=== vector_issue_scheduler ===
Fig. 1: vector_issue_scheduler, met1 routing
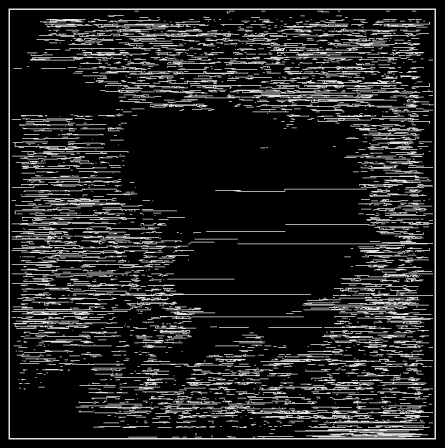
===== src/rtl/vector_issue_scheduler.sv =====
// Vector issue scheduler: queues decoded vector ops and issues them one at a time to the VFU,
// then holds the captured result for writeback over a valid/ready handshake.
module vector_issue_scheduler #(
   parameter int unsigned DATA_LEN    = 32,
   parameter int unsigned VECTOR_SIZE = 8,
   parameter int unsigned TAG_WIDTH   = 8,
   parameter int unsigned QUEUE_DEPTH = 4,
   parameter int unsigned PTR_WIDTH   = 2,
   parameter int unsigned MAX_CYCLES  = 64
) (
   input  logic                            clk,
   input  logic                            rst,
   input  logic                            rdy_in,
   input  logic                            req_valid,
   output logic                            req_ready,
   input  logic [TAG_WIDTH-1:0]            req_tag,
   input  logic [DATA_LEN-1:0]             req_length,
   output logic                            vfu_execute,
   output logic [DATA_LEN-1:0]             vfu_length,
   output logic [TAG_WIDTH-1:0]            vfu_tag,
   input  logic [1:0]                      vfu_status,
   input  logic [VECTOR_SIZE*DATA_LEN-1:0] vfu_result,
   input  logic                            vfu_is_mask,
   output logic                            wb_valid,
   input  logic                            wb_ready,
   output logic [TAG_WIDTH-1:0]            wb_tag,
   output logic [VECTOR_SIZE*DATA_LEN-1:0] wb_result,
   output logic                            wb_is_mask,
   output logic                            wb_skip,
   output logic                            wb_error,
   output logic                            busy
);

   localparam int unsigned RES_W = VECTOR_SIZE * DATA_LEN;
   localparam int unsigned CNT_W = PTR_WIDTH + 1;
   localparam int unsigned WD_W  = $clog2(MAX_CYCLES) + 1;
   localparam logic [1:0] ST_NOP      = 2'b00;
   localparam logic [1:0] ST_FINISHED = 2'b10;

   typedef enum logic [1:0] {IDLE, ISSUE, BUSY, WB} state_t;

   state_t               state, state_nx;
   logic [TAG_WIDTH-1:0] q_tag [QUEUE_DEPTH];
   logic [DATA_LEN-1:0]  q_len [QUEUE_DEPTH];
   logic [PTR_WIDTH-1:0] head, tail;
   logic [CNT_W-1:0]     count;
   logic [WD_W-1:0]      wd, wd_nx;
   logic                 push, pop;
   logic                 in_flight;

   logic                 wb_valid_nx, wb_is_mask_nx, wb_skip_nx, wb_error_nx;
   logic [TAG_WIDTH-1:0] wb_tag_nx;
   logic [RES_W-1:0]     wb_result_nx;

   assign req_ready   = count < CNT_W'(QUEUE_DEPTH);
   assign push        = req_valid & req_ready & rdy_in;
   assign in_flight   = (state == ISSUE) || (state == BUSY);
   assign vfu_execute = (state == ISSUE) & rdy_in;
   assign vfu_length  = in_flight ? q_len[head] : '0;
   assign vfu_tag     = in_flight ? q_tag[head] : '0;
   assign busy        = (state != IDLE) || (count != '0);

   // Queue storage carries no reset; validity is tracked by head/tail/count.
   always_ff @(posedge clk) begin
      if (push) begin
         q_tag[tail] <= req_tag;
         q_len[tail] <= req_length;
      end
   end

   always_ff @(posedge clk or posedge rst) begin
      if (rst) begin
         head  <= '0;
         tail  <= '0;
         count <= '0;
      end else begin
         if (push) tail <= tail + PTR_WIDTH'(1);
         if (pop)  head <= head + PTR_WIDTH'(1);
         case ({push, pop})
            2'b10:   count <= count + CNT_W'(1);
            2'b01:   count <= count - CNT_W'(1);
            default: count <= count;
         endcase
      end
   end

   always_ff @(posedge clk or posedge rst) begin
      if (rst) begin
         state      <= IDLE;
         wd         <= '0;
         wb_valid   <= 1'b0;
         wb_tag     <= '0;
         wb_result  <= '0;
         wb_is_mask <= 1'b0;
         wb_skip    <= 1'b0;
         wb_error   <= 1'b0;
      end else begin
         state      <= state_nx;
         wd         <= wd_nx;
         wb_valid   <= wb_valid_nx;
         wb_tag     <= wb_tag_nx;
         wb_result  <= wb_result_nx;
         wb_is_mask <= wb_is_mask_nx;
         wb_skip    <= wb_skip_nx;
         wb_error   <= wb_error_nx;
      end
   end

   // Next-state and writeback capture; nothing advances while rdy_in is low.
   always_comb begin
      state_nx      = state;
      pop           = 1'b0;
      wd_nx         = wd;
      wb_valid_nx   = wb_valid;
      wb_tag_nx     = wb_tag;
      wb_result_nx  = wb_result;
      wb_is_mask_nx = wb_is_mask;
      wb_skip_nx    = wb_skip;
      wb_error_nx   = wb_error;
      if (rdy_in) begin
         case (state)
            IDLE: begin
               if ((count != '0) && (vfu_status == ST_NOP)) begin
                  if (q_len[head] == '0) begin
                     state_nx      = WB;
                     pop           = 1'b1;
                     wb_valid_nx   = 1'b1;
                     wb_tag_nx     = q_tag[head];
                     wb_result_nx  = '0;
                     wb_is_mask_nx = 1'b0;
                     wb_skip_nx    = 1'b1;
                     wb_error_nx   = 1'b0;
                  end else begin
                     state_nx = ISSUE;
                  end
               end
            end
            ISSUE: begin
               wd_nx    = '0;
               state_nx = BUSY;
            end
            BUSY: begin
               if (vfu_status == ST_FINISHED) begin
                  state_nx      = WB;
                  pop           = 1'b1;
                  wb_valid_nx   = 1'b1;
                  wb_tag_nx     = q_tag[head];
                  wb_result_nx  = vfu_result;
                  wb_is_mask_nx = vfu_is_mask;
                  wb_skip_nx    = 1'b0;
                  wb_error_nx   = 1'b0;
               end else if (wd == WD_W'(MAX_CYCLES - 1)) begin
                  state_nx      = WB;
                  pop           = 1'b1;
                  wb_valid_nx   = 1'b1;
                  wb_tag_nx     = q_tag[head];
                  wb_result_nx  = '0;
                  wb_is_mask_nx = 1'b0;
                  wb_skip_nx    = 1'b0;
                  wb_error_nx   = 1'b1;
               end else begin
                  wd_nx = wd + WD_W'(1);
               end
            end
            WB: begin
               if (wb_ready) begin
                  state_nx    = IDLE;
                  wb_valid_nx = 1'b0;
                  wb_skip_nx  = 1'b0;
                  wb_error_nx = 1'b0;
               end
            end
            default: state_nx = IDLE;
         endcase
      end
   end

endmodule


===== config.mk =====
export PLATFORM = sky130hd
export DESIGN_NAME = vector_issue_scheduler
export DESIGN_NICKNAME = d
export VERILOG_FILES = /design/src/rtl/vector_issue_scheduler.sv
export SDC_FILE = /design/constraint.sdc
export NUM_CORES = 1
export LEC_CHECK = 0
export CAP_MARGIN = 20
export CORE_AREA = 3 3 242 244
export DETAILED_ROUTE_END_ITERATION = 8
export DIE_AREA = 0 0 245 247
export PLACE_DENSITY = 0.69
export SLEW_MARGIN = 5
export SYNTH_ARGS = -nofsm -noshare
export SYNTH_HDL_FRONTEND = slang
export SYNTH_SLANG_ARGS = --single-unit

===== constraint.sdc =====
create_clock -name clk -period 27.6 [get_ports clk]
set_input_delay 2.76 -clock clk [delete_from_list [all_inputs] [get_ports clk]]
set_output_delay 2.76 -clock clk [all_outputs]
set_load 0.02 [all_outputs]

==> qor.txt <==
Crit Path Class: in2out
final worst-path cycle share: 26.1%
max-slew violation count: 0
status: completed
initial antenna violation count: 7
post-synthesis mux area share: 5.18%
n_taps: 756
Dominant combinational family: AND-OR/OR-AND gates
CP Launch Type: input port
Num CTS Buffers: 49
die area: 60,500 sq um
clock buffer depth: 3
Yosys cell types: 47
Worst Hold End: wb_result[64]$_DFFE_PP0P_
worst r2r path cells: 9
max_cap viols: 0
via count: 14,212
GRT met3 Usage: 5.40%
ys flop type: dfrtp_1
met2 WL: 30,100 microns
Die Span Y: 247 microns
Basic Gates by Area: 3.49%
skew final: 20.5 ps
sequential share of power: 32.4%
Logic area: 6350 sq um
post-layout util: 48.5%
Notes on Fig. 1 above:
- longest straight run: 86.9 microns
- main direction: horizontal

==> sequential cells by signal, indices dropped and copies added, names as in the netlist <==
name        flops
state           2
wb_error        1
tail            2
wb_skip         1
count           3
q_len         128
wb_valid        1
q_tag          32
wb_is_mask      1
wd              7
wb_result     256
head            2
wb_tag          8
==> cells by family after synthesis <==
logic type	after synthesis
muxes	45
adders and majority gates	13
buffers and inverters	133
DFF	444
xor gates and xnor gates	4
and+or+nand+nor	114
AOI/OAI and AO/OA	551

=== trade_order_sequencer ===
Fig. 2: trade_order_sequencer, met1 routing
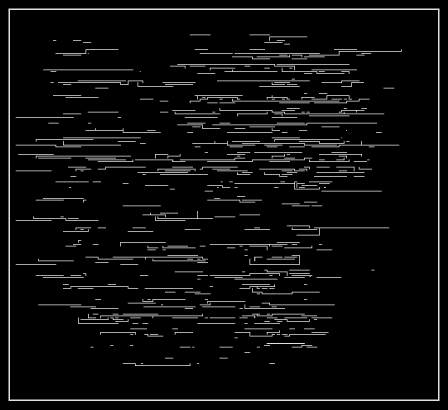
### config.mk
export PLATFORM = sky130hd
export DESIGN_NAME = trade_order_sequencer
export DESIGN_NICKNAME = d
export VERILOG_FILES = /design/src/rtl/trade_order_sequencer.sv
export SDC_FILE = /design/constraint.sdc
export NUM_CORES = 1
export LEC_CHECK = 0
export CAP_MARGIN = 20
export CELL_PAD_IN_SITES_DETAIL_PLACEMENT = 1
export CELL_PAD_IN_SITES_GLOBAL_PLACEMENT = 1
export CORE_ASPECT_RATIO = 0.9
export CORE_MARGIN = 4
export CORE_UTILIZATION = 36
export DETAILED_ROUTE_END_ITERATION = 10
export PLACE_DENSITY_LB_ADDON = 0.25
export SLEW_MARGIN = 20
export SYNTH_ARGS = -nofsm -noshare
export SYNTH_HDL_FRONTEND = slang
export SYNTH_SLANG_ARGS = --single-unit
export TNS_END_PERCENT = 1
### constraint.sdc
create_clock -name clk -period 2.32 [get_ports clk]
set_input_delay 0.232 -clock clk [delete_from_list [all_inputs] [get_ports clk]]
set_output_delay 0.232 -clock clk [all_outputs]
set_load 0.01 [all_outputs]
### src/rtl/trade_order_sequencer.sv
// trade_order_sequencer: turns crossover pulses into single valid/ready orders with fill wait, position limit and cooldown.
// Optional ORDER_STATS_EN adds saturating fill/reject/timeout counters.
module trade_order_sequencer #(
  parameter int MAX_POS      = 4,
  parameter int ORDER_QTY    = 1,
  parameter int FILL_TIMEOUT = 16,
  parameter int COOLDOWN     = 8
) (
  input  logic       clk,
  input  logic       rst,
  input  logic       buy_signal,
  input  logic       sell_signal,
  input  logic [7:0] price_in,
  output logic       order_valid,
  input  logic       order_ready,
  output logic       order_side,
  output logic [7:0] order_price,
  output logic [7:0] order_qty,
  input  logic       fill_valid,
  input  logic       fill_ok,
  output logic [7:0] position,
  output logic       busy,
  output logic       timeout_err
`ifdef ORDER_STATS_EN
  ,
  output logic [15:0] fill_count,
  output logic [15:0] reject_count,
  output logic [15:0] timeout_count
`endif
);
  localparam int TW = $clog2(FILL_TIMEOUT + 1);
  localparam int CW = $clog2(COOLDOWN + 2);
  localparam logic signed [7:0] QTY = 8'(ORDER_QTY);
  localparam logic signed [8:0] Q9 = 9'(ORDER_QTY);
  localparam logic signed [8:0] M9 = 9'(MAX_POS);
  typedef enum logic [1:0] {S_IDLE, S_ISSUE, S_WAIT, S_COOL} state_t;
  state_t state_q, state_d;
  logic side_q, side_d, valid_q, valid_d, busy_q, busy_d, terr_q, terr_d, done;
  logic [7:0] price_q, price_d, qty_q, qty_d;
  logic signed [7:0] pos_q, pos_d;
  logic signed [8:0] pos9;
  logic [TW-1:0] tmr_q, tmr_d;
  logic [CW-1:0] cd_q, cd_d;
  logic buy_ok, sell_ok;
  assign pos9 = pos_q;
  assign buy_ok = buy_signal & ~sell_signal & (pos9 + Q9 <= M9);
  assign sell_ok = sell_signal & ~buy_signal & (pos9 - Q9 >= -M9);
  always_comb begin
    state_d = state_q;
    side_d = side_q;
    price_d = price_q;
    pos_d = pos_q;
    tmr_d = tmr_q;
    cd_d = cd_q;
    terr_d = 1'b0;
    done = 1'b0;
    case (state_q)
      S_IDLE: if (buy_ok || sell_ok) begin
        state_d = S_ISSUE;
        side_d = buy_ok;
        price_d = price_in;
      end
      S_ISSUE: if (order_ready) begin
        state_d = S_WAIT;
        tmr_d = '0;
      end
      S_WAIT: begin
        // a fill arriving on the timeout edge takes precedence over the timeout
        if (fill_valid) begin
          done = 1'b1;
          pos_d = fill_ok ? (side_q ? pos_q + QTY : pos_q - QTY) : pos_q;
        end else if (tmr_q == TW'(FILL_TIMEOUT - 1)) begin
          done = 1'b1;
          terr_d = 1'b1;
        end else tmr_d = tmr_q + 1'b1;
      end
      S_COOL: if (cd_q == CW'(COOLDOWN - 1)) state_d = S_IDLE; else cd_d = cd_q + 1'b1;
      default: state_d = S_IDLE;
    endcase
    if (done) begin
      state_d = (COOLDOWN == 0) ? S_IDLE : S_COOL;
      cd_d = '0;
    end
    valid_d = state_d == S_ISSUE;
    busy_d = state_d != S_IDLE;
    qty_d = valid_d ? QTY : 8'd0;
  end
  always_ff @(posedge clk) begin
    if (rst) begin
      state_q <= S_IDLE;
      side_q <= 1'b0;
      price_q <= '0;
      pos_q <= '0;
      tmr_q <= '0;
      cd_q <= '0;
      terr_q <= 1'b0;
      valid_q <= 1'b0;
      busy_q <= 1'b0;
      qty_q <= '0;
    end else begin
      state_q <= state_d;
      side_q <= side_d;
      price_q <= price_d;
      pos_q <= pos_d;
      tmr_q <= tmr_d;
      cd_q <= cd_d;
      terr_q <= terr_d;
      valid_q <= valid_d;
      busy_q <= busy_d;
      qty_q <= qty_d;
    end
  end
  assign order_valid = valid_q;
  assign order_side = side_q;
  assign order_price = price_q;
  assign order_qty = qty_q;
  assign position = pos_q;
  assign busy = busy_q;
  assign timeout_err = terr_q;
`ifdef ORDER_STATS_EN
  logic [15:0] fc_q, fc_d, rc_q, rc_d, tc_q, tc_d;
  logic resp;
  always_comb begin
    resp = state_q == S_WAIT && fill_valid;
    fc_d = (resp && fill_ok && fc_q != 16'hFFFF) ? fc_q + 1'b1 : fc_q;
    rc_d = (resp && !fill_ok && rc_q != 16'hFFFF) ? rc_q + 1'b1 : rc_q;
    tc_d = (terr_d && tc_q != 16'hFFFF) ? tc_q + 1'b1 : tc_q;
  end
  always_ff @(posedge clk) begin
    if (rst) begin
      fc_q <= '0;
      rc_q <= '0;
      tc_q <= '0;
    end else begin
      fc_q <= fc_d;
      rc_q <= rc_d;
      tc_q <= tc_d;
    end
  end
  assign fill_count = fc_q;
  assign reject_count = rc_q;
  assign timeout_count = tc_q;
`endif
endmodule

==> qor.txt <==
Post-Syn Area: 1640 sq um
Reg2Reg Capture Point: position[7]$_SDFFE_PP0P_
Final ANT Viol Nets: 0
Total GRT Usage: 16.0%
Top Layer Used: met4
Biggest consumer: sequential cells
mi-comb count: 139
syn_area_per_cell: 9.13 sq um
status: completed
post-cts gate resize count: 0
inverters: 4
busiest layer in global routing: met2
XORs/XNORs by Area: 3.73%
met3 WL: 311 microns
top-count cell post-synth: dfxtp_1
CTS hold repair buffers: 0
Leading cell kind: multi-input combinational cells
CTS sink count: 31
post-synthesis mux area share: 6.77%
largest net degree at the start of global routing: 14
top area contributor share: 37.7%
About Fig. 2:
- longest straight run: 19.8 microns
- nets with wire on the layer: 212
- main direction: horizontal
- share of all routed wire: 44%
- wire length on this layer: 1,830 microns

[placed cells by master, fill, tap and decap left out, drive strengths merged, types with 3 or more instances in the layout]
cell,n
clkdlybuf4s50,35
nand3,5
nor3,7
mux2i,10
a21oi,14
clkbuf,5
xor2,3
and3,3
buf,3
ha,9
xnor2,4
inv,4
nor2,25
nand2,11
o21ai,6
o21bai,3
nand4,3
dfxtp,31
conb,7
[worst min-delay path, delay by kind of cell (launching register included)]
kind / cells / cell delay (ps)
compound gates: 1 / 60
flops: 1 / 330
simple gates: 1 / 70

=== mips_multicycle ===
Fig. 3: mips_multicycle, met1 routing
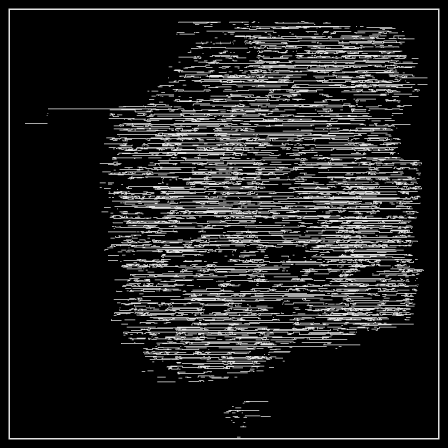
Fig. 4: mips_multicycle, routing congestion map
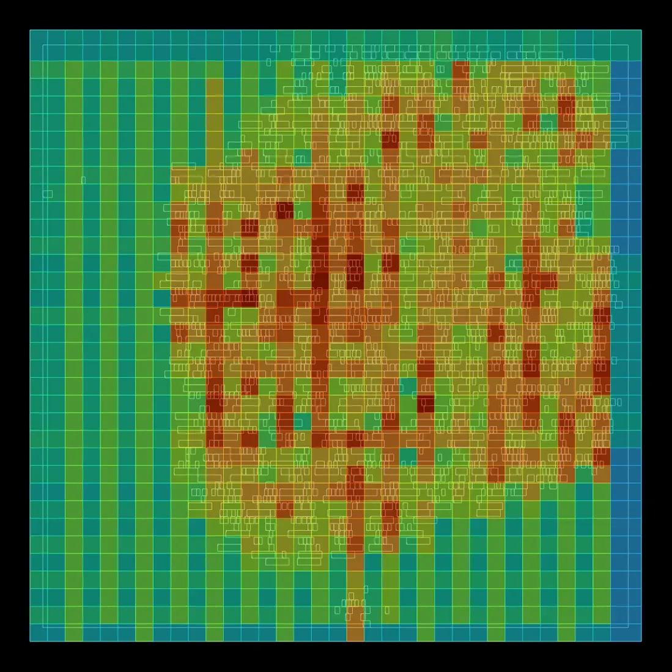
Fig. 5: mips_multicycle, signal wires on met4
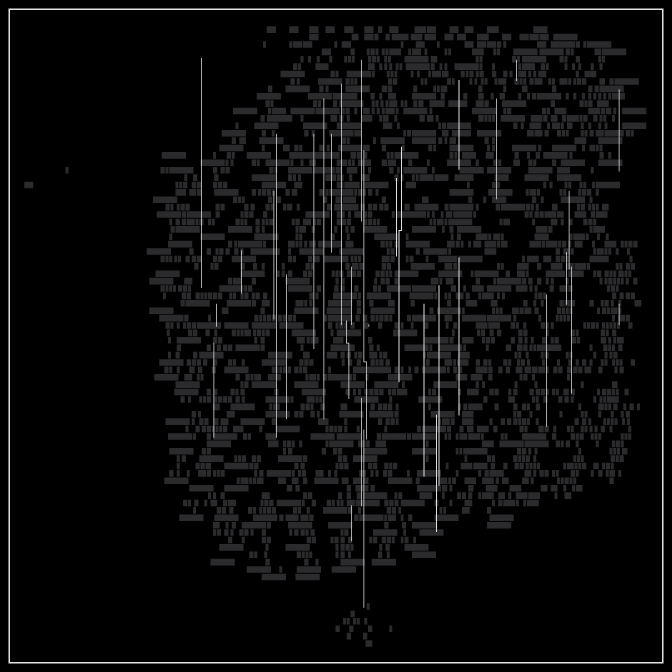
`src/rtl/mips_pkg.sv`:
```
// Shared definitions for the multicycle MIPS-like core: FSM states, opcodes,
// function codes and instruction field positions.
package mips_pkg;

  // Controller states; one instruction walks a subset of these in order.
  typedef enum logic [2:0] {
    StFetch,
    StDecode,
    StExec,
    StMem,
    StWb,
    StHalt
  } state_e;

  typedef enum logic [3:0] {
    OpRtype = 4'd0,
    OpAddi  = 4'd1,
    OpLw    = 4'd2,
    OpSw    = 4'd3,
    OpBeq   = 4'd4,
    OpJ     = 4'd5
  } opcode_e;

  typedef enum logic [2:0] {
    FnAdd = 3'd0,
    FnSub = 3'd1,
    FnAnd = 3'd2,
    FnOr  = 3'd3,
    FnSlt = 3'd4
  } funct_e;

  localparam int unsigned NumRegs  = 8;
  localparam int unsigned RegAddrW = 3;
  localparam int unsigned InstrW   = 16;

  // Instruction field slice positions.
  localparam int unsigned OpHi  = 15;
  localparam int unsigned OpLo  = 12;
  localparam int unsigned RsHi  = 11;
  localparam int unsigned RsLo  = 9;
  localparam int unsigned RtHi  = 8;
  localparam int unsigned RtLo  = 6;
  localparam int unsigned RdHi  = 5;
  localparam int unsigned RdLo  = 3;
  localparam int unsigned FnHi  = 2;
  localparam int unsigned FnLo  = 0;
  localparam int unsigned ImmHi = 5;
  localparam int unsigned ImmLo = 0;
  localparam int unsigned JtHi  = 11;
  localparam int unsigned JtLo  = 0;

  // Only opcodes 0..5 are legal; any other opcode halts the core.
  function automatic logic op_legal(logic [3:0] op);
    return (op <= 4'd5);
  endfunction

endpackage

```
`src/rtl/mips_regfile.sv`:
```
// 8-entry register file: two combinational read ports, one synchronous write
// port; r0 always reads zero and writes to it are discarded.
module mips_regfile
  import mips_pkg::*;
#(
  parameter int unsigned DATA_W = 16
) (
  input  logic                clk,
  input  logic                reset,
  input  logic [RegAddrW-1:0] raddr_a,
  input  logic [RegAddrW-1:0] raddr_b,
  output logic [DATA_W-1:0]   rdata_a,
  output logic [DATA_W-1:0]   rdata_b,
  input  logic                we,
  input  logic [RegAddrW-1:0] waddr,
  input  logic [DATA_W-1:0]   wdata
);

  logic [DATA_W-1:0] regs_q [NumRegs];

  // Register storage; writes to r0 are dropped.
  always_ff @(posedge clk or negedge reset) begin
    if (!reset) begin
      regs_q <= '{default: '0};
    end else if (we && (waddr != '0)) begin
      regs_q[waddr] <= wdata;
    end
  end

  // Read ports with r0 forced to zero.
  always_comb begin
    rdata_a = (raddr_a == '0) ? '0 : regs_q[raddr_a];
    rdata_b = (raddr_b == '0) ? '0 : regs_q[raddr_b];
  end

endmodule

```
`src/rtl/mips_multicycle.sv`:
```
// Multicycle 16-bit-ISA core: one ALU and one unified memory port, sequenced
// by a FETCH/DECODE/EXEC/MEM/WB controller with a ready-based memory handshake.
module mips_multicycle
  import mips_pkg::*;
#(
  parameter int unsigned DATA_W = 16,
  parameter int unsigned PC_W   = 8
) (
  input  logic              clk,
  input  logic              reset,
  output logic              mem_req,
  output logic              mem_we,
  output logic [PC_W-1:0]   mem_addr,
  output logic [DATA_W-1:0] mem_wdata,
  input  logic [DATA_W-1:0] mem_rdata,
  input  logic              mem_ready,
  output logic [PC_W-1:0]   pc,
  output logic              retire,
  output logic              halted
);

  state_e              state_q, state_d;
  logic [PC_W-1:0]     pc_q, pc_d;
  logic [PC_W-1:0]     target_q, target_d;
  logic [InstrW-1:0]   ir_q, ir_d;
  logic [DATA_W-1:0]   a_q, a_d, b_q, b_d;
  logic [DATA_W-1:0]   aluout_q, aluout_d;
  logic [DATA_W-1:0]   mdr_q, mdr_d;
  // Low during reset and for the first edge after it, so the first fetch
  // request appears only after a clock edge has been seen out of reset.
  logic                run_q;

  opcode_e             op;
  funct_e              fn;
  logic [RegAddrW-1:0] rs, rt, rd;
  logic [DATA_W-1:0]   imm_ext;
  logic [PC_W-1:0]     imm_pc, jtarget;
  logic [DATA_W-1:0]   alu_b, alu_y;
  logic [DATA_W-1:0]   rf_rdata_a, rf_rdata_b, rf_wdata;
  logic                rf_we;
  logic [RegAddrW-1:0] rf_waddr;

  assign op      = opcode_e'(ir_q[OpHi:OpLo]);
  assign fn      = funct_e'(ir_q[FnHi:FnLo]);
  assign rs      = ir_q[RsHi:RsLo];
  assign rt      = ir_q[RtHi:RtLo];
  assign rd      = ir_q[RdHi:RdLo];
  assign imm_ext = {{(DATA_W - ImmHi - 1){ir_q[ImmHi]}}, ir_q[ImmHi:ImmLo]};
  assign imm_pc  = PC_W'({{PC_W{ir_q[ImmHi]}}, ir_q[ImmHi:ImmLo]});
  assign jtarget = PC_W'({{PC_W{1'b0}}, ir_q[JtHi:JtLo]});

  assign pc     = pc_q;
  assign halted = (state_q == StHalt);

  mips_regfile #(
    .DATA_W(DATA_W)
  ) u_regfile (
    .clk    (clk),
    .reset  (reset),
    .raddr_a(rs),
    .raddr_b(rt),
    .rdata_a(rf_rdata_a),
    .rdata_b(rf_rdata_b),
    .we     (rf_we),
    .waddr  (rf_waddr),
    .wdata  (rf_wdata)
  );

  // Shared ALU: R-type uses funct on A,B; everything else adds A + sext(imm).
  always_comb begin
    alu_b = (op == OpRtype) ? b_q : imm_ext;
    alu_y = a_q + alu_b;
    if (op == OpRtype) begin
      case (fn)
        FnSub:   alu_y = a_q - alu_b;
        FnAnd:   alu_y = a_q & alu_b;
        FnOr:    alu_y = a_q | alu_b;
        FnSlt:   alu_y = {{(DATA_W - 1){1'b0}}, ($signed(a_q) < $signed(alu_b))};
        default: alu_y = a_q + alu_b;
      endcase
    end
  end

  // State and datapath registers.
  always_ff @(posedge clk or negedge reset) begin
    if (!reset) begin
      state_q  <= StFetch;
      pc_q     <= '0;
      target_q <= '0;
      ir_q     <= '0;
      a_q      <= '0;
      b_q      <= '0;
      aluout_q <= '0;
      mdr_q    <= '0;
      run_q    <= 1'b0;
    end else begin
      state_q  <= state_d;
      pc_q     <= pc_d;
      target_q <= target_d;
      ir_q     <= ir_d;
      a_q      <= a_d;
      b_q      <= b_d;
      aluout_q <= aluout_d;
      mdr_q    <= mdr_d;
      run_q    <= 1'b1;
    end
  end

  // Controller: next state, datapath updates and memory/retire outputs.
  always_comb begin
    state_d   = state_q;
    pc_d      = pc_q;
    target_d  = target_q;
    ir_d      = ir_q;
    a_d       = a_q;
    b_d       = b_q;
    aluout_d  = aluout_q;
    mdr_d     = mdr_q;
    mem_req   = 1'b0;
    mem_we    = 1'b0;
    mem_addr  = pc_q;
    mem_wdata = '0;
    retire    = 1'b0;
    rf_we     = 1'b0;
    rf_waddr  = rt;
    rf_wdata  = aluout_q;

    unique case (state_q)
      StFetch: begin
        if (run_q) begin
          mem_req = 1'b1;
          if (mem_ready) begin
            ir_d    = mem_rdata[InstrW-1:0];
            pc_d    = pc_q + PC_W'(1);
            state_d = StDecode;
          end
        end
      end
      StDecode: begin
        a_d      = rf_rdata_a;
        b_d      = rf_rdata_b;
        // pc already points past this instruction.
        target_d = pc_q + imm_pc;
        state_d  = op_legal(ir_q[OpHi:OpLo]) ? StExec : StHalt;
      end
      StExec: begin
        case (op)
          OpRtype, OpAddi: begin
            aluout_d = alu_y;
            state_d  = StWb;
          end
          OpLw, OpSw: begin
            aluout_d = alu_y;
            state_d  = StMem;
          end
          OpBeq: begin
            if (a_q == b_q) pc_d = target_q;
            retire  = 1'b1;
            state_d = StFetch;
          end
          OpJ: begin
            pc_d    = jtarget;
            retire  = 1'b1;
            state_d = StFetch;
          end
          default: state_d = StHalt;
        endcase
      end
      StMem: begin
        mem_req  = 1'b1;
        mem_addr = PC_W'(aluout_q);
        if (op == OpSw) begin
          mem_we    = 1'b1;
          mem_wdata = b_q;
        end
        if (mem_ready) begin
          if (op == OpSw) begin
            retire  = 1'b1;
            state_d = StFetch;
          end else begin
            mdr_d   = mem_rdata;
            state_d = StWb;
          end
        end
      end
      StWb: begin
        rf_we   = 1'b1;
        retire  = 1'b1;
        state_d = StFetch;
        case (op)
          OpRtype: rf_waddr = rd;
          OpLw:    rf_wdata = mdr_q;
          default: ;
        endcase
      end
      StHalt: state_d = StHalt;
      default: state_d = StHalt;
    endcase
  end

endmodule

```
`config.mk`:
```
export PLATFORM = sky130hd
export DESIGN_NAME = mips_multicycle
export DESIGN_NICKNAME = d
export VERILOG_FILES = /design/src/rtl/mips_pkg.sv /design/src/rtl/mips_regfile.sv /design/src/rtl/mips_multicycle.sv
export SDC_FILE = /design/constraint.sdc
export NUM_CORES = 1
export LEC_CHECK = 0
export ABC_AREA = 1
export CAP_MARGIN = 20
export CORE_MARGIN = 5
export CORE_UTILIZATION = 26
export DETAILED_ROUTE_END_ITERATION = 6
export HOLD_SLACK_MARGIN = 0.03
export PLACE_DENSITY = 0.51
export SYNTH_ARGS = -nofsm -noshare
export SYNTH_HDL_FRONTEND = slang
export SYNTH_SLANG_ARGS = --single-unit
```
`constraint.sdc`:
```
create_clock -name clk -period 3.35 [get_ports clk]
set_clock_uncertainty 0.1 [all_clocks]
set_input_delay 0.8375 -clock clk [delete_from_list [all_inputs] [get_ports clk]]
set_output_delay 0.8375 -clock clk [all_outputs]
set_load 0.02 [all_outputs]
```
==> qor.txt <==
fp util: 26.2%
crit path max fanout: 17
PwrDens: 1040 nW/um^2
Slew Limit Headroom: 46.5%
CP Launch Type: flip-flop
most frequently placed logic cells in the final layout: nand2_1, o21ai_0, inv_1
Biggest consumer: combinational logic
Yosys chip area: 13,700 sq um
fin nets: 2,032
GRT met3 Usage: 2.64%
Port-buffer cells: 54
Setup violations, final: 0
Reg with most FFs: u_regfile.regs_q
status: completed
Hold Path Class: in2async
Num CTS Buffers: 27
clock buffer depth: 3
## Picture notes: Fig. 3
- nets with wire on the layer: 1,901
- share of all routed wire: 45%
- main direction: horizontal

## Picture notes: Fig. 4
Total GRT Usage: 17.1%
WL/cell: 18.9 microns
busiest layer in global routing: met2
post-layout util: 30.7%
M2 GR Usage: 27.8%

## Picture notes: Fig. 5
- main direction: vertical
- nets with wire on the layer: 25
- wire length on this layer: 1,630 microns
- longest straight run: 118 microns
- share of all routed wire: 3.2%

cells by family after synthesis:
| logic type | synth area share, % |
|---|---|
| mux | 1.31 |
| fa+ha+maj | 5.63 |
| simple gates | 21.8 |
| compound gates | 21.0 |
| flops | 38.6 |
| buf+inv | 10.1 |
| xor+xnor | 1.47 |
| other cells | 0.0273 |
layout make-up:
cell class / instances / share of cell area, %
Clock buffer: 39 / 5.10
Clock inverter: 10 / 0.606
Inverter: 265 / 6.26
Multi-Input combinational cell: 1340 / 43.9
Sequential cell: 212 / 33.0
Tap cell: 688 / 5.35
Timing Repair Buffer: 107 / 5.80

=== effect_clipper ===
Fig. 6: effect_clipper, met1 routing
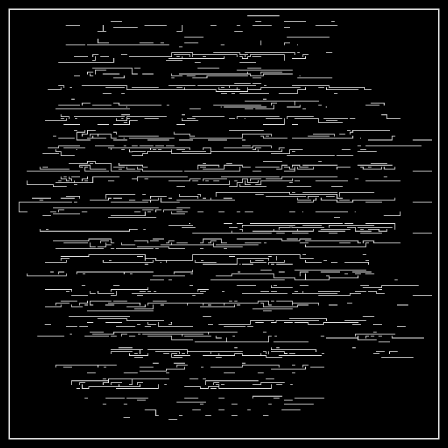
Fig. 7: effect_clipper, the metal 2 layer
Scale bar: 20 microns.
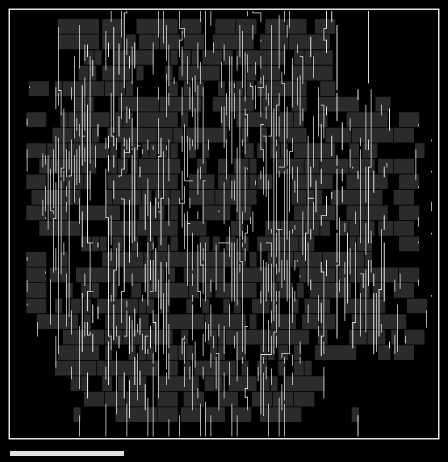
Fig. 8: effect_clipper, met3 routing
Scale bar: 20 microns.
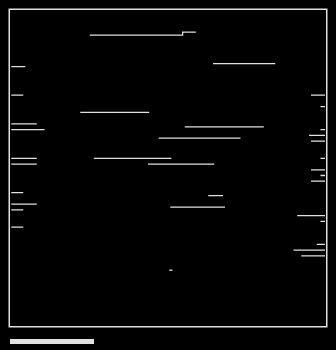
File: config.mk
export PLATFORM = sky130hd
export DESIGN_NAME = effect_clipper
export DESIGN_NICKNAME = d
export VERILOG_FILES = /design/src/rtl/effect_clipper.sv
export SDC_FILE = /design/constraint.sdc
export NUM_CORES = 1
export LEC_CHECK = 0
export ABC_CLOCK_PERIOD_IN_PS = 2000
export CORE_MARGIN = 1.5
export CORE_UTILIZATION = 49
export CTS_CLUSTER_DIAMETER = 200
export DETAILED_ROUTE_END_ITERATION = 16
export PLACE_DENSITY = 0.78
export SLEW_MARGIN = 20
export SYNTH_ARGS = -nofsm -noshare
export SYNTH_HDL_FRONTEND = slang
export SYNTH_SLANG_ARGS = --single-unit
File: constraint.sdc
create_clock -name clk -period 2 [get_ports clk]
set_input_delay 0.2 -clock clk [delete_from_list [all_inputs] [get_ports clk]]
set_output_delay 0.2 -clock clk [all_outputs]
set_load 0.03 [all_outputs]
File: src/rtl/effect_clipper.sv
// effect_clipper: pops one sample, applies a power-of-two pre-gain and a
// symmetric hard clip, then hands raw and clipped samples to the mixer.
`timescale 1ns/1ps
module effect_clipper #(
  parameter int data_width = 16,
  parameter int gain_shift = 2,
  parameter int clip_level = 8192
) (
  input  logic                  clk,
  input  logic                  reset,
  input  logic                  i_fifo_empty,
  output logic                  o_fifo_rd_en,
  input  logic [data_width-1:0] i_data,
  input  logic                  i_read_ready,
  input  logic                  i_read_done,
  output logic                  o_dv,
  output logic [data_width-1:0] o_data_sw0,
  output logic [data_width-1:0] o_data_sw1,
  output logic                  o_clip_flag
);

  localparam int GW = data_width + gain_shift;

  localparam logic [2:0] S_IDLE    = 3'd0;
  localparam logic [2:0] S_READ    = 3'd1;
  localparam logic [2:0] S_CAPTURE = 3'd2;
  localparam logic [2:0] S_GAIN    = 3'd3;
  localparam logic [2:0] S_CLIP    = 3'd4;
  localparam logic [2:0] S_HANDOFF = 3'd5;

  localparam logic signed [GW-1:0] CLIP_P = GW'(clip_level);
  localparam logic signed [GW-1:0] CLIP_N = -CLIP_P;

  logic [2:0]                  r_state;
  logic                        r_rd_en;
  logic signed [data_width-1:0] r_sample;
  logic signed [GW-1:0]        r_gain;
  logic                        r_dv;
  logic [data_width-1:0]       r_sw0;
  logic [data_width-1:0]       r_sw1;
  logic                        r_flag;

  logic signed [GW-1:0]        w_sext;
  logic signed [GW-1:0]        w_gain;
  logic [data_width-1:0]       w_sw1;
  logic                        w_flag;

  assign w_sext = GW'(r_sample);
  assign w_gain = w_sext <<< gain_shift;

  // Hard clip of the gained sample, compared at full gained width
  always_comb begin
    w_sw1  = r_gain[data_width-1:0];
    w_flag = 1'b0;
    if (r_gain > CLIP_P) begin
      w_sw1  = CLIP_P[data_width-1:0];
      w_flag = 1'b1;
    end else if (r_gain < CLIP_N) begin
      w_sw1  = CLIP_N[data_width-1:0];
      w_flag = 1'b1;
    end
  end

  // Sample sequencer: pop, capture, gain, clip, then hold for the mixer
  always_ff @(posedge clk) begin
    if (reset) begin
      r_state  <= S_IDLE;
      r_rd_en  <= 1'b0;
      r_sample <= '0;
      r_gain   <= '0;
      r_dv     <= 1'b0;
      r_sw0    <= '0;
      r_sw1    <= '0;
      r_flag   <= 1'b0;
    end else begin
      r_rd_en <= 1'b0;
      case (r_state)
        S_IDLE: begin
          if (!i_fifo_empty) begin
            r_state <= S_READ;
            r_rd_en <= 1'b1;
          end
        end
        S_READ: begin
          r_state <= S_CAPTURE;
        end
        S_CAPTURE: begin
          r_sample <= i_data;
          r_state  <= S_GAIN;
        end
        S_GAIN: begin
          r_gain  <= w_gain;
          r_state <= S_CLIP;
        end
        S_CLIP: begin
          r_sw0   <= r_sample;
          r_sw1   <= w_sw1;
          r_flag  <= w_flag;
          r_state <= S_HANDOFF;
        end
        S_HANDOFF: begin
          if (r_dv) begin
            if (i_read_done) begin
              r_dv    <= 1'b0;
              r_state <= S_IDLE;
            end
          end else if (i_read_ready) begin
            r_dv <= 1'b1;
          end
        end
        default: begin
          r_state <= S_IDLE;
          r_dv    <= 1'b0;
        end
      endcase
    end
  end

  assign o_fifo_rd_en = r_rd_en;
  assign o_dv         = r_dv;
  assign o_data_sw0   = r_sw0;
  assign o_data_sw1   = r_sw1;
  assign o_clip_flag  = r_flag;

endmodule

==> qor.txt <==
status: completed
Final ANT Viol Nets: 0
flops & latches, synth: 68
Total GRT Usage: 19.7%
fp util: 50.3%
CTS sink count: 68
Dominant combinational family: simple AND/OR/NAND/NOR gates
Least-Margin Pin Slew: 757 ps
Seq/total area: 41.4%
initial antenna violation count: 0
Slew Limit Headroom: 49.6%
fin crit period: 1610 ps
vias in the first global route: 1,882
flip-flops: 68
Synth Instances: 312
Non-CTS buffers: 61
die area: 5620 sq um
top area cells in the synthesized netlist: dfxtp_1, nand2_1, a21oi_1
GRT met3 Usage: 7.90%
post-cts gate resize count: 0
max incr delay on CP: 550 ps
Setup violations, final: 0
CP cell instances: or4_4, o22ai_2, a31oi_1, buf_4, o21a_1
Pwr Total: 0.00265 W
## Picture notes: Fig. 6
- main direction: horizontal
- longest straight run: 21.6 microns
- share of all routed wire: 46%
- nets with wire on the layer: 339
- wire length on this layer: 2,480 microns

## Picture notes: Fig. 7
- main direction: vertical
- nets with wire on the layer: 308
- longest straight run: 37.7 microns
- wire length on this layer: 2,660 microns
- share of all routed wire: 49%

## Picture notes: Fig. 8
- main direction: horizontal
- nets with wire on the layer: 29
- wire length on this layer: 227 microns
- share of all routed wire: 4.2%

-- through the flow --
stage / cells / cell area [sq um]
2_1_floorplan: 313 / 2540
3_5_place_dp: 418 / 3120
3_3_place_gp: 418 / 3120
4_1_cts: 433 / 3290
6_report: 433 / 3290
5_1_grt: 433 / 3290
-- registers in the layout (all words and copies together), names as in the netlist --
register / count
r_sample: 16
r_gain: 16
o_clip_flag: 1
o_fifo_rd_en: 1
o_data_sw0: 16
o_dv: 1
o_data_sw1: 14
r_state: 3
-- where the power goes --
group / switching [W] / internal (W)
Clock: 0.000473 / 0.000507
Sequential: 0.0000421 / 0.00139
Combinational: 0.000134 / 0.000104

=== cdb_reservation_station ===
[config.mk]
export PLATFORM = sky130hd
export DESIGN_NAME = cdb_reservation_station
export DESIGN_NICKNAME = d
export VERILOG_FILES = /design/src/rtl/cdb_reservation_station.sv
export SDC_FILE = /design/constraint.sdc
export NUM_CORES = 1
export LEC_CHECK = 0
export CORE_UTILIZATION = 57
export DETAILED_ROUTE_END_ITERATION = 6
export PLACE_DENSITY = 0.81
export SETUP_SLACK_MARGIN = 0.15
export SLEW_MARGIN = 20
export SYNTH_ARGS = -nofsm -noshare
export SYNTH_HDL_FRONTEND = slang
export SYNTH_SLANG_ARGS = --single-unit
[constraint.sdc]
create_clock -name Clock -period 2.35 [get_ports Clock]
set_input_delay 0.235 -clock Clock [delete_from_list [all_inputs] [get_ports Clock]]
set_output_delay 0.235 -clock Clock [all_outputs]
set_load 0.02 [all_outputs]
[src/rtl/cdb_reservation_station.sv]
// cdb_reservation_station: reservation-station bank that snoops the CDB for operands and its own completions
module cdb_reservation_station #(
    parameter int   ENTRIES = 4,
    parameter logic UNIT_ID = 1'b0
) (
    input  logic               Clock,
    input  logic               Resetn,
    input  logic [22:0]        cdbIn,
    input  logic               issue_valid,
    output logic               issue_ready,
    input  logic [1:0]         issue_op,
    input  logic [2:0]         issue_dest,
    input  logic [15:0]        issue_vj,
    input  logic [15:0]        issue_vk,
    input  logic [2:0]         issue_qj,
    input  logic [2:0]         issue_qk,
    input  logic               issue_qj_busy,
    input  logic               issue_qk_busy,
    output logic [1:0]         issue_label,
    output logic               disp_valid,
    input  logic               disp_ready,
    output logic [1:0]         disp_op,
    output logic [15:0]        disp_vj,
    output logic [15:0]        disp_vk,
    output logic [2:0]         disp_dest,
    output logic [1:0]         disp_label,
    output logic [ENTRIES-1:0] busy
);
    typedef enum logic [1:0] {S_FREE, S_WAIT, S_READY, S_EXEC} state_t;
    state_t      state [ENTRIES];
    logic [1:0]  op    [ENTRIES];
    logic [2:0]  dest  [ENTRIES];
    logic [2:0]  qj    [ENTRIES];
    logic [2:0]  qk    [ENTRIES];
    logic [15:0] vj    [ENTRIES];
    logic [15:0] vk    [ENTRIES];
    logic        jbusy [ENTRIES];
    logic        kbusy [ENTRIES];
    logic               cdb_valid, fwd_j, fwd_k, pend_j, pend_k, issue_fire, disp_fire, stray, unused_dest;
    logic [2:0]         cdb_tag;
    logic [15:0]        cdb_data;
    logic [ENTRIES-1:0] snoop_j, snoop_k, done;
    assign cdb_valid   = cdbIn[22];
    assign cdb_tag     = cdbIn[21:19];
    assign cdb_data    = cdbIn[15:0];
    assign unused_dest = ^cdbIn[18:16];
    assign fwd_j       = cdb_valid && issue_qj_busy && cdb_tag == issue_qj;
    assign fwd_k       = cdb_valid && issue_qk_busy && cdb_tag == issue_qk;
    assign pend_j      = issue_qj_busy && !fwd_j;
    assign pend_k      = issue_qk_busy && !fwd_k;
    assign issue_fire  = issue_valid && issue_ready;
    assign disp_fire   = disp_valid && disp_ready;
    // Scanning high to low leaves the lowest-index FREE/READY entry selected.
    always_comb begin
        issue_ready = 1'b0;
        issue_label = '0;
        disp_valid  = 1'b0;
        disp_label  = '0;
        disp_op     = '0;
        disp_dest   = '0;
        disp_vj     = '0;
        disp_vk     = '0;
        busy        = '0;
        snoop_j     = '0;
        snoop_k     = '0;
        done        = '0;
        stray       = 1'b0;
        for (int i = ENTRIES - 1; i >= 0; i--) begin
            busy[i]    = state[i] != S_FREE;
            snoop_j[i] = cdb_valid && jbusy[i] && qj[i] == cdb_tag;
            snoop_k[i] = cdb_valid && kbusy[i] && qk[i] == cdb_tag;
            done[i]    = cdb_valid && cdbIn[21] == UNIT_ID && cdbIn[20:19] == 2'(i);
            stray      = stray || (done[i] && state[i] != S_EXEC);
            if (state[i] == S_FREE) begin
                issue_ready = 1'b1;
                issue_label = 2'(i);
            end
            if (state[i] == S_READY) begin
                disp_valid = 1'b1;
                disp_label = 2'(i);
                disp_op    = op[i];
                disp_dest  = dest[i];
                disp_vj    = vj[i];
                disp_vk    = vk[i];
            end
        end
    end
    always_ff @(posedge Clock or negedge Resetn) begin
        if (!Resetn) begin
            for (int i = 0; i < ENTRIES; i++) begin
                state[i] <= S_FREE;
                op[i]    <= '0;
                dest[i]  <= '0;
                qj[i]    <= '0;
                qk[i]    <= '0;
                vj[i]    <= '0;
                vk[i]    <= '0;
                jbusy[i] <= 1'b0;
                kbusy[i] <= 1'b0;
            end
        end else begin
            for (int i = 0; i < ENTRIES; i++) begin
                if (issue_fire && issue_label == 2'(i)) begin
                    state[i] <= (pend_j || pend_k) ? S_WAIT : S_READY;
                    op[i]    <= issue_op;
                    dest[i]  <= issue_dest;
                    qj[i]    <= issue_qj;
                    qk[i]    <= issue_qk;
                    vj[i]    <= fwd_j ? cdb_data : issue_vj;
                    vk[i]    <= fwd_k ? cdb_data : issue_vk;
                    jbusy[i] <= pend_j;
                    kbusy[i] <= pend_k;
                end else if (state[i] == S_WAIT) begin
                    if (snoop_j[i]) begin
                        vj[i]    <= cdb_data;
                        jbusy[i] <= 1'b0;
                    end
                    if (snoop_k[i]) begin
                        vk[i]    <= cdb_data;
                        kbusy[i] <= 1'b0;
                    end
                    state[i] <= ((jbusy[i] && !snoop_j[i]) || (kbusy[i] && !snoop_k[i])) ? S_WAIT : S_READY;
                end else if (state[i] == S_READY && disp_fire && disp_label == 2'(i)) begin
                    state[i] <= S_EXEC;
                end else if (state[i] == S_EXEC && done[i]) begin
                    state[i] <= S_FREE;
                    op[i]    <= '0;
                    dest[i]  <= '0;
                    qj[i]    <= '0;
                    qk[i]    <= '0;
                    vj[i]    <= '0;
                    vk[i]    <= '0;
                    jbusy[i] <= 1'b0;
                    kbusy[i] <= 1'b0;
                end
            end
        end
    end
    assert property (@(posedge Clock) disable iff (!Resetn) !stray)
        else $warning("completion broadcast for entry %0d which is not executing", cdbIn[20:19]);
endmodule
Fig. 9: cdb_reservation_station, met1 routing
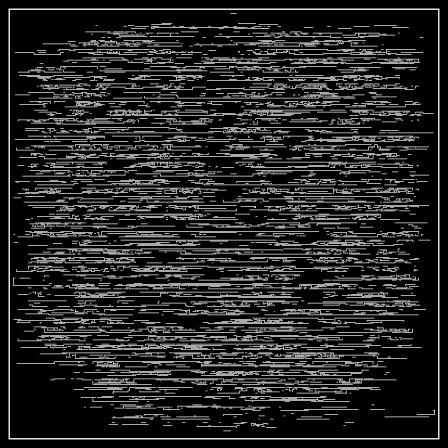
- share of all routed wire: 39%
- main direction: horizontal
- longest straight run: 57.0 microns

==> qor.txt <==
Adder Share, Synth: 0%
sequential power: 0.00586 W
Sw Ratio: 42.3%
std cell rows: 47
Comb power: 0.00975 W
RSZ-0062 raised after global routing: yes
flops & latches, synth: 188
clock root cell: clkbuf_16
Crit Path Class: reg2out
FF+latch area: 4710 sq um
largest net degree at the start of global routing: 63
first-pass GRT wire length: 51,300 microns
Setup violations, final: 0
CP arrival: 2110 ps
CTS hold repair buffers: 1
Placeable Area: 16,800 sq um
status: completed
fin nets: 1,307
Synth Warn #: 0
sequential share of power: 31.4%
Seq/total area: 37.1%
Synth Instances: 1,097
max_cap viols: 0
Pint: 0.0108 W
DRT iter0 DRCs: 1,372
Final Hold Fails: 0
die area: 18,000 sq um
Die Span Y: 134 microns
commonest cells in the netlist: dfrtp_1, nor2_1, a22oi_1, nand2_1, a21oi_1
Biggest consumer: combinational logic
layout cells sized above 1: 17.9%
DR pass1 iterations: 7
Crit-path slowest cell: dfrtp_1
clock buffer depth: 2
Yosys cell types: 49
via count: 9,895
DRT met1 WL: 12,700 microns
CTS sink count: 188
Fig. 10: cdb_reservation_station, the metal 2 layer
Scale bar: 50 microns.
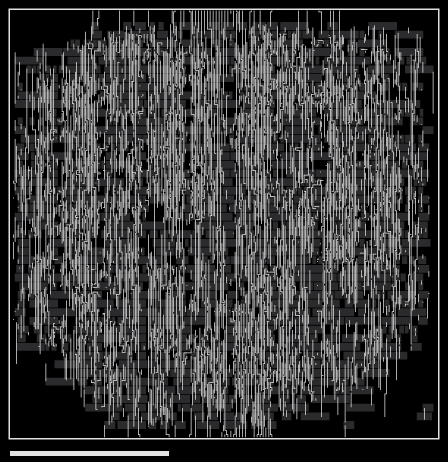
- main direction: vertical
- longest straight run: 54.4 microns

-- metrics by stage --
step	hold WS [ps]	util, %	instances
2_1_floorplan	-60.6	-	1097
3_3_place_gp	256	71.1	1424
3_5_place_dp	256	71.1	1424
4_1_cts	369	74.8	1461
5_1_grt	400	75.4	1469
6_report	361	75.4	1469
-- state kept, by name, indices dropped and copies added, names as in the netlist --
| signal | count |
|---|---|
| dest | 12 |
| jbusy | 4 |
| kbusy | 4 |
| op | 8 |
| qj | 12 |
| qk | 12 |
| state | 8 |
| vj | 64 |
| vk | 64 |

=== fixed_point_divider ===
===== src/rtl/fixed_point_pkg.sv =====
// Shared types and sign-magnitude helpers for the fixed-point divider.
package fixed_point_pkg;

   typedef enum logic [1:0] {IDLE, DIV, DONE} state_t;

   function automatic int unsigned calc_m(input int unsigned nbits);
      return nbits - 1;
   endfunction

   function automatic int unsigned calc_n(input int unsigned nbits, input int unsigned nfrac);
      return nbits - 1 + nfrac;
   endfunction

   // Helpers operate on words zero-extended to 64 bits so they stay width-generic.
   function automatic logic sm_sign(input logic [63:0] x, input int unsigned nbits);
      return ((x >> (nbits - 1)) & 64'd1) != 64'd0;
   endfunction

   function automatic logic [63:0] sm_mag(input logic [63:0] x, input int unsigned nbits);
      return x & ((64'd1 << (nbits - 1)) - 64'd1);
   endfunction

   function automatic logic sm_is_zero(input logic [63:0] x, input int unsigned nbits);
      return sm_mag(x, nbits) == 64'd0;
   endfunction

endpackage


===== src/rtl/fixed_point_divider_step.sv =====
// One restoring-division iteration: shift in a dividend bit, trial-subtract, restore on borrow.
module div_restoring_step #(
   parameter int unsigned M = 31
) (
   input  logic [M:0]   rem_in,
   input  logic         dvd_bit,
   input  logic [M-1:0] divisor,
   output logic [M:0]   rem_out,
   output logic         q_bit
);

   logic [M+1:0] wide;

   assign wide    = {rem_in, dvd_bit};
   assign q_bit   = wide >= (M+2)'(divisor);
   assign rem_out = q_bit ? (M+1)'(wide - (M+2)'(divisor)) : (M+1)'(wide);

endmodule


===== src/rtl/fixed_point_divider.sv =====
// Sequential sign-magnitude fixed-point divider, restoring radix-2, one quotient bit per clock.
module fixed_point_divider
   import fixed_point_pkg::*;
#(
   parameter int unsigned nBits = 32,
   parameter int unsigned nFrac = 16
) (
   input  logic             clk,
   input  logic             rst_n,
   input  logic             start,
   input  logic [nBits-1:0] a,
   input  logic [nBits-1:0] b,
   output logic             ready,
   output logic             done,
   output logic [nBits-1:0] res,
   output logic             ovf,
   output logic             dz
);

   localparam int unsigned M  = calc_m(nBits);
   localparam int unsigned N  = calc_n(nBits, nFrac);
   localparam int unsigned CW = $clog2(N + 1);

   state_t           state_q, state_d;
   logic [CW-1:0]    cnt_q, cnt_d;
   logic [N-1:0]     dvd_q, dvd_d;
   logic [N-1:0]     quot_q, quot_d;
   logic [M:0]       rem_q, rem_d;
   logic [M-1:0]     dsr_q, dsr_d;
   logic             sign_q, sign_d;
   logic             a_sign_q, a_sign_d;
   logic             a_zero_q, a_zero_d;
   logic             zdiv_q, zdiv_d;
   logic             done_q, done_d;
   logic [nBits-1:0] res_q, res_d;
   logic             ovf_q, ovf_d;
   logic             dz_q, dz_d;

   logic [M:0]       step_rem;
   logic             step_q;
   logic [M-1:0]     mag;

   div_restoring_step #(.M(M)) u_step (
      .rem_in  (rem_q),
      .dvd_bit (dvd_q[N-1]),
      .divisor (dsr_q),
      .rem_out (step_rem),
      .q_bit   (step_q)
   );

   // Quotient bits above the result magnitude mean the true value does not fit.
   assign mag = (|(quot_q >> M)) ? {M{1'b1}} : quot_q[M-1:0];

   always_comb begin
      state_d  = state_q;
      cnt_d    = cnt_q;
      dvd_d    = dvd_q;
      quot_d   = quot_q;
      rem_d    = rem_q;
      dsr_d    = dsr_q;
      sign_d   = sign_q;
      a_sign_d = a_sign_q;
      a_zero_d = a_zero_q;
      zdiv_d   = zdiv_q;
      done_d   = 1'b0;
      res_d    = res_q;
      ovf_d    = ovf_q;
      dz_d     = dz_q;
      unique case (state_q)
         IDLE: begin
            if (start && ready) begin
               sign_d   = sm_sign(64'(a), nBits) ^ sm_sign(64'(b), nBits);
               a_sign_d = sm_sign(64'(a), nBits);
               a_zero_d = sm_is_zero(64'(a), nBits);
               zdiv_d   = sm_is_zero(64'(b), nBits);
               dsr_d    = M'(sm_mag(64'(b), nBits));
               dvd_d    = N'(sm_mag(64'(a), nBits)) << nFrac;
               rem_d    = '0;
               quot_d   = '0;
               cnt_d    = CW'(N);
               ovf_d    = 1'b0;
               dz_d     = 1'b0;
               state_d  = sm_is_zero(64'(b), nBits) ? DONE : DIV;
            end
         end
         DIV: begin
            dvd_d  = dvd_q << 1;
            rem_d  = step_rem;
            quot_d = (quot_q << 1) | N'(step_q);
            cnt_d  = cnt_q - CW'(1);
            if (cnt_q == CW'(1)) state_d = DONE;
         end
         DONE: begin
            done_d  = 1'b1;
            dz_d    = zdiv_q;
            state_d = IDLE;
            if (zdiv_q) begin
               ovf_d = 1'b0;
               res_d = a_zero_q ? '0 : {a_sign_q, {M{1'b1}}};
            end else begin
               ovf_d = |(quot_q >> M);
               res_d = {sign_q & (|mag), mag};
            end
         end
         default: state_d = IDLE;
      endcase
   end

   always_ff @(posedge clk or negedge rst_n) begin
      if (!rst_n) begin
         state_q  <= IDLE;
         cnt_q    <= '0;
         dvd_q    <= '0;
         quot_q   <= '0;
         rem_q    <= '0;
         dsr_q    <= '0;
         sign_q   <= 1'b0;
         a_sign_q <= 1'b0;
         a_zero_q <= 1'b0;
         zdiv_q   <= 1'b0;
         done_q   <= 1'b0;
         res_q    <= '0;
         ovf_q    <= 1'b0;
         dz_q     <= 1'b0;
      end else begin
         state_q  <= state_d;
         cnt_q    <= cnt_d;
         dvd_q    <= dvd_d;
         quot_q   <= quot_d;
         rem_q    <= rem_d;
         dsr_q    <= dsr_d;
         sign_q   <= sign_d;
         a_sign_q <= a_sign_d;
         a_zero_q <= a_zero_d;
         zdiv_q   <= zdiv_d;
         done_q   <= done_d;
         res_q    <= res_d;
         ovf_q    <= ovf_d;
         dz_q     <= dz_d;
      end
   end

   // The done cycle is not a ready cycle: a new start is taken the cycle after.
   assign ready = (state_q == IDLE) && !done_q;
   assign done  = done_q;
   assign res   = res_q;
   assign ovf   = ovf_q;
   assign dz    = dz_q;

endmodule


===== config.mk =====
export PLATFORM = sky130hd
export DESIGN_NAME = fixed_point_divider
export DESIGN_NICKNAME = d
export VERILOG_FILES = /design/src/rtl/fixed_point_pkg.sv /design/src/rtl/fixed_point_divider_step.sv /design/src/rtl/fixed_point_divider.sv
export SDC_FILE = /design/constraint.sdc
export NUM_CORES = 1
export LEC_CHECK = 0
export CAP_MARGIN = 10
export CORE_AREA = 2 2 186 188
export CTS_BUF_LIST = sky130_fd_sc_hd__clkbuf_4
export DETAILED_ROUTE_END_ITERATION = 7
export DIE_AREA = 0 0 188 190
export PLACE_DENSITY = 0.49
export SLEW_MARGIN = 20
export SYNTH_ARGS = -nofsm -noshare
export SYNTH_HDL_FRONTEND = slang
export SYNTH_SLANG_ARGS = --single-unit

===== constraint.sdc =====
create_clock -name clk -period 3.7 [get_ports clk]
set_input_delay 0.74 -clock clk [delete_from_list [all_inputs] [get_ports clk]]
set_output_delay 0.74 -clock clk [all_outputs]
set_load 0.005 [all_outputs]

==> qor.txt <==
status: completed
Hold Path Class: in2async
clock buffer depth: 2
via count: 8,316
worst setup margin: 692 ps
critical path depth: 10
Final Hold Fails: 0
CP endpoint: rem_q[30]$_DFFE_PN0P_
clock buf count: 19
commonest cells in the netlist: nand2_1, dfrtp_1, o21ai_0, clkbuf_1, a21oi_1
post-place setup slack: 744 ps
Basic Gates by Area: 21.4%
Crit-path slowest cell: dfrtp_1
FMAX: 332 MHz
placed cells: 1,659
Seq/total area: 40.0%
Placer Congestion: 0.820
mi-comb count: 850
Top Layer Used: met4
n_taps: 455
clk latency of the worst-skew pair: 590 ps
Syn-to-layout area delta: 17.6%
DRT iter0 DRCs: 517
Non-CTS buffers: 119
crit path max fanout: 19
area leader, netlist: dfrtp_1
XORs/XNORs by Area: 2.54%
post-layout util: 34.6%
die area: 35,700 sq um
fp util: 29.4%
Dominant combinational family: simple AND/OR/NAND/NOR gates
Peak VDD IR: 0.157 mV
==> report_power, final <==
group	internal (W)	switching (W)
sequential	0.00206	0
clock	0.000367	0.000772
combinational	0.0000690	0.0000674
==> flip-flops by register name (all words and copies together) (netlist names) <==
register / flops
quot_q: 47
rem_q: 32
res: 32
dsr_q: 31
dvd_q: 31
cnt_q: 6
state_q: 2
a_sign_q: 1
a_zero_q: 1
done: 1
dz: 1
ovf: 1
sign_q: 1
zdiv_q: 1
Fig. 11: fixed_point_divider, met1 routing
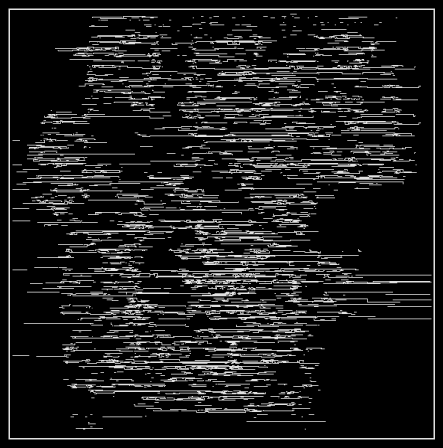
- main direction: horizontal
- nets with wire on the layer: 1,211
- share of all routed wire: 52%

Fig. 12: fixed_point_divider, the metal 2 layer
Scale bar: 50 microns.
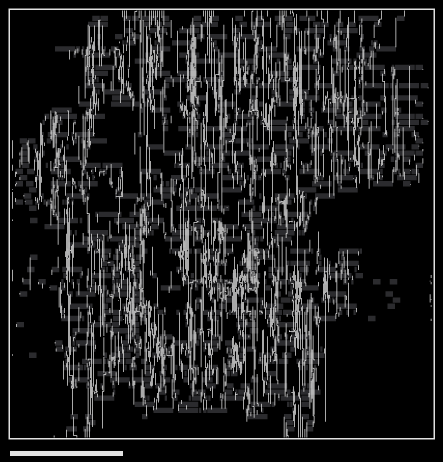
- longest straight run: 53.7 microns
- share of all routed wire: 44%
- nets with wire on the layer: 1,039
- main direction: vertical
- wire length on this layer: 11,500 microns


=== conv_window_mac ===
`src/rtl/conv_window_mac.sv`:
```
// conv_window_mac: loads an M_LEN x M_LEN signed kernel row by row, then
// streams image rows through a sliding window and emits one multiply-accumulate
// result per accepted row once the window is full. The datapath has three
// register stages: window, products and the saturated sum.
// Optional feature: define CONV_WINDOW_MAC_RELU_EN to clamp negative results to 0.
module conv_window_mac #(
    parameter int BIT_LEN  = 8,
    parameter int M_LEN    = 3,
    parameter int CONV_LEN = 20
) (
    input  logic                       i_clk,
    input  logic                       i_reset,
    input  logic                       i_k_valid,
    input  logic [BIT_LEN*M_LEN-1:0]   i_data_kernel,
    input  logic                       i_img_valid,
    output logic                       o_img_ready,
    input  logic [BIT_LEN*M_LEN-1:0]   i_data_img,
    input  logic                       i_flush,
    output logic [CONV_LEN-1:0]        o_data,
    output logic                       o_valid
);

    localparam int N_TAPS = M_LEN * M_LEN;
    localparam int PROD_W = 2 * BIT_LEN;
    localparam int SUM_W  = 2 * BIT_LEN + $clog2(N_TAPS);
    localparam int CNT_W  = $clog2(M_LEN + 1);

    typedef enum logic [1:0] {S_LOAD, S_FILL, S_RUN} state_t;

    state_t                     state_q, state_d;
    logic [CNT_W-1:0]           k_cnt_q, k_cnt_d;
    logic [CNT_W-1:0]           fill_q, fill_d;
    logic signed [BIT_LEN-1:0]  kernel_q [M_LEN][M_LEN];
    logic signed [BIT_LEN-1:0]  kernel_d [M_LEN][M_LEN];
    logic signed [BIT_LEN-1:0]  window_q [M_LEN][M_LEN];
    logic signed [BIT_LEN-1:0]  window_d [M_LEN][M_LEN];
    logic signed [PROD_W-1:0]   prod_q [N_TAPS];
    logic signed [PROD_W-1:0]   prod_d [N_TAPS];
    logic                       trig_q, trig_d;
    logic                       pv_q, pv_d;
    logic                       ov_q, ov_d;
    logic                       img_ready_q, img_ready_d;
    logic [CONV_LEN-1:0]        data_q, data_d;
    logic                       kill;

    logic signed [BIT_LEN-1:0]  k_row [M_LEN];
    logic signed [BIT_LEN-1:0]  img_row [M_LEN];
    logic signed [SUM_W-1:0]    sum_full;
    logic signed [CONV_LEN-1:0] sat_val;
    logic signed [CONV_LEN-1:0] result;

    // Split the packed row buses into per-lane signed elements.
    for (genvar gi = 0; gi < M_LEN; gi++) begin : g_lane
        assign k_row[gi]   = i_data_kernel[BIT_LEN*(gi+1)-1 : BIT_LEN*gi];
        assign img_row[gi] = i_data_img[BIT_LEN*(gi+1)-1 : BIT_LEN*gi];
    end

    // Control: kernel loading, window shifting, flush/reload and compute trigger.
    always_comb begin
        state_d  = state_q;
        k_cnt_d  = k_cnt_q;
        fill_d   = fill_q;
        kernel_d = kernel_q;
        window_d = window_q;
        trig_d   = 1'b0;
        kill     = 1'b0;
        case (state_q)
            S_LOAD: begin
                if (i_k_valid) begin
                    for (int r = 0; r < M_LEN; r++) begin
                        if (CNT_W'(r) == k_cnt_q) kernel_d[r] = k_row;
                    end
                    if (k_cnt_q == CNT_W'(M_LEN - 1)) begin
                        k_cnt_d = '0;
                        fill_d  = '0;
                        state_d = S_FILL;
                    end else begin
                        k_cnt_d = k_cnt_q + 1'b1;
                    end
                end
            end
            default: begin
                if (i_k_valid) begin
                    // A new kernel restarts loading; row 0 is taken right away.
                    kernel_d[0] = k_row;
                    k_cnt_d     = CNT_W'(1);
                    fill_d      = '0;
                    kill        = 1'b1;
                    state_d     = S_LOAD;
                    for (int r = 0; r < M_LEN; r++)
                        for (int j = 0; j < M_LEN; j++) window_d[r][j] = '0;
                end else if (i_flush) begin
                    fill_d  = '0;
                    kill    = 1'b1;
                    state_d = S_FILL;
                    for (int r = 0; r < M_LEN; r++)
                        for (int j = 0; j < M_LEN; j++) window_d[r][j] = '0;
                end else if (i_img_valid) begin
                    for (int r = 0; r < M_LEN - 1; r++) window_d[r] = window_q[r + 1];
                    window_d[M_LEN-1] = img_row;
                    if (state_q == S_FILL) begin
                        if (fill_q == CNT_W'(M_LEN - 1)) begin
                            fill_d  = '0;
                            trig_d  = 1'b1;
                            state_d = S_RUN;
                        end else begin
                            fill_d = fill_q + 1'b1;
                        end
                    end else begin
                        trig_d = 1'b1;
                    end
                end
            end
        endcase
        img_ready_d = (state_d != S_LOAD);
    end

    // Element-wise signed products of the current window and kernel.
    for (genvar gi = 0; gi < M_LEN; gi++) begin : g_row
        for (genvar gj = 0; gj < M_LEN; gj++) begin : g_col
            assign prod_d[gi*M_LEN+gj] = PROD_W'(window_q[gi][gj]) * PROD_W'(kernel_q[gi][gj]);
        end
    end

    // Full-precision adder tree over the registered products.
    always_comb begin
        sum_full = '0;
        for (int t = 0; t < N_TAPS; t++) sum_full = sum_full + SUM_W'(prod_q[t]);
    end

    // Fit the full-precision sum into the output width.
    if (CONV_LEN < SUM_W) begin : g_sat
        localparam logic signed [SUM_W-1:0] SAT_MAX = {{(SUM_W-CONV_LEN+1){1'b0}}, {(CONV_LEN-1){1'b1}}};
        localparam logic signed [SUM_W-1:0] SAT_MIN = {{(SUM_W-CONV_LEN+1){1'b1}}, {(CONV_LEN-1){1'b0}}};
        // Clamp to the signed output range.
        always_comb begin
            if (sum_full > SAT_MAX)      sat_val = SAT_MAX[CONV_LEN-1:0];
            else if (sum_full < SAT_MIN) sat_val = SAT_MIN[CONV_LEN-1:0];
            else                         sat_val = sum_full[CONV_LEN-1:0];
        end
    end else if (CONV_LEN == SUM_W) begin : g_same
        assign sat_val = sum_full;
    end else begin : g_ext
        assign sat_val = {{(CONV_LEN-SUM_W){sum_full[SUM_W-1]}}, sum_full};
    end

    // Optional rectification, in the sum stage so latency is unchanged.
    always_comb begin
        result = sat_val;
`ifdef CONV_WINDOW_MAC_RELU_EN
        if (sat_val[CONV_LEN-1]) result = '0;
`endif
    end

    // Pipeline valids are cleared by flush/reload so in-flight results vanish.
    always_comb begin
        pv_d   = trig_q && !kill;
        ov_d   = pv_q && !kill;
        data_d = ov_d ? result : data_q;
    end

    // State and datapath registers.
    always_ff @(posedge i_clk) begin
        if (i_reset) begin
            state_q     <= S_LOAD;
            k_cnt_q     <= '0;
            fill_q      <= '0;
            trig_q      <= 1'b0;
            pv_q        <= 1'b0;
            ov_q        <= 1'b0;
            img_ready_q <= 1'b0;
            data_q      <= '0;
            for (int r = 0; r < M_LEN; r++) begin
                for (int j = 0; j < M_LEN; j++) begin
                    kernel_q[r][j] <= '0;
                    window_q[r][j] <= '0;
                end
            end
            for (int t = 0; t < N_TAPS; t++) prod_q[t] <= '0;
        end else begin
            state_q     <= state_d;
            k_cnt_q     <= k_cnt_d;
            fill_q      <= fill_d;
            trig_q      <= trig_d;
            pv_q        <= pv_d;
            ov_q        <= ov_d;
            img_ready_q <= img_ready_d;
            data_q      <= data_d;
            kernel_q    <= kernel_d;
            window_q    <= window_d;
            prod_q      <= prod_d;
        end
    end

    assign o_img_ready = img_ready_q;
    assign o_valid     = ov_q;
    assign o_data      = data_q;

endmodule

```
`config.mk`:
```
export PLATFORM = sky130hd
export DESIGN_NAME = conv_window_mac
export DESIGN_NICKNAME = d
export VERILOG_FILES = /design/src/rtl/conv_window_mac.sv
export SDC_FILE = /design/constraint.sdc
export NUM_CORES = 2
export LEC_CHECK = 0
export CORE_MARGIN = 4
export CORE_UTILIZATION = 40
export DETAILED_ROUTE_END_ITERATION = 8
export GPL_ROUTABILITY_DRIVEN = 0
export GPL_TIMING_DRIVEN = 1
export SETUP_SLACK_MARGIN = 0.2
export SLEW_MARGIN = 25
export SYNTH_ARGS = -nofsm -noshare
export SYNTH_HDL_FRONTEND = slang
export SYNTH_SLANG_ARGS = --single-unit
```
`constraint.sdc`:
```
create_clock -name i_clk -period 5.8 [get_ports i_clk]
set_clock_uncertainty 0.2 [all_clocks]
set_input_delay 1.16 -clock i_clk [delete_from_list [all_inputs] [get_ports i_clk]]
set_output_delay 1.16 -clock i_clk [all_outputs]
set_load 0.005 [all_outputs]
```
Fig. 13: conv_window_mac, met1 routing
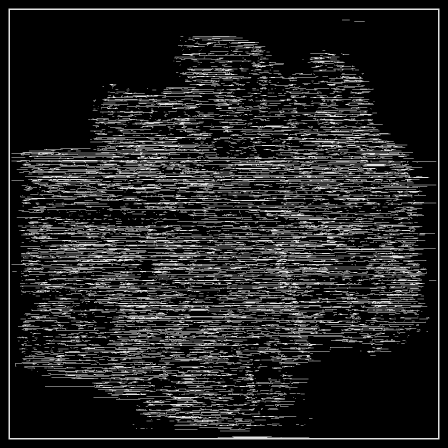
- main direction: horizontal
- nets with wire on the layer: 4,510
- share of all routed wire: 48%

==> qor.txt <==
sequential share of power: 41.7%
met1 usage: 28.6%
ys cells: 3,835
Reg2Reg Capture Point: prod_q[95]$_SDFF_PP0_
ys flop type: dfxtp_1
DP HPWL: 72,800 microns
CTS sink count: 318
CP endpoint: prod_q[95]$_SDFF_PP0_
clock root cell: clkbuf_16
Boundary Pins: 75
Clk pwr share: 48.4%
register share after synthesis: 18.0%
M2 GR Usage: 31.0%
fin crit period: 4750 ps
clock buffer depth: 3
max-slew violation count: 0
DR pass1 iterations: 5
met2 WL: 40,700 microns
Synth Instances: 3,835
Worst Hold End: o_data[9]$_SDFFE_PP0P_
Largest regs: prod_q (144), kernel_q (72), window_q (72)
Pwr Total: 0.00551 W
PwrDens: 143 nW/um^2
most used cell, CP: fa_1
top area cells in the synthesized netlist: fa_1, dfxtp_1, ha_1
post-cts gate resize count: 0
die area: 93,100 sq um
Pint: 0.00400 W
area leader, netlist: fa_1
clk latency of the worst-skew pair: 590 ps
CTS H-tree depth: 2
top-count cell post-synth: inv_1
DRT iter0 DRCs: 1,442
ys async rst share: 0%
std cell rows: 108
number of enable flip-flop cells: 0
DRT Wirelength: 89,100 microns
Reg2Reg Setup Slack: 1050 ps
worst r2r path cells: 15
Finished Cell Area: 38,500 sq um
vias in the first global route: 25,543
critical path depth: 15
CP cell instances: nand2_1, fa_1, inv_1, fa_1, fa_1, inv_1, fa_1, inv_1, ha_1, or2_2, a21boi_0, a311o_1, o311ai_1, xnor2_1, nor2_1
placed cells: 4,964
Yosys chip area: 35,300 sq um
final hold slack: 249 ps
Reg with most FFs: prod_q
Num CTS Buffers: 40
initial antenna violation count: 1
commonest cells in the netlist: inv_1, fa_1, and2_1, nand2_1, dfxtp_1
status: completed
Post-Syn Area: 35,300 sq um
Least-Margin Pin Slew: 964 ps
Biggest consumer: the clock network
Placeable Area: 87,200 sq um
FF-to-FF Start: window_q[46]$_SDFFE_PP0P_
RSZ-0062 raised after global routing: no
DRC: 0
Crit Path Class: reg2reg
Fig. 14: conv_window_mac, the metal 2 layer
Scale bar: 100 microns.
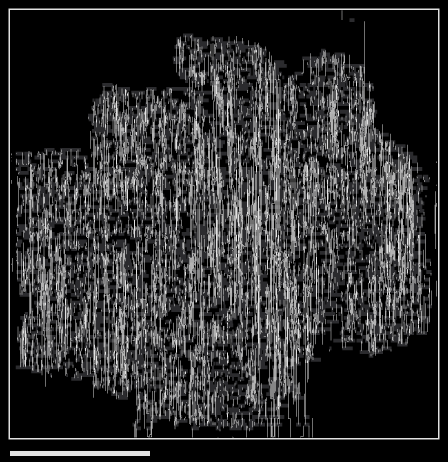
- longest straight run: 80.6 microns
- share of all routed wire: 46%
- main direction: vertical
- wire length on this layer: 40.7 mm

-- logic make-up (layout without fill, tap and decap cells) --
kind of cell	Yosys count	after routing	synth area share (%)
simple gates	1121	1121	16.0
buf+inv	957	1003	10.4
fa+ha+maj	891	891	44.6
compound gates	404	404	7.47
flops	318	318	18.0
xor+xnor	143	143	3.55
mux	1	1	0.0319
other cells	0	1	0
-- area by class of cell --
type | instances | area (sq um)
tap | 1155 | 1450
fill | 8509 | 48700
sequential | 318 | 6370
timing repair buffer | 91 | 873
clock buffer | 50 | 1130
antenna | 1 | 2.50
multi-input combinational | 2560 | 25300
clock inverter | 22 | 248
inverter | 840 | 3150

=== wb_decoder ===
Fig. 15: wb_decoder, met1 routing
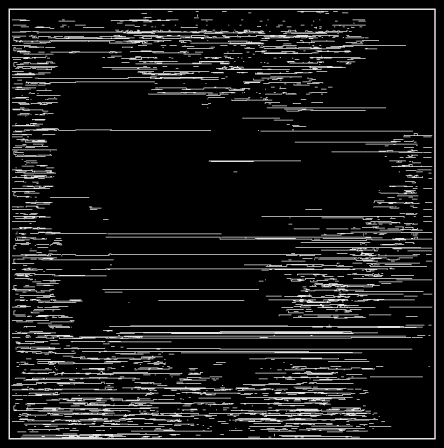
`config.mk`:
```
export PLATFORM = sky130hd
export DESIGN_NAME = wb_decoder
export DESIGN_NICKNAME = d
export VERILOG_FILES = /design/src/rtl/wb_decoder_pkg.sv /design/src/rtl/wb_decoder_watchdog.sv /design/src/rtl/wb_decoder.sv
export SDC_FILE = /design/constraint.sdc
export NUM_CORES = 1
export LEC_CHECK = 0
export CAP_MARGIN = 20
export CELL_PAD_IN_SITES_DETAIL_PLACEMENT = 1
export CELL_PAD_IN_SITES_GLOBAL_PLACEMENT = 2
export CORE_AREA = 2 2 221 223
export CTS_BUF_LIST = sky130_fd_sc_hd__clkbuf_4
export DETAILED_ROUTE_END_ITERATION = 7
export DIE_AREA = 0 0 223 225
export HOLD_SLACK_MARGIN = 0.03
export PLACE_DENSITY = 0.76
export SYNTH_ARGS = -nofsm -noshare
export SYNTH_HDL_FRONTEND = slang
export SYNTH_SLANG_ARGS = --single-unit
```
`constraint.sdc`:
```
create_clock -name i_clk -period 4.3 [get_ports i_clk]
set_input_delay 0.86 -clock i_clk [delete_from_list [all_inputs] [get_ports i_clk]]
set_output_delay 0.86 -clock i_clk [all_outputs]
set_load 0.01 [all_outputs]
```
`src/rtl/wb_decoder_pkg.sv`:
```
// Wishbone bundle types, decoder state codes and the address-window helper
// shared by wb_decoder and its sub-modules.
package wb_decoder_pkg;

    typedef struct packed {
        logic        cyc;
        logic        stb;
        logic        we;
        logic [3:0]  sel;
        logic [31:0] adr;
        logic [31:0] dat;
    } WB_M2S;

    typedef struct packed {
        logic        ack;
        logic        err;
        logic [31:0] dat;
    } WB_S2M;

    localparam logic [1:0] ST_DEC_IDLE   = 2'd0;
    localparam logic [1:0] ST_DEC_ACTIVE = 2'd1;
    localparam logic [1:0] ST_DEC_ERR    = 2'd2;
    localparam logic [1:0] ST_DEC_WAIT   = 2'd3;

    function automatic logic addr_hit(input logic [31:0] adr,
                                      input logic [31:0] base,
                                      input logic [31:0] mask);
        return (adr & mask) == base;
    endfunction

endpackage

```
`src/rtl/wb_decoder_watchdog.sv`:
```
// Bus watchdog: counts enabled cycles since the last clear and flags when the
// count reaches TIMEOUT-1. Reusable by any bridge that needs a reply deadline.
module wb_watchdog #(
    parameter int TIMEOUT = 16
) (
    input  logic i_clk,
    input  logic i_rstn,
    input  logic clr,
    input  logic en,
    output logic expired
);

    localparam logic [7:0] LAST = 8'(TIMEOUT - 1);

    logic [7:0] cnt_q, cnt_d;

    always_comb begin
        // NOTE: default first so every path assigns cnt_d and no latch is inferred.
        cnt_d = cnt_q;
        if (clr) begin
            cnt_d = '0;
        end else if (en && !expired) begin
            cnt_d = cnt_q + 8'd1;
        end
    end

    always_ff @(posedge i_clk or negedge i_rstn) begin
        // NOTE: non-blocking updates so every register samples pre-edge values.
        if (!i_rstn) begin
            cnt_q <= '0;
        end else begin
            cnt_q <= cnt_d;
        end
    end

    assign expired = (cnt_q == LAST);

endmodule

```
`src/rtl/wb_decoder.sv`:
```
// Single-initiator, four-responder Wishbone address decoder. Selection is
// locked for the whole CYC; unmapped or unanswered strobes get a local ERR.
module wb_decoder
    import wb_decoder_pkg::*;
#(
    parameter logic [31:0] S0_BASE = 32'h0000_0000,
    parameter logic [31:0] S0_MASK = 32'hF000_0000,
    parameter logic [31:0] S1_BASE = 32'h1000_0000,
    parameter logic [31:0] S1_MASK = 32'hF000_0000,
    parameter logic [31:0] S2_BASE = 32'h2000_0000,
    parameter logic [31:0] S2_MASK = 32'hF000_0000,
    parameter logic [31:0] S3_BASE = 32'h3000_0000,
    parameter logic [31:0] S3_MASK = 32'hF000_0000,
    parameter int          TIMEOUT = 16
) (
    input  logic        i_clk,
    input  logic        i_rstn,
    input  WB_M2S       i_m2s_wb,
    output WB_S2M       o_s2m_wb,
    output WB_M2S       o_m2s0_wb,
    output WB_M2S       o_m2s1_wb,
    output WB_M2S       o_m2s2_wb,
    output WB_M2S       o_m2s3_wb,
    input  WB_S2M       i_s2m0_wb,
    input  WB_S2M       i_s2m1_wb,
    input  WB_S2M       i_s2m2_wb,
    input  WB_S2M       i_s2m3_wb,
    output logic        o_bus_err,
    output logic [31:0] o_err_adr
);

    localparam logic [31:0] BASE [4] = '{S0_BASE, S1_BASE, S2_BASE, S3_BASE};
    localparam logic [31:0] MASK [4] = '{S0_MASK, S1_MASK, S2_MASK, S3_MASK};

    logic [1:0]  state_q, state_d;
    logic [1:0]  sel_q, sel_d;
    logic [31:0] err_adr_q, err_adr_d;

    logic        hit_any;
    logic [1:0]  hit_idx;
    WB_S2M       s2m_rsp [4];
    WB_S2M       sel_rsp;
    WB_M2S       m2s_out [4];
    logic        rsp_done;
    logic        in_active;
    logic        wd_expired;

    // Scan downwards so the lowest matching responder wins.
    always_comb begin
        hit_any = 1'b0;
        hit_idx = '0;
        for (int k = 3; k >= 0; k--) begin
            if (addr_hit(i_m2s_wb.adr, BASE[k], MASK[k])) begin
                hit_any = 1'b1;
                hit_idx = 2'(k);
            end
        end
    end

    assign s2m_rsp   = '{i_s2m0_wb, i_s2m1_wb, i_s2m2_wb, i_s2m3_wb};
    assign sel_rsp   = s2m_rsp[sel_q];
    assign rsp_done  = sel_rsp.ack | sel_rsp.err;
    assign in_active = (state_q == ST_DEC_ACTIVE);

    wb_watchdog #(
        .TIMEOUT (TIMEOUT)
    ) u_watchdog (
        .i_clk   (i_clk),
        .i_rstn  (i_rstn),
        .clr     (!in_active || rsp_done || !i_m2s_wb.stb),
        .en      (in_active && i_m2s_wb.stb),
        .expired (wd_expired)
    );

    always_comb begin
        state_d   = state_q;
        sel_d     = sel_q;
        err_adr_d = err_adr_q;
        case (state_q)
            ST_DEC_IDLE: begin
                if (i_m2s_wb.cyc && i_m2s_wb.stb) begin
                    if (hit_any) begin
                        sel_d   = hit_idx;
                        state_d = ST_DEC_ACTIVE;
                    end else begin
                        err_adr_d = i_m2s_wb.adr;
                        state_d   = ST_DEC_ERR;
                    end
                end
            end
            ST_DEC_ACTIVE: begin
                // A reply on the expiry cycle takes precedence over the timeout.
                if (!i_m2s_wb.cyc) begin
                    state_d = ST_DEC_IDLE;
                end else if (wd_expired && i_m2s_wb.stb && !rsp_done) begin
                    err_adr_d = i_m2s_wb.adr;
                    state_d   = ST_DEC_ERR;
                end
            end
            ST_DEC_ERR: state_d = ST_DEC_WAIT;
            default: begin
                if (!i_m2s_wb.cyc) begin
                    state_d = ST_DEC_IDLE;
                end
            end
        endcase
    end

    always_ff @(posedge i_clk or negedge i_rstn) begin
        if (!i_rstn) begin
            state_q   <= ST_DEC_IDLE;
            sel_q     <= '0;
            err_adr_q <= '0;
        end else begin
            state_q   <= state_d;
            sel_q     <= sel_d;
            err_adr_q <= err_adr_d;
        end
    end

    // Outputs decode straight from state so an async reset clears them at once.
    always_comb begin
        for (int k = 0; k < 4; k++) begin
            m2s_out[k] = '0;
        end
        o_s2m_wb  = '0;
        o_bus_err = 1'b0;
        case (state_q)
            ST_DEC_ACTIVE: begin
                m2s_out[sel_q] = i_m2s_wb;
                o_s2m_wb       = sel_rsp;
            end
            ST_DEC_ERR: begin
                o_s2m_wb.err = 1'b1;
                o_bus_err    = 1'b1;
            end
            default: ;
        endcase
    end

    assign o_m2s0_wb = m2s_out[0];
    assign o_m2s1_wb = m2s_out[1];
    assign o_m2s2_wb = m2s_out[2];
    assign o_m2s3_wb = m2s_out[3];
    assign o_err_adr = err_adr_q;

endmodule

```
==> qor.txt <==
final hold slack: 416 ps
Peak VDD IR: 0.278 mV
Worst setup startpoint: state_q[1]$_DFFE_PN0P_
Congestion Overflow GR: 0
Setup TNS Final: 0 ps
Total GRT Usage: 13.5%
GRT met3 Usage: 2.88%
max_cap viols: 0
met2 WL: 17,700 microns
inverters: 4
Placer Congestion: 0.880
mi-comb count: 520
Net Count, Synth: 836
data required time of the critical path: 3440 ps
layout cells sized above 1: 9.13%
Pwr Total: 0.00490 W
DRT iter0 DRCs: 221
Basic Gates by Area: 38.5%
Setup violations, final: 0
CP Launch Type: flip-flop
ys async rst share: 100%
M2 GR Usage: 24.0%
ys cells: 622
Finished Layout Cells: 1,768
post-synthesis mux area share: 28.1%
sequential power: 0.000709 W
vias in the first global route: 7,161
Comb power: 0.00390 W
Clock buf/inv share: 0.730%
via count: 6,612
ys flop type: dfrtp_1
met1 usage: 17.1%
Reg2Reg Capture Point: o_err_adr[0]$_DFFE_PN0P_
Synth Warn #: 0
Biggest consumer: combinational logic
fp util: 9.61%
postcts setup bufs: 0
Placeable Area: 47,500 sq um
status: completed
Adder Share, Synth: 1.37%
## Picture notes: Fig. 15
- wire length on this layer: 15,400 microns
- nets with wire on the layer: 1,224
- main direction: horizontal
- longest straight run: 155 microns
- share of all routed wire: 43%

## worst min-delay path by stage
stage | end | slack (ps)
after detailed placement | o_err_adr[2]$_DFFE_PN0P_ | 500
final | o_err_adr[13]$_DFFE_PN0P_ | 420
after floorplan | u_watchdog.cnt_q[7]$_DFFE_PN0P_ | 510
after global routing | o_err_adr[12]$_DFFE_PN0P_ | 420
after CTS | o_err_adr[13]$_DFFE_PN0P_ | 400
after global placement | o_err_adr[27]$_DFFE_PN0P_ | 490
## sequential cells by signal, indices dropped and copies added (netlist names)
signal,cells
state_q,2
u_watchdog.cnt_q,8
sel_q,2
o_err_adr,32

=== pipo_rr_arbiter ===
[src/rtl/pipo_ctrl_pkg.sv]
// pipo_ctrl_pkg: shared state encoding, default sizes and width helper for the PIPO arbiter
package pipo_ctrl_pkg;

    typedef enum logic [1:0] {
        IDLE  = 2'd0,
        GRANT = 2'd1,
        HOLD  = 2'd2
    } state_t;

    localparam int DEF_WIDTH = 4;
    localparam int DEF_N_REQ = 4;

    function automatic int clog2(input int v);
        int r;
        r = 0;
        while ((1 << r) < v) r++;
        return r;
    endfunction

endpackage

[src/rtl/rr_pick.sv]
// rr_pick: combinational round-robin priority encoder starting at a given index
module rr_pick #(
    parameter int N  = 4,
    parameter int IW = 2
) (
    input  logic [N-1:0]  req,
    input  logic [IW-1:0] start,
    output logic [N-1:0]  win,
    output logic [IW-1:0] idx,
    output logic          any
);

    assign any = |req;

    // scan from farthest to nearest so the nearest set bit after start wins
    always_comb begin
        win = '0;
        idx = '0;
        for (int k = N - 1; k >= 0; k--) begin
            if (req[(int'(start) + k) % N]) begin
                win = '0;
                win[(int'(start) + k) % N] = 1'b1;
                idx = IW'((int'(start) + k) % N);
            end
        end
    end

endmodule

[src/rtl/pipo_rr_arbiter.sv]
// pipo_rr_arbiter: round-robin arbitration of N_REQ writers onto one shared PIPO register
module pipo_rr_arbiter
    import pipo_ctrl_pkg::*;
#(
    parameter  int N_REQ       = DEF_N_REQ,
    parameter  int WIDTH       = DEF_WIDTH,
    parameter  int HOLD_CYCLES = 2,
    localparam int IW          = clog2(N_REQ)
) (
    input  logic                   clk,
    input  logic                   rst_n,
    input  logic [N_REQ-1:0]       req,
    input  logic [N_REQ*WIDTH-1:0] din,
    output logic [N_REQ-1:0]       gnt,
    output logic                   ack,
    output logic [WIDTH-1:0]       out,
    output logic [IW-1:0]          owner,
    output logic                   valid
);

    state_t          state;
    logic [3:0]      cnt;
    logic [IW-1:0]   gidx;
    logic [IW-1:0]   start;
    logic [N_REQ-1:0] win;
    logic [IW-1:0]   widx;
    logic            any;
    logic            we;

    // the previous owner is searched last, giving it lowest priority
    assign start = (owner == IW'(N_REQ - 1)) ? '0 : owner + 1'b1;
    assign we    = (state == GRANT) && |(req & gnt);

    rr_pick #(.N(N_REQ), .IW(IW)) u_pick (
        .req   (req),
        .start (start),
        .win   (win),
        .idx   (widx),
        .any   (any)
    );

    // shared holding register, loaded only by a committed grant
    always_ff @(posedge clk or negedge rst_n) begin
        if (!rst_n)
            out <= '0;
        else if (we)
            out <= din[int'(gidx) * WIDTH +: WIDTH];
    end

    // arbitration FSM: pick in IDLE, commit or abort in GRANT, wait out HOLD
    always_ff @(posedge clk or negedge rst_n) begin
        if (!rst_n) begin
            state <= IDLE;
            gnt   <= '0;
            ack   <= 1'b0;
            owner <= IW'(N_REQ - 1);
            valid <= 1'b0;
            cnt   <= '0;
            gidx  <= '0;
        end else begin
            ack <= 1'b0;
            case (state)
                IDLE: begin
                    gnt  <= win;
                    gidx <= widx;
                    if (any) state <= GRANT;
                end
                GRANT: begin
                    gnt   <= '0;
                    state <= IDLE;
                    if (we) begin
                        owner <= gidx;
                        valid <= 1'b1;
                        ack   <= 1'b1;
                        cnt   <= 4'(HOLD_CYCLES);
                        state <= (HOLD_CYCLES > 0) ? HOLD : IDLE;
                    end
                end
                HOLD: begin
                    cnt <= cnt - 1'b1;
                    if (cnt == 4'd1) state <= IDLE;
                end
                default: state <= IDLE;
            endcase
        end
    end

endmodule

[config.mk]
export PLATFORM = sky130hd
export DESIGN_NAME = pipo_rr_arbiter
export DESIGN_NICKNAME = d
export VERILOG_FILES = /design/src/rtl/pipo_ctrl_pkg.sv /design/src/rtl/rr_pick.sv /design/src/rtl/pipo_rr_arbiter.sv
export SDC_FILE = /design/constraint.sdc
export NUM_CORES = 1
export LEC_CHECK = 0
export ABC_CLOCK_PERIOD_IN_PS = 2400
export CORE_UTILIZATION = 49
export CTS_CLUSTER_DIAMETER = 120
export DETAILED_ROUTE_END_ITERATION = 10
export PLACE_DENSITY_LB_ADDON = 0.12
export RECOVER_POWER = 100
export SLEW_MARGIN = 25
export SYNTH_ARGS = -nofsm -noshare
export SYNTH_HDL_FRONTEND = slang
export SYNTH_SLANG_ARGS = --single-unit
[constraint.sdc]
create_clock -name clk -period 2.4 [get_ports clk]
set_input_delay 0.36 -clock clk [delete_from_list [all_inputs] [get_ports clk]]
set_output_delay 0.36 -clock clk [all_outputs]
set_load 0.05 [all_outputs]
Fig. 16: pipo_rr_arbiter, met1 routing
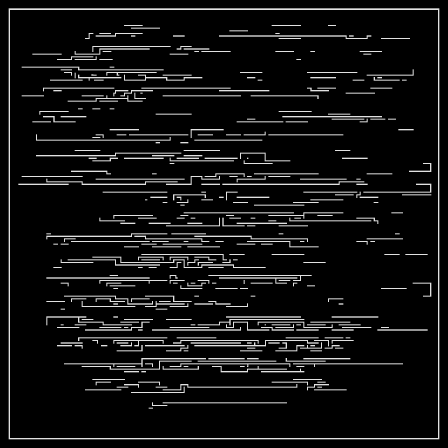
- share of all routed wire: 44%
- main direction: horizontal
- longest straight run: 17.5 microns
- wire length on this layer: 1,570 microns

==> qor.txt <==
status: completed
WHS Path Cells: 1
combinational share of cell area: 47.8%
Congestion Overflow GR: 0
Boundary Pins: 34
Crit Path Class: reg2out
Filler cells: 230
post-place setup slack: 146 ps
postcts setup bufs: 0
met2 WL: 1690 microns
Clk pwr share: 9.6%
Reg2Reg Capture Point: gnt[2]$_DFFE_PN0N_
Lkg Pwr: 0.754 nW
Synth Instances: 148
Total GRT Usage: 24.0%
Port-buffer cells: 33
placed cells: 209
Comb power: 0.00189 W
Slew Limit Headroom: 28.9%
Comb pwr share: 67.2%
layout cells sized above 1: 13.7%
max incr delay on CP: 840 ps
Die Span Y: 55.9 microns
CP cell instances: clkbuf_4, clkdlybuf4s50_1
Die X: 55.9 microns
clock group total power: 0.000271 W
post-layout util: 66.8%
Syn-to-layout area delta: 29.3%
Logic area: 881 sq um
mi-comb count: 116
PwrDens: 1530 nW/um^2
Top Layer Used: met4
Fig. 17: pipo_rr_arbiter, the metal 2 layer
Scale bar: 20 microns.
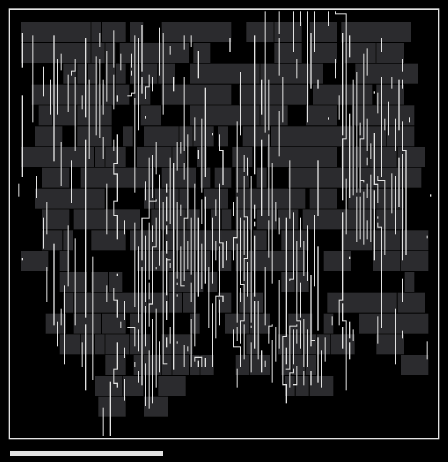
- longest straight run: 26.9 microns
- share of all routed wire: 48%

## cells by family (layout without fill, tap and decap cells)
group / count (synthesis) / after routing / share of synthesized area (%)
DFF: 20 / 20 / 35.3
AOI/OAI and AO/OA: 46 / 46 / 23.4
muxes: 12 / 12 / 12.4
buffers and inverters: 12 / 46 / 3.95
adders and majority gates: 7 / 7 / 6.15
xor gates and xnor gates: 2 / 2 / 1.23
and+or+nand+nor: 49 / 49 / 17.6

=== fetch_pc_ctrl ===
Fig. 18: fetch_pc_ctrl, met1 routing
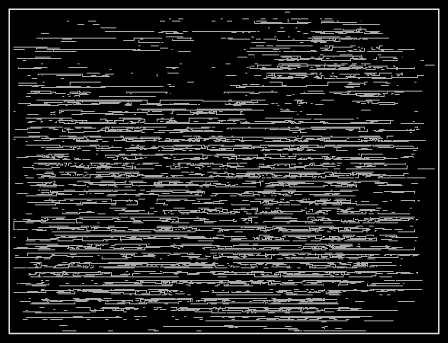
Fig. 19: fetch_pc_ctrl, the metal 2 layer
Scale bar: 50 microns.
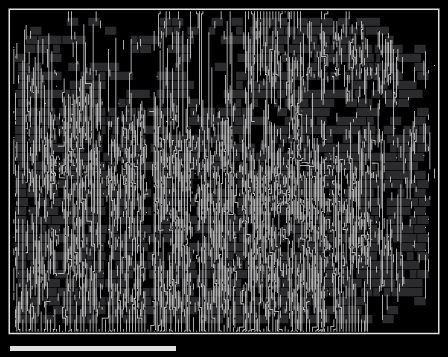
===== src/rtl/fetch_pc_ctrl_pkg.sv =====
// Shared types for the fetch PC controller: FSM states, PC-source encoding, line size default.
// Pure declarations; no logic, no latency, no backpressure.
// Imported by the top and the redirect arbiter.
package fetch_pc_ctrl_pkg;

  localparam int LINE_BYTES_DEF = 16;

  typedef enum logic [0:0] {
    ST_RUN  = 1'b0,
    ST_MISS = 1'b1
  } fetch_state_e;

  typedef enum logic [2:0] {
    SRC_ROB = 3'd0,
    SRC_BR  = 3'd1,
    SRC_D1  = 3'd2,
    SRC_RAS = 3'd3,
    SRC_BP  = 3'd4,
    SRC_SEQ = 3'd5
  } redir_src_e;

endpackage


===== src/rtl/fetch_redirect_arb.sv =====
// Fixed-priority redirect select: ROB > BR > D1 > RAS.
// Purely combinational, zero latency; no backpressure (losers are simply dropped).
module fetch_redirect_arb
  import fetch_pc_ctrl_pkg::*;
#(
  parameter int XLEN = 32
) (
  input  logic            rob_v,
  input  logic [XLEN-1:0] rob_tgt,
  input  logic            br_v,
  input  logic [XLEN-1:0] br_tgt,
  input  logic            d1_v,
  input  logic [XLEN-1:0] d1_tgt,
  input  logic            ras_v,
  input  logic [XLEN-1:0] ras_tgt,
  output logic            redir_v,
  output logic [XLEN-1:0] redir_tgt,
  output redir_src_e      redir_src
);

  always_comb begin
    redir_v   = 1'b1;
    redir_tgt = rob_tgt;
    redir_src = SRC_ROB;
    if (rob_v) begin
      redir_tgt = rob_tgt;
      redir_src = SRC_ROB;
    end else if (br_v) begin
      redir_tgt = br_tgt;
      redir_src = SRC_BR;
    end else if (d1_v) begin
      redir_tgt = d1_tgt;
      redir_src = SRC_D1;
    end else if (ras_v) begin
      redir_tgt = ras_tgt;
      redir_src = SRC_RAS;
    end else begin
      redir_v   = 1'b0;
      redir_tgt = '0;
      redir_src = SRC_SEQ;
    end
  end

endmodule


===== src/rtl/fetch_pc_ctrl.sv =====
// Fetch PC sequencer: redirects, branch prediction, I-cache request/response and miss wait.
// One outstanding request; fetch_v arrives with the response, one cycle after acceptance.
// stall_in holds issue but still delivers the in-flight response; redirects act under stall.
module fetch_pc_ctrl
  import fetch_pc_ctrl_pkg::*;
#(
  parameter int XLEN       = 32,
  parameter int LINE_BYTES = LINE_BYTES_DEF
) (
  input  logic            clk,
  input  logic            rst,
  input  logic            stall_in,
  input  logic            rs_rob_v,
  input  logic            rs_br_v,
  input  logic            rs_d1_v,
  input  logic            rs_ras_v,
  input  logic [XLEN-1:0] rs_rob_tgt,
  input  logic [XLEN-1:0] rs_br_tgt,
  input  logic [XLEN-1:0] rs_d1_tgt,
  input  logic [XLEN-1:0] rs_ras_tgt,
  input  logic            bp_taken,
  input  logic [XLEN-1:0] bp_target,
  output logic            ic_req_v,
  input  logic            ic_req_rdy,
  output logic [XLEN-1:0] ic_req_pc,
  input  logic            ic_rsp_v,
  input  logic            ic_rsp_hit,
  input  logic            ic_refill_done,
  output logic            fetch_v,
  output logic [XLEN-1:0] fetch_pc,
  output logic            flush,
  output logic [15:0]     miss_cycles
);

  localparam logic [XLEN-1:0] LINE_INC  = XLEN'(LINE_BYTES);
  localparam logic [XLEN-1:0] LINE_MASK = ~(LINE_INC - XLEN'(1));

  fetch_state_e    state;
  logic [XLEN-1:0] pc;
  logic            epoch;
  logic            infl_v;
  logic [XLEN-1:0] infl_pc;
  logic            infl_epoch;
  logic            flush_q;
  logic [15:0]     miss_cnt;

  logic            redir_v;
  logic [XLEN-1:0] redir_tgt;
  redir_src_e      redir_src;
  redir_src_e      pc_src;
  logic [XLEN-1:0] next_pc;
  logic            req_acc;
  logic            rsp_ok;
  logic            rsp_miss;

  fetch_redirect_arb #(.XLEN(XLEN)) u_arb (
    .rob_v     (rs_rob_v),
    .rob_tgt   (rs_rob_tgt),
    .br_v      (rs_br_v),
    .br_tgt    (rs_br_tgt),
    .d1_v      (rs_d1_v),
    .d1_tgt    (rs_d1_tgt),
    .ras_v     (rs_ras_v),
    .ras_tgt   (rs_ras_tgt),
    .redir_v   (redir_v),
    .redir_tgt (redir_tgt),
    .redir_src (redir_src)
  );

  always_comb begin
    pc_src = SRC_SEQ;
    if (redir_v)       pc_src = redir_src;
    else if (bp_taken) pc_src = SRC_BP;
    case (pc_src)
      SRC_BP:  next_pc = bp_target;
      SRC_SEQ: next_pc = (pc & LINE_MASK) + LINE_INC;
      default: next_pc = redir_tgt;
    endcase
  end

  assign ic_req_v  = (state == ST_RUN) && !stall_in && !rst;
  assign ic_req_pc = pc;
  assign req_acc   = ic_req_v && ic_req_rdy;

  // A response is only trusted if it belongs to the current epoch and no redirect lands this cycle.
  assign rsp_ok      = ic_rsp_v && infl_v && (infl_epoch == epoch) && !redir_v && !rst;
  assign rsp_miss    = rsp_ok && !ic_rsp_hit && (state == ST_RUN);
  assign fetch_v     = rsp_ok && ic_rsp_hit;
  assign fetch_pc    = rst ? '0 : infl_pc;
  assign flush       = flush_q && !rst;
  assign miss_cycles = miss_cnt;

  always_ff @(posedge clk) begin
    if (rst) begin
      state      <= ST_RUN;
      pc         <= '0;
      epoch      <= 1'b0;
      infl_v     <= 1'b0;
      infl_pc    <= '0;
      infl_epoch <= 1'b0;
      flush_q    <= 1'b0;
      miss_cnt   <= '0;
    end else begin
      flush_q    <= redir_v;
      infl_v     <= req_acc;
      infl_pc    <= pc;
      infl_epoch <= epoch;
      if (state == ST_MISS && miss_cnt != 16'hFFFF) miss_cnt <= miss_cnt + 16'd1;

      if (redir_v) begin
        pc    <= next_pc;
        state <= ST_RUN;
        epoch <= ~epoch;
      end else if (rsp_miss) begin
        // Rewind to the missed line; anything accepted this cycle is dropped.
        state  <= ST_MISS;
        pc     <= infl_pc;
        infl_v <= 1'b0;
      end else if (state == ST_MISS) begin
        if (ic_refill_done) state <= ST_RUN;
      end else if (req_acc) begin
        pc <= next_pc;
      end
    end
  end

endmodule


===== config.mk =====
export PLATFORM = sky130hd
export DESIGN_NAME = fetch_pc_ctrl
export DESIGN_NICKNAME = d
export VERILOG_FILES = /design/src/rtl/fetch_pc_ctrl_pkg.sv /design/src/rtl/fetch_redirect_arb.sv /design/src/rtl/fetch_pc_ctrl.sv
export SDC_FILE = /design/constraint.sdc
export NUM_CORES = 1
export LEC_CHECK = 0
export CORE_ASPECT_RATIO = 0.75
export CORE_UTILIZATION = 45
export DETAILED_ROUTE_END_ITERATION = 12
export PLACE_DENSITY = 0.93
export SETUP_SLACK_MARGIN = 0.5
export SLEW_MARGIN = 20
export SYNTH_ARGS = -nofsm -noshare
export SYNTH_HDL_FRONTEND = slang
export SYNTH_SLANG_ARGS = --single-unit

===== constraint.sdc =====
create_clock -name clk -period 5 [get_ports clk]
set_clock_uncertainty 0.15 [all_clocks]
set_input_delay 0.5 -clock clk [delete_from_list [all_inputs] [get_ports clk]]
set_output_delay 0.5 -clock clk [all_outputs]
set_load 0.01 [all_outputs]

==> qor.txt <==
Hold Path Class: reg2reg
CTS hold repair buffers: 0
Leading cell kind: multi-input combinational cells
Least-Margin Pin Slew: 994 ps
Final Hold Fails: 0
critical path depth: 4
post-place setup slack: 1120 ps
max incr delay on CP: 890 ps
DR pass1 iterations: 6
ys cells: 681
Total GRT Usage: 36.9%
final worst-path cycle share: 76.6%
inverters: 10
PwrDens: 229 nW/um^2
via/cell ratio: 6.44
top-count cell post-synth: dfxtp_1
flops & latches, synth: 85
area leader, netlist: dfxtp_1
worst setup margin: 1170 ps
Post-Syn Area: 5460 sq um
top area cells in the synthesized netlist: dfxtp_1, nor2b_1, a221oi_1
WHS Path Cells: 1
most used cell, CP: clkdlybuf4s50_1
Crit-path slowest cell: clkdlybuf4s50_1
RSZ-0062 raised after global routing: no
Clk pwr share: 35.8%
status: completed
CP endpoint: fetch_v
CTS tree: done
Worst Hold End: infl_pc[1]$_SDFF_PP0_
CP arrival: 3180 ps
Peak VDD IR: 0.235 mV
DRT iter0 DRCs: 1,006
die area: 12,600 sq um
Die X: 129 microns
fin crit period: 3830 ps
Syn-to-layout area delta: 53.0%
placed cells: 1,050
number of enable flip-flop cells: 0
layout cells sized above 1: 5.32%
Comb power: 0.000459 W
Synth Instances: 681
Slew Limit Headroom: 33.5%
most frequently placed logic cells in the final layout: clkdlybuf4s50_1, dfxtp_1, nor2b_1
flip-flops: 85
fp util: 46.7%
top area contributor share: 31.2%
Die Span Y: 97.4 microns
commonest cells in the netlist: dfxtp_1, nor2b_1, clkbuf_1, nand2_1, nor2_1
via count: 6,861
buffering overhead: 31.3%
ys flop type: dfxtp_1
Pint: 0.00137 W
HP Start: ic_req_pc[1]$_SDFFE_PP0P_
Congestion Overflow GR: 0
first-pass GRT wire length: 35,400 microns
Buf/Inv on CP: 2
vias in the first global route: 6,297
sequential power: 0.000767 W
Port-buffer cells: 254
Comb pwr share: 24.0%
syn_area_per_cell: 8.02 sq um
FF+latch area: 1700 sq um
max-slew violation count: 0
FMAX: 261 MHz
CP cell instances: clkdlybuf4s50_1, or4_4, nor4_1, clkdlybuf4s50_1
## Picture notes: Fig. 18
- main direction: horizontal
- nets with wire on the layer: 942
- longest straight run: 42.8 microns

## Picture notes: Fig. 19
- nets with wire on the layer: 944
- main direction: vertical
- share of all routed wire: 45%
- longest straight run: 44.5 microns

-- cell families after synthesis --
logic type	share of synthesized area [%]
and+or+nand+nor	29.1
AOI/OAI and AO/OA	29.9
DFF	31.2
buffers and inverters	5.04
xor gates and xnor gates	4.01
muxes	0.390
adders and majority gates	0.458
-- per-layer routing --
| metal | GRT usage [%] | vias up | part of all wire, % |
|---|---|---|---|
| li1 | - | 3046 | - |
| met2 | 57.7 | 527 | 45 |
| met1 | 48.5 | 3201 | 39 |
| met3 | 10.3 | 87 | 12 |
| met4 | 12.6 | 0 | 3.6 |
| met5 | 0 | - | 0 |

=== rsa_crt_decrypt_flat ===
Fig. 20: rsa_crt_decrypt_flat, met3 routing
Scale bar: 100 microns.
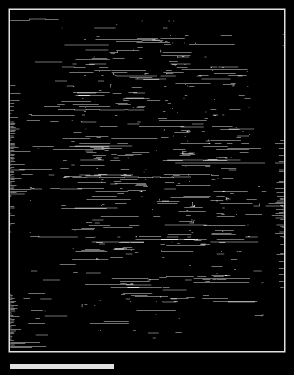
Fig. 21: rsa_crt_decrypt_flat, signal wires on met4
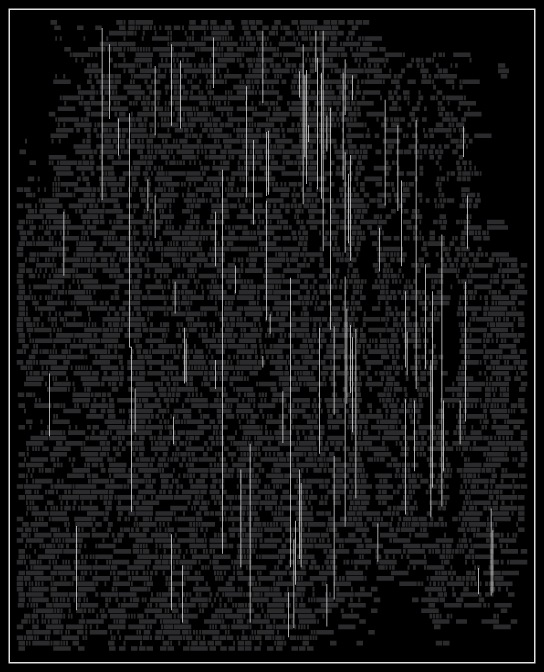
## config.mk

```make
export PLATFORM = sky130hd
export DESIGN_NAME = rsa_crt_decrypt_flat
export DESIGN_NICKNAME = d
export VERILOG_FILES = /design/src/rtl/rsa_pkg.sv /design/src/rtl/rsa_crt_decrypt_if.sv /design/src/rtl/mod_mul_seq.sv /design/src/rtl/rsa_crt_decrypt.sv /design/src/flat_wrapper.sv
export SDC_FILE = /design/constraint.sdc
export NUM_CORES = 2
export LEC_CHECK = 0
export CAP_MARGIN = 20
export CORE_ASPECT_RATIO = 1.25
export CORE_MARGIN = 3
export CORE_UTILIZATION = 50
export DETAILED_ROUTE_END_ITERATION = 6
export PLACE_DENSITY = 0.7
export SLEW_MARGIN = 40
export SYNTH_ARGS = -nofsm -noshare
export SYNTH_HDL_FRONTEND = slang
export SYNTH_HIERARCHICAL = 1
export SYNTH_SLANG_ARGS = --single-unit
```

## constraint.sdc

```tcl
create_clock -name clk -period 24.3 [get_ports clk]
set_clock_uncertainty 0.1 [all_clocks]
set_input_delay 4.86 -clock clk [delete_from_list [all_inputs] [get_ports clk]]
set_output_delay 4.86 -clock clk [all_outputs]
set_load 0.02 [all_outputs]
```

## src/rtl/rsa_pkg.sv

```systemverilog
// Shared definitions for the RSA CRT decryption engine: FSM encodings,
// default prime width and the closed-form start-to-finish latency.
package rsa_pkg;

  localparam int RSA_WIDTH = 32;

  typedef enum logic [3:0] {
    ST_IDLE,
    ST_RED_P,
    ST_EXP_P,
    ST_RED_Q,
    ST_EXP_Q,
    ST_SUB,
    ST_MUL_H,
    ST_RECOMB,
    ST_DONE
  } crt_state_e;

  typedef enum logic {
    PH_SQ,
    PH_MUL
  } exp_phase_e;

  function automatic int crt_latency(input int w);
    return 4 * w * w + 10 * w + 6;
  endfunction

endpackage

```

## src/rtl/rsa_crt_decrypt_if.sv

```systemverilog
// Start/finish handshake and operand bundle for the CRT decryption engine.
interface rsa_crt_decrypt_if import rsa_pkg::*; #(
  parameter int WIDTH = RSA_WIDTH
);

  logic                 start;
  logic [2*WIDTH-1:0]   ciphertext;
  logic [WIDTH-1:0]     p;
  logic [WIDTH-1:0]     q;
  logic [WIDTH-1:0]     dp;
  logic [WIDTH-1:0]     dq;
  logic [WIDTH-1:0]     qinv;
  logic                 busy;
  logic                 finish;
  logic [2*WIDTH-1:0]   result;

  modport master (
    output start, ciphertext, p, q, dp, dq, qinv,
    input  busy, finish, result
  );

  modport slave (
    input  start, ciphertext, p, q, dp, dq, qinv,
    output busy, finish, result
  );

endinterface

```

## src/rtl/mod_mul_seq.sv

```systemverilog
// Sequential interleaved shift-add modular multiplier: one load cycle, then
// one bit of b per cycle (WIDTH bits, or 2*WIDTH when wide is set).
module mod_mul_seq import rsa_pkg::*; #(
  parameter int WIDTH = RSA_WIDTH
) (
  input  logic               clk,
  input  logic               reset,
  input  logic               load,
  input  logic               nomod,
  input  logic               wide,
  input  logic [WIDTH-1:0]   a,
  input  logic [2*WIDTH-1:0] b,
  input  logic [WIDTH-1:0]   m,
  output logic [2*WIDTH-1:0] r,
  output logic               done
);

  localparam int CW = $clog2(2 * WIDTH) + 1;

  logic [WIDTH-1:0]   a_q, a_d;
  logic [WIDTH-1:0]   m_q, m_d;
  logic [2*WIDTH-1:0] b_q, b_d;
  logic [2*WIDTH-1:0] r_q, r_d;
  logic [CW-1:0]      cnt_q, cnt_d;
  logic               run_q, run_d;
  logic               nomod_q, nomod_d;
  logic               wide_q, wide_d;

  logic [CW-1:0]      last;
  logic [WIDTH+1:0]   m_ext, addend, t0, t1, t2;
  logic [2*WIDTH-1:0] prod;

  // 2r+a < 3m when r,a < m, so two conditional subtracts restore r < m
  always_comb begin
    last   = wide_q ? CW'(2 * WIDTH - 1) : CW'(WIDTH - 1);
    m_ext  = {2'b00, m_q};
    addend = b_q[2*WIDTH-1] ? {2'b00, a_q} : '0;
    t0     = {1'b0, r_q[WIDTH-1:0], 1'b0} + addend;
    t1     = (t0 >= m_ext) ? t0 - m_ext : t0;
    t2     = (t1 >= m_ext) ? t1 - m_ext : t1;
    prod   = {r_q[2*WIDTH-2:0], 1'b0} +
             (b_q[2*WIDTH-1] ? {{WIDTH{1'b0}}, a_q} : '0);

    a_d     = a_q;
    m_d     = m_q;
    b_d     = b_q;
    r_d     = r_q;
    cnt_d   = cnt_q;
    run_d   = run_q;
    nomod_d = nomod_q;
    wide_d  = wide_q;

    if (load) begin
      a_d     = a;
      m_d     = m;
      b_d     = wide ? b : {b[WIDTH-1:0], {WIDTH{1'b0}}};
      r_d     = '0;
      cnt_d   = '0;
      run_d   = 1'b1;
      nomod_d = nomod;
      wide_d  = wide;
    end else if (run_q) begin
      r_d   = nomod_q ? prod : (2 * WIDTH)'(t2);
      b_d   = {b_q[2*WIDTH-2:0], 1'b0};
      cnt_d = cnt_q + CW'(1);
      if (cnt_q == last) begin
        run_d = 1'b0;
      end
    end
  end

  always_ff @(posedge clk or posedge reset) begin
    if (reset) begin
      a_q     <= '0;
      m_q     <= '0;
      b_q     <= '0;
      r_q     <= '0;
      cnt_q   <= '0;
      run_q   <= 1'b0;
      nomod_q <= 1'b0;
      wide_q  <= 1'b0;
    end else begin
      a_q     <= a_d;
      m_q     <= m_d;
      b_q     <= b_d;
      r_q     <= r_d;
      cnt_q   <= cnt_d;
      run_q   <= run_d;
      nomod_q <= nomod_d;
      wide_q  <= wide_d;
    end
  end

  assign r    = r_q;
  assign done = run_q && (cnt_q == last);

endmodule

```

## src/rtl/rsa_crt_decrypt.sv

```systemverilog
// RSA CRT decryption m = c^d mod pq, sequenced over one shared modular
// multiplier with operand-independent latency.
module rsa_crt_decrypt import rsa_pkg::*; #(
  parameter int WIDTH = RSA_WIDTH
) (
  input  logic               clk,
  input  logic               reset,
  rsa_crt_decrypt_if.slave   bus
);

  localparam int BW = $clog2(WIDTH);

  crt_state_e         state_q, state_d;
  exp_phase_e         phase_q, phase_d;
  logic [2*WIDTH-1:0] c_q, c_d;
  logic [WIDTH-1:0]   p_q, p_d, q_q, q_d;
  logic [WIDTH-1:0]   dp_q, dp_d, dq_q, dq_d, qinv_q, qinv_d;
  logic [WIDTH-1:0]   e_q, e_d, base_q, base_d, sq_q, sq_d;
  logic [WIDTH-1:0]   m1_q, m1_d, m2_q, m2_d, d_q, d_d;
  logic [BW-1:0]      bit_cnt_q, bit_cnt_d;
  logic               keep_q, keep_d, ld_q, ld_d, add_q, add_d;
  logic               busy_q, busy_d, finish_q, finish_d;
  logic [2*WIDTH-1:0] result_q, result_d;

  logic               mm_load, mm_nomod, mm_wide, mm_done;
  logic [WIDTH-1:0]   mm_a, mm_m;
  logic [2*WIDTH-1:0] mm_b, mm_r;
  logic [WIDTH-1:0]   acc_cur, cur_mod;

  mod_mul_seq #(.WIDTH(WIDTH)) u_mm (
    .clk   (clk),
    .reset (reset),
    .load  (mm_load),
    .nomod (mm_nomod),
    .wide  (mm_wide),
    .a     (mm_a),
    .b     (mm_b),
    .m     (mm_m),
    .r     (mm_r),
    .done  (mm_done)
  );

  // The accumulator is never stored: it is the last multiply result when
  // that exponent bit was 1, otherwise the saved square.
  always_comb begin
    state_d   = state_q;
    phase_d   = phase_q;
    c_d       = c_q;
    p_d       = p_q;
    q_d       = q_q;
    dp_d      = dp_q;
    dq_d      = dq_q;
    qinv_d    = qinv_q;
    e_d       = e_q;
    base_d    = base_q;
    sq_d      = sq_q;
    keep_d    = keep_q;
    m1_d      = m1_q;
    m2_d      = m2_q;
    d_d       = d_q;
    bit_cnt_d = bit_cnt_q;
    ld_d      = 1'b0;
    add_d     = add_q;
    busy_d    = busy_q;
    finish_d  = finish_q;
    result_d  = result_q;

    mm_load   = 1'b0;
    mm_nomod  = 1'b0;
    mm_wide   = 1'b0;
    mm_a      = '0;
    mm_b      = '0;
    mm_m      = '0;

    acc_cur = keep_q ? mm_r[WIDTH-1:0] : sq_q;
    cur_mod = (state_q == ST_RED_P || state_q == ST_EXP_P) ? p_q : q_q;

    case (state_q)
      ST_IDLE, ST_DONE: begin
        if (bus.start) begin
          c_d      = bus.ciphertext;
          p_d      = bus.p;
          q_d      = bus.q;
          dp_d     = bus.dp;
          dq_d     = bus.dq;
          qinv_d   = bus.qinv;
          busy_d   = 1'b1;
          finish_d = 1'b0;
          ld_d     = 1'b1;
          state_d  = ST_RED_P;
        end
      end

      ST_RED_P, ST_RED_Q: begin
        mm_load = ld_q;
        mm_a    = WIDTH'(1);
        mm_b    = c_q;
        mm_m    = cur_mod;
        mm_wide = 1'b1;
        if (ld_q && state_q == ST_RED_Q) begin
          m1_d = acc_cur;
        end
        if (mm_done) begin
          ld_d      = 1'b1;
          sq_d      = WIDTH'(1);
          keep_d    = 1'b0;
          bit_cnt_d = '0;
          phase_d   = PH_SQ;
          e_d       = (state_q == ST_RED_P) ? dp_q : dq_q;
          state_d   = (state_q == ST_RED_P) ? ST_EXP_P : ST_EXP_Q;
        end
      end

      ST_EXP_P, ST_EXP_Q: begin
        mm_load = ld_q;
        mm_m    = cur_mod;
        if (phase_q == PH_SQ) begin
          mm_a = acc_cur;
          mm_b = {{WIDTH{1'b0}}, acc_cur};
          if (ld_q && bit_cnt_q == '0) begin
            base_d = mm_r[WIDTH-1:0];
          end
        end else begin
          mm_a = base_q;
          mm_b = {{WIDTH{1'b0}}, mm_r[WIDTH-1:0]};
          if (ld_q) begin
            sq_d = mm_r[WIDTH-1:0];
          end
        end
        if (mm_done) begin
          ld_d = 1'b1;
          if (phase_q == PH_SQ) begin
            phase_d = PH_MUL;
          end else begin
            phase_d = PH_SQ;
            keep_d  = e_q[WIDTH-1];
            e_d     = {e_q[WIDTH-2:0], 1'b0};
            if (bit_cnt_q == BW'(WIDTH - 1)) begin
              state_d = (state_q == ST_EXP_P) ? ST_RED_Q : ST_SUB;
            end else begin
              bit_cnt_d = bit_cnt_q + BW'(1);
            end
          end
        end
      end

      // m2 < q < p, so a single +p brings a negative difference into range
      ST_SUB: begin
        m2_d    = acc_cur;
        d_d     = m1_q - acc_cur + ((m1_q >= acc_cur) ? '0 : p_q);
        ld_d    = 1'b1;
        state_d = ST_MUL_H;
      end

      ST_MUL_H: begin
        mm_load = ld_q;
        mm_a    = qinv_q;
        mm_b    = {{WIDTH{1'b0}}, d_q};
        mm_m    = p_q;
        if (mm_done) begin
          ld_d    = 1'b1;
          state_d = ST_RECOMB;
        end
      end

      ST_RECOMB: begin
        if (!add_q) begin
          mm_load  = ld_q;
          mm_nomod = 1'b1;
          mm_a     = q_q;
          mm_b     = {{WIDTH{1'b0}}, mm_r[WIDTH-1:0]};
          mm_m     = p_q;
          if (mm_done) begin
            add_d = 1'b1;
          end
        end else begin
          result_d = {{WIDTH{1'b0}}, m2_q} + mm_r;
          add_d    = 1'b0;
          busy_d   = 1'b0;
          finish_d = 1'b1;
          state_d  = ST_DONE;
        end
      end

      default: begin
        state_d = ST_IDLE;
      end
    endcase
  end

  always_ff @(posedge clk or posedge reset) begin
    if (reset) begin
      state_q   <= ST_IDLE;
      phase_q   <= PH_SQ;
      c_q       <= '0;
      p_q       <= '0;
      q_q       <= '0;
      dp_q      <= '0;
      dq_q      <= '0;
      qinv_q    <= '0;
      e_q       <= '0;
      base_q    <= '0;
      sq_q      <= '0;
      keep_q    <= 1'b0;
      m1_q      <= '0;
      m2_q      <= '0;
      d_q       <= '0;
      bit_cnt_q <= '0;
      ld_q      <= 1'b0;
      add_q     <= 1'b0;
      busy_q    <= 1'b0;
      finish_q  <= 1'b0;
      result_q  <= '0;
    end else begin
      state_q   <= state_d;
      phase_q   <= phase_d;
      c_q       <= c_d;
      p_q       <= p_d;
      q_q       <= q_d;
      dp_q      <= dp_d;
      dq_q      <= dq_d;
      qinv_q    <= qinv_d;
      e_q       <= e_d;
      base_q    <= base_d;
      sq_q      <= sq_d;
      keep_q    <= keep_d;
      m1_q      <= m1_d;
      m2_q      <= m2_d;
      d_q       <= d_d;
      bit_cnt_q <= bit_cnt_d;
      ld_q      <= ld_d;
      add_q     <= add_d;
      busy_q    <= busy_d;
      finish_q  <= finish_d;
      result_q  <= result_d;
    end
  end

  assign bus.busy   = busy_q;
  assign bus.finish = finish_q;
  assign bus.result = result_q;

endmodule

```

## src/flat_wrapper.sv

```systemverilog
// flat-port wrapper written by rule: the top's interface ports become plain ports
module rsa_crt_decrypt_flat import rsa_pkg::*;
#(
  parameter int WIDTH = RSA_WIDTH
)
  (clk, reset, bus_start, bus_ciphertext, bus_p, bus_q, bus_dp, bus_dq, bus_qinv, bus_busy, bus_finish, bus_result);
  rsa_crt_decrypt_if #(.WIDTH(WIDTH)) bus_i ();
  input  logic clk;
  input  logic reset;
  input wire logic [$bits(bus_i.start)-1:0] bus_start;
  input wire logic [$bits(bus_i.ciphertext)-1:0] bus_ciphertext;
  input wire logic [$bits(bus_i.p)-1:0] bus_p;
  input wire logic [$bits(bus_i.q)-1:0] bus_q;
  input wire logic [$bits(bus_i.dp)-1:0] bus_dp;
  input wire logic [$bits(bus_i.dq)-1:0] bus_dq;
  input wire logic [$bits(bus_i.qinv)-1:0] bus_qinv;
  output wire logic [$bits(bus_i.busy)-1:0] bus_busy;
  output wire logic [$bits(bus_i.finish)-1:0] bus_finish;
  output wire logic [$bits(bus_i.result)-1:0] bus_result;
  assign bus_i.start = bus_start;
  assign bus_i.ciphertext = bus_ciphertext;
  assign bus_i.p = bus_p;
  assign bus_i.q = bus_q;
  assign bus_i.dp = bus_dp;
  assign bus_i.dq = bus_dq;
  assign bus_i.qinv = bus_qinv;
  assign bus_busy = bus_i.busy;
  assign bus_finish = bus_i.finish;
  assign bus_result = bus_i.result;
  rsa_crt_decrypt #(.WIDTH(WIDTH)) u_core (.clk(clk), .reset(reset), .bus(bus_i));
endmodule
```

==> qor.txt <==
number of enable flip-flop cells: 0
flip-flops: 697
Worst Setup End Kind: flip-flop
clock buffer depth: 3
first-pass GRT wire length: 193,000 microns
WL/cell: 20.0 microns
mi-comb count: 3,675
max_cap viols: 0
CP arrival: 10,950 ps
placed cells: 5,991
M2 GR Usage: 45.7%
area leader, netlist: dfrtp_1
CP Launch Type: flip-flop
WHS Path Cells: 2
busiest layer in global routing: met2
layout cells sized above 1: 6.45%
Placer Congestion: 0.942
Final ANT Viol Nets: 0
Placeable Area: 82,000 sq um
GRT met3 Usage: 3.18%
ant diodes: 0
DRC: 0
XORs/XNORs by Area: 4.27%
Yosys chip area: 41,600 sq um
Die Span Y: 329 microns
buffering overhead: 7.06%
worst r2r path cells: 34
Crit Path Class: reg2reg
Logic area: 22,500 sq um
Die X: 264 microns
status: completed
met2 WL: 57,400 microns
DP HPWL: 89,200 microns
inverters: 212
postcts setup bufs: 0
post-layout util: 58.8%
top area cells in the synthesized netlist: dfrtp_1, nand2_1, ha_1
Congestion Overflow GR: 0
Worst setup startpoint: u_core/u_mm/b_q[63]$_DFFE_PP0P_
max incr delay on CP: 600 ps
FMAX: 95.1 MHz
top-count cell post-synth: nand2_1
Syn-to-layout area delta: 15.8%
## Picture notes: Fig. 20
- longest straight run: 86.0 microns
- wire length on this layer: 7,000 microns
- nets with wire on the layer: 455
- main direction: horizontal

## Picture notes: Fig. 21
- share of all routed wire: 3.5%
- nets with wire on the layer: 71

-- registers in the layout, summed over array words and instances, names as in the netlist, 4 cells and up --
name / flops
u_core/dp_q: 32
u_core/u_mm/cnt_q: 7
u_core/state_q: 4
u_core/c_q: 64
u_core/base_q: 32
u_core/dq_q: 32
u_core/qinv_q: 32
u_core/u_mm/a_q: 32
u_core/bus.result: 64
u_core/m2_q: 32
u_core/bit_cnt_q: 5
u_core/u_mm/m_q: 32
u_core/m1_q: 32
u_core/e_q: 32
u_core/sq_q: 32
u_core/u_mm/b_q: 64
u_core/d_q: 32
u_core/p_q: 32
u_core/q_q: 32
u_core/u_mm/r: 64

=== seven_seg_capture_flat ===
Fig. 22: seven_seg_capture_flat, met1 routing
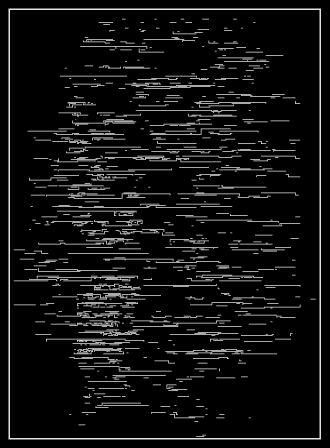
Fig. 23: seven_seg_capture_flat, the metal 2 layer
Scale bar: 20 microns.
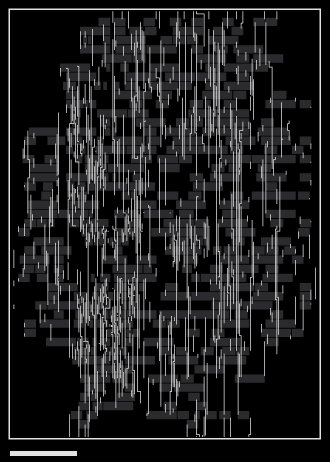
## src/rtl/seg_pkg.sv

```systemverilog
// Shared seven-segment definitions: active-high code table (bit6=a .. bit0=g)
// and the capture output FSM states. Also used by the display encoder.
package seg_pkg;

   localparam logic [6:0] SEG_0     = 7'h7E;
   localparam logic [6:0] SEG_1     = 7'h30;
   localparam logic [6:0] SEG_2     = 7'h6D;
   localparam logic [6:0] SEG_3     = 7'h79;
   localparam logic [6:0] SEG_4     = 7'h33;
   localparam logic [6:0] SEG_5     = 7'h5B;
   localparam logic [6:0] SEG_6     = 7'h5F;
   localparam logic [6:0] SEG_7     = 7'h70;
   localparam logic [6:0] SEG_8     = 7'h7F;
   localparam logic [6:0] SEG_9     = 7'h7B;
   localparam logic [6:0] SEG_A     = 7'h77;
   localparam logic [6:0] SEG_B     = 7'h1F;
   localparam logic [6:0] SEG_C     = 7'h4E;
   localparam logic [6:0] SEG_D     = 7'h3D;
   localparam logic [6:0] SEG_E     = 7'h4F;
   localparam logic [6:0] SEG_F     = 7'h47;
   localparam logic [6:0] SEG_BLANK = 7'h00;

   typedef enum logic [0:0] {
      SCAN = 1'b0,
      HOLD = 1'b1
   } fsm_state_e;

endpackage

```

## src/rtl/seven_seg_capture_if.sv

```systemverilog
// Frame output channel of the seven-segment capture block: value plus a
// valid/ready handshake.
interface seven_seg_capture_if #(
   parameter int NUM_DIGITS = 8
);
   logic [4*NUM_DIGITS-1:0] value;
   logic                    out_valid;
   logic                    out_ready;

   modport master (output value, output out_valid, input out_ready);
   modport slave  (input value, input out_valid, output out_ready);
endinterface

```

## src/rtl/seg7_decode.sv

```systemverilog
// Combinational seven-segment pattern to hex nibble decoder; hit is set only
// for one of the 16 table codes, blank flags the all-off gap pattern.
module seg7_decode
   import seg_pkg::*;
(
   input  logic [6:0] seg,
   output logic       hit,
   output logic       blank,
   output logic [3:0] nibble
);

   always_comb begin
      hit    = 1'b1;
      blank  = (seg == SEG_BLANK);
      nibble = 4'h0;
      case (seg)
         SEG_0:   nibble = 4'h0;
         SEG_1:   nibble = 4'h1;
         SEG_2:   nibble = 4'h2;
         SEG_3:   nibble = 4'h3;
         SEG_4:   nibble = 4'h4;
         SEG_5:   nibble = 4'h5;
         SEG_6:   nibble = 4'h6;
         SEG_7:   nibble = 4'h7;
         SEG_8:   nibble = 4'h8;
         SEG_9:   nibble = 4'h9;
         SEG_A:   nibble = 4'hA;
         SEG_B:   nibble = 4'hB;
         SEG_C:   nibble = 4'hC;
         SEG_D:   nibble = 4'hD;
         SEG_E:   nibble = 4'hE;
         SEG_F:   nibble = 4'hF;
         default: hit    = 1'b0;
      endcase
   end

endmodule

```

## src/rtl/seven_seg_capture.sv

```systemverilog
// Receive side of a multiplexed seven-segment display: debounces the shared
// segment bus per digit, rebuilds a full frame and hands it out via valid/ready.
module seven_seg_capture
   import seg_pkg::*;
#(
   parameter int NUM_DIGITS    = 8,
   parameter int STABLE_CYCLES = 4
) (
   input  logic                  clk,
   input  logic                  rst,
   input  logic [6:0]            seg,
   input  logic [NUM_DIGITS-1:0] dig_sel,
   seven_seg_capture_if.master   frame,
   output logic                  code_err,
   output logic                  sel_err,
   output logic                  overrun
);

   localparam int SW = NUM_DIGITS + 7;
   localparam int VW = 4 * NUM_DIGITS;
   localparam int CW = $clog2(STABLE_CYCLES + 1);
   localparam logic [CW-1:0] CNT_MAX  = CW'(STABLE_CYCLES);
   localparam logic [CW-1:0] CNT_LAST = CW'(STABLE_CYCLES - 1);
   localparam logic [0:0] ST_SCAN = 1'(SCAN);
   localparam logic [0:0] ST_HOLD = 1'(HOLD);

   function automatic logic is_onehot(input logic [NUM_DIGITS-1:0] s);
      return (s != '0) && ((s & (s - 1'b1)) == '0);
   endfunction

   logic [SW-1:0]         samp_p0;
   logic [CW-1:0]         stab_cnt;
   logic [NUM_DIGITS-1:0] got;
   logic [VW-1:0]         cap_buf;
   logic                  frame_pend_p1;
   logic [VW-1:0]         value_r;
   logic [0:0]            state;

   logic                  same;
   logic                  commit;
   logic [NUM_DIGITS-1:0] sel_p0;
   logic                  hit;
   logic                  blank;
   logic [3:0]            nibble;
   logic [NUM_DIGITS-1:0] got_base;
   logic [NUM_DIGITS-1:0] got_nx;
   logic [VW-1:0]         buf_nx;
   logic                  code_err_nx;
   logic                  sel_err_nx;
   logic                  frame_done_nx;
   logic                  out_free;
   logic                  load;

   // Sample stage: the commit fires on the edge that brings stab_cnt to STABLE_CYCLES
   assign same   = ({dig_sel, seg} == samp_p0);
   assign commit = same && (stab_cnt == CNT_LAST);
   assign sel_p0 = samp_p0[SW-1:7];

   seg7_decode u_decode (
      .seg    (samp_p0[6:0]),
      .hit    (hit),
      .blank  (blank),
      .nibble (nibble)
   );

   // Commit stage: update got-mask and buffer; a pending frame clears got first
   always_comb begin
      got_base      = frame_pend_p1 ? '0 : got;
      got_nx        = got_base;
      buf_nx        = cap_buf;
      code_err_nx   = 1'b0;
      sel_err_nx    = 1'b0;
      if (commit) begin
         if (!is_onehot(sel_p0)) begin
            sel_err_nx = 1'b1;
         end else if (blank) begin
            got_nx = got_base;
         end else if (!hit) begin
            code_err_nx = 1'b1;
            got_nx      = got_base & ~sel_p0;
         end else begin
            got_nx = got_base | sel_p0;
            for (int i = 0; i < NUM_DIGITS; i++) begin
               if (sel_p0[i]) buf_nx[4*i +: 4] = nibble;
            end
         end
      end
      frame_done_nx = commit && (&got_nx);
   end

   // Load stage: a completed frame moves out when the slot is empty or being drained
   assign out_free = (state == ST_SCAN) || frame.out_ready;
   assign load     = frame_pend_p1 && out_free;

   always_ff @(posedge clk or posedge rst) begin
      if (rst) begin
         samp_p0       <= '0;
         stab_cnt      <= '0;
         got           <= '0;
         cap_buf       <= '0;
         frame_pend_p1 <= 1'b0;
         value_r       <= '0;
         state         <= ST_SCAN;
         code_err      <= 1'b0;
         sel_err       <= 1'b0;
         overrun       <= 1'b0;
      end else begin
         samp_p0 <= {dig_sel, seg};
         if (!same)                   stab_cnt <= '0;
         else if (stab_cnt != CNT_MAX) stab_cnt <= stab_cnt + 1'b1;
         got           <= got_nx;
         cap_buf       <= buf_nx;
         frame_pend_p1 <= frame_done_nx;
         code_err      <= code_err_nx;
         sel_err       <= sel_err_nx;
         overrun       <= frame_pend_p1 && !out_free;
         if (load) value_r <= cap_buf;
         case (state)
            ST_SCAN: if (load) state <= ST_HOLD;
            ST_HOLD: if (frame.out_ready && !load) state <= ST_SCAN;
            default: state <= ST_SCAN;
         endcase
      end
   end

   assign frame.value     = value_r;
   assign frame.out_valid = (state == ST_HOLD);

endmodule

```

## src/flat_wrapper.sv

```systemverilog
// flat-port wrapper written by rule: the top's interface ports become plain ports
module seven_seg_capture_flat import seg_pkg::*;
#(
   parameter int NUM_DIGITS    = 8,
   parameter int STABLE_CYCLES = 4
)
  (clk, rst, seg, dig_sel, code_err, sel_err, overrun, frame_value, frame_out_valid, frame_out_ready);
  seven_seg_capture_if #(.NUM_DIGITS(NUM_DIGITS)) frame_i ();
  input  logic clk;
  input  logic rst;
  input  logic [6:0] seg;
  input  logic [NUM_DIGITS-1:0] dig_sel;
  output logic code_err;
  output logic sel_err;
  output logic overrun;
  output wire logic [$bits(frame_i.value)-1:0] frame_value;
  output wire logic [$bits(frame_i.out_valid)-1:0] frame_out_valid;
  input wire logic [$bits(frame_i.out_ready)-1:0] frame_out_ready;
  assign frame_value = frame_i.value;
  assign frame_out_valid = frame_i.out_valid;
  assign frame_i.out_ready = frame_out_ready;
  seven_seg_capture #(.NUM_DIGITS(NUM_DIGITS), .STABLE_CYCLES(STABLE_CYCLES)) u_core (.clk(clk), .rst(rst), .seg(seg), .dig_sel(dig_sel), .frame(frame_i), .code_err(code_err), .sel_err(sel_err), .overrun(overrun));
endmodule
```

## config.mk

```make
export PLATFORM = sky130hd
export DESIGN_NAME = seven_seg_capture_flat
export DESIGN_NICKNAME = d
export VERILOG_FILES = /design/src/rtl/seg_pkg.sv /design/src/rtl/seven_seg_capture_if.sv /design/src/rtl/seg7_decode.sv /design/src/rtl/seven_seg_capture.sv /design/src/flat_wrapper.sv
export SDC_FILE = /design/constraint.sdc
export NUM_CORES = 1
export LEC_CHECK = 0
export CAP_MARGIN = 20
export CORE_ASPECT_RATIO = 1.4
export CORE_MARGIN = 2
export CORE_UTILIZATION = 40
export DETAILED_ROUTE_END_ITERATION = 7
export SLEW_MARGIN = 20
export SYNTH_ARGS = -nofsm -noshare
export SYNTH_HDL_FRONTEND = slang
export SYNTH_HIERARCHICAL = 1
export SYNTH_SLANG_ARGS = --single-unit
```

## constraint.sdc

```tcl
create_clock -name clk -period 6.5 [get_ports clk]
set_clock_uncertainty 0.2 [all_clocks]
set_input_delay 0.65 -clock clk [delete_from_list [all_inputs] [get_ports clk]]
set_output_delay 0.65 -clock clk [all_outputs]
set_load 0.1 [all_outputs]
```

==> qor.txt <==
Buf/Inv on CP: 0
Slew Limit Headroom: 34.7%
register share after synthesis: 54.7%
placed cells: 524
largest net degree at the start of global routing: 55
Synth Instances: 343
CTS hold repair buffers: 0
status: completed
Clk pwr share: 43.6%
Final Hold Fails: 0
postcts setup bufs: 0
final hold slack: 287 ps
Least-Margin Pin Slew: 976 ps
Yosys cell types: 49
first-pass GRT wire length: 14,200 microns
Worst setup startpoint: u_core/samp_p0[2]$_DFF_PP0_
clk latency of the worst-skew pair: 340 ps
Placer Congestion: 0.883
clk slew on worst S/H paths: 70 ps
Pwr Total: 0.00119 W
Logic area: 1870 sq um
Net Count, Synth: 364
Sw Ratio: 22.8%
via/cell ratio: 5.10
ant diodes: 0
most frequently placed logic cells in the final layout: dfrtp_1, clkdlybuf4s50_1, mux2_2
final worst-path cycle share: 50.2%
Finished Cell Area: 5320 sq um
Worst Setup End Kind: flip-flop
Syn-to-layout area delta: 22.4%
CP endpoint: u_core/frame_pend_p1$_DFF_PP0_
CP arrival: 3300 ps
HP Start: u_core/cap_buf[13]$_DFFE_PP0P_
ys flop type: dfrtp_1
CTS sink count: 95
Die Span Y: 127 microns
Comb power: 0.0000598 W
data required time of the critical path: 6540 ps
worst setup margin: 3240 ps
tool warnings: 27
WHS Path Cells: 1
Filler cells: 986
Adder Share, Synth: 0.864%
DP HPWL: 5870 microns
Reg2Reg Capture Point: u_core/frame_pend_p1$_DFF_PP0_
CP cell instances: or3_1, nor2_1, nor4b_1, nand3b_1, nor3_1, o211a_1, a21oi_1, o22ai_1, nor4b_2
via count: 2,755
sequential power: 0.000612 W
Setup violations, final: 0
fp util: 40.6%
Comb pwr share: 5.0%
Setup TNS Final: 0 ps
Total GRT Usage: 15.4%
commonest cells in the netlist: dfrtp_1, mux2_2, mux2_1, nand2_1
std cell rows: 45
Switch Pwr: 0.000271 W
crit path max fanout: 17
PwrDens: 224 nW/um^2
Worst Hold End: u_core/cap_buf[13]$_DFFE_PP0P_
XORs/XNORs by Area: 3.23%
Boundary Pins: 54
flops & latches, synth: 95
Placeable Area: 10,700 sq um
RSZ-0062 raised after global routing: no
Synth Warn #: 6
top area cells in the synthesized netlist: dfrtp_1, mux2_2, mux2_1
most common logic cell in the routed design: dfrtp_1
Peak VDD IR: 0.130 mV
## Picture notes: Fig. 22
- nets with wire on the layer: 364
- share of all routed wire: 43%
- main direction: horizontal

## Picture notes: Fig. 23
- share of all routed wire: 52%
- longest straight run: 69.7 microns
- wire length on this layer: 4,280 microns
- main direction: vertical
- nets with wire on the layer: 374

area by class of cell:
| cell class | instances | share of cell area [%] |
|---|---|---|
| clock buffer | 9 | 4.24 |
| inverter | 9 | 0.659 |
| tap | 141 | 3.32 |
| multi-input combinational | 222 | 35.2 |
| sequential | 95 | 44.7 |
| timing repair buffer | 57 | 10.5 |
| clock inverter | 7 | 1.34 |
per-layer routing:
metal  part of all wire [%]  global-route usage [%]  wire length [microns]
met1                     43                    19.0                   3550
met2                     52                    26.3                   4280
met4                    1.4                    6.76                    115
met3                    3.2                    3.07                    261
met5                      0                       0                      0

=== fruit_juicer ===
Fig. 24: fruit_juicer, met1 routing
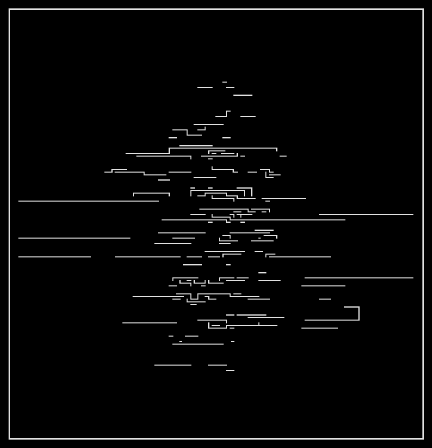
Fig. 25: fruit_juicer, the metal 2 layer
Scale bar: 20 microns.
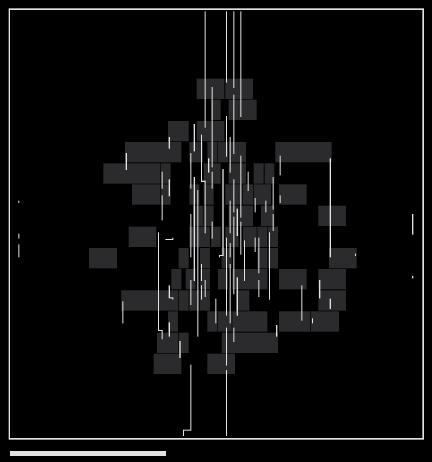
Fig. 26: fruit_juicer, met3 routing
Scale bar: 20 microns.
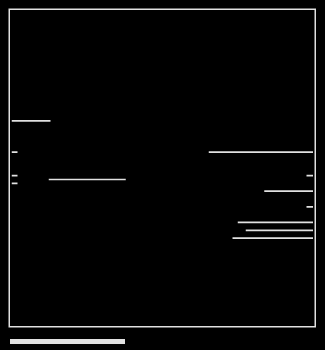
==> config.mk <==
export PLATFORM = sky130hd
export DESIGN_NAME = fruit_juicer
export DESIGN_NICKNAME = d
export VERILOG_FILES = /design/src/rtl/fruit_juicer.sv
export SDC_FILE = /design/constraint.sdc
export NUM_CORES = 1
export LEC_CHECK = 0
export ABC_AREA = 1
export CORE_AREA = 8 8 45 47
export CTS_CLUSTER_SIZE = 28
export DETAILED_ROUTE_END_ITERATION = 10
export DIE_AREA = 0 0 53 55
export MAX_ROUTING_LAYER = met4
export PLACE_DENSITY = 0.54
export SLEW_MARGIN = 20
export SYNTH_ARGS = -nofsm -noshare
export SYNTH_HDL_FRONTEND = slang
export SYNTH_SLANG_ARGS = --single-unit
==> constraint.sdc <==
create_clock -name clk -period 4.2 [get_ports clk]
set_clock_uncertainty 0.05 [all_clocks]
set_input_delay 1.26 -clock clk [delete_from_list [all_inputs] [get_ports clk]]
set_output_delay 1.26 -clock clk [all_outputs]
set_load 0.05 [all_outputs]
==> src/rtl/fruit_juicer.sv <==
// rtl/fruit_juicer.sv - selectable fruit accumulator with threshold pour handshake
module fruit_juicer #(
    parameter int N      = 2,
    parameter int FW     = 1,
    parameter int W      = 3,
    parameter int INIT   = 5,
    parameter int SAT    = 0,
    parameter int THRESH = 0,
    localparam int SW    = (N > 1) ? $clog2(N) : 1
) (
    input  logic              clk,
    input  logic              rst,
    input  logic [SW-1:0]     sel,
    input  logic [N*FW-1:0]   fruit,
    input  logic              fruit_valid,
    output logic              fruit_ready,
    input  logic              load,
    input  logic [W-1:0]      water,
    output logic [W-1:0]      juice,
    output logic              juice_valid,
    input  logic              juice_ready,
    output logic              overflow
);

    typedef enum logic {FILL, POUR} state_t;

    state_t        state, state_nxt;
    logic [W-1:0]  bowl, bowl_nxt;
    logic          ovf, ovf_nxt;
    logic [FW-1:0] sel_val;
    logic [W:0]    sum;
    logic          wr;

    // Out-of-range selects fall through to zero.
    always_comb begin
        sel_val = '0;
        for (int k = 0; k < N; k++) begin
            if (sel == SW'(k)) sel_val = fruit[k*FW +: FW];
        end
    end

    assign sum = {1'b0, bowl} + {1'b0, W'(sel_val)};

    always_comb begin
        bowl_nxt  = bowl;
        ovf_nxt   = ovf;
        state_nxt = state;
        wr        = 1'b0;
        if (load) begin
            bowl_nxt  = water;
            ovf_nxt   = 1'b0;
            state_nxt = FILL;
            wr        = 1'b1;
        end else if (state == POUR) begin
            if (juice_ready) begin
                bowl_nxt  = W'(INIT);
                state_nxt = FILL;
            end
        end else if (fruit_valid) begin
            wr = 1'b1;
            if (sum[W]) begin
                ovf_nxt  = 1'b1;
                bowl_nxt = (SAT != 0) ? '1 : sum[W-1:0];
            end else begin
                bowl_nxt = sum[W-1:0];
            end
        end
        // Only fresh writes can start a pour; the refill after an accept cannot.
        if (wr && (THRESH != 0) && (32'(bowl_nxt) >= THRESH)) state_nxt = POUR;
    end

    always_ff @(posedge clk) begin
        if (rst) begin
            state <= FILL;
            bowl  <= W'(INIT);
            ovf   <= 1'b0;
        end else begin
            state <= state_nxt;
            bowl  <= bowl_nxt;
            ovf   <= ovf_nxt;
        end
    end

    assign juice       = bowl;
    assign overflow    = ovf;
    assign juice_valid = (state == POUR);
    assign fruit_ready = (state == FILL);

endmodule

==> qor.txt <==
post-synthesis mux area share: 3.57%
Seq/total area: 19.2%
Placeable Area: 1380 sq um
clock buf count: 4
commonest cells in the netlist: nand2_1, inv_1, nor2_1, dfxtp_1, nand3_1
fp util: 22.8%
clk slew on worst S/H paths: 50 ps
most frequently placed logic cells in the final layout: clkdlybuf4s50_1, nand2_1, inv_1, nor2_1
CTS H-tree depth: 1
Leading cell kind: multi-input combinational cells
buffering overhead: 30.7%
data required time of the critical path: 2890 ps
Pint: 0.000107 W
Dominant combinational family: simple AND/OR/NAND/NOR gates
top-count cell post-synth: nand2_1
ys cells: 50
DRT Wirelength: 859 microns
most common logic cell in the routed design: clkdlybuf4s50_1
Pwr Total: 0.000153 W
worst setup margin: 1370 ps
Num CTS Buffers: 3
initial antenna violation count: 0
WL/cell: 9.99 microns
flip-flops: 5
ys flop type: dfxtp_1
Top Layer Used: met4
FMAX: 353 MHz
top area cells in the synthesized netlist: dfxtp_1, nand2_1, inv_1
placed cells: 82
Port-buffer cells: 16
met2 WL: 341 microns
die area: 2920 sq um
fin crit period: 2830 ps
layout cells sized above 1: 11.4%
status: completed
Yosys cell types: 14
M2 GR Usage: 8.01%
final hold slack: 425 ps
Die Span Y: 55 microns
DRC: 0
Logic area: 185 sq um
max-slew violation count: 0
Finished Layout Cells: 86
CTS tree: done
Adder Share, Synth: 7.94%
Post-Synth AOI/OAI Area: 1.59%
clock root cell: clkbuf_4
via count: 351
## Picture notes: Fig. 24
- main direction: horizontal
- longest straight run: 17.9 microns
- share of all routed wire: 49%
- nets with wire on the layer: 77

## Picture notes: Fig. 25
- main direction: vertical
- nets with wire on the layer: 61
- share of all routed wire: 40%

## Picture notes: Fig. 26
- main direction: horizontal
- share of all routed wire: 10%
- wire length on this layer: 87.4 microns
- nets with wire on the layer: 11

==> path summary, 6_finish.rpt <==
kind                                         endpoint  slack, ps                   start  cells after the start
worst max-delay path                      juice_valid       1370  juice_valid$_SDFF_PP0_                      1
worst min-delay path            overflow$_SDFFE_PP0P_        430   overflow$_SDFFE_PP0P_                      2
worst max register to register  juice[1]$_SDFFE_PP0P_       3010   juice[0]$_SDFFE_PP1P_                      6
worst min register to register  overflow$_SDFFE_PP0P_        430   overflow$_SDFFE_PP0P_                      2
==> registers in the layout, summed over array words and instances, names as in the netlist <==
name / cells
overflow: 1
juice_valid: 1
juice: 3

=== apb_access_phase ===
Fig. 27: apb_access_phase, met1 routing
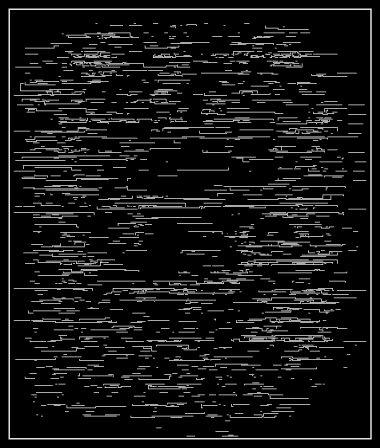
Fig. 28: apb_access_phase, the metal 2 layer
Scale bar: 20 microns.
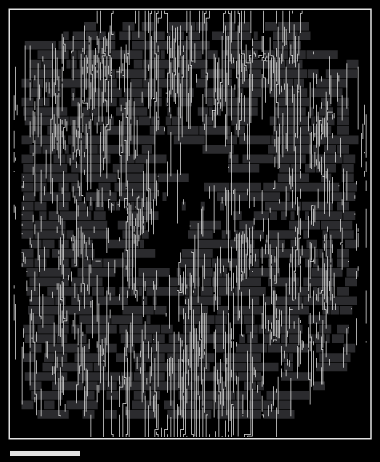
### config.mk
export PLATFORM = sky130hd
export DESIGN_NAME = apb_access_phase
export DESIGN_NICKNAME = d
export VERILOG_FILES = /design/src/rtl/apb_access_phase.sv
export SDC_FILE = /design/constraint.sdc
export NUM_CORES = 1
export LEC_CHECK = 0
export CORE_ASPECT_RATIO = 1.2
export CORE_MARGIN = 3
export CORE_UTILIZATION = 50
export CTS_CLUSTER_DIAMETER = 120
export DETAILED_ROUTE_END_ITERATION = 6
export MAX_ROUTING_LAYER = met4
export PLACE_DENSITY = 0.84
export SLEW_MARGIN = 0
export SYNTH_ARGS = -nofsm -noshare
export SYNTH_HDL_FRONTEND = slang
export SYNTH_SLANG_ARGS = --single-unit
### constraint.sdc
create_clock -name pclk -period 13.1 [get_ports pclk]
set_input_delay 2.62 -clock pclk [delete_from_list [all_inputs] [get_ports pclk]]
set_output_delay 2.62 -clock pclk [all_outputs]
set_load 0.1 [all_outputs]
### src/rtl/apb_access_phase.sv
// rtl/apb_access_phase.sv - passive APB phase classifier, transfer counter and protocol checker
module apb_access_phase #(
    parameter int ADDR_WIDTH = 16,
    parameter int DATA_WIDTH = 32
) (
    input  logic                  pclk,
    input  logic                  preset,
    input  logic                  checks_en,
    input  logic                  clr_err,
    input  logic                  psel,
    input  logic                  penable,
    input  logic                  pwrite,
    input  logic [ADDR_WIDTH-1:0] paddr,
    input  logic [DATA_WIDTH-1:0] pwdata,
    input  logic                  pready,
    input  logic [DATA_WIDTH-1:0] prdata,
    input  logic                  pslverr,
    output logic                  setup_phase,
    output logic                  access_phase,
    output logic                  xfer_done,
    output logic [31:0]           xfer_count,
    output logic [15:0]           slverr_count,
    output logic [6:0]            err_pulse,
    output logic [6:0]            err_sticky,
    output logic [15:0]           err_count
);

    // Check bit positions within err_pulse / err_sticky
    localparam int PENABLE_EXIT          = 0;
    localparam int PENABLE_DROP          = 1;
    localparam int PWRITE_STABLE         = 2;
    localparam int PADDR_STABLE          = 3;
    localparam int PWDATA_STABLE         = 4;
    localparam int PENABLE_IN_SETUP      = 5;
    localparam int NO_ACCESS_AFTER_SETUP = 6;

    // History of the previous sampled bus cycle
    logic                  prev_psel_q,    prev_psel_d;
    logic                  prev_penable_q, prev_penable_d;
    logic                  prev_pready_q,  prev_pready_d;
    logic                  prev_pwrite_q,  prev_pwrite_d;
    logic [ADDR_WIDTH-1:0] prev_paddr_q,   prev_paddr_d;
    logic [DATA_WIDTH-1:0] prev_pwdata_q,  prev_pwdata_d;
    logic                  prev_access_q,  prev_access_d;
    logic                  prev_setup_q,   prev_setup_d;
    logic                  hist_valid_q,   hist_valid_d;

    // Registered outputs
    logic [31:0] xfer_count_q,   xfer_count_d;
    logic [15:0] slverr_count_q, slverr_count_d;
    logic [6:0]  err_pulse_q,    err_pulse_d;
    logic [6:0]  err_sticky_q,   err_sticky_d;
    logic [15:0] err_count_q,    err_count_d;

    logic [6:0]  chk_raw;
    logic [6:0]  chk_fire;
    logic [2:0]  fire_cnt;
    logic [15:0] err_count_base;
    logic [16:0] err_sum;

    // Read data is observed for completeness but no rule applies to it
    logic unused_prdata;
    assign unused_prdata = ^prdata;

    // A select cycle is setup when it starts a transfer or follows a completion
    assign setup_phase  = psel & (~prev_psel_q | prev_pready_q);
    assign access_phase = psel & penable;
    assign xfer_done    = access_phase & pready;

    assign xfer_count   = xfer_count_q;
    assign slverr_count = slverr_count_q;
    assign err_pulse    = err_pulse_q;
    assign err_sticky   = err_sticky_q;
    assign err_count    = err_count_q;

    // Evaluate the protocol rules and compute every next-state value
    always_comb begin
        chk_raw                        = '0;
        chk_raw[PENABLE_EXIT]          = prev_access_q & prev_pready_q & penable;
        chk_raw[PENABLE_DROP]          = prev_access_q & ~prev_pready_q & ~penable;
        chk_raw[PWRITE_STABLE]         = access_phase & (pwrite != prev_pwrite_q);
        chk_raw[PADDR_STABLE]          = access_phase & (paddr != prev_paddr_q);
        chk_raw[PWDATA_STABLE]         = access_phase & pwrite & (pwdata != prev_pwdata_q);
        chk_raw[PENABLE_IN_SETUP]      = setup_phase & penable;
        chk_raw[NO_ACCESS_AFTER_SETUP] = prev_setup_q & ~penable;

        // The first sample after reset has no valid history to compare against
        chk_fire = chk_raw & {7{checks_en & hist_valid_q}};

        fire_cnt = '0;
        for (int i = 0; i < 7; i++) begin
            fire_cnt = fire_cnt + {2'b00, chk_fire[i]};
        end

        // Clear first, then record this edge's violations so a new event survives clr_err
        err_count_base = clr_err ? 16'h0000 : err_count_q;
        err_sum        = {1'b0, err_count_base} + {14'b0, fire_cnt};
        err_count_d    = err_sum[16] ? 16'hFFFF : err_sum[15:0];
        err_sticky_d   = (clr_err ? 7'h00 : err_sticky_q) | chk_fire;
        err_pulse_d    = chk_fire;

        xfer_count_d   = xfer_done ? (xfer_count_q + 32'd1) : xfer_count_q;
        slverr_count_d = slverr_count_q;
        if (xfer_done && pslverr && (slverr_count_q != 16'hFFFF)) begin
            slverr_count_d = slverr_count_q + 16'd1;
        end

        prev_psel_d    = psel;
        prev_penable_d = penable;
        prev_pready_d  = pready;
        prev_pwrite_d  = pwrite;
        prev_paddr_d   = paddr;
        prev_pwdata_d  = pwdata;
        prev_access_d  = access_phase;
        prev_setup_d   = setup_phase;
        hist_valid_d   = 1'b1;
    end

    // State update; reset wipes history and outputs immediately
    always_ff @(posedge pclk or posedge preset) begin
        if (preset) begin
            prev_psel_q    <= 1'b0;
            prev_penable_q <= 1'b0;
            prev_pready_q  <= 1'b0;
            prev_pwrite_q  <= 1'b0;
            prev_paddr_q   <= '0;
            prev_pwdata_q  <= '0;
            prev_access_q  <= 1'b0;
            prev_setup_q   <= 1'b0;
            hist_valid_q   <= 1'b0;
            xfer_count_q   <= '0;
            slverr_count_q <= '0;
            err_pulse_q    <= '0;
            err_sticky_q   <= '0;
            err_count_q    <= '0;
        end else begin
            prev_psel_q    <= prev_psel_d;
            prev_penable_q <= prev_penable_d;
            prev_pready_q  <= prev_pready_d;
            prev_pwrite_q  <= prev_pwrite_d;
            prev_paddr_q   <= prev_paddr_d;
            prev_pwdata_q  <= prev_pwdata_d;
            prev_access_q  <= prev_access_d;
            prev_setup_q   <= prev_setup_d;
            hist_valid_q   <= hist_valid_d;
            xfer_count_q   <= xfer_count_d;
            slverr_count_q <= slverr_count_d;
            err_pulse_q    <= err_pulse_d;
            err_sticky_q   <= err_sticky_d;
            err_count_q    <= err_count_d;
        end
    end

endmodule

==> qor.txt <==
Seq/total area: 42.0%
inverters: 22
DP HPWL: 8880 microns
CTS H-tree depth: 4
Boundary Pins: 170
Lkg Pwr: 3.53 nW
Top Layer Used: met4
Congestion Overflow GR: 0
fin crit period: 7340 ps
std cell rows: 42
Peak VDD IR: 0.161 mV
via count: 3,931
worst setup margin: 5760 ps
final worst-path cycle share: 56.0%
FF+latch area: 3300 sq um
ys async rst share: 100%
HP Start: xfer_count[31]$_DFFE_PP0P_
Finished Layout Cells: 779
clk latency of the worst-skew pair: 400 ps
met3 WL: 491 microns
worst r2r path cells: 15
first-pass GRT wire length: 20,600 microns
Least-Margin Pin Slew: 1020 ps
most common logic cell in the routed design: clkdlybuf4s50_1
ant diodes: 0
Final Hold Fails: 0
DRT Wirelength: 12,100 microns
Pint: 0.000802 W
fin nets: 714
Comb pwr share: 19.4%
Post-Syn Area: 5700 sq um
RSZ-0062 raised after global routing: no
status: completed
fp util: 51.4%
Sw Ratio: 31.2%
clock buf count: 18
met1 usage: 24.6%
M2 GR Usage: 35.1%
flip-flops: 132
Num CTS Buffers: 17
About Fig. 27:
- nets with wire on the layer: 617
- share of all routed wire: 41%

About Fig. 28:
- share of all routed wire: 53%
- longest straight run: 45.7 microns
- main direction: vertical

## cells by family (layout without fill, tap and decap cells)
| logic type | after synthesis | in the layout | share of synthesized area, % |
|---|---|---|---|
| compound gates | 26 | 26 | 2.92 |
| simple gates | 151 | 151 | 16.6 |
| fa+ha+maj | 13 | 13 | 3.38 |
| mux | 4 | 4 | 0.768 |
| flops | 132 | 132 | 57.9 |
| other cells | 1 | 1 | 0.0657 |
| buf+inv | 29 | 193 | 2.26 |
| xor+xnor | 105 | 105 | 16.1 |
## worst max-delay path, cell delays in order
cell,delay (ps)
clkdlybuf4s50_1,640
and3_2,300
clkdlybuf4s50_1,1150

=== addsub_exec_stage ===
==> src/rtl/addsub_exec_stage.sv <==
// Accept/execute/hold sequencer around an external N-bit adder/subtractor.
// Optional signed saturation of the result and accumulator: define ADDSUB_SAT_EN.
module addsub_exec_stage #(
   parameter int N = 8
) (
   input  logic         clk,
   input  logic         rst_n,
   input  logic         in_valid,
   output logic         in_ready,
   input  logic [1:0]   in_op,
   input  logic         in_clr,
   input  logic [N-1:0] in_a,
   input  logic [N-1:0] in_b,
   output logic [N-1:0] as_x,
   output logic [N-1:0] as_y,
   output logic         as_cin,
   input  logic [N-1:0] as_result,
   input  logic         as_carry,
   output logic         out_valid,
   input  logic         out_ready,
   output logic [N-1:0] out_result,
   output logic         out_carry,
   output logic         out_zero,
   output logic         out_neg,
   output logic         out_ovf,
   output logic [N-1:0] acc
);

   // Handshakes: a transfer happens on a rising edge where valid && ready.
   // in_ready depends only on state; out_valid stays high and every out_*
   // field is frozen until out_ready is seen high.
   typedef enum logic [1:0] {IDLE, EXEC, HOLD} state_t;

   state_t       state;
   logic [N-1:0] yeff;
   logic         ovf;
   logic [N-1:0] fin_result;

   assign in_ready = (state == IDLE);

   // Overflow is judged on the effective Y the adder sees (inverted for subtract).
   always_comb begin
      yeff = as_y ^ {N{as_cin}};
      ovf  = (as_x[N-1] == yeff[N-1]) && (as_result[N-1] != as_x[N-1]);
   end

`ifdef ADDSUB_SAT_EN
   always_comb begin
      fin_result = as_result;
      if (ovf)
         fin_result = as_x[N-1] ? {1'b1, {(N-1){1'b0}}} : {1'b0, {(N-1){1'b1}}};
   end
`else
   assign fin_result = as_result;
`endif

   always_ff @(posedge clk or negedge rst_n) begin
      if (!rst_n) begin
         state      <= IDLE;
         as_x       <= '0;
         as_y       <= '0;
         as_cin     <= 1'b0;
         out_valid  <= 1'b0;
         out_result <= '0;
         out_carry  <= 1'b0;
         out_zero   <= 1'b0;
         out_neg    <= 1'b0;
         out_ovf    <= 1'b0;
         acc        <= '0;
      end else begin
         case (state)
            IDLE: begin
               if (in_valid) begin
                  as_y   <= in_b;
                  as_cin <= in_op[0];
                  as_x   <= in_op[1] ? (in_clr ? '0 : acc) : in_a;
                  state  <= EXEC;
               end
            end
            EXEC: begin
               out_result <= fin_result;
               out_carry  <= as_carry;
               out_zero   <= (fin_result == '0);
               out_neg    <= fin_result[N-1];
               out_ovf    <= ovf;
               acc        <= fin_result;
               out_valid  <= 1'b1;
               state      <= HOLD;
            end
            HOLD: begin
               if (out_ready) begin
                  out_valid <= 1'b0;
                  state     <= IDLE;
               end
            end
            default: state <= IDLE;
         endcase
      end
   end

endmodule

==> config.mk <==
export PLATFORM = sky130hd
export DESIGN_NAME = addsub_exec_stage
export DESIGN_NICKNAME = d
export VERILOG_FILES = /design/src/rtl/addsub_exec_stage.sv
export SDC_FILE = /design/constraint.sdc
export NUM_CORES = 1
export LEC_CHECK = 0
export CORE_MARGIN = 2
export CORE_UTILIZATION = 33
export DETAILED_ROUTE_END_ITERATION = 10
export PLACE_DENSITY_LB_ADDON = 0.08
export RECOVER_POWER = 100
export SYNTH_ARGS = -nofsm -noshare
export SYNTH_HDL_FRONTEND = slang
export SYNTH_SLANG_ARGS = --single-unit
==> constraint.sdc <==
create_clock -name clk -period 2 [get_ports clk]
set_clock_uncertainty 0.2 [all_clocks]
set_input_delay 0.6 -clock clk [delete_from_list [all_inputs] [get_ports clk]]
set_output_delay 0.6 -clock clk [all_outputs]
set_load 0.01 [all_outputs]
Fig. 29: addsub_exec_stage, met1 routing
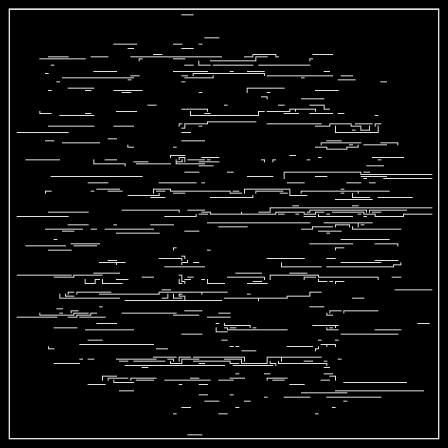
- share of all routed wire: 41%
- longest straight run: 26.2 microns
- nets with wire on the layer: 203
- main direction: horizontal
- wire length on this layer: 1,410 microns

Fig. 30: addsub_exec_stage, the metal 2 layer
Scale bar: 20 microns.
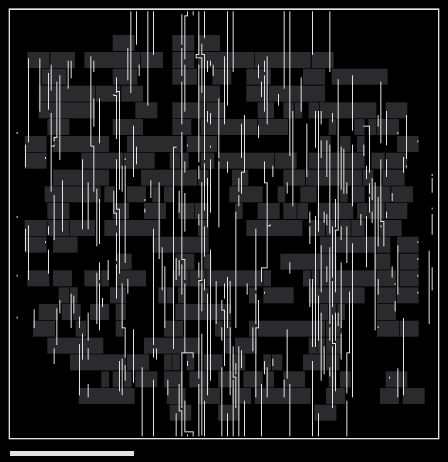
- wire length on this layer: 1,770 microns
- main direction: vertical

Fig. 31: addsub_exec_stage, met3 routing
Scale bar: 20 microns.
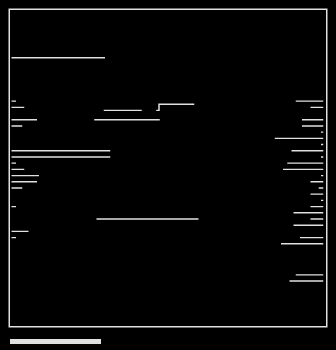
- share of all routed wire: 7.2%
- longest straight run: 22.1 microns

==> qor.txt <==
Seq/total area: 34.9%
via/cell ratio: 4.57
number of enable flip-flop cells: 0
Final Hold Fails: 0
post-cts gate resize count: 20
Finished Cell Area: 2220 sq um
Slew Limit Headroom: 48.9%
Boundary Pins: 71
most frequently placed logic cells in the final layout: nand2_1, dfrtp_1, clkdlybuf4s50_1
ys flop type: dfrtp_1
FF-to-FF Start: state[1]$_DFFE_PN0P_
Leading cell kind: flip-flops and latches
area leader, netlist: dfrtp_1
ys async rst share: 100%
critical path depth: 1
Port-buffer cells: 70
Yosys cell types: 25
Basic Gates by Area: 19.8%
WHS Path Cells: 2
Buf/Inv on CP: 1
via count: 1,187
Lkg Pwr: 1.02 nW
Die Span Y: 69.3 microns
placed cells: 249
Crit Path Class: reg2out
tool warnings: 26
FMAX: 510 MHz
ys cells: 134
Synth Warn #: 0
first-pass GRT wire length: 5830 microns
status: completed
Total GRT Usage: 15.2%
final worst-path cycle share: 98.1%
top area contributor share: 55.2%
CTS sink count: 31
clk slew on worst S/H paths: 70 ps
Clock buf/inv share: 5.29%
HP Start: out_zero$_DFFE_PN0P_
Sw Ratio: 34.3%
Syn-to-layout area delta: 58.0%
vias in the first global route: 1,254
CTS H-tree depth: 2
clock root cell: clkbuf_8
combinational share of cell area: 22.7%
postcts setup bufs: 3
worst r2r path cells: 4
clock buffer depth: 2
Placeable Area: 4060 sq um
CP Launch Type: flip-flop
sequential power: 0.00113 W
Post-Synth AOI/OAI Area: 8.19%
clock buf count: 6
Crit path max-delay family: buffers and inverters
Post-Place Cell Area: 2140 sq um
Setup violations, final: 0
Clk pwr share: 19.1%
Placer Congestion: 0.899
CTS tree: done
## Yosys cell counts (all sizes together) (2+ instances only)
cell,n
a21oi,16
nor4,2
nand2,32
mux2,9
buf,14
inv,2
or2b,2
nor2,8
nor2b,8
dfrtp,31
## flip-flops by register name (all words and copies together) (netlist names)
signal	cells
out_valid	1
out_neg	1
state	2
as_y	8
out_zero	1
acc	7
as_cin	1
out_ovf	1
as_x	8
out_carry	1
## routing by layer
layer	global-route usage (%)	wire, microns	vias to the layer above
met4	3.92	35	0
met5	0	0	-
met2	25.5	1770	44
met1	18.0	1410	553
li1	-	-	585
met3	6.10	249	5

=== uart_tx ===
Fig. 32: uart_tx, a small window of the routed layout
Scale bar: 5 microns. Window x 6 to 26, y 39 to 59 microns. Cells in gray, sequential cells in the stronger gray; small squares are vias.
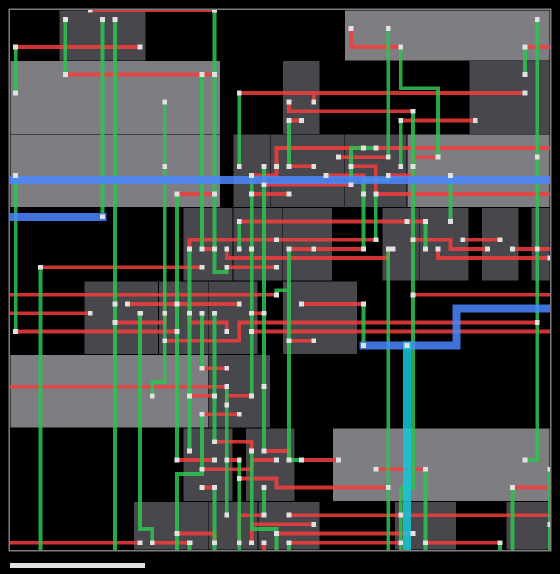
Fig. 33: uart_tx, met3 routing
Scale bar: 20 microns.
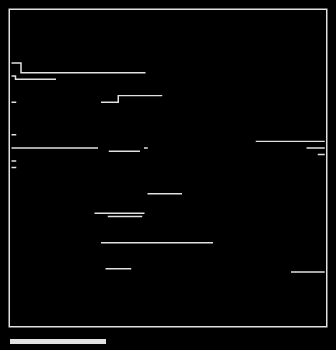
$ cat config.mk
export PLATFORM = sky130hd
export DESIGN_NAME = uart_tx
export DESIGN_NICKNAME = d
export VERILOG_FILES = /design/src/rtl/uart_tx.sv
export SDC_FILE = /design/constraint.sdc
export NUM_CORES = 1
export LEC_CHECK = 0
export CELL_PAD_IN_SITES_DETAIL_PLACEMENT = 0
export CELL_PAD_IN_SITES_GLOBAL_PLACEMENT = 1
export CORE_MARGIN = 4
export CORE_UTILIZATION = 51
export CTS_BUF_LIST = sky130_fd_sc_hd__clkbuf_4 sky130_fd_sc_hd__clkbuf_8
export DETAILED_ROUTE_END_ITERATION = 6
export DONT_BUFFER_PORTS = 1
export GPL_TIMING_DRIVEN = 0
export PLACE_DENSITY_LB_ADDON = 0.1
export SKIP_LAST_GASP = 1
export SYNTH_ARGS = -nofsm -noshare
export SYNTH_HDL_FRONTEND = slang
export SYNTH_SLANG_ARGS = --single-unit
$ cat constraint.sdc
create_clock -name clk -period 2.22 [get_ports clk]
set_clock_uncertainty 0.2 [all_clocks]
set_input_delay 0.444 -clock clk [delete_from_list [all_inputs] [get_ports clk]]
set_output_delay 0.444 -clock clk [all_outputs]
set_load 0.005 [all_outputs]
$ cat src/rtl/uart_tx.sv
// UART transmitter: 8 data bits LSB first, 1 or 2 stop bits, busyTx high for the whole frame.
// Define UART_TX_PARITY_EN to insert an even-parity bit between the data and stop bits.
module uart_tx #(
    parameter int CLKS_PER_BIT = 434,
    parameter int STOP_BITS    = 1
) (
    input  logic       clk,
    input  logic       rst_n,
    input  logic       txEnable,
    input  logic [7:0] txData,
    output logic       tx,
    output logic       busyTx
);

`ifdef UART_TX_PARITY_EN
    typedef enum logic [2:0] {IDLE, START, DATA, PARITY, STOP} state_t;
`else
    typedef enum logic [2:0] {IDLE, START, DATA, STOP} state_t;
`endif

    localparam logic [15:0] BAUD_MAX  = 16'(CLKS_PER_BIT - 1);
    localparam logic        STOP_LAST = 1'(STOP_BITS - 1);

    state_t      stateReg, stateNext;
    logic [15:0] baudReg, baudNext;
    logic [2:0]  bitIdxReg, bitIdxNext;
    logic        stopIdxReg, stopIdxNext;
    logic [7:0]  shiftReg, shiftNext;
    logic        txReg, txNext;
    logic        busyReg, busyNext;
    logic        bitEnd;
`ifdef UART_TX_PARITY_EN
    logic        parityReg, parityNext;
`endif

    assign tx     = txReg;
    assign busyTx = busyReg;
    assign bitEnd = (baudReg == BAUD_MAX);

    always_ff @(posedge clk or negedge rst_n) begin
        if (!rst_n) begin
            stateReg   <= IDLE;
            baudReg    <= '0;
            bitIdxReg  <= '0;
            stopIdxReg <= 1'b0;
            shiftReg   <= '0;
            txReg      <= 1'b1;
            busyReg    <= 1'b0;
`ifdef UART_TX_PARITY_EN
            parityReg  <= 1'b0;
`endif
        end else begin
            stateReg   <= stateNext;
            baudReg    <= baudNext;
            bitIdxReg  <= bitIdxNext;
            stopIdxReg <= stopIdxNext;
            shiftReg   <= shiftNext;
            txReg      <= txNext;
            busyReg    <= busyNext;
`ifdef UART_TX_PARITY_EN
            parityReg  <= parityNext;
`endif
        end
    end

    always_comb begin
        stateNext   = stateReg;
        bitIdxNext  = bitIdxReg;
        stopIdxNext = stopIdxReg;
        shiftNext   = shiftReg;
        txNext      = txReg;
        busyNext    = busyReg;
        // Every state change happens on a bit end, so wrapping here also clears on change.
        baudNext    = bitEnd ? 16'd0 : baudReg + 16'd1;
`ifdef UART_TX_PARITY_EN
        parityNext  = parityReg;
`endif

        case (stateReg)
            IDLE: begin
                baudNext = 16'd0;
                txNext   = 1'b1;
                busyNext = 1'b0;
                if (txEnable) begin
                    stateNext   = START;
                    shiftNext   = txData;
                    bitIdxNext  = 3'd0;
                    stopIdxNext = 1'b0;
                    txNext      = 1'b0;
                    busyNext    = 1'b1;
`ifdef UART_TX_PARITY_EN
                    parityNext  = ^txData;
`endif
                end
            end
            START: begin
                if (bitEnd) begin
                    stateNext = DATA;
                    txNext    = shiftReg[0];
                end
            end
            DATA: begin
                if (bitEnd) begin
                    shiftNext = {1'b0, shiftReg[7:1]};
                    if (bitIdxReg == 3'd7) begin
                        bitIdxNext = 3'd0;
`ifdef UART_TX_PARITY_EN
                        stateNext  = PARITY;
                        txNext     = parityReg;
`else
                        stateNext  = STOP;
                        txNext     = 1'b1;
`endif
                    end else begin
                        bitIdxNext = bitIdxReg + 3'd1;
                        txNext     = shiftReg[1];
                    end
                end
            end
`ifdef UART_TX_PARITY_EN
            PARITY: begin
                if (bitEnd) begin
                    stateNext = STOP;
                    txNext    = 1'b1;
                end
            end
`endif
            STOP: begin
                if (bitEnd) begin
                    if (stopIdxReg == STOP_LAST) begin
                        stateNext   = IDLE;
                        stopIdxNext = 1'b0;
                        busyNext    = 1'b0;
                        txNext      = 1'b1;
                    end else begin
                        stopIdxNext = 1'b1;
                    end
                end
            end
            default: begin
                stateNext = IDLE;
                txNext    = 1'b1;
                busyNext  = 1'b0;
            end
        endcase
    end

endmodule

==> qor.txt <==
flops & latches, synth: 31
worst r2r path cells: 5
Num CTS Buffers: 5
Comb pwr share: 1.8%
Crit Path Class: reg2reg
max_cap viols: 0
Post-Synth AOI/OAI Area: 8.53%
XORs/XNORs by Area: 7.21%
CTS H-tree depth: 2
DRC: 0
data required time of the critical path: 2250 ps
layout cells sized above 1: 12.0%
std cell rows: 20
most frequently placed logic cells in the final layout: dfrtp_1, nor2_1, nand3_1
Pwr Total: 0.000915 W
Basic Gates by Area: 22.4%
Peak VDD IR: 0.367 mV
clock buffer depth: 2
PwrDens: 492 nW/um^2
Post-Place Cell Area: 1760 sq um
flip-flops: 31
status: completed
final worst-path cycle share: 92.7%
Worst setup startpoint: baudReg[0]$_DFF_PN0_
Non-CTS buffers: 9
CP endpoint: stateReg[1]$_DFFE_PN0P_
n_taps: 44
CP arrival: 2080 ps
post-synthesis mux area share: 5.44%
Port-buffer cells: 0
syn_area_per_cell: 9.78 sq um
Lkg Pwr: 0.794 nW
Clk pwr share: 36.6%
via/cell ratio: 5.70
About Fig. 32:
- M4: cyan
- M1: red
- M3: blue
- M2: green
- cells with their middle in the window: 30
- most frequent: nand3_1 (6), dfrtp_1 (6), nand2_1 (3)
- netlist names of flops here include: shiftReg (4), bitIdxReg (2)
- sequential cells in the window: 6

About Fig. 33:
- nets with wire on the layer: 15
- main direction: horizontal

routing by layer:
metal / vias to the layer above / wire length [microns] / global-route usage [%]
met5: - / 0 / 0
met4: 0 / 44 / 5.44
met3: 5 / 157 / 7.35
met2: 24 / 1490 / 28.2
met1: 627 / 1720 / 26.7
li1: 638 / - / -
worst max-delay path, cell delays in order, from the launching register on:
cell,delay [ps]
dfrtp_1,440
ha_1,220
nor3b_1,150
and4_1,230
o21ai_0,340
mux2_2,380
repair_timing:
item | CTS | global route
pin swaps | 0 | 0
gates resized | 1 | 7
hold endpoints to repair | 31 | 0
setup endpoints to repair | 5 | 11
hold buffers | 2 | 0

=== jstk_poll_ctrl ===
Fig. 34: jstk_poll_ctrl, routing congestion map
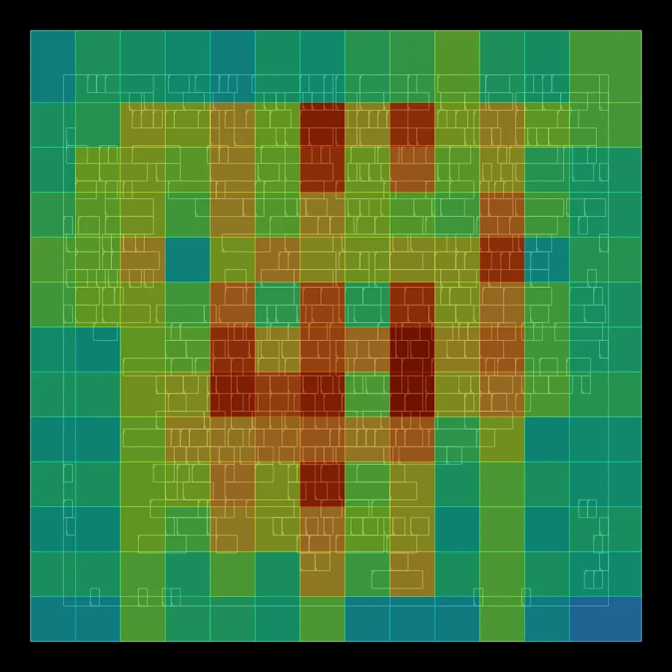
Fig. 35: jstk_poll_ctrl, the metal 2 layer
Scale bar: 20 microns.
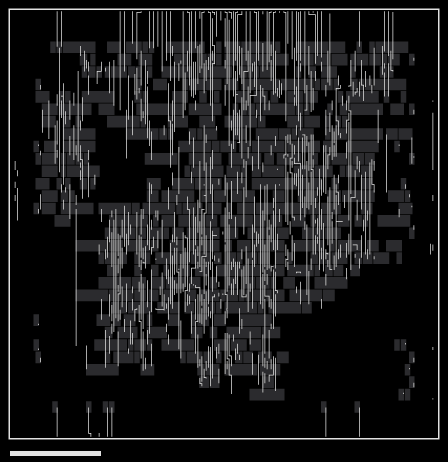
$ cat src/rtl/jstk_poll_ctrl.sv
// jstk_poll_ctrl
// Periodically polls the PmodJSTK joystick through the `spi` master.
// Each poll raises spi_trigger for TRIG_CYCLES cycles with the 5-byte LED
// command on spi_out_bytes, follows the transfer through spi_cs, and then
// decodes the 40-bit response into X/Y position and button fields.
//
// Ports:
//   clk            in   1   system clock, all logic on posedge
//   rst            in   1   synchronous reset, active-high
//   enable         in   1   polling enabled (sampled in IDLE and GAP only)
//   led            in   2   {led2, led1} to send in the command byte
//   spi_trigger    out  1   to spi.trigger
//   spi_out_bytes  out  40  to spi.out_bytes, byte 0 in [39:32]
//   spi_in_bytes   in   40  from spi.in_bytes, byte 0 in [39:32]
//   spi_cs         in   1   from spi.cs, low while a transfer runs
//   x_pos          out  10  last X sample
//   y_pos          out  10  last Y sample
//   btn            out  3   last buttons {btn2, btn1, jstk}
//   sample_valid   out  1   one-cycle pulse when x_pos/y_pos/btn update
//   timeout_err    out  1   sticky: last poll never saw spi_cs fall
module jstk_poll_ctrl #(
  parameter int unsigned POLL_PERIOD   = 50000,
  parameter int unsigned TRIG_CYCLES   = 5,
  parameter int unsigned START_TIMEOUT = 1024,
  parameter int unsigned CNT_W         = 20
) (
  input  logic        clk,
  input  logic        rst,
  input  logic        enable,
  input  logic [1:0]  led,
  output logic        spi_trigger,
  output logic [39:0] spi_out_bytes,
  input  logic [39:0] spi_in_bytes,
  input  logic        spi_cs,
  output logic [9:0]  x_pos,
  output logic [9:0]  y_pos,
  output logic [2:0]  btn,
  output logic        sample_valid,
  output logic        timeout_err
);

  typedef enum logic [2:0] {
    ST_IDLE       = 3'd0,
    ST_TRIG       = 3'd1,
    ST_WAIT_START = 3'd2,
    ST_WAIT_DONE  = 3'd3,
    ST_LATCH      = 3'd4,
    ST_GAP        = 3'd5
  } state_e;

  localparam logic [CNT_W-1:0] CNT_ZERO    = {CNT_W{1'b0}};
  localparam logic [CNT_W-1:0] CNT_ONE     = {{(CNT_W-1){1'b0}}, 1'b1};
  localparam logic [CNT_W-1:0] CNT_MAX     = {CNT_W{1'b1}};
  localparam logic [CNT_W-1:0] TRIG_LAST   = CNT_W'(TRIG_CYCLES - 1);
  localparam logic [CNT_W-1:0] TMO_LAST    = CNT_W'(START_TIMEOUT - 1);
  localparam logic [CNT_W-1:0] PERIOD_LAST = CNT_W'(POLL_PERIOD - 1);

  state_e            state_q, state_d;
  logic [CNT_W-1:0]  cnt_q, cnt_d;
  logic              trig_q, trig_d;
  logic [39:0]       out_q, out_d;
  logic [9:0]        x_q, x_d;
  logic [9:0]        y_q, y_d;
  logic [2:0]        btn_q, btn_d;
  logic              valid_q, valid_d;
  logic              terr_q, terr_d;
  logic              fell_q, fell_d;   // spi_cs seen low while still in TRIG
  logic [39:0]       cmd_s;
  logic              unused_in_s;

  // LED command: byte 0 = 8'b1000_00{led2,led1}, remaining bytes zero.
  assign cmd_s = {6'b100000, led, 32'h0000_0000};

  // Response bits that carry no joystick information.
  assign unused_in_s = ^{spi_in_bytes[31:26], spi_in_bytes[15:10], spi_in_bytes[7:3]};

  // Next-state and next-output computation for the poll sequencer.
  always_comb begin
    state_d = state_q;
    cnt_d   = (cnt_q == CNT_MAX) ? cnt_q : (cnt_q + CNT_ONE);
    trig_d  = trig_q;
    out_d   = out_q;
    x_d     = x_q;
    y_d     = y_q;
    btn_d   = btn_q;
    valid_d = 1'b0;
    terr_d  = terr_q;
    fell_d  = fell_q;

    case (state_q)
      ST_IDLE: begin
        trig_d = 1'b0;
        // spi may still be finishing a transfer cut short by reset.
        if (enable && spi_cs) begin
          state_d = ST_TRIG;
          cnt_d   = CNT_ZERO;
          trig_d  = 1'b1;
          out_d   = cmd_s;
          fell_d  = 1'b0;
        end else begin
          state_d = ST_IDLE;
        end
      end

      ST_TRIG: begin
        if (!spi_cs) begin
          fell_d = 1'b1;
        end else begin
          fell_d = fell_q;
        end
        if (cnt_q >= TRIG_LAST) begin
          trig_d = 1'b0;
          // A transfer that already started skips the start wait.
          if (fell_q || !spi_cs) begin
            state_d = ST_WAIT_DONE;
          end else begin
            state_d = ST_WAIT_START;
          end
        end else begin
          trig_d = 1'b1;
        end
      end

      ST_WAIT_START: begin
        trig_d = 1'b0;
        if (!spi_cs) begin
          state_d = ST_WAIT_DONE;
        end else if (cnt_q >= TMO_LAST) begin
          terr_d  = 1'b1;
          state_d = ST_GAP;
        end else begin
          state_d = ST_WAIT_START;
        end
      end

      ST_WAIT_DONE: begin
        trig_d = 1'b0;
        // Outputs are registered, so the decode is captured on the edge
        // that enters LATCH and is visible throughout the LATCH cycle.
        if (spi_cs) begin
          state_d = ST_LATCH;
          x_d     = {spi_in_bytes[25:24], spi_in_bytes[39:32]};
          y_d     = {spi_in_bytes[9:8], spi_in_bytes[23:16]};
          btn_d   = spi_in_bytes[2:0];
          valid_d = 1'b1;
          terr_d  = 1'b0;
        end else begin
          state_d = ST_WAIT_DONE;
        end
      end

      ST_LATCH: begin
        trig_d  = 1'b0;
        state_d = ST_GAP;
      end

      ST_GAP: begin
        trig_d = 1'b0;
        // Overlong transfers land here with cnt already past the period,
        // so the next poll starts after a single GAP cycle.
        if (cnt_q >= PERIOD_LAST) begin
          if (enable) begin
            state_d = ST_TRIG;
            cnt_d   = CNT_ZERO;
            trig_d  = 1'b1;
            out_d   = cmd_s;
            fell_d  = 1'b0;
          end else begin
            state_d = ST_IDLE;
          end
        end else begin
          state_d = ST_GAP;
        end
      end

      default: begin
        trig_d  = 1'b0;
        state_d = ST_IDLE;
      end
    endcase
  end

  // State, counter and registered outputs with synchronous reset.
  always_ff @(posedge clk) begin
    if (rst) begin
      state_q <= ST_IDLE;
      cnt_q   <= CNT_ZERO;
      trig_q  <= 1'b0;
      out_q   <= 40'h00_0000_0000;
      x_q     <= 10'd0;
      y_q     <= 10'd0;
      btn_q   <= 3'd0;
      valid_q <= 1'b0;
      terr_q  <= 1'b0;
      fell_q  <= 1'b0;
    end else begin
      state_q <= state_d;
      cnt_q   <= cnt_d;
      trig_q  <= trig_d;
      out_q   <= out_d;
      x_q     <= x_d;
      y_q     <= y_d;
      btn_q   <= btn_d;
      valid_q <= valid_d;
      terr_q  <= terr_d;
      fell_q  <= fell_d;
    end
  end

  assign spi_trigger   = trig_q;
  assign spi_out_bytes = out_q;
  assign x_pos         = x_q;
  assign y_pos         = y_q;
  assign btn           = btn_q;
  assign sample_valid  = valid_q;
  assign timeout_err   = terr_q;

endmodule

$ cat config.mk
export PLATFORM = sky130hd
export DESIGN_NAME = jstk_poll_ctrl
export DESIGN_NICKNAME = d
export VERILOG_FILES = /design/src/rtl/jstk_poll_ctrl.sv
export SDC_FILE = /design/constraint.sdc
export NUM_CORES = 1
export LEC_CHECK = 0
export CAP_MARGIN = 20
export CORE_MARGIN = 5
export CORE_UTILIZATION = 39
export CTS_CLUSTER_DIAMETER = 60
export DETAILED_ROUTE_END_ITERATION = 7
export PLACE_DENSITY = 0.79
export SETUP_SLACK_MARGIN = 0.2
export SLEW_MARGIN = 20
export SYNTH_ARGS = -nofsm -noshare
export SYNTH_HDL_FRONTEND = slang
export SYNTH_SLANG_ARGS = --single-unit
$ cat constraint.sdc
create_clock -name clk -period 1.8 [get_ports clk]
set_clock_uncertainty 0.1 [all_clocks]
set_input_delay 0.18 -clock clk [delete_from_list [all_inputs] [get_ports clk]]
set_output_delay 0.18 -clock clk [all_outputs]
set_load 0.05 [all_outputs]
==> qor.txt <==
status: finished with violations
violated checks: setup timing
Clk pwr share: 25.4%
clock root cell: clkbuf_8
inverters: 7
CP endpoint: state_q[0]$_SDFFE_PP0N_
Comb power: 0.000733 W
Crit path max-delay family: AND-OR/OR-AND gates
CTS sink count: 53
CTS hold repair buffers: 0
PwrDens: 714 nW/um^2
Die X: 93.8 microns
clk latency of the worst-skew pair: 300 ps
DRT Wirelength: 7000 microns
DRC: 0
Logic area: 1500 sq um
clock group total power: 0.000682 W
via count: 2,591
Non-CTS buffers: 109
Pint: 0.00176 W
crit path max fanout: 5
commonest cells in the netlist: nand2_1, dfxtp_1, a21oi_1, buf_4, nor2_1
clock buffer depth: 2
WL/cell: 13.1 microns
n_taps: 96
Adder Share, Synth: 0.913%
Worst Setup End Kind: flip-flop
Biggest consumer: sequential cells
FF-to-FF Start: cnt_q[16]$_SDFF_PP0_
CTS H-tree depth: 2
Finished Layout Cells: 536
Clock buf/inv share: 2.40%
Basic Gates by Area: 25.1%
Post-Syn Area: 2740 sq um
Setup violations, final: 29
top-count cell post-synth: nand2_1
met2 WL: 3470 microns
vias in the first global route: 2,444
postcts setup bufs: 1
worst setup margin: -227 ps
Seq/total area: 28.3%
Yosys chip area: 2740 sq um
XORs/XNORs by Area: 4.47%
DRT met1 WL: 3040 microns
post-synthesis mux area share: 1.46%
met3 WL: 333 microns
flip-flops: 53
fin nets: 487
Buf/Inv on CP: 1
critical path depth: 5
std cell rows: 30
Placer Congestion: 0.918
About Fig. 34:
busiest layer in global routing: met2
Total GRT Usage: 15.6%
post-layout util: 55.0%
met1 usage: 19.7%

About Fig. 35:
- longest straight run: 29.9 microns
- nets with wire on the layer: 396
- share of all routed wire: 50%

state kept, by name, summed over array words and instances, names as in the netlist:
register       cells
btn                3
cnt_q             20
fell_q             1
sample_valid       1
spi_out_bytes      3
spi_trigger        1
state_q            3
timeout_err        1
x_pos             10
y_pos             10
logic make-up after synthesis:
family                   after synthesis
other                                  1
adder cells (fa/ha/maj)                2
XOR/XNOR                              14
multiplexers                           4
buffers and inverters                 63
AND/OR/NAND/NOR                      143
flip-flops                            53
AND-OR/OR-AND                         63

=== instr_sequencer ===
Fig. 36: instr_sequencer, met1 routing
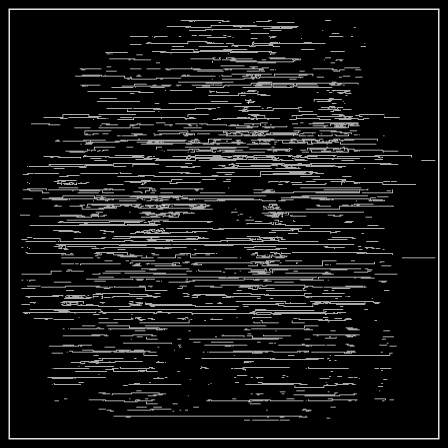
Fig. 37: instr_sequencer, the metal 2 layer
Scale bar: 50 microns.
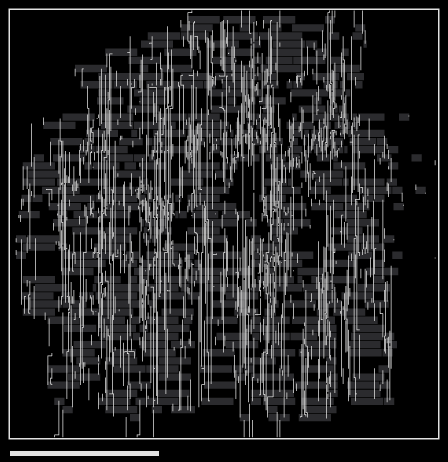
File: src/rtl/instr_sequencer.sv
// Instruction sequencer: issues words from a small program memory to a processor,
// handshaking on Done. Define SEQ_WATCHDOG_EN to compile in the Done-wait watchdog.
module instr_sequencer #(
    parameter int DEPTH   = 16,
    parameter int WIDTH   = 11,
    parameter int TIMEOUT = 64
) (
    input  logic                     clk,
    input  logic                     reset,
    input  logic                     start,
    input  logic                     Done,
    input  logic                     prog_we,
    input  logic [$clog2(DEPTH)-1:0] prog_addr,
    input  logic [WIDTH-1:0]         prog_data,
    output logic [WIDTH-1:0]         INSTRUCTION,
    output logic [$clog2(DEPTH)-1:0] pc,
    output logic                     busy,
    output logic                     halted,
    output logic                     error
);
    localparam int AW = $clog2(DEPTH);

    typedef enum logic [1:0] {IDLE, LOAD_OP, WAIT_DONE, HALTED} state_t;

    state_t           state_q, state_d, fetch_state;
    logic [WIDTH-1:0] mem [DEPTH];
    logic [WIDTH-1:0] instr_q, instr_d;
    logic [AW-1:0]    pc_q, pc_d;
    logic             error_q, error_d;
    logic [AW-1:0]    pc_next, fetch_addr;
    logic [WIDTH-1:0] fetch_word;
    logic             idle_or_halted, fetch_is_load, fetch_is_halt, pc_last, wd_expire;

    assign idle_or_halted = (state_q == IDLE) || (state_q == HALTED);
    assign pc_next        = pc_q + AW'(1);
    assign pc_last        = (pc_q == AW'(DEPTH - 1));

    // One read port serves both a fresh start (address 0) and every advance (pc+1).
    assign fetch_addr     = idle_or_halted ? '0 : pc_next;
    assign fetch_word     = mem[fetch_addr];
    assign fetch_is_load  = (fetch_word[WIDTH-1 -: 3] == 3'b001);
    assign fetch_is_halt  = (fetch_word[WIDTH-1 -: 3] == 3'b111);
    assign fetch_state    = fetch_is_halt ? HALTED : (fetch_is_load ? LOAD_OP : WAIT_DONE);

    always_ff @(posedge clk) begin
        if (prog_we && idle_or_halted) begin
            mem[prog_addr] <= prog_data;
        end
    end

`ifdef SEQ_WATCHDOG_EN
    localparam int CW = $clog2(TIMEOUT + 1);

    logic [CW-1:0] wd_cnt_q, wd_cnt_d;

    // Counter sits at zero outside a pending wait, so every WAIT_DONE entry starts fresh.
    assign wd_cnt_d  = (state_q == WAIT_DONE && !Done) ? wd_cnt_q + CW'(1) : '0;
    assign wd_expire = (state_q == WAIT_DONE) && !Done && (wd_cnt_q == CW'(TIMEOUT - 2));

    always_ff @(posedge clk or posedge reset) begin
        if (reset) begin
            wd_cnt_q <= '0;
        end else begin
            wd_cnt_q <= wd_cnt_d;
        end
    end
`else
    assign wd_expire = 1'b0;
`endif

    always_ff @(posedge clk or posedge reset) begin
        if (reset) begin
            state_q <= IDLE;
        end else begin
            state_q <= state_d;
        end
    end

    always_comb begin
        state_d = state_q;
        case (state_q)
            IDLE, HALTED: if (start) state_d = fetch_state;
            LOAD_OP:      state_d = pc_last ? HALTED : WAIT_DONE;
            WAIT_DONE: begin
                if (Done) begin
                    state_d = pc_last ? HALTED : fetch_state;
                end else if (wd_expire) begin
                    state_d = HALTED;
                end
            end
            default:      state_d = IDLE;
        endcase
    end

    // A HALT word is never issued: the bus drops to zero instead.
    always_comb begin
        instr_d = instr_q;
        pc_d    = pc_q;
        error_d = error_q;
        case (state_q)
            IDLE, HALTED: begin
                if (start) begin
                    error_d = 1'b0;
                    pc_d    = fetch_addr;
                    instr_d = fetch_is_halt ? '0 : fetch_word;
                end
            end
            LOAD_OP: begin
                if (pc_last) begin
                    error_d = 1'b1;
                    instr_d = '0;
                end else begin
                    pc_d    = pc_next;
                    instr_d = fetch_word;
                end
            end
            WAIT_DONE: begin
                if (Done) begin
                    if (pc_last) begin
                        instr_d = '0;
                    end else begin
                        pc_d    = fetch_addr;
                        instr_d = fetch_is_halt ? '0 : fetch_word;
                    end
                end else if (wd_expire) begin
                    error_d = 1'b1;
                    instr_d = '0;
                end
            end
            default: begin
                instr_d = '0;
                pc_d    = '0;
            end
        endcase
    end

    always_ff @(posedge clk or posedge reset) begin
        if (reset) begin
            instr_q <= '0;
            pc_q    <= '0;
            error_q <= 1'b0;
        end else begin
            instr_q <= instr_d;
            pc_q    <= pc_d;
            error_q <= error_d;
        end
    end

    assign INSTRUCTION = instr_q;
    assign pc          = pc_q;
    assign error       = error_q;
    assign busy        = (state_q == LOAD_OP) || (state_q == WAIT_DONE);
    assign halted      = (state_q == HALTED);

endmodule

File: config.mk
export PLATFORM = sky130hd
export DESIGN_NAME = instr_sequencer
export DESIGN_NICKNAME = d
export VERILOG_FILES = /design/src/rtl/instr_sequencer.sv
export SDC_FILE = /design/constraint.sdc
export NUM_CORES = 1
export LEC_CHECK = 0
export CAP_MARGIN = 20
export CORE_UTILIZATION = 40
export CTS_CLUSTER_DIAMETER = 30
export CTS_CLUSTER_SIZE = 25
export DETAILED_ROUTE_END_ITERATION = 8
export PLACE_DENSITY = 0.57
export SETUP_SLACK_MARGIN = 0.5
export SLEW_MARGIN = 20
export SYNTH_ARGS = -nofsm -noshare
export SYNTH_HDL_FRONTEND = slang
export SYNTH_SLANG_ARGS = --single-unit
File: constraint.sdc
create_clock -name clk -period 6.3 [get_ports clk]
set_clock_uncertainty 0.05 [all_clocks]
set_input_delay 0.945 -clock clk [delete_from_list [all_inputs] [get_ports clk]]
set_output_delay 0.945 -clock clk [all_outputs]
set_load 0.02 [all_outputs]
==> qor.txt <==
Placer Congestion: 0.832
RSZ-0062 raised after global routing: no
Post-Synth AOI/OAI Area: 8.53%
via count: 4,379
Net Count, Synth: 488
CTS hold repair buffers: 0
tool warnings: 28
clock root cell: clkbuf_16
Yosys chip area: 7990 sq um
post-place setup slack: 2800 ps
status: completed
GRT met3 Usage: 3.23%
M2 GR Usage: 29.3%
buffering overhead: 5.43%
clk latency of the worst-skew pair: 430 ps
met2 WL: 8620 microns
placed cells: 758
Pwr Total: 0.00433 W
flip-flops: 194
met1 usage: 26.0%
largest net degree at the start of global routing: 34
Reg2Reg Setup Slack: 2750 ps
## Picture notes: Fig. 36
- longest straight run: 63.0 microns
- nets with wire on the layer: 502
- wire length on this layer: 8,020 microns
- main direction: horizontal

## Picture notes: Fig. 37
- main direction: vertical
- longest straight run: 77.5 microns
- nets with wire on the layer: 452
- wire length on this layer: 8,620 microns
- share of all routed wire: 49%

## state kept, by name, indices dropped and copies added (netlist names)
signal,cells
INSTRUCTION,11
error,1
mem,176
pc,4
state_q,2
## where the power goes
group          internal [W]  leakage [nW]  switching (W)  total [W]
clock network      0.000518         0.267       0.000490    0.00101
logic              0.000751         0.917        0.00102    0.00178
registers           0.00149          1.82      0.0000540    0.00154
total               0.00276          3.00        0.00157    0.00433

=== spi_cache_arb ===
Fig. 38: spi_cache_arb, met1 routing
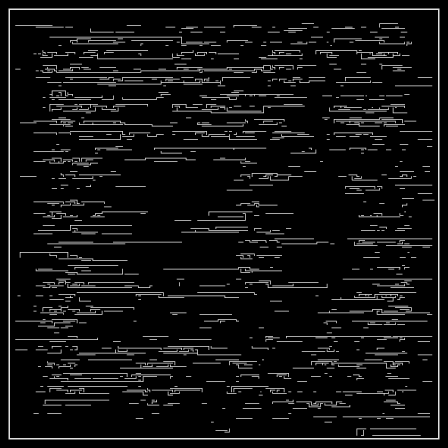
<file path="config.mk">
export PLATFORM = sky130hd
export DESIGN_NAME = spi_cache_arb
export DESIGN_NICKNAME = d
export VERILOG_FILES = /design/src/rtl/spi_cache_arb.sv
export SDC_FILE = /design/constraint.sdc
export NUM_CORES = 1
export LEC_CHECK = 0
export ABC_AREA = 1
export CAP_MARGIN = 20
export CORE_UTILIZATION = 34
export CTS_CLUSTER_SIZE = 30
export DETAILED_ROUTE_END_ITERATION = 12
export PLACE_DENSITY = 0.86
export SLEW_MARGIN = 20
export SYNTH_ARGS = -nofsm -noshare
export SYNTH_HDL_FRONTEND = slang
export SYNTH_SLANG_ARGS = --single-unit
</file>
<file path="constraint.sdc">
create_clock -name aclk -period 2.06 [get_ports aclk]
set_input_delay 0.412 -clock aclk [delete_from_list [all_inputs] [get_ports aclk]]
set_output_delay 0.412 -clock aclk [all_outputs]
set_load 0.01 [all_outputs]
</file>
<file path="src/rtl/spi_cache_arb.sv">
`default_nettype none
// ============================================================================
//  Module   : spi_cache_arb
//  Purpose  : Two-master AXI4-Lite read arbiter in front of the SPI cache.
//             Master 0 (instruction fetch) and master 1 (data read) share
//             the single cache read port. Round-robin grant, one transaction
//             outstanding at a time, registered address toward the cache,
//             combinational read-data return to the granted master.
//  Ports    : aclk / aresetn      - clock, asynchronous active-low reset
//             m0_* / m1_*         - AR and R channels of the two masters
//             s_*                 - AR and R channels toward the cache
//             grant               - index of current or last granted master
//             busy                - high while a transaction is in flight
//  Revision : 1.0 - initial release
// ============================================================================
module spi_cache_arb #(
  parameter int ADDR_W = 32,
  parameter int DATA_W = 32
) (
  input  logic              aclk,
  input  logic              aresetn,
  input  logic              m0_arvalid,
  output logic              m0_arready,
  input  logic [ADDR_W-1:0] m0_araddr,
  output logic              m0_rvalid,
  input  logic              m0_rready,
  output logic [DATA_W-1:0] m0_rdata,
  output logic [1:0]        m0_rresp,
  input  logic              m1_arvalid,
  output logic              m1_arready,
  input  logic [ADDR_W-1:0] m1_araddr,
  output logic              m1_rvalid,
  input  logic              m1_rready,
  output logic [DATA_W-1:0] m1_rdata,
  output logic [1:0]        m1_rresp,
  output logic              s_arvalid,
  input  logic              s_arready,
  output logic [ADDR_W-1:0] s_araddr,
  input  logic              s_rvalid,
  output logic              s_rready,
  input  logic [DATA_W-1:0] s_rdata,
  input  logic [1:0]        s_rresp,
  output logic              grant,
  output logic              busy
);

  typedef enum logic [1:0] {
    ST_IDLE = 2'd0,
    ST_ADDR = 2'd1,
    ST_DATA = 2'd2
  } state_t;

  state_t            r_state;
  state_t            w_state_nxt;
  logic [ADDR_W-1:0] r_addr;
  logic              r_grant;
  logic              r_last;
  logic              w_winner;
  logic              w_accept;
  logic              w_granted_rready;

  // On a tie the master not served last wins; a lone requester always wins.
  // arready is combinational from arvalid, so it is gated with aresetn to
  // keep every ready low while reset is held.
  always_comb begin
    w_winner = (m0_arvalid && m1_arvalid) ? ~r_last : m1_arvalid;
    w_accept = aresetn && (r_state == ST_IDLE) && (m0_arvalid || m1_arvalid);
    w_granted_rready = r_grant ? m1_rready : m0_rready;
  end

  always_comb begin
    w_state_nxt = r_state;
    m0_arready  = 1'b0;
    m1_arready  = 1'b0;
    s_arvalid   = 1'b0;
    s_rready    = 1'b0;
    m0_rvalid   = 1'b0;
    m1_rvalid   = 1'b0;
    m0_rdata    = '0;
    m1_rdata    = '0;
    m0_rresp    = 2'b00;
    m1_rresp    = 2'b00;
    case (r_state)
      ST_IDLE: begin
        if (w_accept) begin
          m0_arready  = ~w_winner;
          m1_arready  = w_winner;
          w_state_nxt = ST_ADDR;
        end
      end
      ST_ADDR: begin
        s_arvalid = 1'b1;
        if (s_arready) begin
          w_state_nxt = ST_DATA;
        end
      end
      ST_DATA: begin
        // Zero-latency pass-through; the non-granted master sees all zeros.
        s_rready = w_granted_rready;
        if (r_grant) begin
          m1_rvalid = s_rvalid;
          m1_rdata  = s_rdata;
          m1_rresp  = s_rresp;
        end else begin
          m0_rvalid = s_rvalid;
          m0_rdata  = s_rdata;
          m0_rresp  = s_rresp;
        end
        if (s_rvalid && w_granted_rready) begin
          w_state_nxt = ST_IDLE;
        end
      end
      default: begin
        w_state_nxt = ST_IDLE;
      end
    endcase
  end

  always_ff @(posedge aclk or negedge aresetn) begin
    if (!aresetn) begin
      r_state <= ST_IDLE;
      r_addr  <= '0;
      r_grant <= 1'b0;
      r_last  <= 1'b1;
    end else begin
      r_state <= w_state_nxt;
      if (w_accept) begin
        r_addr  <= w_winner ? m1_araddr : m0_araddr;
        r_grant <= w_winner;
        r_last  <= w_winner;
      end
    end
  end

  assign s_araddr = r_addr;
  assign grant    = r_grant;
  assign busy     = (r_state != ST_IDLE);

endmodule
`default_nettype wire

</file>
==> qor.txt <==
status: completed
Total GRT Usage: 22.9%
Setup violations, final: 0
final worst-path cycle share: 93.3%
clock root cell: clkbuf_8
DRT Wirelength: 8530 microns
M2 GR Usage: 42.7%
Sw Ratio: 40.0%
number of enable flip-flop cells: 0
met1 usage: 23.9%
XORs/XNORs by Area: 0%
Final Hold Fails: 0
Yosys cell types: 14
Port-buffer cells: 213
post-place setup slack: -292 ps
crit path max fanout: 35
Synth Warn #: 0
## Picture notes: Fig. 38
- longest straight run: 26.7 microns
- share of all routed wire: 36%
- main direction: horizontal

## worst max-delay path, stage by stage, from the launching register on
cell           delay (ps)
dfrtp_2               440
nor2_4                140
nand2_2                80
buf_12                170
nor2_1                100
dlygate4sd2_1         280
## through the flow
| stage | setup TNS (ps) | area [sq um] | util [%] |
|---|---|---|---|
| global placement | -519 | 4600 | 66.9 |
| CTS | 0 | 4620 | 67.2 |
| detailed placement | -536 | 4600 | 66.9 |
| finish | 0 | 4620 | 67.3 |
| global route | 0 | 4620 | 67.3 |
| floorplan | 0 | 2430 | - |

=== mips_cpu_mem_bridge ===
==> config.mk <==
export PLATFORM = sky130hd
export DESIGN_NAME = mips_cpu_mem_bridge
export DESIGN_NICKNAME = d
export VERILOG_FILES = /design/src/rtl/mips_cpu_mem_bridge.sv
export SDC_FILE = /design/constraint.sdc
export NUM_CORES = 1
export LEC_CHECK = 0
export ABC_AREA = 1
export CAP_MARGIN = 15
export CORE_MARGIN = 1
export CORE_UTILIZATION = 49
export DETAILED_ROUTE_END_ITERATION = 7
export PLACE_DENSITY = 0.94
export SLEW_MARGIN = 20
export SYNTH_ARGS = -nofsm -noshare
export SYNTH_HDL_FRONTEND = slang
export SYNTH_SLANG_ARGS = --single-unit
==> constraint.sdc <==
create_clock -name clk -period 4.35 [get_ports clk]
set_clock_uncertainty 0.2 [all_clocks]
set_input_delay 0.87 -clock clk [delete_from_list [all_inputs] [get_ports clk]]
set_output_delay 0.87 -clock clk [all_outputs]
set_load 0.02 [all_outputs]
==> src/rtl/mips_cpu_mem_bridge.sv <==
// -----------------------------------------------------------------------------
// mips_cpu_mem_bridge
//
// Bus interface unit between the multicycle CPU's load/store master and an
// Avalon-MM memory. A CPU request is latched in IDLE and then turned into one
// word-aligned Avalon transfer in BUS. That transfer carries the byteenable for
// the addressed lanes and lane-replicated store data. Load data is extracted,
// right-justified and optionally sign-extended. The CPU sees a single-cycle
// completion (RESP) or a single-cycle abort (FAULT).
//
// Ports:
//   clk, rst            clock, synchronous active-high reset
//   cpu_address         byte address of the access
//   cpu_read/cpu_write  request strobes, held until cpu_waitrequest is low
//   cpu_size            00 byte, 01 half, 10 word, 11 illegal
//   cpu_signed          sign-extend byte/half loads
//   cpu_writedata       right-justified store data
//   cpu_readdata        right-justified load data (holds until the next load)
//   cpu_waitrequest     stall to CPU
//   cpu_fault           one-cycle pulse when an access is aborted
//   avm_*               Avalon-MM master towards memory
// -----------------------------------------------------------------------------
module mips_cpu_mem_bridge #(
    parameter int TIMEOUT_CYCLES = 1024,
    parameter int CNT_W          = 11
) (
    input  logic        clk,
    input  logic        rst,
    input  logic [31:0] cpu_address,
    input  logic        cpu_read,
    input  logic        cpu_write,
    input  logic [1:0]  cpu_size,
    input  logic        cpu_signed,
    input  logic [31:0] cpu_writedata,
    output logic [31:0] cpu_readdata,
    output logic        cpu_waitrequest,
    output logic        cpu_fault,
    output logic [31:0] avm_address,
    output logic        avm_read,
    output logic        avm_write,
    input  logic        avm_waitrequest,
    output logic [31:0] avm_writedata,
    output logic [3:0]  avm_byteenable,
    input  logic [31:0] avm_readdata
);

    typedef enum logic [1:0] {
        S_IDLE  = 2'd0,
        S_BUS   = 2'd1,
        S_RESP  = 2'd2,
        S_FAULT = 2'd3
    } state_t;

    state_t r_state;
    state_t w_next;

    // Latched copy of the request; the CPU may wiggle its inputs while stalled.
    logic [1:0]       r_off;
    logic [1:0]       r_size;
    logic             r_signed;

    logic [31:0]      r_avm_address;
    logic             r_avm_read;
    logic             r_avm_write;
    logic [31:0]      r_avm_writedata;
    logic [3:0]       r_avm_byteenable;
    logic [31:0]      r_cpu_readdata;
    logic [CNT_W-1:0] r_cnt;

    logic             w_req;
    logic             w_illegal;
    logic             w_timeout;
    logic [1:0]       w_off;
    logic [3:0]       w_be;
    logic [31:0]      w_wd;
    logic [15:0]      w_lane;
    logic [31:0]      w_extract;

    assign w_req = cpu_read | cpu_write;
    assign w_off = cpu_address[1:0];

    // Request legality: exactly one direction, legal size, natural alignment.
    always_comb begin
        w_illegal = cpu_read & cpu_write;
        case (cpu_size)
            2'b01:   if (w_off[0])       w_illegal = 1'b1;
            2'b10:   if (w_off != 2'b00) w_illegal = 1'b1;
            2'b11:                       w_illegal = 1'b1;
            default: ;
        endcase
    end

    // Lane encoding from the live request; only sampled on the IDLE accept edge.
    always_comb begin
        w_be = 4'b1111;
        w_wd = cpu_writedata;
        case (cpu_size)
            2'b00: begin
                w_be = 4'b0001 << w_off;
                w_wd = {4{cpu_writedata[7:0]}};
            end
            2'b01: begin
                w_be = 4'b0011 << w_off;
                w_wd = {2{cpu_writedata[15:0]}};
            end
            default: ;
        endcase
    end

    // Shift the addressed lane down to bit 0, then extend to 32 bits.
    assign w_lane = 16'(avm_readdata >> {r_off, 3'b000});

    always_comb begin
        w_extract = avm_readdata;
        case (r_size)
            2'b00:   w_extract = {{24{r_signed & w_lane[7]}},  w_lane[7:0]};
            2'b01:   w_extract = {{16{r_signed & w_lane[15]}}, w_lane[15:0]};
            default: ;
        endcase
    end

    // r_cnt holds the number of wait cycles already seen. Aborting on the
    // TIMEOUT_CYCLES-th waiting cycle keeps the strobe up for exactly that many cycles.
    assign w_timeout = avm_waitrequest && (r_cnt == CNT_W'(TIMEOUT_CYCLES - 1));

    always_comb begin
        w_next = r_state;
        case (r_state)
            S_IDLE: begin
                if (w_req) w_next = w_illegal ? S_FAULT : S_BUS;
            end
            S_BUS: begin
                if (!avm_waitrequest) w_next = S_RESP;
                else if (w_timeout)   w_next = S_FAULT;
            end
            S_RESP:  w_next = S_IDLE;
            S_FAULT: w_next = S_IDLE;
            default: w_next = S_IDLE;
        endcase
    end

    always_ff @(posedge clk) begin
        if (rst) begin
            r_state <= S_IDLE;
        end else begin
            r_state <= w_next;
        end
    end

    always_ff @(posedge clk) begin
        if (rst) begin
            r_off            <= 2'b00;
            r_size           <= 2'b00;
            r_signed         <= 1'b0;
            r_avm_address    <= 32'h0;
            r_avm_read       <= 1'b0;
            r_avm_write      <= 1'b0;
            r_avm_writedata  <= 32'h0;
            r_avm_byteenable <= 4'h0;
            r_cpu_readdata   <= 32'h0;
            r_cnt            <= '0;
        end else begin
            case (r_state)
                S_IDLE: begin
                    if (w_req) begin
                        r_off    <= w_off;
                        r_size   <= cpu_size;
                        r_signed <= cpu_signed;
                        r_cnt    <= '0;
                        // Illegal requests never reach the bus.
                        if (!w_illegal) begin
                            r_avm_address    <= {cpu_address[31:2], 2'b00};
                            r_avm_read       <= cpu_read;
                            r_avm_write      <= cpu_write;
                            r_avm_byteenable <= w_be;
                            r_avm_writedata  <= cpu_write ? w_wd : 32'h0;
                        end
                    end
                end
                S_BUS: begin
                    if (!avm_waitrequest || w_timeout) begin
                        if (!avm_waitrequest && r_avm_read) r_cpu_readdata <= w_extract;
                        r_avm_read       <= 1'b0;
                        r_avm_write      <= 1'b0;
                        r_avm_byteenable <= 4'h0;
                        r_avm_writedata  <= 32'h0;
                        r_cnt            <= '0;
                    end else begin
                        r_cnt <= r_cnt + CNT_W'(1);
                    end
                end
                default: ;
            endcase
        end
    end

    assign cpu_waitrequest = w_req && (r_state != S_RESP) && (r_state != S_FAULT);
    assign cpu_fault       = (r_state == S_FAULT);
    assign cpu_readdata    = r_cpu_readdata;
    assign avm_address     = r_avm_address;
    assign avm_read        = r_avm_read;
    assign avm_write       = r_avm_write;
    assign avm_writedata   = r_avm_writedata;
    assign avm_byteenable  = r_avm_byteenable;

endmodule

==> qor.txt <==
fin crit period: 3390 ps
inverters: 76
std cell rows: 40
HP Start: avm_writedata[2]$_SDFFE_PP0P_
Hold Path Class: reg2reg
Boundary Pins: 208
ys flop type: dfxtp_1
Synth Instances: 892
status: completed
register share after synthesis: 39.3%
Num CTS Buffers: 17
fin nets: 1,178
area leader, netlist: dfxtp_1
worst r2r path cells: 9
final hold slack: 265 ps
Placer Congestion: 0.948
clock buffer depth: 2
DRT iter0 DRCs: 583
combinational share of cell area: 35.6%
[layer usage]
layer  global-route usage, %  wire length (microns)  vias up
li1                        -                      -     3231
met1                    33.8                   7240     2937
met2                    51.0                   8770      334
met3                    10.9                   1890       45
met4                    14.3                    555        0
met5                       0                      0        -
[critical path, cell delays in order]
cell and delay [ps]:
clkdlybuf4s50_1 550, nor2_1 70, nor2_1 170, clkdlybuf4s50_1 650
[cells in the mapped netlist, drive strengths merged, types with 3 or more instances]
cell,n
nand3,70
a21oi,72
xor2,3
o211ai,5
nor2,156
dfxtp,118
nand2,179
ha,6
o21ai,128
buf,30
clkbuf,29
inv,74
nor3,10
Fig. 39: mips_cpu_mem_bridge, met1 routing
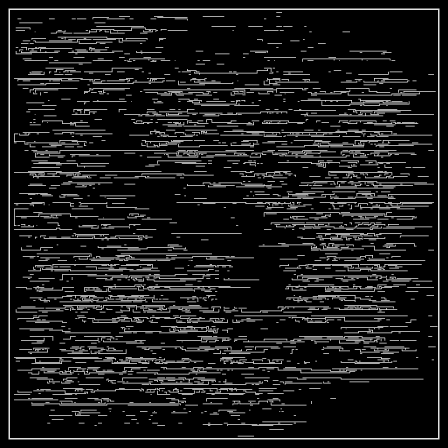
- nets with wire on the layer: 1,026
- longest straight run: 27.8 microns
- share of all routed wire: 39%

Fig. 40: mips_cpu_mem_bridge, the metal 2 layer
Scale bar: 20 microns.
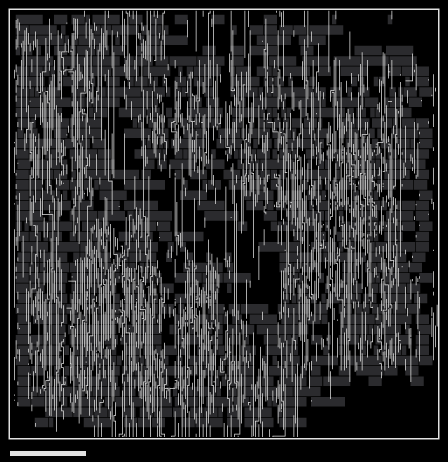
- share of all routed wire: 48%
- nets with wire on the layer: 953

Fig. 41: mips_cpu_mem_bridge, met3 routing
Scale bar: 20 microns.
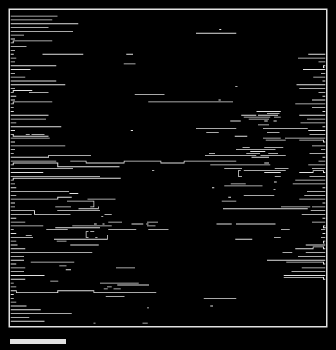
- longest straight run: 38.2 microns
- wire length on this layer: 1,890 microns
- share of all routed wire: 10%


=== sfir_symmetric_systolic_cfg ===
`config.mk`:
```
export PLATFORM = sky130hd
export DESIGN_NAME = sfir_symmetric_systolic_cfg
export DESIGN_NICKNAME = d
export VERILOG_FILES = /design/src/rtl/sfir_pkg.sv /design/src/rtl/sfir_sym_element.sv /design/src/rtl/sfir_symmetric_systolic_cfg.sv
export SDC_FILE = /design/constraint.sdc
export NUM_CORES = 2
export LEC_CHECK = 0
export ABC_AREA = 1
export CAP_MARGIN = 15
export CORE_MARGIN = 2
export CORE_UTILIZATION = 50
export DETAILED_ROUTE_END_ITERATION = 8
export HOLD_SLACK_MARGIN = 0.06
export PLACE_DENSITY = 0.73
export REMOVE_ABC_BUFFERS = 1
export SKIP_LAST_GASP = 1
export SYNTH_ARGS = -nofsm -noshare
export SYNTH_HDL_FRONTEND = slang
export SYNTH_SLANG_ARGS = --single-unit
```
`constraint.sdc`:
```
create_clock -name clk -period 12.3 [get_ports clk]
set_input_delay 1.845 -clock clk [delete_from_list [all_inputs] [get_ports clk]]
set_output_delay 1.845 -clock clk [all_outputs]
set_load 0.01 [all_outputs]
```
`src/rtl/sfir_pkg.sv`:
```
`default_nettype none
// +------------------------------------------------------------------+
// | sfir_pkg: shared helpers for the symmetric systolic FIR          |
// | Revision: 1.0                                                    |
// +------------------------------------------------------------------+
package sfir_pkg;

    typedef logic signed [127:0] wide_t;

    function automatic int clog2(input int n);
        int r;
        r = 0;
        while ((1 << r) < n) r++;
        return r;
    endfunction

    function automatic int asize(input int dsize, input int nbtap);
        return 2 * dsize + 1 + clog2(nbtap);
    endfunction

    // Round half up after an arithmetic right shift, then clamp to osize bits.
    function automatic wide_t round_sat(input wide_t acc, input int shift, input int osize);
        wide_t r;
        wide_t hi;
        wide_t lo;
        r = acc;
        if (shift > 0) r = (acc + (wide_t'(1) <<< (shift - 1))) >>> shift;
        hi = (wide_t'(1) <<< (osize - 1)) - wide_t'(1);
        lo = -(wide_t'(1) <<< (osize - 1));
        if (r > hi) r = hi;
        else if (r < lo) r = lo;
        return r;
    endfunction

endpackage
`default_nettype wire

```
`src/rtl/sfir_sym_element.sv`:
```
`default_nettype none
// +------------------------------------------------------------------+
// | sfir_sym_element: one systolic tap (pre-add, multiply, cascade)  |
// | Revision: 1.0                                                    |
// +------------------------------------------------------------------+
module sfir_sym_element #(
    parameter int DSIZE = 16,
    parameter int ASIZE = 35
) (
    input  logic                    clk,
    input  logic                    rstn,
    input  logic                    ce,
    input  logic signed [DSIZE-1:0] coef,
    input  logic signed [DSIZE-1:0] din,
    input  logic signed [DSIZE-1:0] dmir,
    input  logic signed [ASIZE-1:0] cin,
    output logic signed [ASIZE-1:0] cout
);

    logic signed [DSIZE:0]     r_pre;
    logic signed [2*DSIZE:0]   r_prod;
    logic signed [ASIZE-1:0]   r_casc;

    always_ff @(posedge clk) begin
        if (!rstn) begin
            r_pre  <= '0;
            r_prod <= '0;
            r_casc <= '0;
        end else if (ce) begin
            r_pre  <= (DSIZE+1)'(din) + (DSIZE+1)'(dmir);
            r_prod <= (2*DSIZE+1)'(r_pre) * (2*DSIZE+1)'(coef);
            r_casc <= cin + ASIZE'(r_prod);
        end
    end

    assign cout = r_casc;

endmodule
`default_nettype wire

```
`src/rtl/sfir_symmetric_systolic_cfg.sv`:
```
`default_nettype none
// +------------------------------------------------------------------+
// | sfir_symmetric_systolic_cfg: even-symmetric systolic FIR with    |
// | double-buffered coefficients, stall, rounding and saturation     |
// | Revision: 1.0                                                    |
// +------------------------------------------------------------------+
module sfir_symmetric_systolic_cfg
    import sfir_pkg::*;
#(
    parameter int NBTAP = 4,
    parameter int DSIZE = 16,
    parameter int OSIZE = 24,
    parameter int SHIFT = 0
) (
    input  logic                      clk,
    input  logic                      rstn,
    input  logic signed [DSIZE-1:0]   din,
    input  logic                      din_valid,
    input  logic                      coef_wr,
    input  logic [clog2(NBTAP)-1:0]   coef_addr,
    input  logic signed [DSIZE-1:0]   coef_data,
    input  logic                      coef_commit,
    output logic                      coef_settled,
    output logic signed [OSIZE-1:0]   dout,
    output logic                      dout_valid
);

    localparam int c_ASIZE = asize(DSIZE, NBTAP);
    localparam int c_TAPS  = 2 * NBTAP - 1;
    localparam int c_CW    = clog2(NBTAP + 4);

    logic signed [DSIZE-1:0]          r_dl [c_TAPS];
    logic signed [DSIZE-1:0]          r_shadow [NBTAP];
    logic signed [DSIZE-1:0]          r_active [NBTAP];
    logic [c_CW-1:0]                  r_settle;
    logic signed [OSIZE-1:0]          r_dout;
    logic                             r_dout_valid;
    logic [NBTAP:0][c_ASIZE-1:0]      w_casc;
    wide_t                            w_acc_ext;

    // din itself is the first stage of the mirror line, so 2*NBTAP-1 registers follow it.
    always_ff @(posedge clk) begin
        if (!rstn) begin
            for (int i = 0; i < c_TAPS; i++) r_dl[i] <= '0;
        end else if (din_valid) begin
            r_dl[0] <= din;
            for (int i = 1; i < c_TAPS; i++) r_dl[i] <= r_dl[i-1];
        end
    end

    // A write in the commit cycle is forwarded so the commit includes it.
    always_ff @(posedge clk) begin
        if (!rstn) begin
            for (int k = 0; k < NBTAP; k++) begin
                r_shadow[k] <= '0;
                r_active[k] <= '0;
            end
        end else begin
            for (int k = 0; k < NBTAP; k++) begin
                if (coef_wr && int'(coef_addr) == k) r_shadow[k] <= coef_data;
                if (coef_commit)
                    r_active[k] <= (coef_wr && int'(coef_addr) == k) ? coef_data : r_shadow[k];
            end
        end
    end

    always_ff @(posedge clk) begin
        if (!rstn)
            r_settle <= '0;
        else if (coef_commit)
            r_settle <= c_CW'(NBTAP + 3);
        else if (din_valid && r_settle != '0)
            r_settle <= r_settle - 1'b1;
    end

    assign w_casc[0] = '0;

    // Forward data is skewed by two samples per tap to line up with the cascade latency.
    for (genvar k = 0; k < NBTAP; k++) begin : g_tap
        logic signed [DSIZE-1:0] w_fwd;
        if (k == 0) begin : g_head
            assign w_fwd = din;
        end else begin : g_body
            assign w_fwd = r_dl[2*k-1];
        end
        sfir_sym_element #(
            .DSIZE (DSIZE),
            .ASIZE (c_ASIZE)
        ) u_elem (
            .clk  (clk),
            .rstn (rstn),
            .ce   (din_valid),
            .coef (r_active[k]),
            .din  (w_fwd),
            .dmir (r_dl[c_TAPS-1]),
            .cin  (w_casc[k]),
            .cout (w_casc[k+1])
        );
    end

    assign w_acc_ext = {{(128-c_ASIZE){w_casc[NBTAP][c_ASIZE-1]}}, w_casc[NBTAP]};

    always_ff @(posedge clk) begin
        if (!rstn) begin
            r_dout       <= '0;
            r_dout_valid <= 1'b0;
        end else begin
            r_dout_valid <= din_valid;
            if (din_valid) r_dout <= OSIZE'(round_sat(w_acc_ext, SHIFT, OSIZE));
        end
    end

    assign dout         = r_dout;
    assign dout_valid   = r_dout_valid;
    assign coef_settled = (r_settle == '0);

endmodule
`default_nettype wire

```
Fig. 42: sfir_symmetric_systolic_cfg, met3 routing
Scale bar: 100 microns.
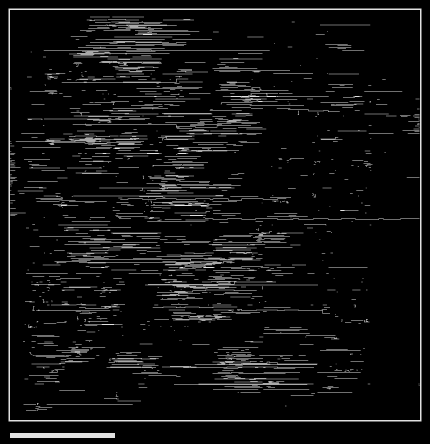
- longest straight run: 165 microns
- wire length on this layer: 20,000 microns
- share of all routed wire: 9.0%

Fig. 43: sfir_symmetric_systolic_cfg, the metal 2 layer
Scale bar: 100 microns.
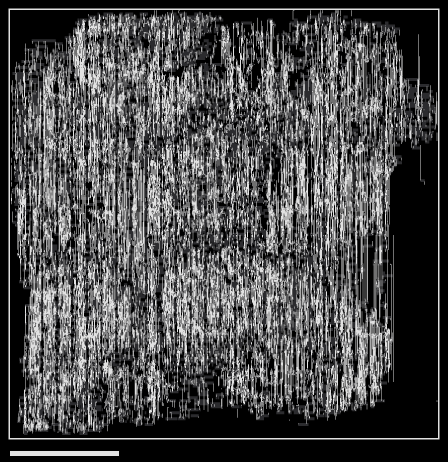
- nets with wire on the layer: 9,292
- main direction: vertical

==> qor.txt <==
ys flop type: dfxtp_1
combinational share of cell area: 63.2%
Basic Gates by Area: 21.6%
Die Span Y: 391 microns
Post-Syn Area: 75,000 sq um
CTS tree: done
Placeable Area: 149,000 sq um
FF-to-FF Start: r_active[1][1]$_SDFFCE_PN0P_
clock buf count: 98
DRC: 0
WL/cell: 18.7 microns
worst setup margin: 5840 ps
Syn-to-layout area delta: 6.09%
Filler cells: 14,088
Worst Hold End: g_tap[3].u_elem.cout[20]$_SDFFE_PN0P_
Peak VDD IR: 0.118 mV
Synth Warn #: 0
Setup violations, final: 0
tool warnings: 29
top area contributor share: 29.7%
Hold Path Class: reg2reg
n_taps: 2,016
inverters: 2,313
ant diodes: 2
post-layout util: 53.2%
Finished Layout Cells: 11,799
top area cells in the synthesized netlist: fa_1, nand2_1, inv_1
DR pass1 iterations: 6
Final ANT Viol Nets: 0
CP Launch Type: flip-flop
CP arrival: 7040 ps
mi-comb count: 6,640
RSZ-0062 raised after global routing: no
met3 WL: 20,000 microns
Worst Setup End Kind: flip-flop
status: completed
CTS sink count: 605
post-place setup slack: 5890 ps
final worst-path cycle share: 52.5%
==> critical path, stage by stage (launching register included) <==
cell	delay (ps)
edfxtp_1	790
nand2_1	220
inv_1	160
fa_1	560
fa_1	930
fa_1	550
fa_1	500
fa_1	510
inv_1	60
fa_1	480
inv_1	40
ha_1	410
nand2_1	140
nor2_1	240
nand2_1	110
nor4_1	200
nand2_1	170
nand3_1	100
nand2_1	50
nand3_1	70
nand2_1	60
==> where the power goes <==
group	switching, W	total (W)	internal (W)
registers	0.000469	0.00287	0.00240
logic	0.00352	0.00545	0.00193
clock network	0.000996	0.00241	0.00141

=== memory ===
Fig. 44: memory, met1 routing
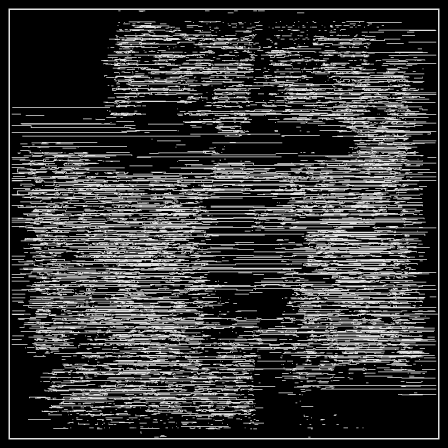
Fig. 45: memory, the metal 2 layer
Scale bar: 100 microns.
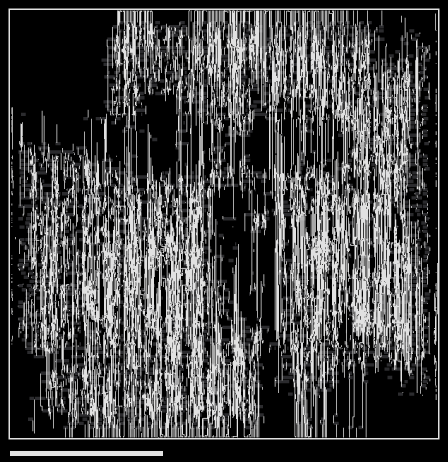
$ cat config.mk
export PLATFORM = sky130hd
export DESIGN_NAME = memory
export DESIGN_NICKNAME = d
export VERILOG_FILES = /design/src/rtl/memory.sv
export SDC_FILE = /design/constraint.sdc
export NUM_CORES = 1
export LEC_CHECK = 0
export CORE_MARGIN = 5
export CORE_UTILIZATION = 29
export DETAILED_ROUTE_END_ITERATION = 10
export GPL_TIMING_DRIVEN = 0
export SYNTH_ARGS = -nofsm -noshare
export SYNTH_HDL_FRONTEND = slang
export SYNTH_SLANG_ARGS = --single-unit
$ cat constraint.sdc
create_clock -name clk -period 3.22 [get_ports clk]
set_clock_uncertainty 0.2 [all_clocks]
set_input_delay 0.322 -clock clk [delete_from_list [all_inputs] [get_ports clk]]
set_output_delay 0.322 -clock clk [all_outputs]
set_load 0.02 [all_outputs]
$ cat src/rtl/memory.sv
// memory: pipeline memory stage issuing one data-bus transaction per aligned load/store.
// dataE/dataM layout: [170:165] op, [164:160] dst, [159:128] instr, [127:64] aluout, [63:0] rd.
module memory (
  input  logic         clk,
  input  logic         reset,
  input  logic         in_valid,
  input  logic [170:0] dataE,
  output logic         stall,
  output logic         dreq_valid,
  output logic [63:0]  dreq_addr,
  output logic [2:0]   dreq_size,
  output logic [7:0]   dreq_strobe,
  output logic [63:0]  dreq_data,
  input  logic         dresp_addr_ok,
  input  logic         dresp_data_ok,
  input  logic [63:0]  dresp_data,
  output logic         out_valid,
  output logic [170:0] dataM,
  output logic         out_misalign
);
  localparam logic [5:0] LB = 6'd2, LH = 6'd3, LW = 6'd4, LD = 6'd5, LBU = 6'd6, LHU = 6'd7, LWU = 6'd8;
  localparam logic [5:0] SB = 6'd9, SH = 6'd10, SW = 6'd11, SD = 6'd12;
  typedef enum logic [1:0] {IDLE, REQ, WAIT} state_t;
  state_t state, state_n;
  logic [5:0] op, hop;
  logic [63:0] addr, rd, hold_addr, lane, ld_val, wmask;
  logic is_load, is_store, mis, accept, done;
  logic [1:0] size;
  logic [2:0] amask;
  logic [170:0] held;
  assign op = dataE[170:165];
  assign addr = dataE[127:64];
  assign rd = dataE[63:0];
  assign hop = held[170:165];
  assign hold_addr = held[127:64];
  always_comb begin
    is_load = op inside {LB, LH, LW, LD, LBU, LHU, LWU};
    is_store = op inside {SB, SH, SW, SD};
    size = (op == LB || op == LBU || op == SB) ? 2'd0 :
           (op == LH || op == LHU || op == SH) ? 2'd1 :
           (op == LW || op == LWU || op == SW) ? 2'd2 : 2'd3;
    amask = size == 2'd0 ? 3'd0 : size == 2'd1 ? 3'd1 : size == 2'd2 ? 3'd3 : 3'd7;
    mis = (addr[2:0] & amask) != 3'd0;
    wmask = size == 2'd0 ? 64'hFF : size == 2'd1 ? 64'hFFFF : size == 2'd2 ? 64'hFFFF_FFFF : '1;
    accept = state == IDLE && in_valid && (is_load || is_store) && !mis;
    done = (state == REQ && dresp_addr_ok && dresp_data_ok) || (state == WAIT && dresp_data_ok);
  end
  always_ff @(posedge clk)
    if (reset) state <= IDLE;
    else state <= state_n;
  always_comb begin
    state_n = state == IDLE ? (accept ? REQ : IDLE) :
              state == REQ  ? (dresp_addr_ok ? (dresp_data_ok ? IDLE : WAIT) : REQ) :
                              (dresp_data_ok ? IDLE : WAIT);
  end
  always_comb begin
    stall = state != IDLE || accept;
    dreq_valid = state != IDLE;
  end
  // Byte lane selected by the latched address, then extended by the latched op.
  always_comb begin
    lane = dresp_data >> {hold_addr[2:0], 3'b000};
    ld_val = hop == LB  ? {{56{lane[7]}}, lane[7:0]} :
             hop == LH  ? {{48{lane[15]}}, lane[15:0]} :
             hop == LW  ? {{32{lane[31]}}, lane[31:0]} :
             hop == LBU ? {56'd0, lane[7:0]} :
             hop == LHU ? {48'd0, lane[15:0]} :
             hop == LWU ? {32'd0, lane[31:0]} :
             hop == LD  ? dresp_data : hold_addr;
  end
  assign dreq_addr = hold_addr;
  always_ff @(posedge clk)
    if (reset) begin
      held <= '0;
      dreq_size <= '0;
      dreq_strobe <= '0;
      dreq_data <= '0;
      out_valid <= 1'b0;
      out_misalign <= 1'b0;
      dataM <= '0;
    end else begin
      if (accept) begin
        held <= dataE;
        dreq_size <= {1'b0, size};
        dreq_strobe <= is_store ? 8'((9'h1 << (4'd1 << size)) - 9'h1) << addr[2:0] : 8'h00;
        dreq_data <= (rd & wmask) << {addr[2:0], 3'b000};
      end
      out_valid <= (state == IDLE && in_valid && !accept) || done;
      out_misalign <= state == IDLE && in_valid && (is_load || is_store) && mis;
      if (done) dataM <= {held[170:128], ld_val, held[63:0]};
      else if (state == IDLE && in_valid && !accept) dataM <= dataE;
    end
endmodule

==> qor.txt <==
status: finished with violations
violated checks: setup timing
number of enable flip-flop cells: 0
final hold slack: 88.7 ps
Yosys chip area: 21,000 sq um
Syn-to-layout area delta: 40.5%
post-layout util: 41.1%
most frequently placed logic cells in the final layout: clkdlybuf4s50_1, nand2_1, dfxtp_1
Dominant combinational family: simple AND/OR/NAND/NOR gates
Reg2Reg Capture Point: held[64]$_SDFFE_PP0P_
inverters: 10
CTS sink count: 420
Finished Layout Cells: 4,330
tool warnings: 28
Die Span Y: 279 microns
initial antenna violation count: 15
largest net degree at the start of global routing: 14
clock buf count: 69
die area: 77,700 sq um
Basic Gates by Area: 25.6%
Leading cell kind: multi-input combinational cells
sequential power: 0.00550 W
Worst Hold End: held[8]$_SDFFE_PP0P_
Die X: 279 microns
busiest layer in global routing: met2
FF-to-FF Start: state[1]$_SDFF_PP0_
top area contributor share: 40.1%
commonest cells in the netlist: nand2_1, dfxtp_1, nor2_1, a21oi_1, clkbuf_1
Post-Syn Area: 21,000 sq um
critical path depth: 9
CTS H-tree depth: 2
Synth Warn #: 0
Hold Path Class: in2reg
post-place setup slack: -1130 ps
ys flop type: dfxtp_1
clk latency of the worst-skew pair: 610 ps
WHS Path Cells: 3
HP Start: dataE[8]
data required time of the critical path: 3560 ps
Least-Margin Pin Slew: 1160 ps
Seq/total area: 28.5%
FF+latch area: 8410 sq um
fin crit period: 3360 ps
Final Hold Fails: 0
final worst-path cycle share: 104%
DR pass1 iterations: 9
Worst Setup End Kind: flip-flop
Net Count, Synth: 2,968
met3 WL: 11,300 microns
sequential share of power: 41.1%
M2 GR Usage: 44.4%
Top Layer Used: met5
combinational share of cell area: 37.5%
buffering overhead: 24.3%
worst setup margin: -135 ps
top area cells in the synthesized netlist: dfxtp_1, nand2_1, nor2_1
Crit Path Class: in2reg
DRT Wirelength: 113,000 microns
Buf/Inv on CP: 3
Adder Share, Synth: 0%
mi-comb count: 1,981
placed cells: 4,228
worst r2r path cells: 8
Setup violations, final: 5
std cell rows: 98
Slew Limit Headroom: 22.6%
flip-flops: 420
DRT iter0 DRCs: 2,387
clock root cell: clkbuf_16
About Fig. 44:
- main direction: horizontal
- longest straight run: 116 microns
- nets with wire on the layer: 3,291
- wire length on this layer: 45.9 mm

About Fig. 45:
- nets with wire on the layer: 2,952
- longest straight run: 107 microns
- share of all routed wire: 45%
- main direction: vertical

## sequential cells by signal, summed over array words and instances (netlist names)
register / count
state: 2
held: 171
out_misalign: 1
out_valid: 1
dreq_data: 64
dreq_strobe: 8
dataM: 171
dreq_size: 2
## timing repair
| action | in CTS | in global routing |
|---|---|---|
| endpoints found under the setup margin | 310 | 150 |
| hold buffers | 0 | 0 |
| resized | 26 | 42 |
| setup buffers | 1 | 5 |
| pin swaps | 0 | 1 |

=== reg_file_sb ===
Fig. 46: reg_file_sb, met1 routing
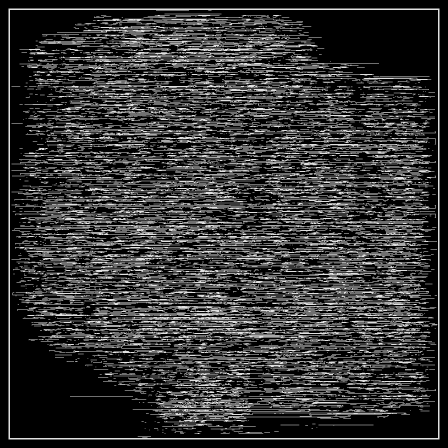
Fig. 47: reg_file_sb, the metal 2 layer
Scale bar: 100 microns.
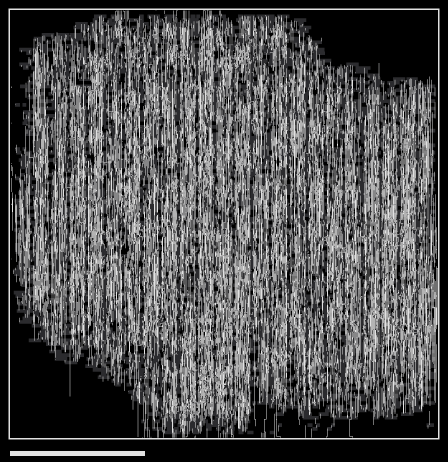
File: config.mk
export PLATFORM = sky130hd
export DESIGN_NAME = reg_file_sb
export DESIGN_NICKNAME = d
export VERILOG_FILES = /design/src/rtl/reg_file_sb_pkg.sv /design/src/rtl/reg_file_sb_scoreboard.sv /design/src/rtl/reg_file_sb.sv
export SDC_FILE = /design/constraint.sdc
export NUM_CORES = 2
export LEC_CHECK = 0
export ABC_CLOCK_PERIOD_IN_PS = 5900
export CORE_MARGIN = 2
export CORE_UTILIZATION = 60
export DETAILED_ROUTE_END_ITERATION = 7
export GPL_ROUTABILITY_DRIVEN = 0
export PLACE_DENSITY = 0.77
export SYNTH_ARGS = -nofsm -noshare
export SYNTH_HDL_FRONTEND = slang
export SYNTH_SLANG_ARGS = --single-unit
File: constraint.sdc
create_clock -name clock -period 5.9 [get_ports clock]
set_input_delay 0.885 -clock clock [delete_from_list [all_inputs] [get_ports clock]]
set_output_delay 0.885 -clock clock [all_outputs]
set_load 0.02 [all_outputs]
File: src/rtl/reg_file_sb_pkg.sv
// reg_file_sb_pkg
// Shared definitions for the register file slice: the machine word type,
// the default register address type and the legacy register-file op enum.
// No ports; imported by reg_file_sb and reg_scoreboard.
package reg_file_sb_pkg;

  localparam int WORD_SIZE    = 32;
  localparam int NUM_REGS_DEF = 32;
  localparam int AW_DEF       = $clog2(NUM_REGS_DEF);

  typedef logic [WORD_SIZE-1:0] word;
  typedef logic [AW_DEF-1:0]    reg_addr_t;

  // Legacy single-issue register file enable. The multi-port file uses
  // wb_valid instead; the type is kept for the older block that still uses it.
  typedef enum logic [1:0] {
    RF_OP_NONE  = 2'b00,
    RF_OP_READ  = 2'b01,
    RF_OP_WRITE = 2'b10,
    RF_OP_RW    = 2'b11
  } reg_file_op_t;

  // True when an address selects a real, writable register (not x0).
  function automatic logic addr_is_live(input logic [31:0] addr);
    return (addr != 32'd0);
  endfunction

endpackage

File: src/rtl/reg_file_sb_scoreboard.sv
// reg_scoreboard
// Pending-write scoreboard: one busy bit per register, set at issue and
// cleared at writeback, with flush overriding everything. Register 0 is
// never busy. busy_count is the number of set busy bits, kept in a register
// that always mirrors the popcount of the busy vector.
// Ports:
//   clock, reset_n         clock and asynchronous active-low reset
//   issue_valid/issue_addr destination marked busy on this edge
//   wb_valid/wb_addr       destination cleared on this edge
//   flush                  drop every busy mark on this edge
//   busy_vec               current busy bits, one per register
//   busy_count             popcount of busy_vec
module reg_scoreboard
  import reg_file_sb_pkg::*;
#(
  parameter int NUM_REGS = 32,
  parameter int AW       = $clog2(NUM_REGS),
  parameter int CW       = $clog2(NUM_REGS + 1)
) (
  input  logic                clock,
  input  logic                reset_n,
  input  logic                issue_valid,
  input  logic [AW-1:0]       issue_addr,
  input  logic                wb_valid,
  input  logic [AW-1:0]       wb_addr,
  input  logic                flush,
  output logic [NUM_REGS-1:0] busy_vec,
  output logic [CW-1:0]       busy_count
);

  logic [NUM_REGS-1:0] busy_r;
  logic [NUM_REGS-1:0] busy_nxt_s;
  logic [CW-1:0]       count_r;
  logic [CW-1:0]       count_nxt_s;

  // Next busy bit per register: flush, then issue (new producer wins), then writeback.
  always_comb begin
    busy_nxt_s = busy_r;
    for (int r = 0; r < NUM_REGS; r++) begin
      if (!addr_is_live(32'(r))) begin
        busy_nxt_s[r] = 1'b0;
      end else if (flush) begin
        busy_nxt_s[r] = 1'b0;
      end else if (issue_valid && (issue_addr == AW'(r))) begin
        busy_nxt_s[r] = 1'b1;
      end else if (wb_valid && (wb_addr == AW'(r))) begin
        busy_nxt_s[r] = 1'b0;
      end else begin
        busy_nxt_s[r] = busy_r[r];
      end
    end
  end

  // Popcount of the next busy vector so the count register tracks busy_r exactly.
  always_comb begin
    count_nxt_s = {CW{1'b0}};
    for (int r = 0; r < NUM_REGS; r++) begin
      count_nxt_s = count_nxt_s + CW'(busy_nxt_s[r]);
    end
  end

  // Busy vector and its count.
  always_ff @(posedge clock or negedge reset_n) begin
    if (!reset_n) begin
      busy_r  <= {NUM_REGS{1'b0}};
      count_r <= {CW{1'b0}};
    end else begin
      busy_r  <= busy_nxt_s;
      count_r <= count_nxt_s;
    end
  end

  assign busy_vec   = busy_r;
  assign busy_count = count_r;

endmodule

File: src/rtl/reg_file_sb.sv
// reg_file_sb
// Multi-read-port register file with same-cycle writeback bypass and a
// per-register pending-write scoreboard. x0 reads as zero and is never busy.
// Ports:
//   clock, reset_n      clock and asynchronous active-low reset
//   rd_addr             NUM_READ packed read addresses (port p at [p*AW +: AW])
//   rd_data             NUM_READ packed read values (port p at [p*WORD_SIZE +: WORD_SIZE])
//   rd_busy             per port: operand still has an outstanding write
//   wb_valid/addr/data  writeback of a result
//   issue_valid/addr    destination marked busy by an issuing instruction
//   flush               clear all busy marks
//   busy_count          number of registers currently busy
module reg_file_sb #(
  parameter int WORD_SIZE = reg_file_sb_pkg::WORD_SIZE,
  parameter int NUM_REGS  = 32,
  parameter int NUM_READ  = 2,
  parameter int AW        = $clog2(NUM_REGS)
) (
  input  logic                          clock,
  input  logic                          reset_n,
  input  logic [NUM_READ*AW-1:0]        rd_addr,
  output logic [NUM_READ*WORD_SIZE-1:0] rd_data,
  output logic [NUM_READ-1:0]           rd_busy,
  input  logic                          wb_valid,
  input  logic [AW-1:0]                 wb_addr,
  input  logic [WORD_SIZE-1:0]          wb_data,
  input  logic                          issue_valid,
  input  logic [AW-1:0]                 issue_addr,
  input  logic                          flush,
  output logic [$clog2(NUM_REGS+1)-1:0] busy_count
);

  import reg_file_sb_pkg::*;

  localparam int CW = $clog2(NUM_REGS + 1);

  logic [WORD_SIZE-1:0] regs_r [NUM_REGS];
  logic [NUM_REGS-1:0]  busy_vec_s;
  logic                 wb_live_s;

  assign wb_live_s = wb_valid && addr_is_live(32'(wb_addr));

  // Data array: writeback lands regardless of busy state or flush; x0 is never written.
  always_ff @(posedge clock or negedge reset_n) begin
    if (!reset_n) begin
      for (int r = 0; r < NUM_REGS; r++) begin
        regs_r[r] <= {WORD_SIZE{1'b0}};
      end
    end else if (wb_live_s) begin
      regs_r[wb_addr] <= wb_data;
    end else begin
      regs_r[0] <= {WORD_SIZE{1'b0}};
    end
  end

  reg_scoreboard #(
    .NUM_REGS (NUM_REGS),
    .AW       (AW),
    .CW       (CW)
  ) u_scoreboard (
    .clock       (clock),
    .reset_n     (reset_n),
    .issue_valid (issue_valid),
    .issue_addr  (issue_addr),
    .wb_valid    (wb_valid),
    .wb_addr     (wb_addr),
    .flush       (flush),
    .busy_vec    (busy_vec_s),
    .busy_count  (busy_count)
  );

  // Read ports. A same-cycle writeback is forwarded and reported not busy,
  // since its producer has just finished. A same-cycle issue is younger than
  // the reader and so is deliberately invisible here.
  for (genvar p = 0; p < NUM_READ; p++) begin : g_rd
    logic [AW-1:0]        addr_s;
    logic [WORD_SIZE-1:0] data_s;
    logic                 busy_s;

    assign addr_s = rd_addr[p*AW +: AW];

    // Operand select for this port: x0, bypass, then stored value.
    always_comb begin
      data_s = {WORD_SIZE{1'b0}};
      busy_s = 1'b0;
      if (!addr_is_live(32'(addr_s))) begin
        data_s = {WORD_SIZE{1'b0}};
        busy_s = 1'b0;
      end else if (wb_valid && (wb_addr == addr_s)) begin
        data_s = wb_data;
        busy_s = 1'b0;
      end else begin
        data_s = regs_r[addr_s];
        busy_s = busy_vec_s[addr_s];
      end
    end

    assign rd_data[p*WORD_SIZE +: WORD_SIZE] = data_s;
    assign rd_busy[p]                        = busy_s;
  end

endmodule

==> qor.txt <==
Seq/total area: 40.7%
max_cap viols: 0
Switch Pwr: 0.00591 W
worst r2r path cells: 18
Congestion Overflow GR: 0
Setup TNS Final: 0 ps
buffering overhead: 5.05%
max incr delay on CP: 550 ps
met3 WL: 18,500 microns
post-layout util: 67.5%
Final Hold Fails: 0
CTS H-tree depth: 3
via/cell ratio: 7.27
Crit-path slowest cell: fa_1
Die X: 316 microns
Pwr Total: 0.0217 W
Setup violations, final: 0
Filler cells: 6,721
DR pass1 iterations: 5
Non-CTS buffers: 357
Final ANT Viol Nets: 0
number of enable flip-flop cells: 0
Comb power: 0.00449 W
largest net degree at the start of global routing: 147
fin crit period: 5730 ps
flip-flops: 1,061
status: completed
M2 GR Usage: 56.6%
Synth Instances: 4,093
std cell rows: 114
Post-Synth AOI/OAI Area: 5.90%
Synth Warn #: 0
Comb pwr share: 20.7%
Clock buf/inv share: 6.04%
Yosys cell types: 70
DRT iter0 DRCs: 4,699
initial antenna violation count: 9
vias in the first global route: 41,009
Basic Gates by Area: 3.32%
Crit Path Class: in2reg
Total GRT Usage: 36.6%
post-place setup slack: -541 ps
ys async rst share: 100%
clock group total power: 0.00755 W
Leading cell kind: multi-input combinational cells
Slew Limit Headroom: 19.3%
XORs/XNORs by Area: 0.208%
ys flop type: dfrtp_1
CTS tree: done
skew final: 14.2 ps
n_taps: 1,276
Sw Ratio: 27.3%
Hold Path Class: in2async
Biggest consumer: sequential cells
top-count cell post-synth: dfrtp_1
fp util: 60.5%
Least-Margin Pin Slew: 1210 ps
placed cells: 5,296
CP arrival: 6330 ps
crit path max fanout: 8
Finished Layout Cells: 5,513
About Fig. 46:
- share of all routed wire: 37%
- longest straight run: 98.4 microns
- main direction: horizontal
- nets with wire on the layer: 3,987

About Fig. 47:
- nets with wire on the layer: 3,917
- main direction: vertical
- share of all routed wire: 46%

-- through the flow --
| step | hold slack, ps | instance area, sq um |
|---|---|---|
| finish | 153 | 65300 |
| global route | 172 | 65300 |
| CTS | 156 | 65200 |
| detailed placement | 490 | 61300 |
| global placement | 482 | 61300 |
| floorplan | 463 | 58500 |
-- critical path: cells and delay by family --
family / cells / cell delay [ps]
adders and majority gates: 8 / 3560
AOI/OAI and AO/OA: 3 / 390
xor gates and xnor gates: 1 / 130
buffers and inverters: 6 / 940
and+or+nand+nor: 3 / 430

=== cdb_arbiter ===
Fig. 48: cdb_arbiter, met1 routing
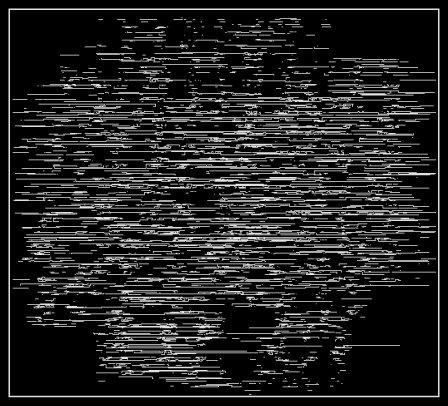
Fig. 49: cdb_arbiter, the metal 2 layer
Scale bar: 50 microns.
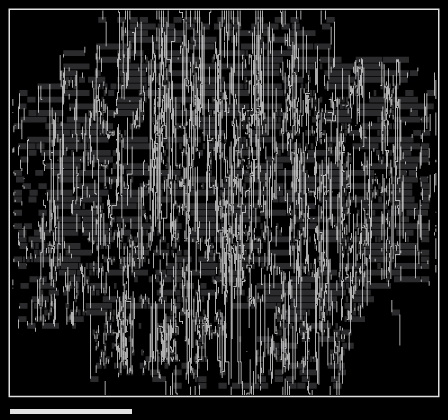
===== src/rtl/cdb_arbiter.sv =====
// ============================================================================
// cdb_arbiter
// ----------------------------------------------------------------------------
// Writeback stage that sits after the functional units (FUs). Each FU's
// completed result goes into a small circular queue for that FU. The queues
// are round-robin arbitrated onto the single common data bus (CDB), with at
// most one broadcast per cycle. A full queue raises fu_busy so the issuer
// stops issuing to that FU.
//
// Configuration macro:
//   CDB_BYPASS_EN - when defined, an empty queue whose FU presents a result
//                   this cycle is also an arbitration candidate. If it wins,
//                   the result goes straight to the CDB output registers
//                   (latency 1). If it loses, it is queued as usual. When
//                   undefined, every result is queued first (latency >= 2).
//
// Parameters:
//   FU_COUNT - number of functional units / result queues
//   QDEPTH   - entries per FU result queue (power of 2, >= 1)
//
// Ports:
//   clk          in   clock
//   rst          in   synchronous reset, active-high
//   flush        in   mispredict flush; drops every queued result
//   fu_valid     in   [FU_COUNT]      FU i presents a result this cycle
//   fu_result    in   [FU_COUNT][8]   result value per FU
//   fu_robid     in   [FU_COUNT][4]   destination ROB/PRF tag per FU
//   fu_busy      out  [FU_COUNT]      queue i is full; FU i must hold off
//   cdbval       out  [8]             broadcast value (zero when idle)
//   cdbid        out  [4]             broadcast tag   (zero when idle)
//   cdbtransmit  out                  cdbval/cdbid valid this cycle
// ============================================================================
module cdb_arbiter #(
    parameter int FU_COUNT = 8,
    parameter int QDEPTH   = 2
) (
    input  logic                     clk,
    input  logic                     rst,
    input  logic                     flush,
    input  logic [FU_COUNT-1:0]      fu_valid,
    input  logic [FU_COUNT-1:0][7:0] fu_result,
    input  logic [FU_COUNT-1:0][3:0] fu_robid,
    output logic [FU_COUNT-1:0]      fu_busy,
    output logic [7:0]               cdbval,
    output logic [3:0]               cdbid,
    output logic                     cdbtransmit
);

    // ------------------------------------------------------------------------
    // Widths and constants
    // ------------------------------------------------------------------------
    localparam int PW = (QDEPTH   > 1) ? $clog2(QDEPTH)   : 1;  // queue pointer
    localparam int CW = $clog2(QDEPTH + 1);                     // 0..QDEPTH
    localparam int RW = (FU_COUNT > 1) ? $clog2(FU_COUNT) : 1;  // rr pointer

    localparam logic [PW-1:0] PTR_LAST = PW'(QDEPTH - 1);
    localparam logic [CW-1:0] CNT_FULL = CW'(QDEPTH);
    localparam logic [RW-1:0] RR_LAST  = RW'(FU_COUNT - 1);

    typedef struct packed {
        logic [7:0] val;
        logic [3:0] id;
    } entry_t;

    // ------------------------------------------------------------------------
    // State
    // ------------------------------------------------------------------------
    entry_t        mem_q   [FU_COUNT][QDEPTH];
    logic [PW-1:0] head_q  [FU_COUNT];
    logic [PW-1:0] head_d  [FU_COUNT];
    logic [PW-1:0] tail_q  [FU_COUNT];
    logic [PW-1:0] tail_d  [FU_COUNT];
    logic [CW-1:0] count_q [FU_COUNT];
    logic [CW-1:0] count_d [FU_COUNT];
    logic [RW-1:0] rr_ptr_q, rr_ptr_d;

    logic          cdbtransmit_q, cdbtransmit_d;
    entry_t        cdb_q, cdb_d;

    // ------------------------------------------------------------------------
    // Per-queue status and candidate selection
    // ------------------------------------------------------------------------
    logic [FU_COUNT-1:0] busy_w;
    logic [FU_COUNT-1:0] nonempty_w;
    logic [FU_COUNT-1:0] accept_w;   // result accepted this cycle (queued or bypassed)
    logic [FU_COUNT-1:0] cand_w;

    // NOTE: every signal written in an always_comb gets a default before any
    // conditional logic; otherwise a path that skips the assignment would
    // infer a latch.
    always_comb begin
        busy_w     = '0;
        nonempty_w = '0;
        for (int i = 0; i < FU_COUNT; i++) begin
            // Busy comes from the registered count only: a full queue refuses
            // a push even in a cycle where it is also popped.
            busy_w[i]     = (count_q[i] == CNT_FULL);
            nonempty_w[i] = (count_q[i] != '0);
        end
        // A valid result presented while busy is a protocol error and is dropped.
        accept_w = fu_valid & ~busy_w;
`ifdef CDB_BYPASS_EN
        // An empty queue with an incoming result competes directly.
        cand_w = nonempty_w | (fu_valid & ~nonempty_w);
`else
        cand_w = nonempty_w;
`endif
    end

    assign fu_busy = busy_w;

    // ------------------------------------------------------------------------
    // Round-robin arbiter: first candidate scanning from rr_ptr upward, wrapping
    // ------------------------------------------------------------------------
    logic          win_found;
    logic [RW-1:0] win_idx;

    always_comb begin
        logic [RW-1:0] idx;
        win_found = 1'b0;
        win_idx   = '0;
        idx       = '0;
        for (int k = 0; k < FU_COUNT; k++) begin
            idx = RW'((int'(rr_ptr_q) + k) % FU_COUNT);
            if (!win_found && cand_w[idx]) begin
                win_found = 1'b1;
                win_idx   = idx;
            end
        end
    end

    // Winner's entry, and which queue pops / which result skips its queue
    logic [FU_COUNT-1:0] pop_w;
    logic [FU_COUNT-1:0] bypass_w;
    logic [FU_COUNT-1:0] push_w;
    entry_t              win_entry;

    always_comb begin
        pop_w     = '0;
        bypass_w  = '0;
        win_entry = mem_q[win_idx][head_q[win_idx]];
        if (win_found) begin
            if (nonempty_w[win_idx]) begin
                pop_w[win_idx] = 1'b1;
            end
`ifdef CDB_BYPASS_EN
            else begin
                // Winner was empty, so it can only have won through its
                // incoming result: forward it without queueing.
                bypass_w[win_idx] = 1'b1;
                win_entry.val     = fu_result[win_idx];
                win_entry.id      = fu_robid[win_idx];
            end
`endif
        end
        push_w = accept_w & ~bypass_w;
    end

    // ------------------------------------------------------------------------
    // Queue pointer / count next state
    // ------------------------------------------------------------------------
    function automatic logic [PW-1:0] ptr_inc(input logic [PW-1:0] p);
        return (p == PTR_LAST) ? '0 : p + PW'(1);
    endfunction

    always_comb begin
        for (int i = 0; i < FU_COUNT; i++) begin
            head_d[i]  = head_q[i];
            tail_d[i]  = tail_q[i];
            count_d[i] = count_q[i];
            if (pop_w[i]) begin
                head_d[i] = ptr_inc(head_q[i]);
            end
            if (push_w[i]) begin
                tail_d[i] = ptr_inc(tail_q[i]);
            end
            // Push and pop together leave the count unchanged.
            case ({push_w[i], pop_w[i]})
                2'b10:   count_d[i] = count_q[i] + CW'(1);
                2'b01:   count_d[i] = count_q[i] - CW'(1);
                default: count_d[i] = count_q[i];
            endcase
        end
    end

    // ------------------------------------------------------------------------
    // Arbiter pointer and CDB output next state
    // ------------------------------------------------------------------------
    always_comb begin
        rr_ptr_d      = rr_ptr_q;
        cdbtransmit_d = 1'b0;
        cdb_d         = '0;  // idle bus carries zeros for OR-style consumers
        if (win_found) begin
            rr_ptr_d      = (win_idx == RR_LAST) ? '0 : win_idx + RW'(1);
            cdbtransmit_d = 1'b1;
            cdb_d         = win_entry;
        end
    end

    // ------------------------------------------------------------------------
    // Control registers: reset and flush both clear everything on one edge
    // and take priority over any push/pop in the same cycle.
    // ------------------------------------------------------------------------
    // NOTE: sequential state is updated only with non-blocking assignments so
    // every register samples the pre-edge value of every other register.
    always_ff @(posedge clk) begin
        if (rst || flush) begin
            for (int i = 0; i < FU_COUNT; i++) begin
                head_q[i]  <= '0;
                tail_q[i]  <= '0;
                count_q[i] <= '0;
            end
            rr_ptr_q      <= '0;
            cdbtransmit_q <= 1'b0;
            cdb_q         <= '0;
        end else begin
            for (int i = 0; i < FU_COUNT; i++) begin
                head_q[i]  <= head_d[i];
                tail_q[i]  <= tail_d[i];
                count_q[i] <= count_d[i];
            end
            rr_ptr_q      <= rr_ptr_d;
            cdbtransmit_q <= cdbtransmit_d;
            cdb_q         <= cdb_d;
        end
    end

    // ------------------------------------------------------------------------
    // Queue storage
    // ------------------------------------------------------------------------
    // NOTE: the entry storage has no reset; an entry is only read when the
    // count says it was written, so clearing the pointers is sufficient and
    // the array can map onto plain flops or RAM without a reset network.
    always_ff @(posedge clk) begin
        for (int i = 0; i < FU_COUNT; i++) begin
            if (push_w[i]) begin
                mem_q[i][tail_q[i]] <= '{val: fu_result[i], id: fu_robid[i]};
            end
        end
    end

    assign cdbtransmit = cdbtransmit_q;
    assign cdbval      = cdb_q.val;
    assign cdbid       = cdb_q.id;

endmodule


===== config.mk =====
export PLATFORM = sky130hd
export DESIGN_NAME = cdb_arbiter
export DESIGN_NICKNAME = d
export VERILOG_FILES = /design/src/rtl/cdb_arbiter.sv
export SDC_FILE = /design/constraint.sdc
export NUM_CORES = 1
export LEC_CHECK = 0
export ABC_AREA = 1
export CAP_MARGIN = 5
export CORE_ASPECT_RATIO = 0.9
export CORE_UTILIZATION = 40
export CTS_CLUSTER_SIZE = 10
export DETAILED_ROUTE_END_ITERATION = 12
export HOLD_SLACK_MARGIN = 0.08
export PLACE_DENSITY = 0.61
export SYNTH_ARGS = -nofsm -noshare
export SYNTH_HDL_FRONTEND = slang
export SYNTH_SLANG_ARGS = --single-unit

===== constraint.sdc =====
create_clock -name clk -period 3.9 [get_ports clk]
set_input_delay 0.585 -clock clk [delete_from_list [all_inputs] [get_ports clk]]
set_output_delay 0.585 -clock clk [all_outputs]
set_load 0.02 [all_outputs]

==> qor.txt <==
status: completed
DRC: 0
combinational share of cell area: 26.8%
GRT met3 Usage: 3.24%
most frequently placed logic cells in the final layout: nand2_1, edfxtp_1, clkdlybuf4s50_1
worst setup margin: 332 ps
Finished Cell Area: 13,400 sq um
Buf/Inv on CP: 4
die area: 27,600 sq um
Finished Layout Cells: 1,644
Post-Synth AOI/OAI Area: 3.96%
DRT iter0 DRCs: 896
Non-CTS buffers: 161
Yosys chip area: 10,800 sq um
post-layout util: 50.8%
Slew Limit Headroom: 31.1%
Top Layer Used: met4
initial antenna violation count: 0
Notes on Fig. 48 above:
- share of all routed wire: 48%
- main direction: horizontal
- nets with wire on the layer: 1,287
- wire length on this layer: 14,100 microns

Notes on Fig. 49 above:
- longest straight run: 71.7 microns
- nets with wire on the layer: 1,094
- share of all routed wire: 43%

[final timing paths]
check / start / to / slack, ps / depth (start not counted)
worst min register to register: head_q[1]$_SDFFE_PP0P_ / head_q[1]$_SDFFE_PP0P_ / 470 / 2
worst max-delay path: rr_ptr_q[0]$_SDFFE_PP0N_ / cdbid[3]$_SDFF_PP0_ / 330 / 20
worst max register to register: rr_ptr_q[0]$_SDFFE_PP0N_ / cdbid[3]$_SDFF_PP0_ / 330 / 20
worst min-delay path: head_q[1]$_SDFFE_PP0P_ / head_q[1]$_SDFFE_PP0P_ / 470 / 2

=== cpu_mem_arbiter ===
Fig. 50: cpu_mem_arbiter, met1 routing
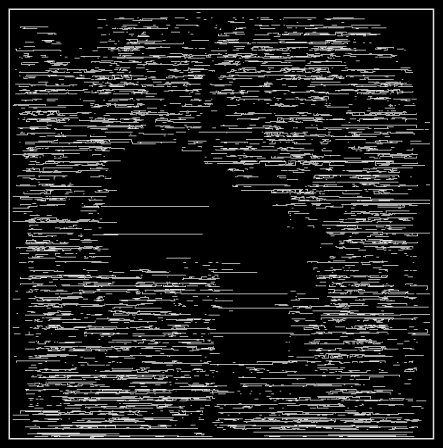
Fig. 51: cpu_mem_arbiter, the metal 2 layer
Scale bar: 50 microns.
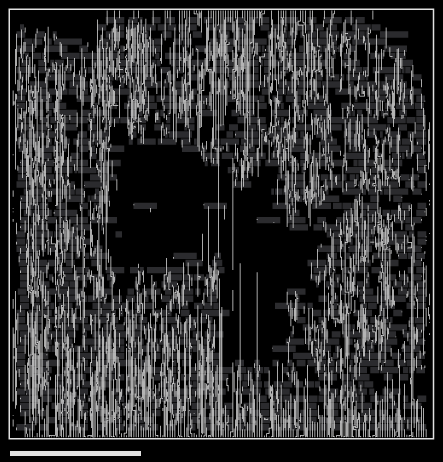
Fig. 52: cpu_mem_arbiter, met3 routing
Scale bar: 50 microns.
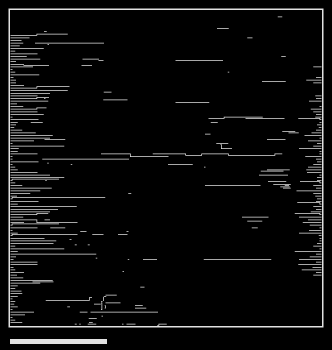
## src/rtl/cpu_mem_pkg.sv

```systemverilog
// Shared definitions for the CPU memory arbiter: FSM encoding, owner tags, default priority.
package cpu_mem_pkg;

    typedef enum logic [2:0] {
        S_IDLE = 3'b001,
        S_REQ  = 3'b010,
        S_RESP = 3'b100
    } arb_state_t;

    localparam logic OWNER_I = 1'b0;
    localparam logic OWNER_D = 1'b1;

    localparam int DATA_PRIO_DEFAULT = 1;

endpackage

```

## src/rtl/cpu_mem_arbiter_perf_counter.sv

```systemverilog
// Free-running event counter for the perf-counter bank; wraps modulo 2^CNT_W.
module perf_counter #(
    parameter int CNT_W = 32
) (
    input  logic             clk,
    input  logic             rst,
    input  logic             inc,
    output logic [CNT_W-1:0] value
);

    always_ff @(posedge clk) begin
        if (rst) begin
            value <= '0;
        end else if (inc) begin
            value <= value + 1'b1;
        end
    end

endmodule

```

## src/rtl/cpu_mem_arbiter.sv

```systemverilog
// Merges fetch and data channels onto one memory port, one transaction in flight,
// routing read responses back to the issuing channel.
module cpu_mem_arbiter
    import cpu_mem_pkg::*;
#(
    parameter int DATA_PRIO = DATA_PRIO_DEFAULT,
    parameter int CNT_W     = 32
) (
    input  logic             clk,
    input  logic             rst,
    input  logic [31:0]      PC,
    input  logic             Inst_Req_Valid,
    output logic             Inst_Req_Ready,
    output logic [31:0]      Instruction,
    output logic             Inst_Valid,
    input  logic             Inst_Ready,
    input  logic [31:0]      Address,
    input  logic             MemWrite,
    input  logic             MemRead,
    input  logic [31:0]      Write_data,
    input  logic [3:0]       Write_strb,
    output logic             Mem_Req_Ready,
    output logic [31:0]      Read_data,
    output logic             Read_data_Valid,
    input  logic             Read_data_Ready,
    output logic [31:0]      mem_addr,
    output logic             mem_wen,
    output logic [31:0]      mem_wdata,
    output logic [3:0]       mem_wstrb,
    output logic             mem_req_valid,
    input  logic             mem_req_ready,
    input  logic [31:0]      mem_rdata,
    input  logic             mem_rdata_valid,
    output logic             mem_rdata_ready,
    output logic [CNT_W-1:0] inst_txn_cnt,
    output logic [CNT_W-1:0] data_txn_cnt,
    output logic [CNT_W-1:0] conflict_cnt,
    output logic [CNT_W-1:0] stray_cnt
);

    arb_state_t  state_q, state_d;
    logic        owner_q;
    logic        wen_q;
    logic [31:0] addr_q;
    logic [31:0] wdata_q;
    logic [3:0]  wstrb_q;

    logic data_req;
    logic grant_i, grant_d;
    logic in_idle, in_req, in_resp;
    logic resp_hs;

    assign data_req = MemRead | MemWrite;
    assign in_idle  = (state_q == S_IDLE);
    assign in_req   = (state_q == S_REQ);
    assign in_resp  = (state_q == S_RESP);

    always_ff @(posedge clk) begin
        if (rst) begin
            state_q <= S_IDLE;
        end else begin
            state_q <= state_d;
        end
    end

    always_comb begin
        state_d         = state_q;
        grant_i         = 1'b0;
        grant_d         = 1'b0;
        mem_req_valid   = 1'b0;
        mem_rdata_ready = 1'b0;
        unique case (state_q)
            S_IDLE: begin
                // Strays are drained here so a late response can never wedge the port.
                mem_rdata_ready = 1'b1;
                if (data_req && (DATA_PRIO != 0 || !Inst_Req_Valid)) begin
                    grant_d = 1'b1;
                    state_d = S_REQ;
                end else if (Inst_Req_Valid) begin
                    grant_i = 1'b1;
                    state_d = S_REQ;
                end
            end
            S_REQ: begin
                mem_req_valid = 1'b1;
                if (mem_req_ready) begin
                    state_d = wen_q ? S_IDLE : S_RESP;
                end
            end
            S_RESP: begin
                mem_rdata_ready = (owner_q == OWNER_D) ? Read_data_Ready : Inst_Ready;
                if (mem_rdata_valid && mem_rdata_ready) begin
                    state_d = S_IDLE;
                end
            end
            default: state_d = S_IDLE;
        endcase
    end

    // Request fields are captured at grant so the core may move on while the port stalls.
    always_ff @(posedge clk) begin
        if (rst) begin
            owner_q <= OWNER_I;
            wen_q   <= 1'b0;
            addr_q  <= '0;
            wdata_q <= '0;
            wstrb_q <= '0;
        end else if (grant_d) begin
            owner_q <= OWNER_D;
            wen_q   <= MemWrite;
            addr_q  <= Address;
            wdata_q <= Write_data;
            wstrb_q <= MemWrite ? Write_strb : 4'b0000;
        end else if (grant_i) begin
            owner_q <= OWNER_I;
            wen_q   <= 1'b0;
            addr_q  <= PC;
            wdata_q <= '0;
            wstrb_q <= 4'b0000;
        end
    end

    assign Inst_Req_Ready  = grant_i;
    assign Mem_Req_Ready   = grant_d;

    assign mem_addr        = addr_q;
    assign mem_wen         = wen_q;
    assign mem_wdata       = wdata_q;
    assign mem_wstrb       = wstrb_q;

    assign Inst_Valid      = in_resp && (owner_q == OWNER_I) && mem_rdata_valid;
    assign Instruction     = (in_resp && (owner_q == OWNER_I)) ? mem_rdata : '0;
    assign Read_data_Valid = in_resp && (owner_q == OWNER_D) && mem_rdata_valid;
    assign Read_data       = (in_resp && (owner_q == OWNER_D)) ? mem_rdata : '0;

    assign resp_hs = in_resp && mem_rdata_valid && mem_rdata_ready;

    logic inst_done, data_done, conflict_seen, stray_seen;

    // Stores complete at the request handshake, loads at the response handshake.
    assign inst_done     = resp_hs && (owner_q == OWNER_I);
    assign data_done     = (resp_hs && (owner_q == OWNER_D)) || (in_req && wen_q && mem_req_ready);
    assign conflict_seen = in_idle && Inst_Req_Valid && data_req;
    assign stray_seen    = in_idle && mem_rdata_valid;

    perf_counter #(.CNT_W(CNT_W)) u_inst_cnt (
        .clk(clk), .rst(rst), .inc(inst_done), .value(inst_txn_cnt)
    );
    perf_counter #(.CNT_W(CNT_W)) u_data_cnt (
        .clk(clk), .rst(rst), .inc(data_done), .value(data_txn_cnt)
    );
    perf_counter #(.CNT_W(CNT_W)) u_conf_cnt (
        .clk(clk), .rst(rst), .inc(conflict_seen), .value(conflict_cnt)
    );
    perf_counter #(.CNT_W(CNT_W)) u_stray_cnt (
        .clk(clk), .rst(rst), .inc(stray_seen), .value(stray_cnt)
    );

endmodule
```

## config.mk

```make
export PLATFORM = sky130hd
export DESIGN_NAME = cpu_mem_arbiter
export DESIGN_NICKNAME = d
export VERILOG_FILES = /design/src/rtl/cpu_mem_pkg.sv /design/src/rtl/cpu_mem_arbiter_perf_counter.sv /design/src/rtl/cpu_mem_arbiter.sv
export SDC_FILE = /design/constraint.sdc
export NUM_CORES = 1
export LEC_CHECK = 0
export CORE_AREA = 2 2 159 161
export DETAILED_ROUTE_END_ITERATION = 10
export DIE_AREA = 0 0 161 163
export PLACE_DENSITY = 0.78
export SYNTH_ARGS = -nofsm -noshare
export SYNTH_HDL_FRONTEND = slang
export SYNTH_HIERARCHICAL = 1
export SYNTH_SLANG_ARGS = --single-unit
```

## constraint.sdc

```tcl
create_clock -name clk -period 4.7 [get_ports clk]
set_input_delay 0.705 -clock clk [delete_from_list [all_inputs] [get_ports clk]]
set_output_delay 0.705 -clock clk [all_outputs]
set_load 0.02 [all_outputs]
```

==> qor.txt <==
status: completed
Logic area: 5570 sq um
crit path max fanout: 33
flops & latches, synth: 201
layout cells sized above 1: 7.98%
Synth Instances: 1,192
Placeable Area: 24,700 sq um
WHS Path Cells: 2
Biggest consumer: sequential cells
ys async rst share: 0%
max_cap viols: 0
Peak VDD IR: 0.277 mV
Finished Layout Cells: 1,884
top area cells in the synthesized netlist: dfxtp_1, a21oi_1, and2_1
final hold slack: 467 ps
RSZ-0062 raised after global routing: no
sequential share of power: 40.7%
CP Launch Type: flip-flop
Reg2Reg Capture Point: u_conf_cnt/value[28]$_SDFFE_PP0P_
Worst Setup End Kind: output pin
PwrDens: 306 nW/um^2
clock buf count: 30
CTS sink count: 201
Slew Limit Headroom: 22.8%
clock buffer depth: 3
FMAX: 278 MHz
Worst setup startpoint: state_q[2]$_SDFFE_PP0P_
FF-to-FF Start: state_q[0]$_SDFFE_PP1P_
flip-flops: 201
About Fig. 50:
- main direction: horizontal
- longest straight run: 63.9 microns

About Fig. 51:
- longest straight run: 77.9 microns
- main direction: vertical
- nets with wire on the layer: 1,446

About Fig. 52:
- share of all routed wire: 7.3%
- main direction: horizontal
- longest straight run: 47.8 microns
- wire length on this layer: 2,320 microns
- nets with wire on the layer: 235

critical path: cells and delay by family, from the launching register on:
| kind | cells | cell delay, ps |
|---|---|---|
| buffers and inverters | 1 | 660 |
| DFF | 1 | 440 |
| and+or+nand+nor | 3 | 1280 |
cell families after synthesis:
kind of cell    after synthesis
simple gates                535
compound gates              237
flops                       201
buf+inv                     114
xor+xnor                     52
mux                          49
fa+ha+maj                     4
metal layers:
layer,track usage (%),up-vias,wire length (microns)
li1,-,4956,-
met1,28.6,4736,13400
met2,39.6,328,15300
met3,6.32,48,2320
met4,6.17,0,847
met5,0,-,0


## Gallery

Signal wires on met4.
shot_01.png
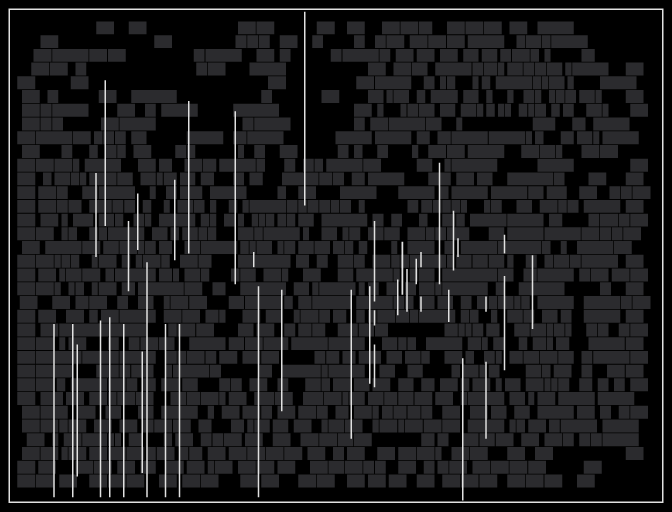
shot_02.png
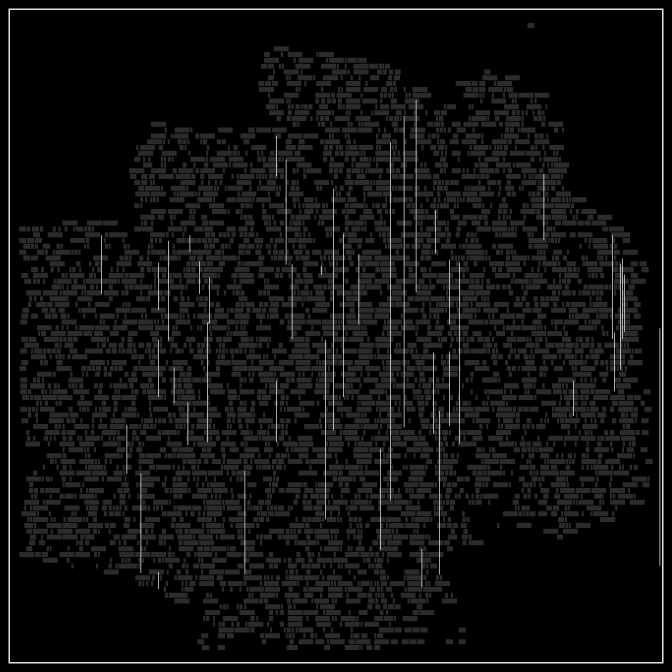
shot_03.png
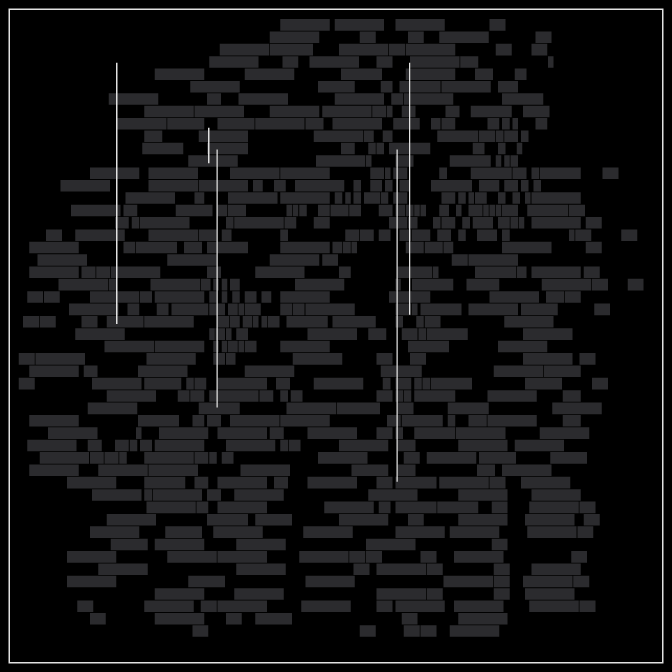
shot_04.png
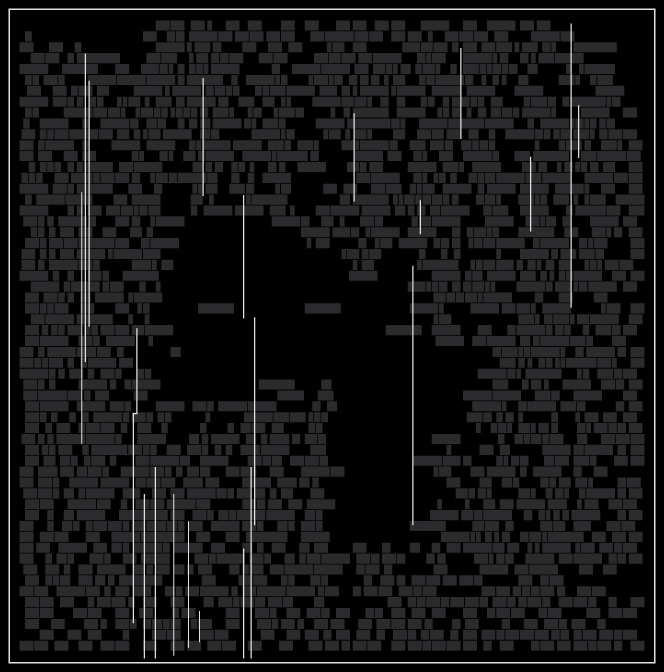
shot_05.png
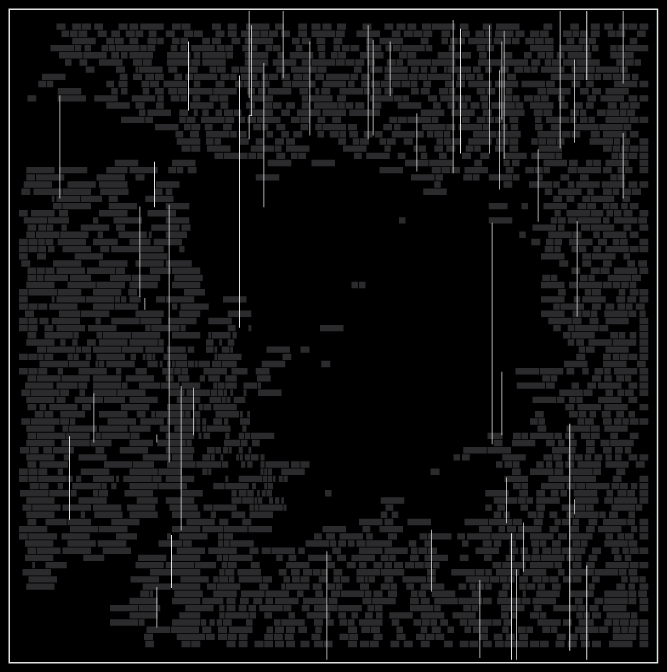
shot_06.png
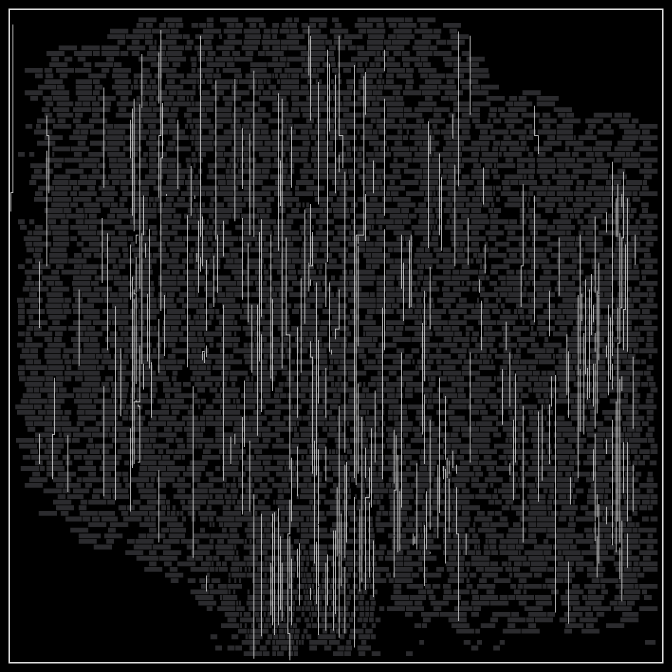
reg_file_sb -> shot_06.png
conv_window_mac -> shot_02.png
fetch_pc_ctrl -> shot_01.png
cpu_mem_arbiter -> shot_04.png
instr_sequencer -> shot_03.png
vector_issue_scheduler -> shot_05.png

Key to shot_02.png:
- share of all routed wire: 2.2%
- longest straight run: 167 microns
- main direction: vertical
- wire length on this layer: 1,920 microns
- nets with wire on the layer: 24


==> notes/layouts.md <==
Pictures saved along the way, in no particular order.

Routing congestion map.
image #1
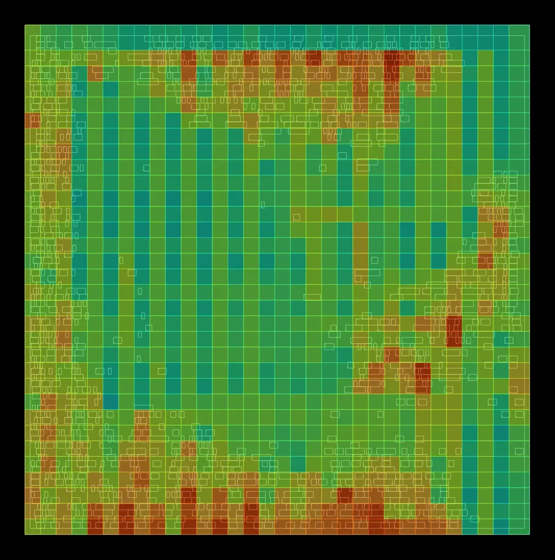
image #2
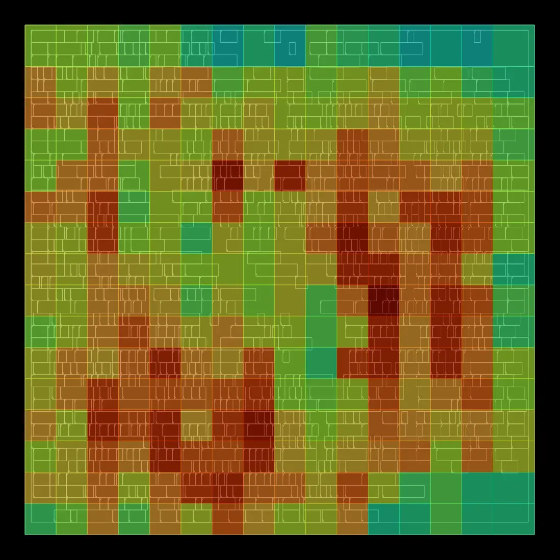
image #3
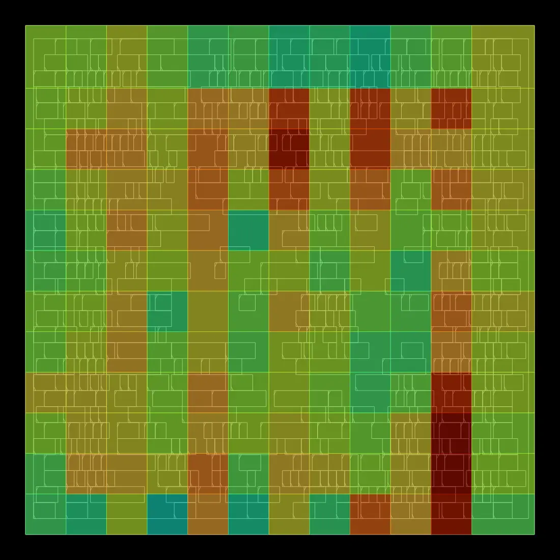
image #4
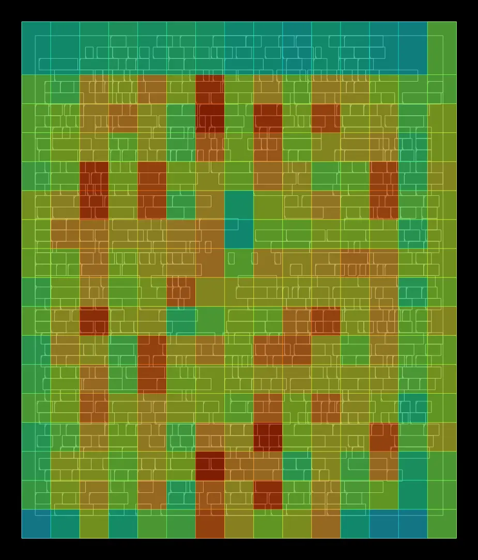
image #5
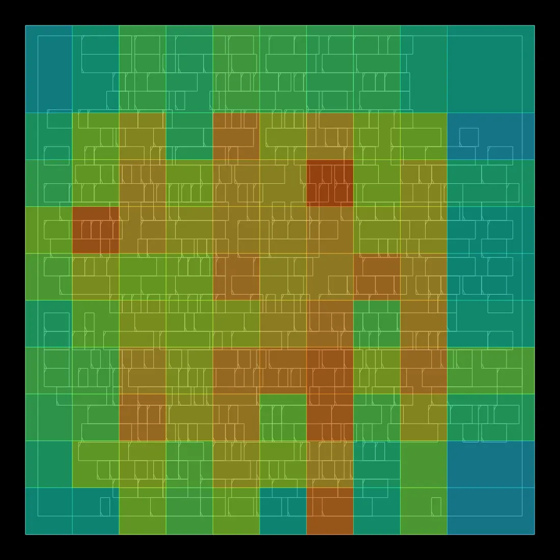
image #6
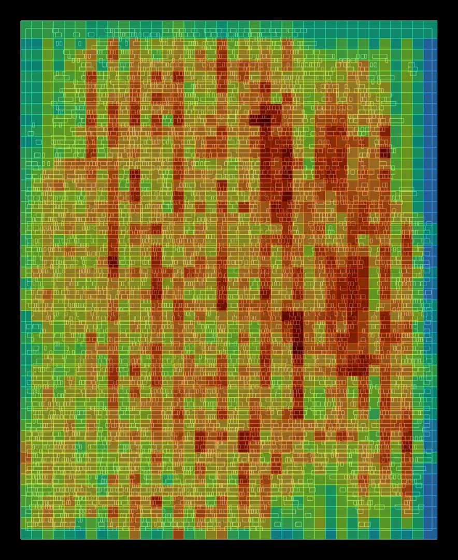
The one with the lowest track usage is image #1.
The one with the lowest utilization is image #1.
Image #3 is spi_cache_arb.
Image #6 is rsa_crt_decrypt_flat.
Image #5 is effect_clipper.
Image #1 is wb_decoder.
Image #4 is apb_access_phase.
Image #2 is mips_cpu_mem_bridge.

Power and IR drop assume default switching activity.
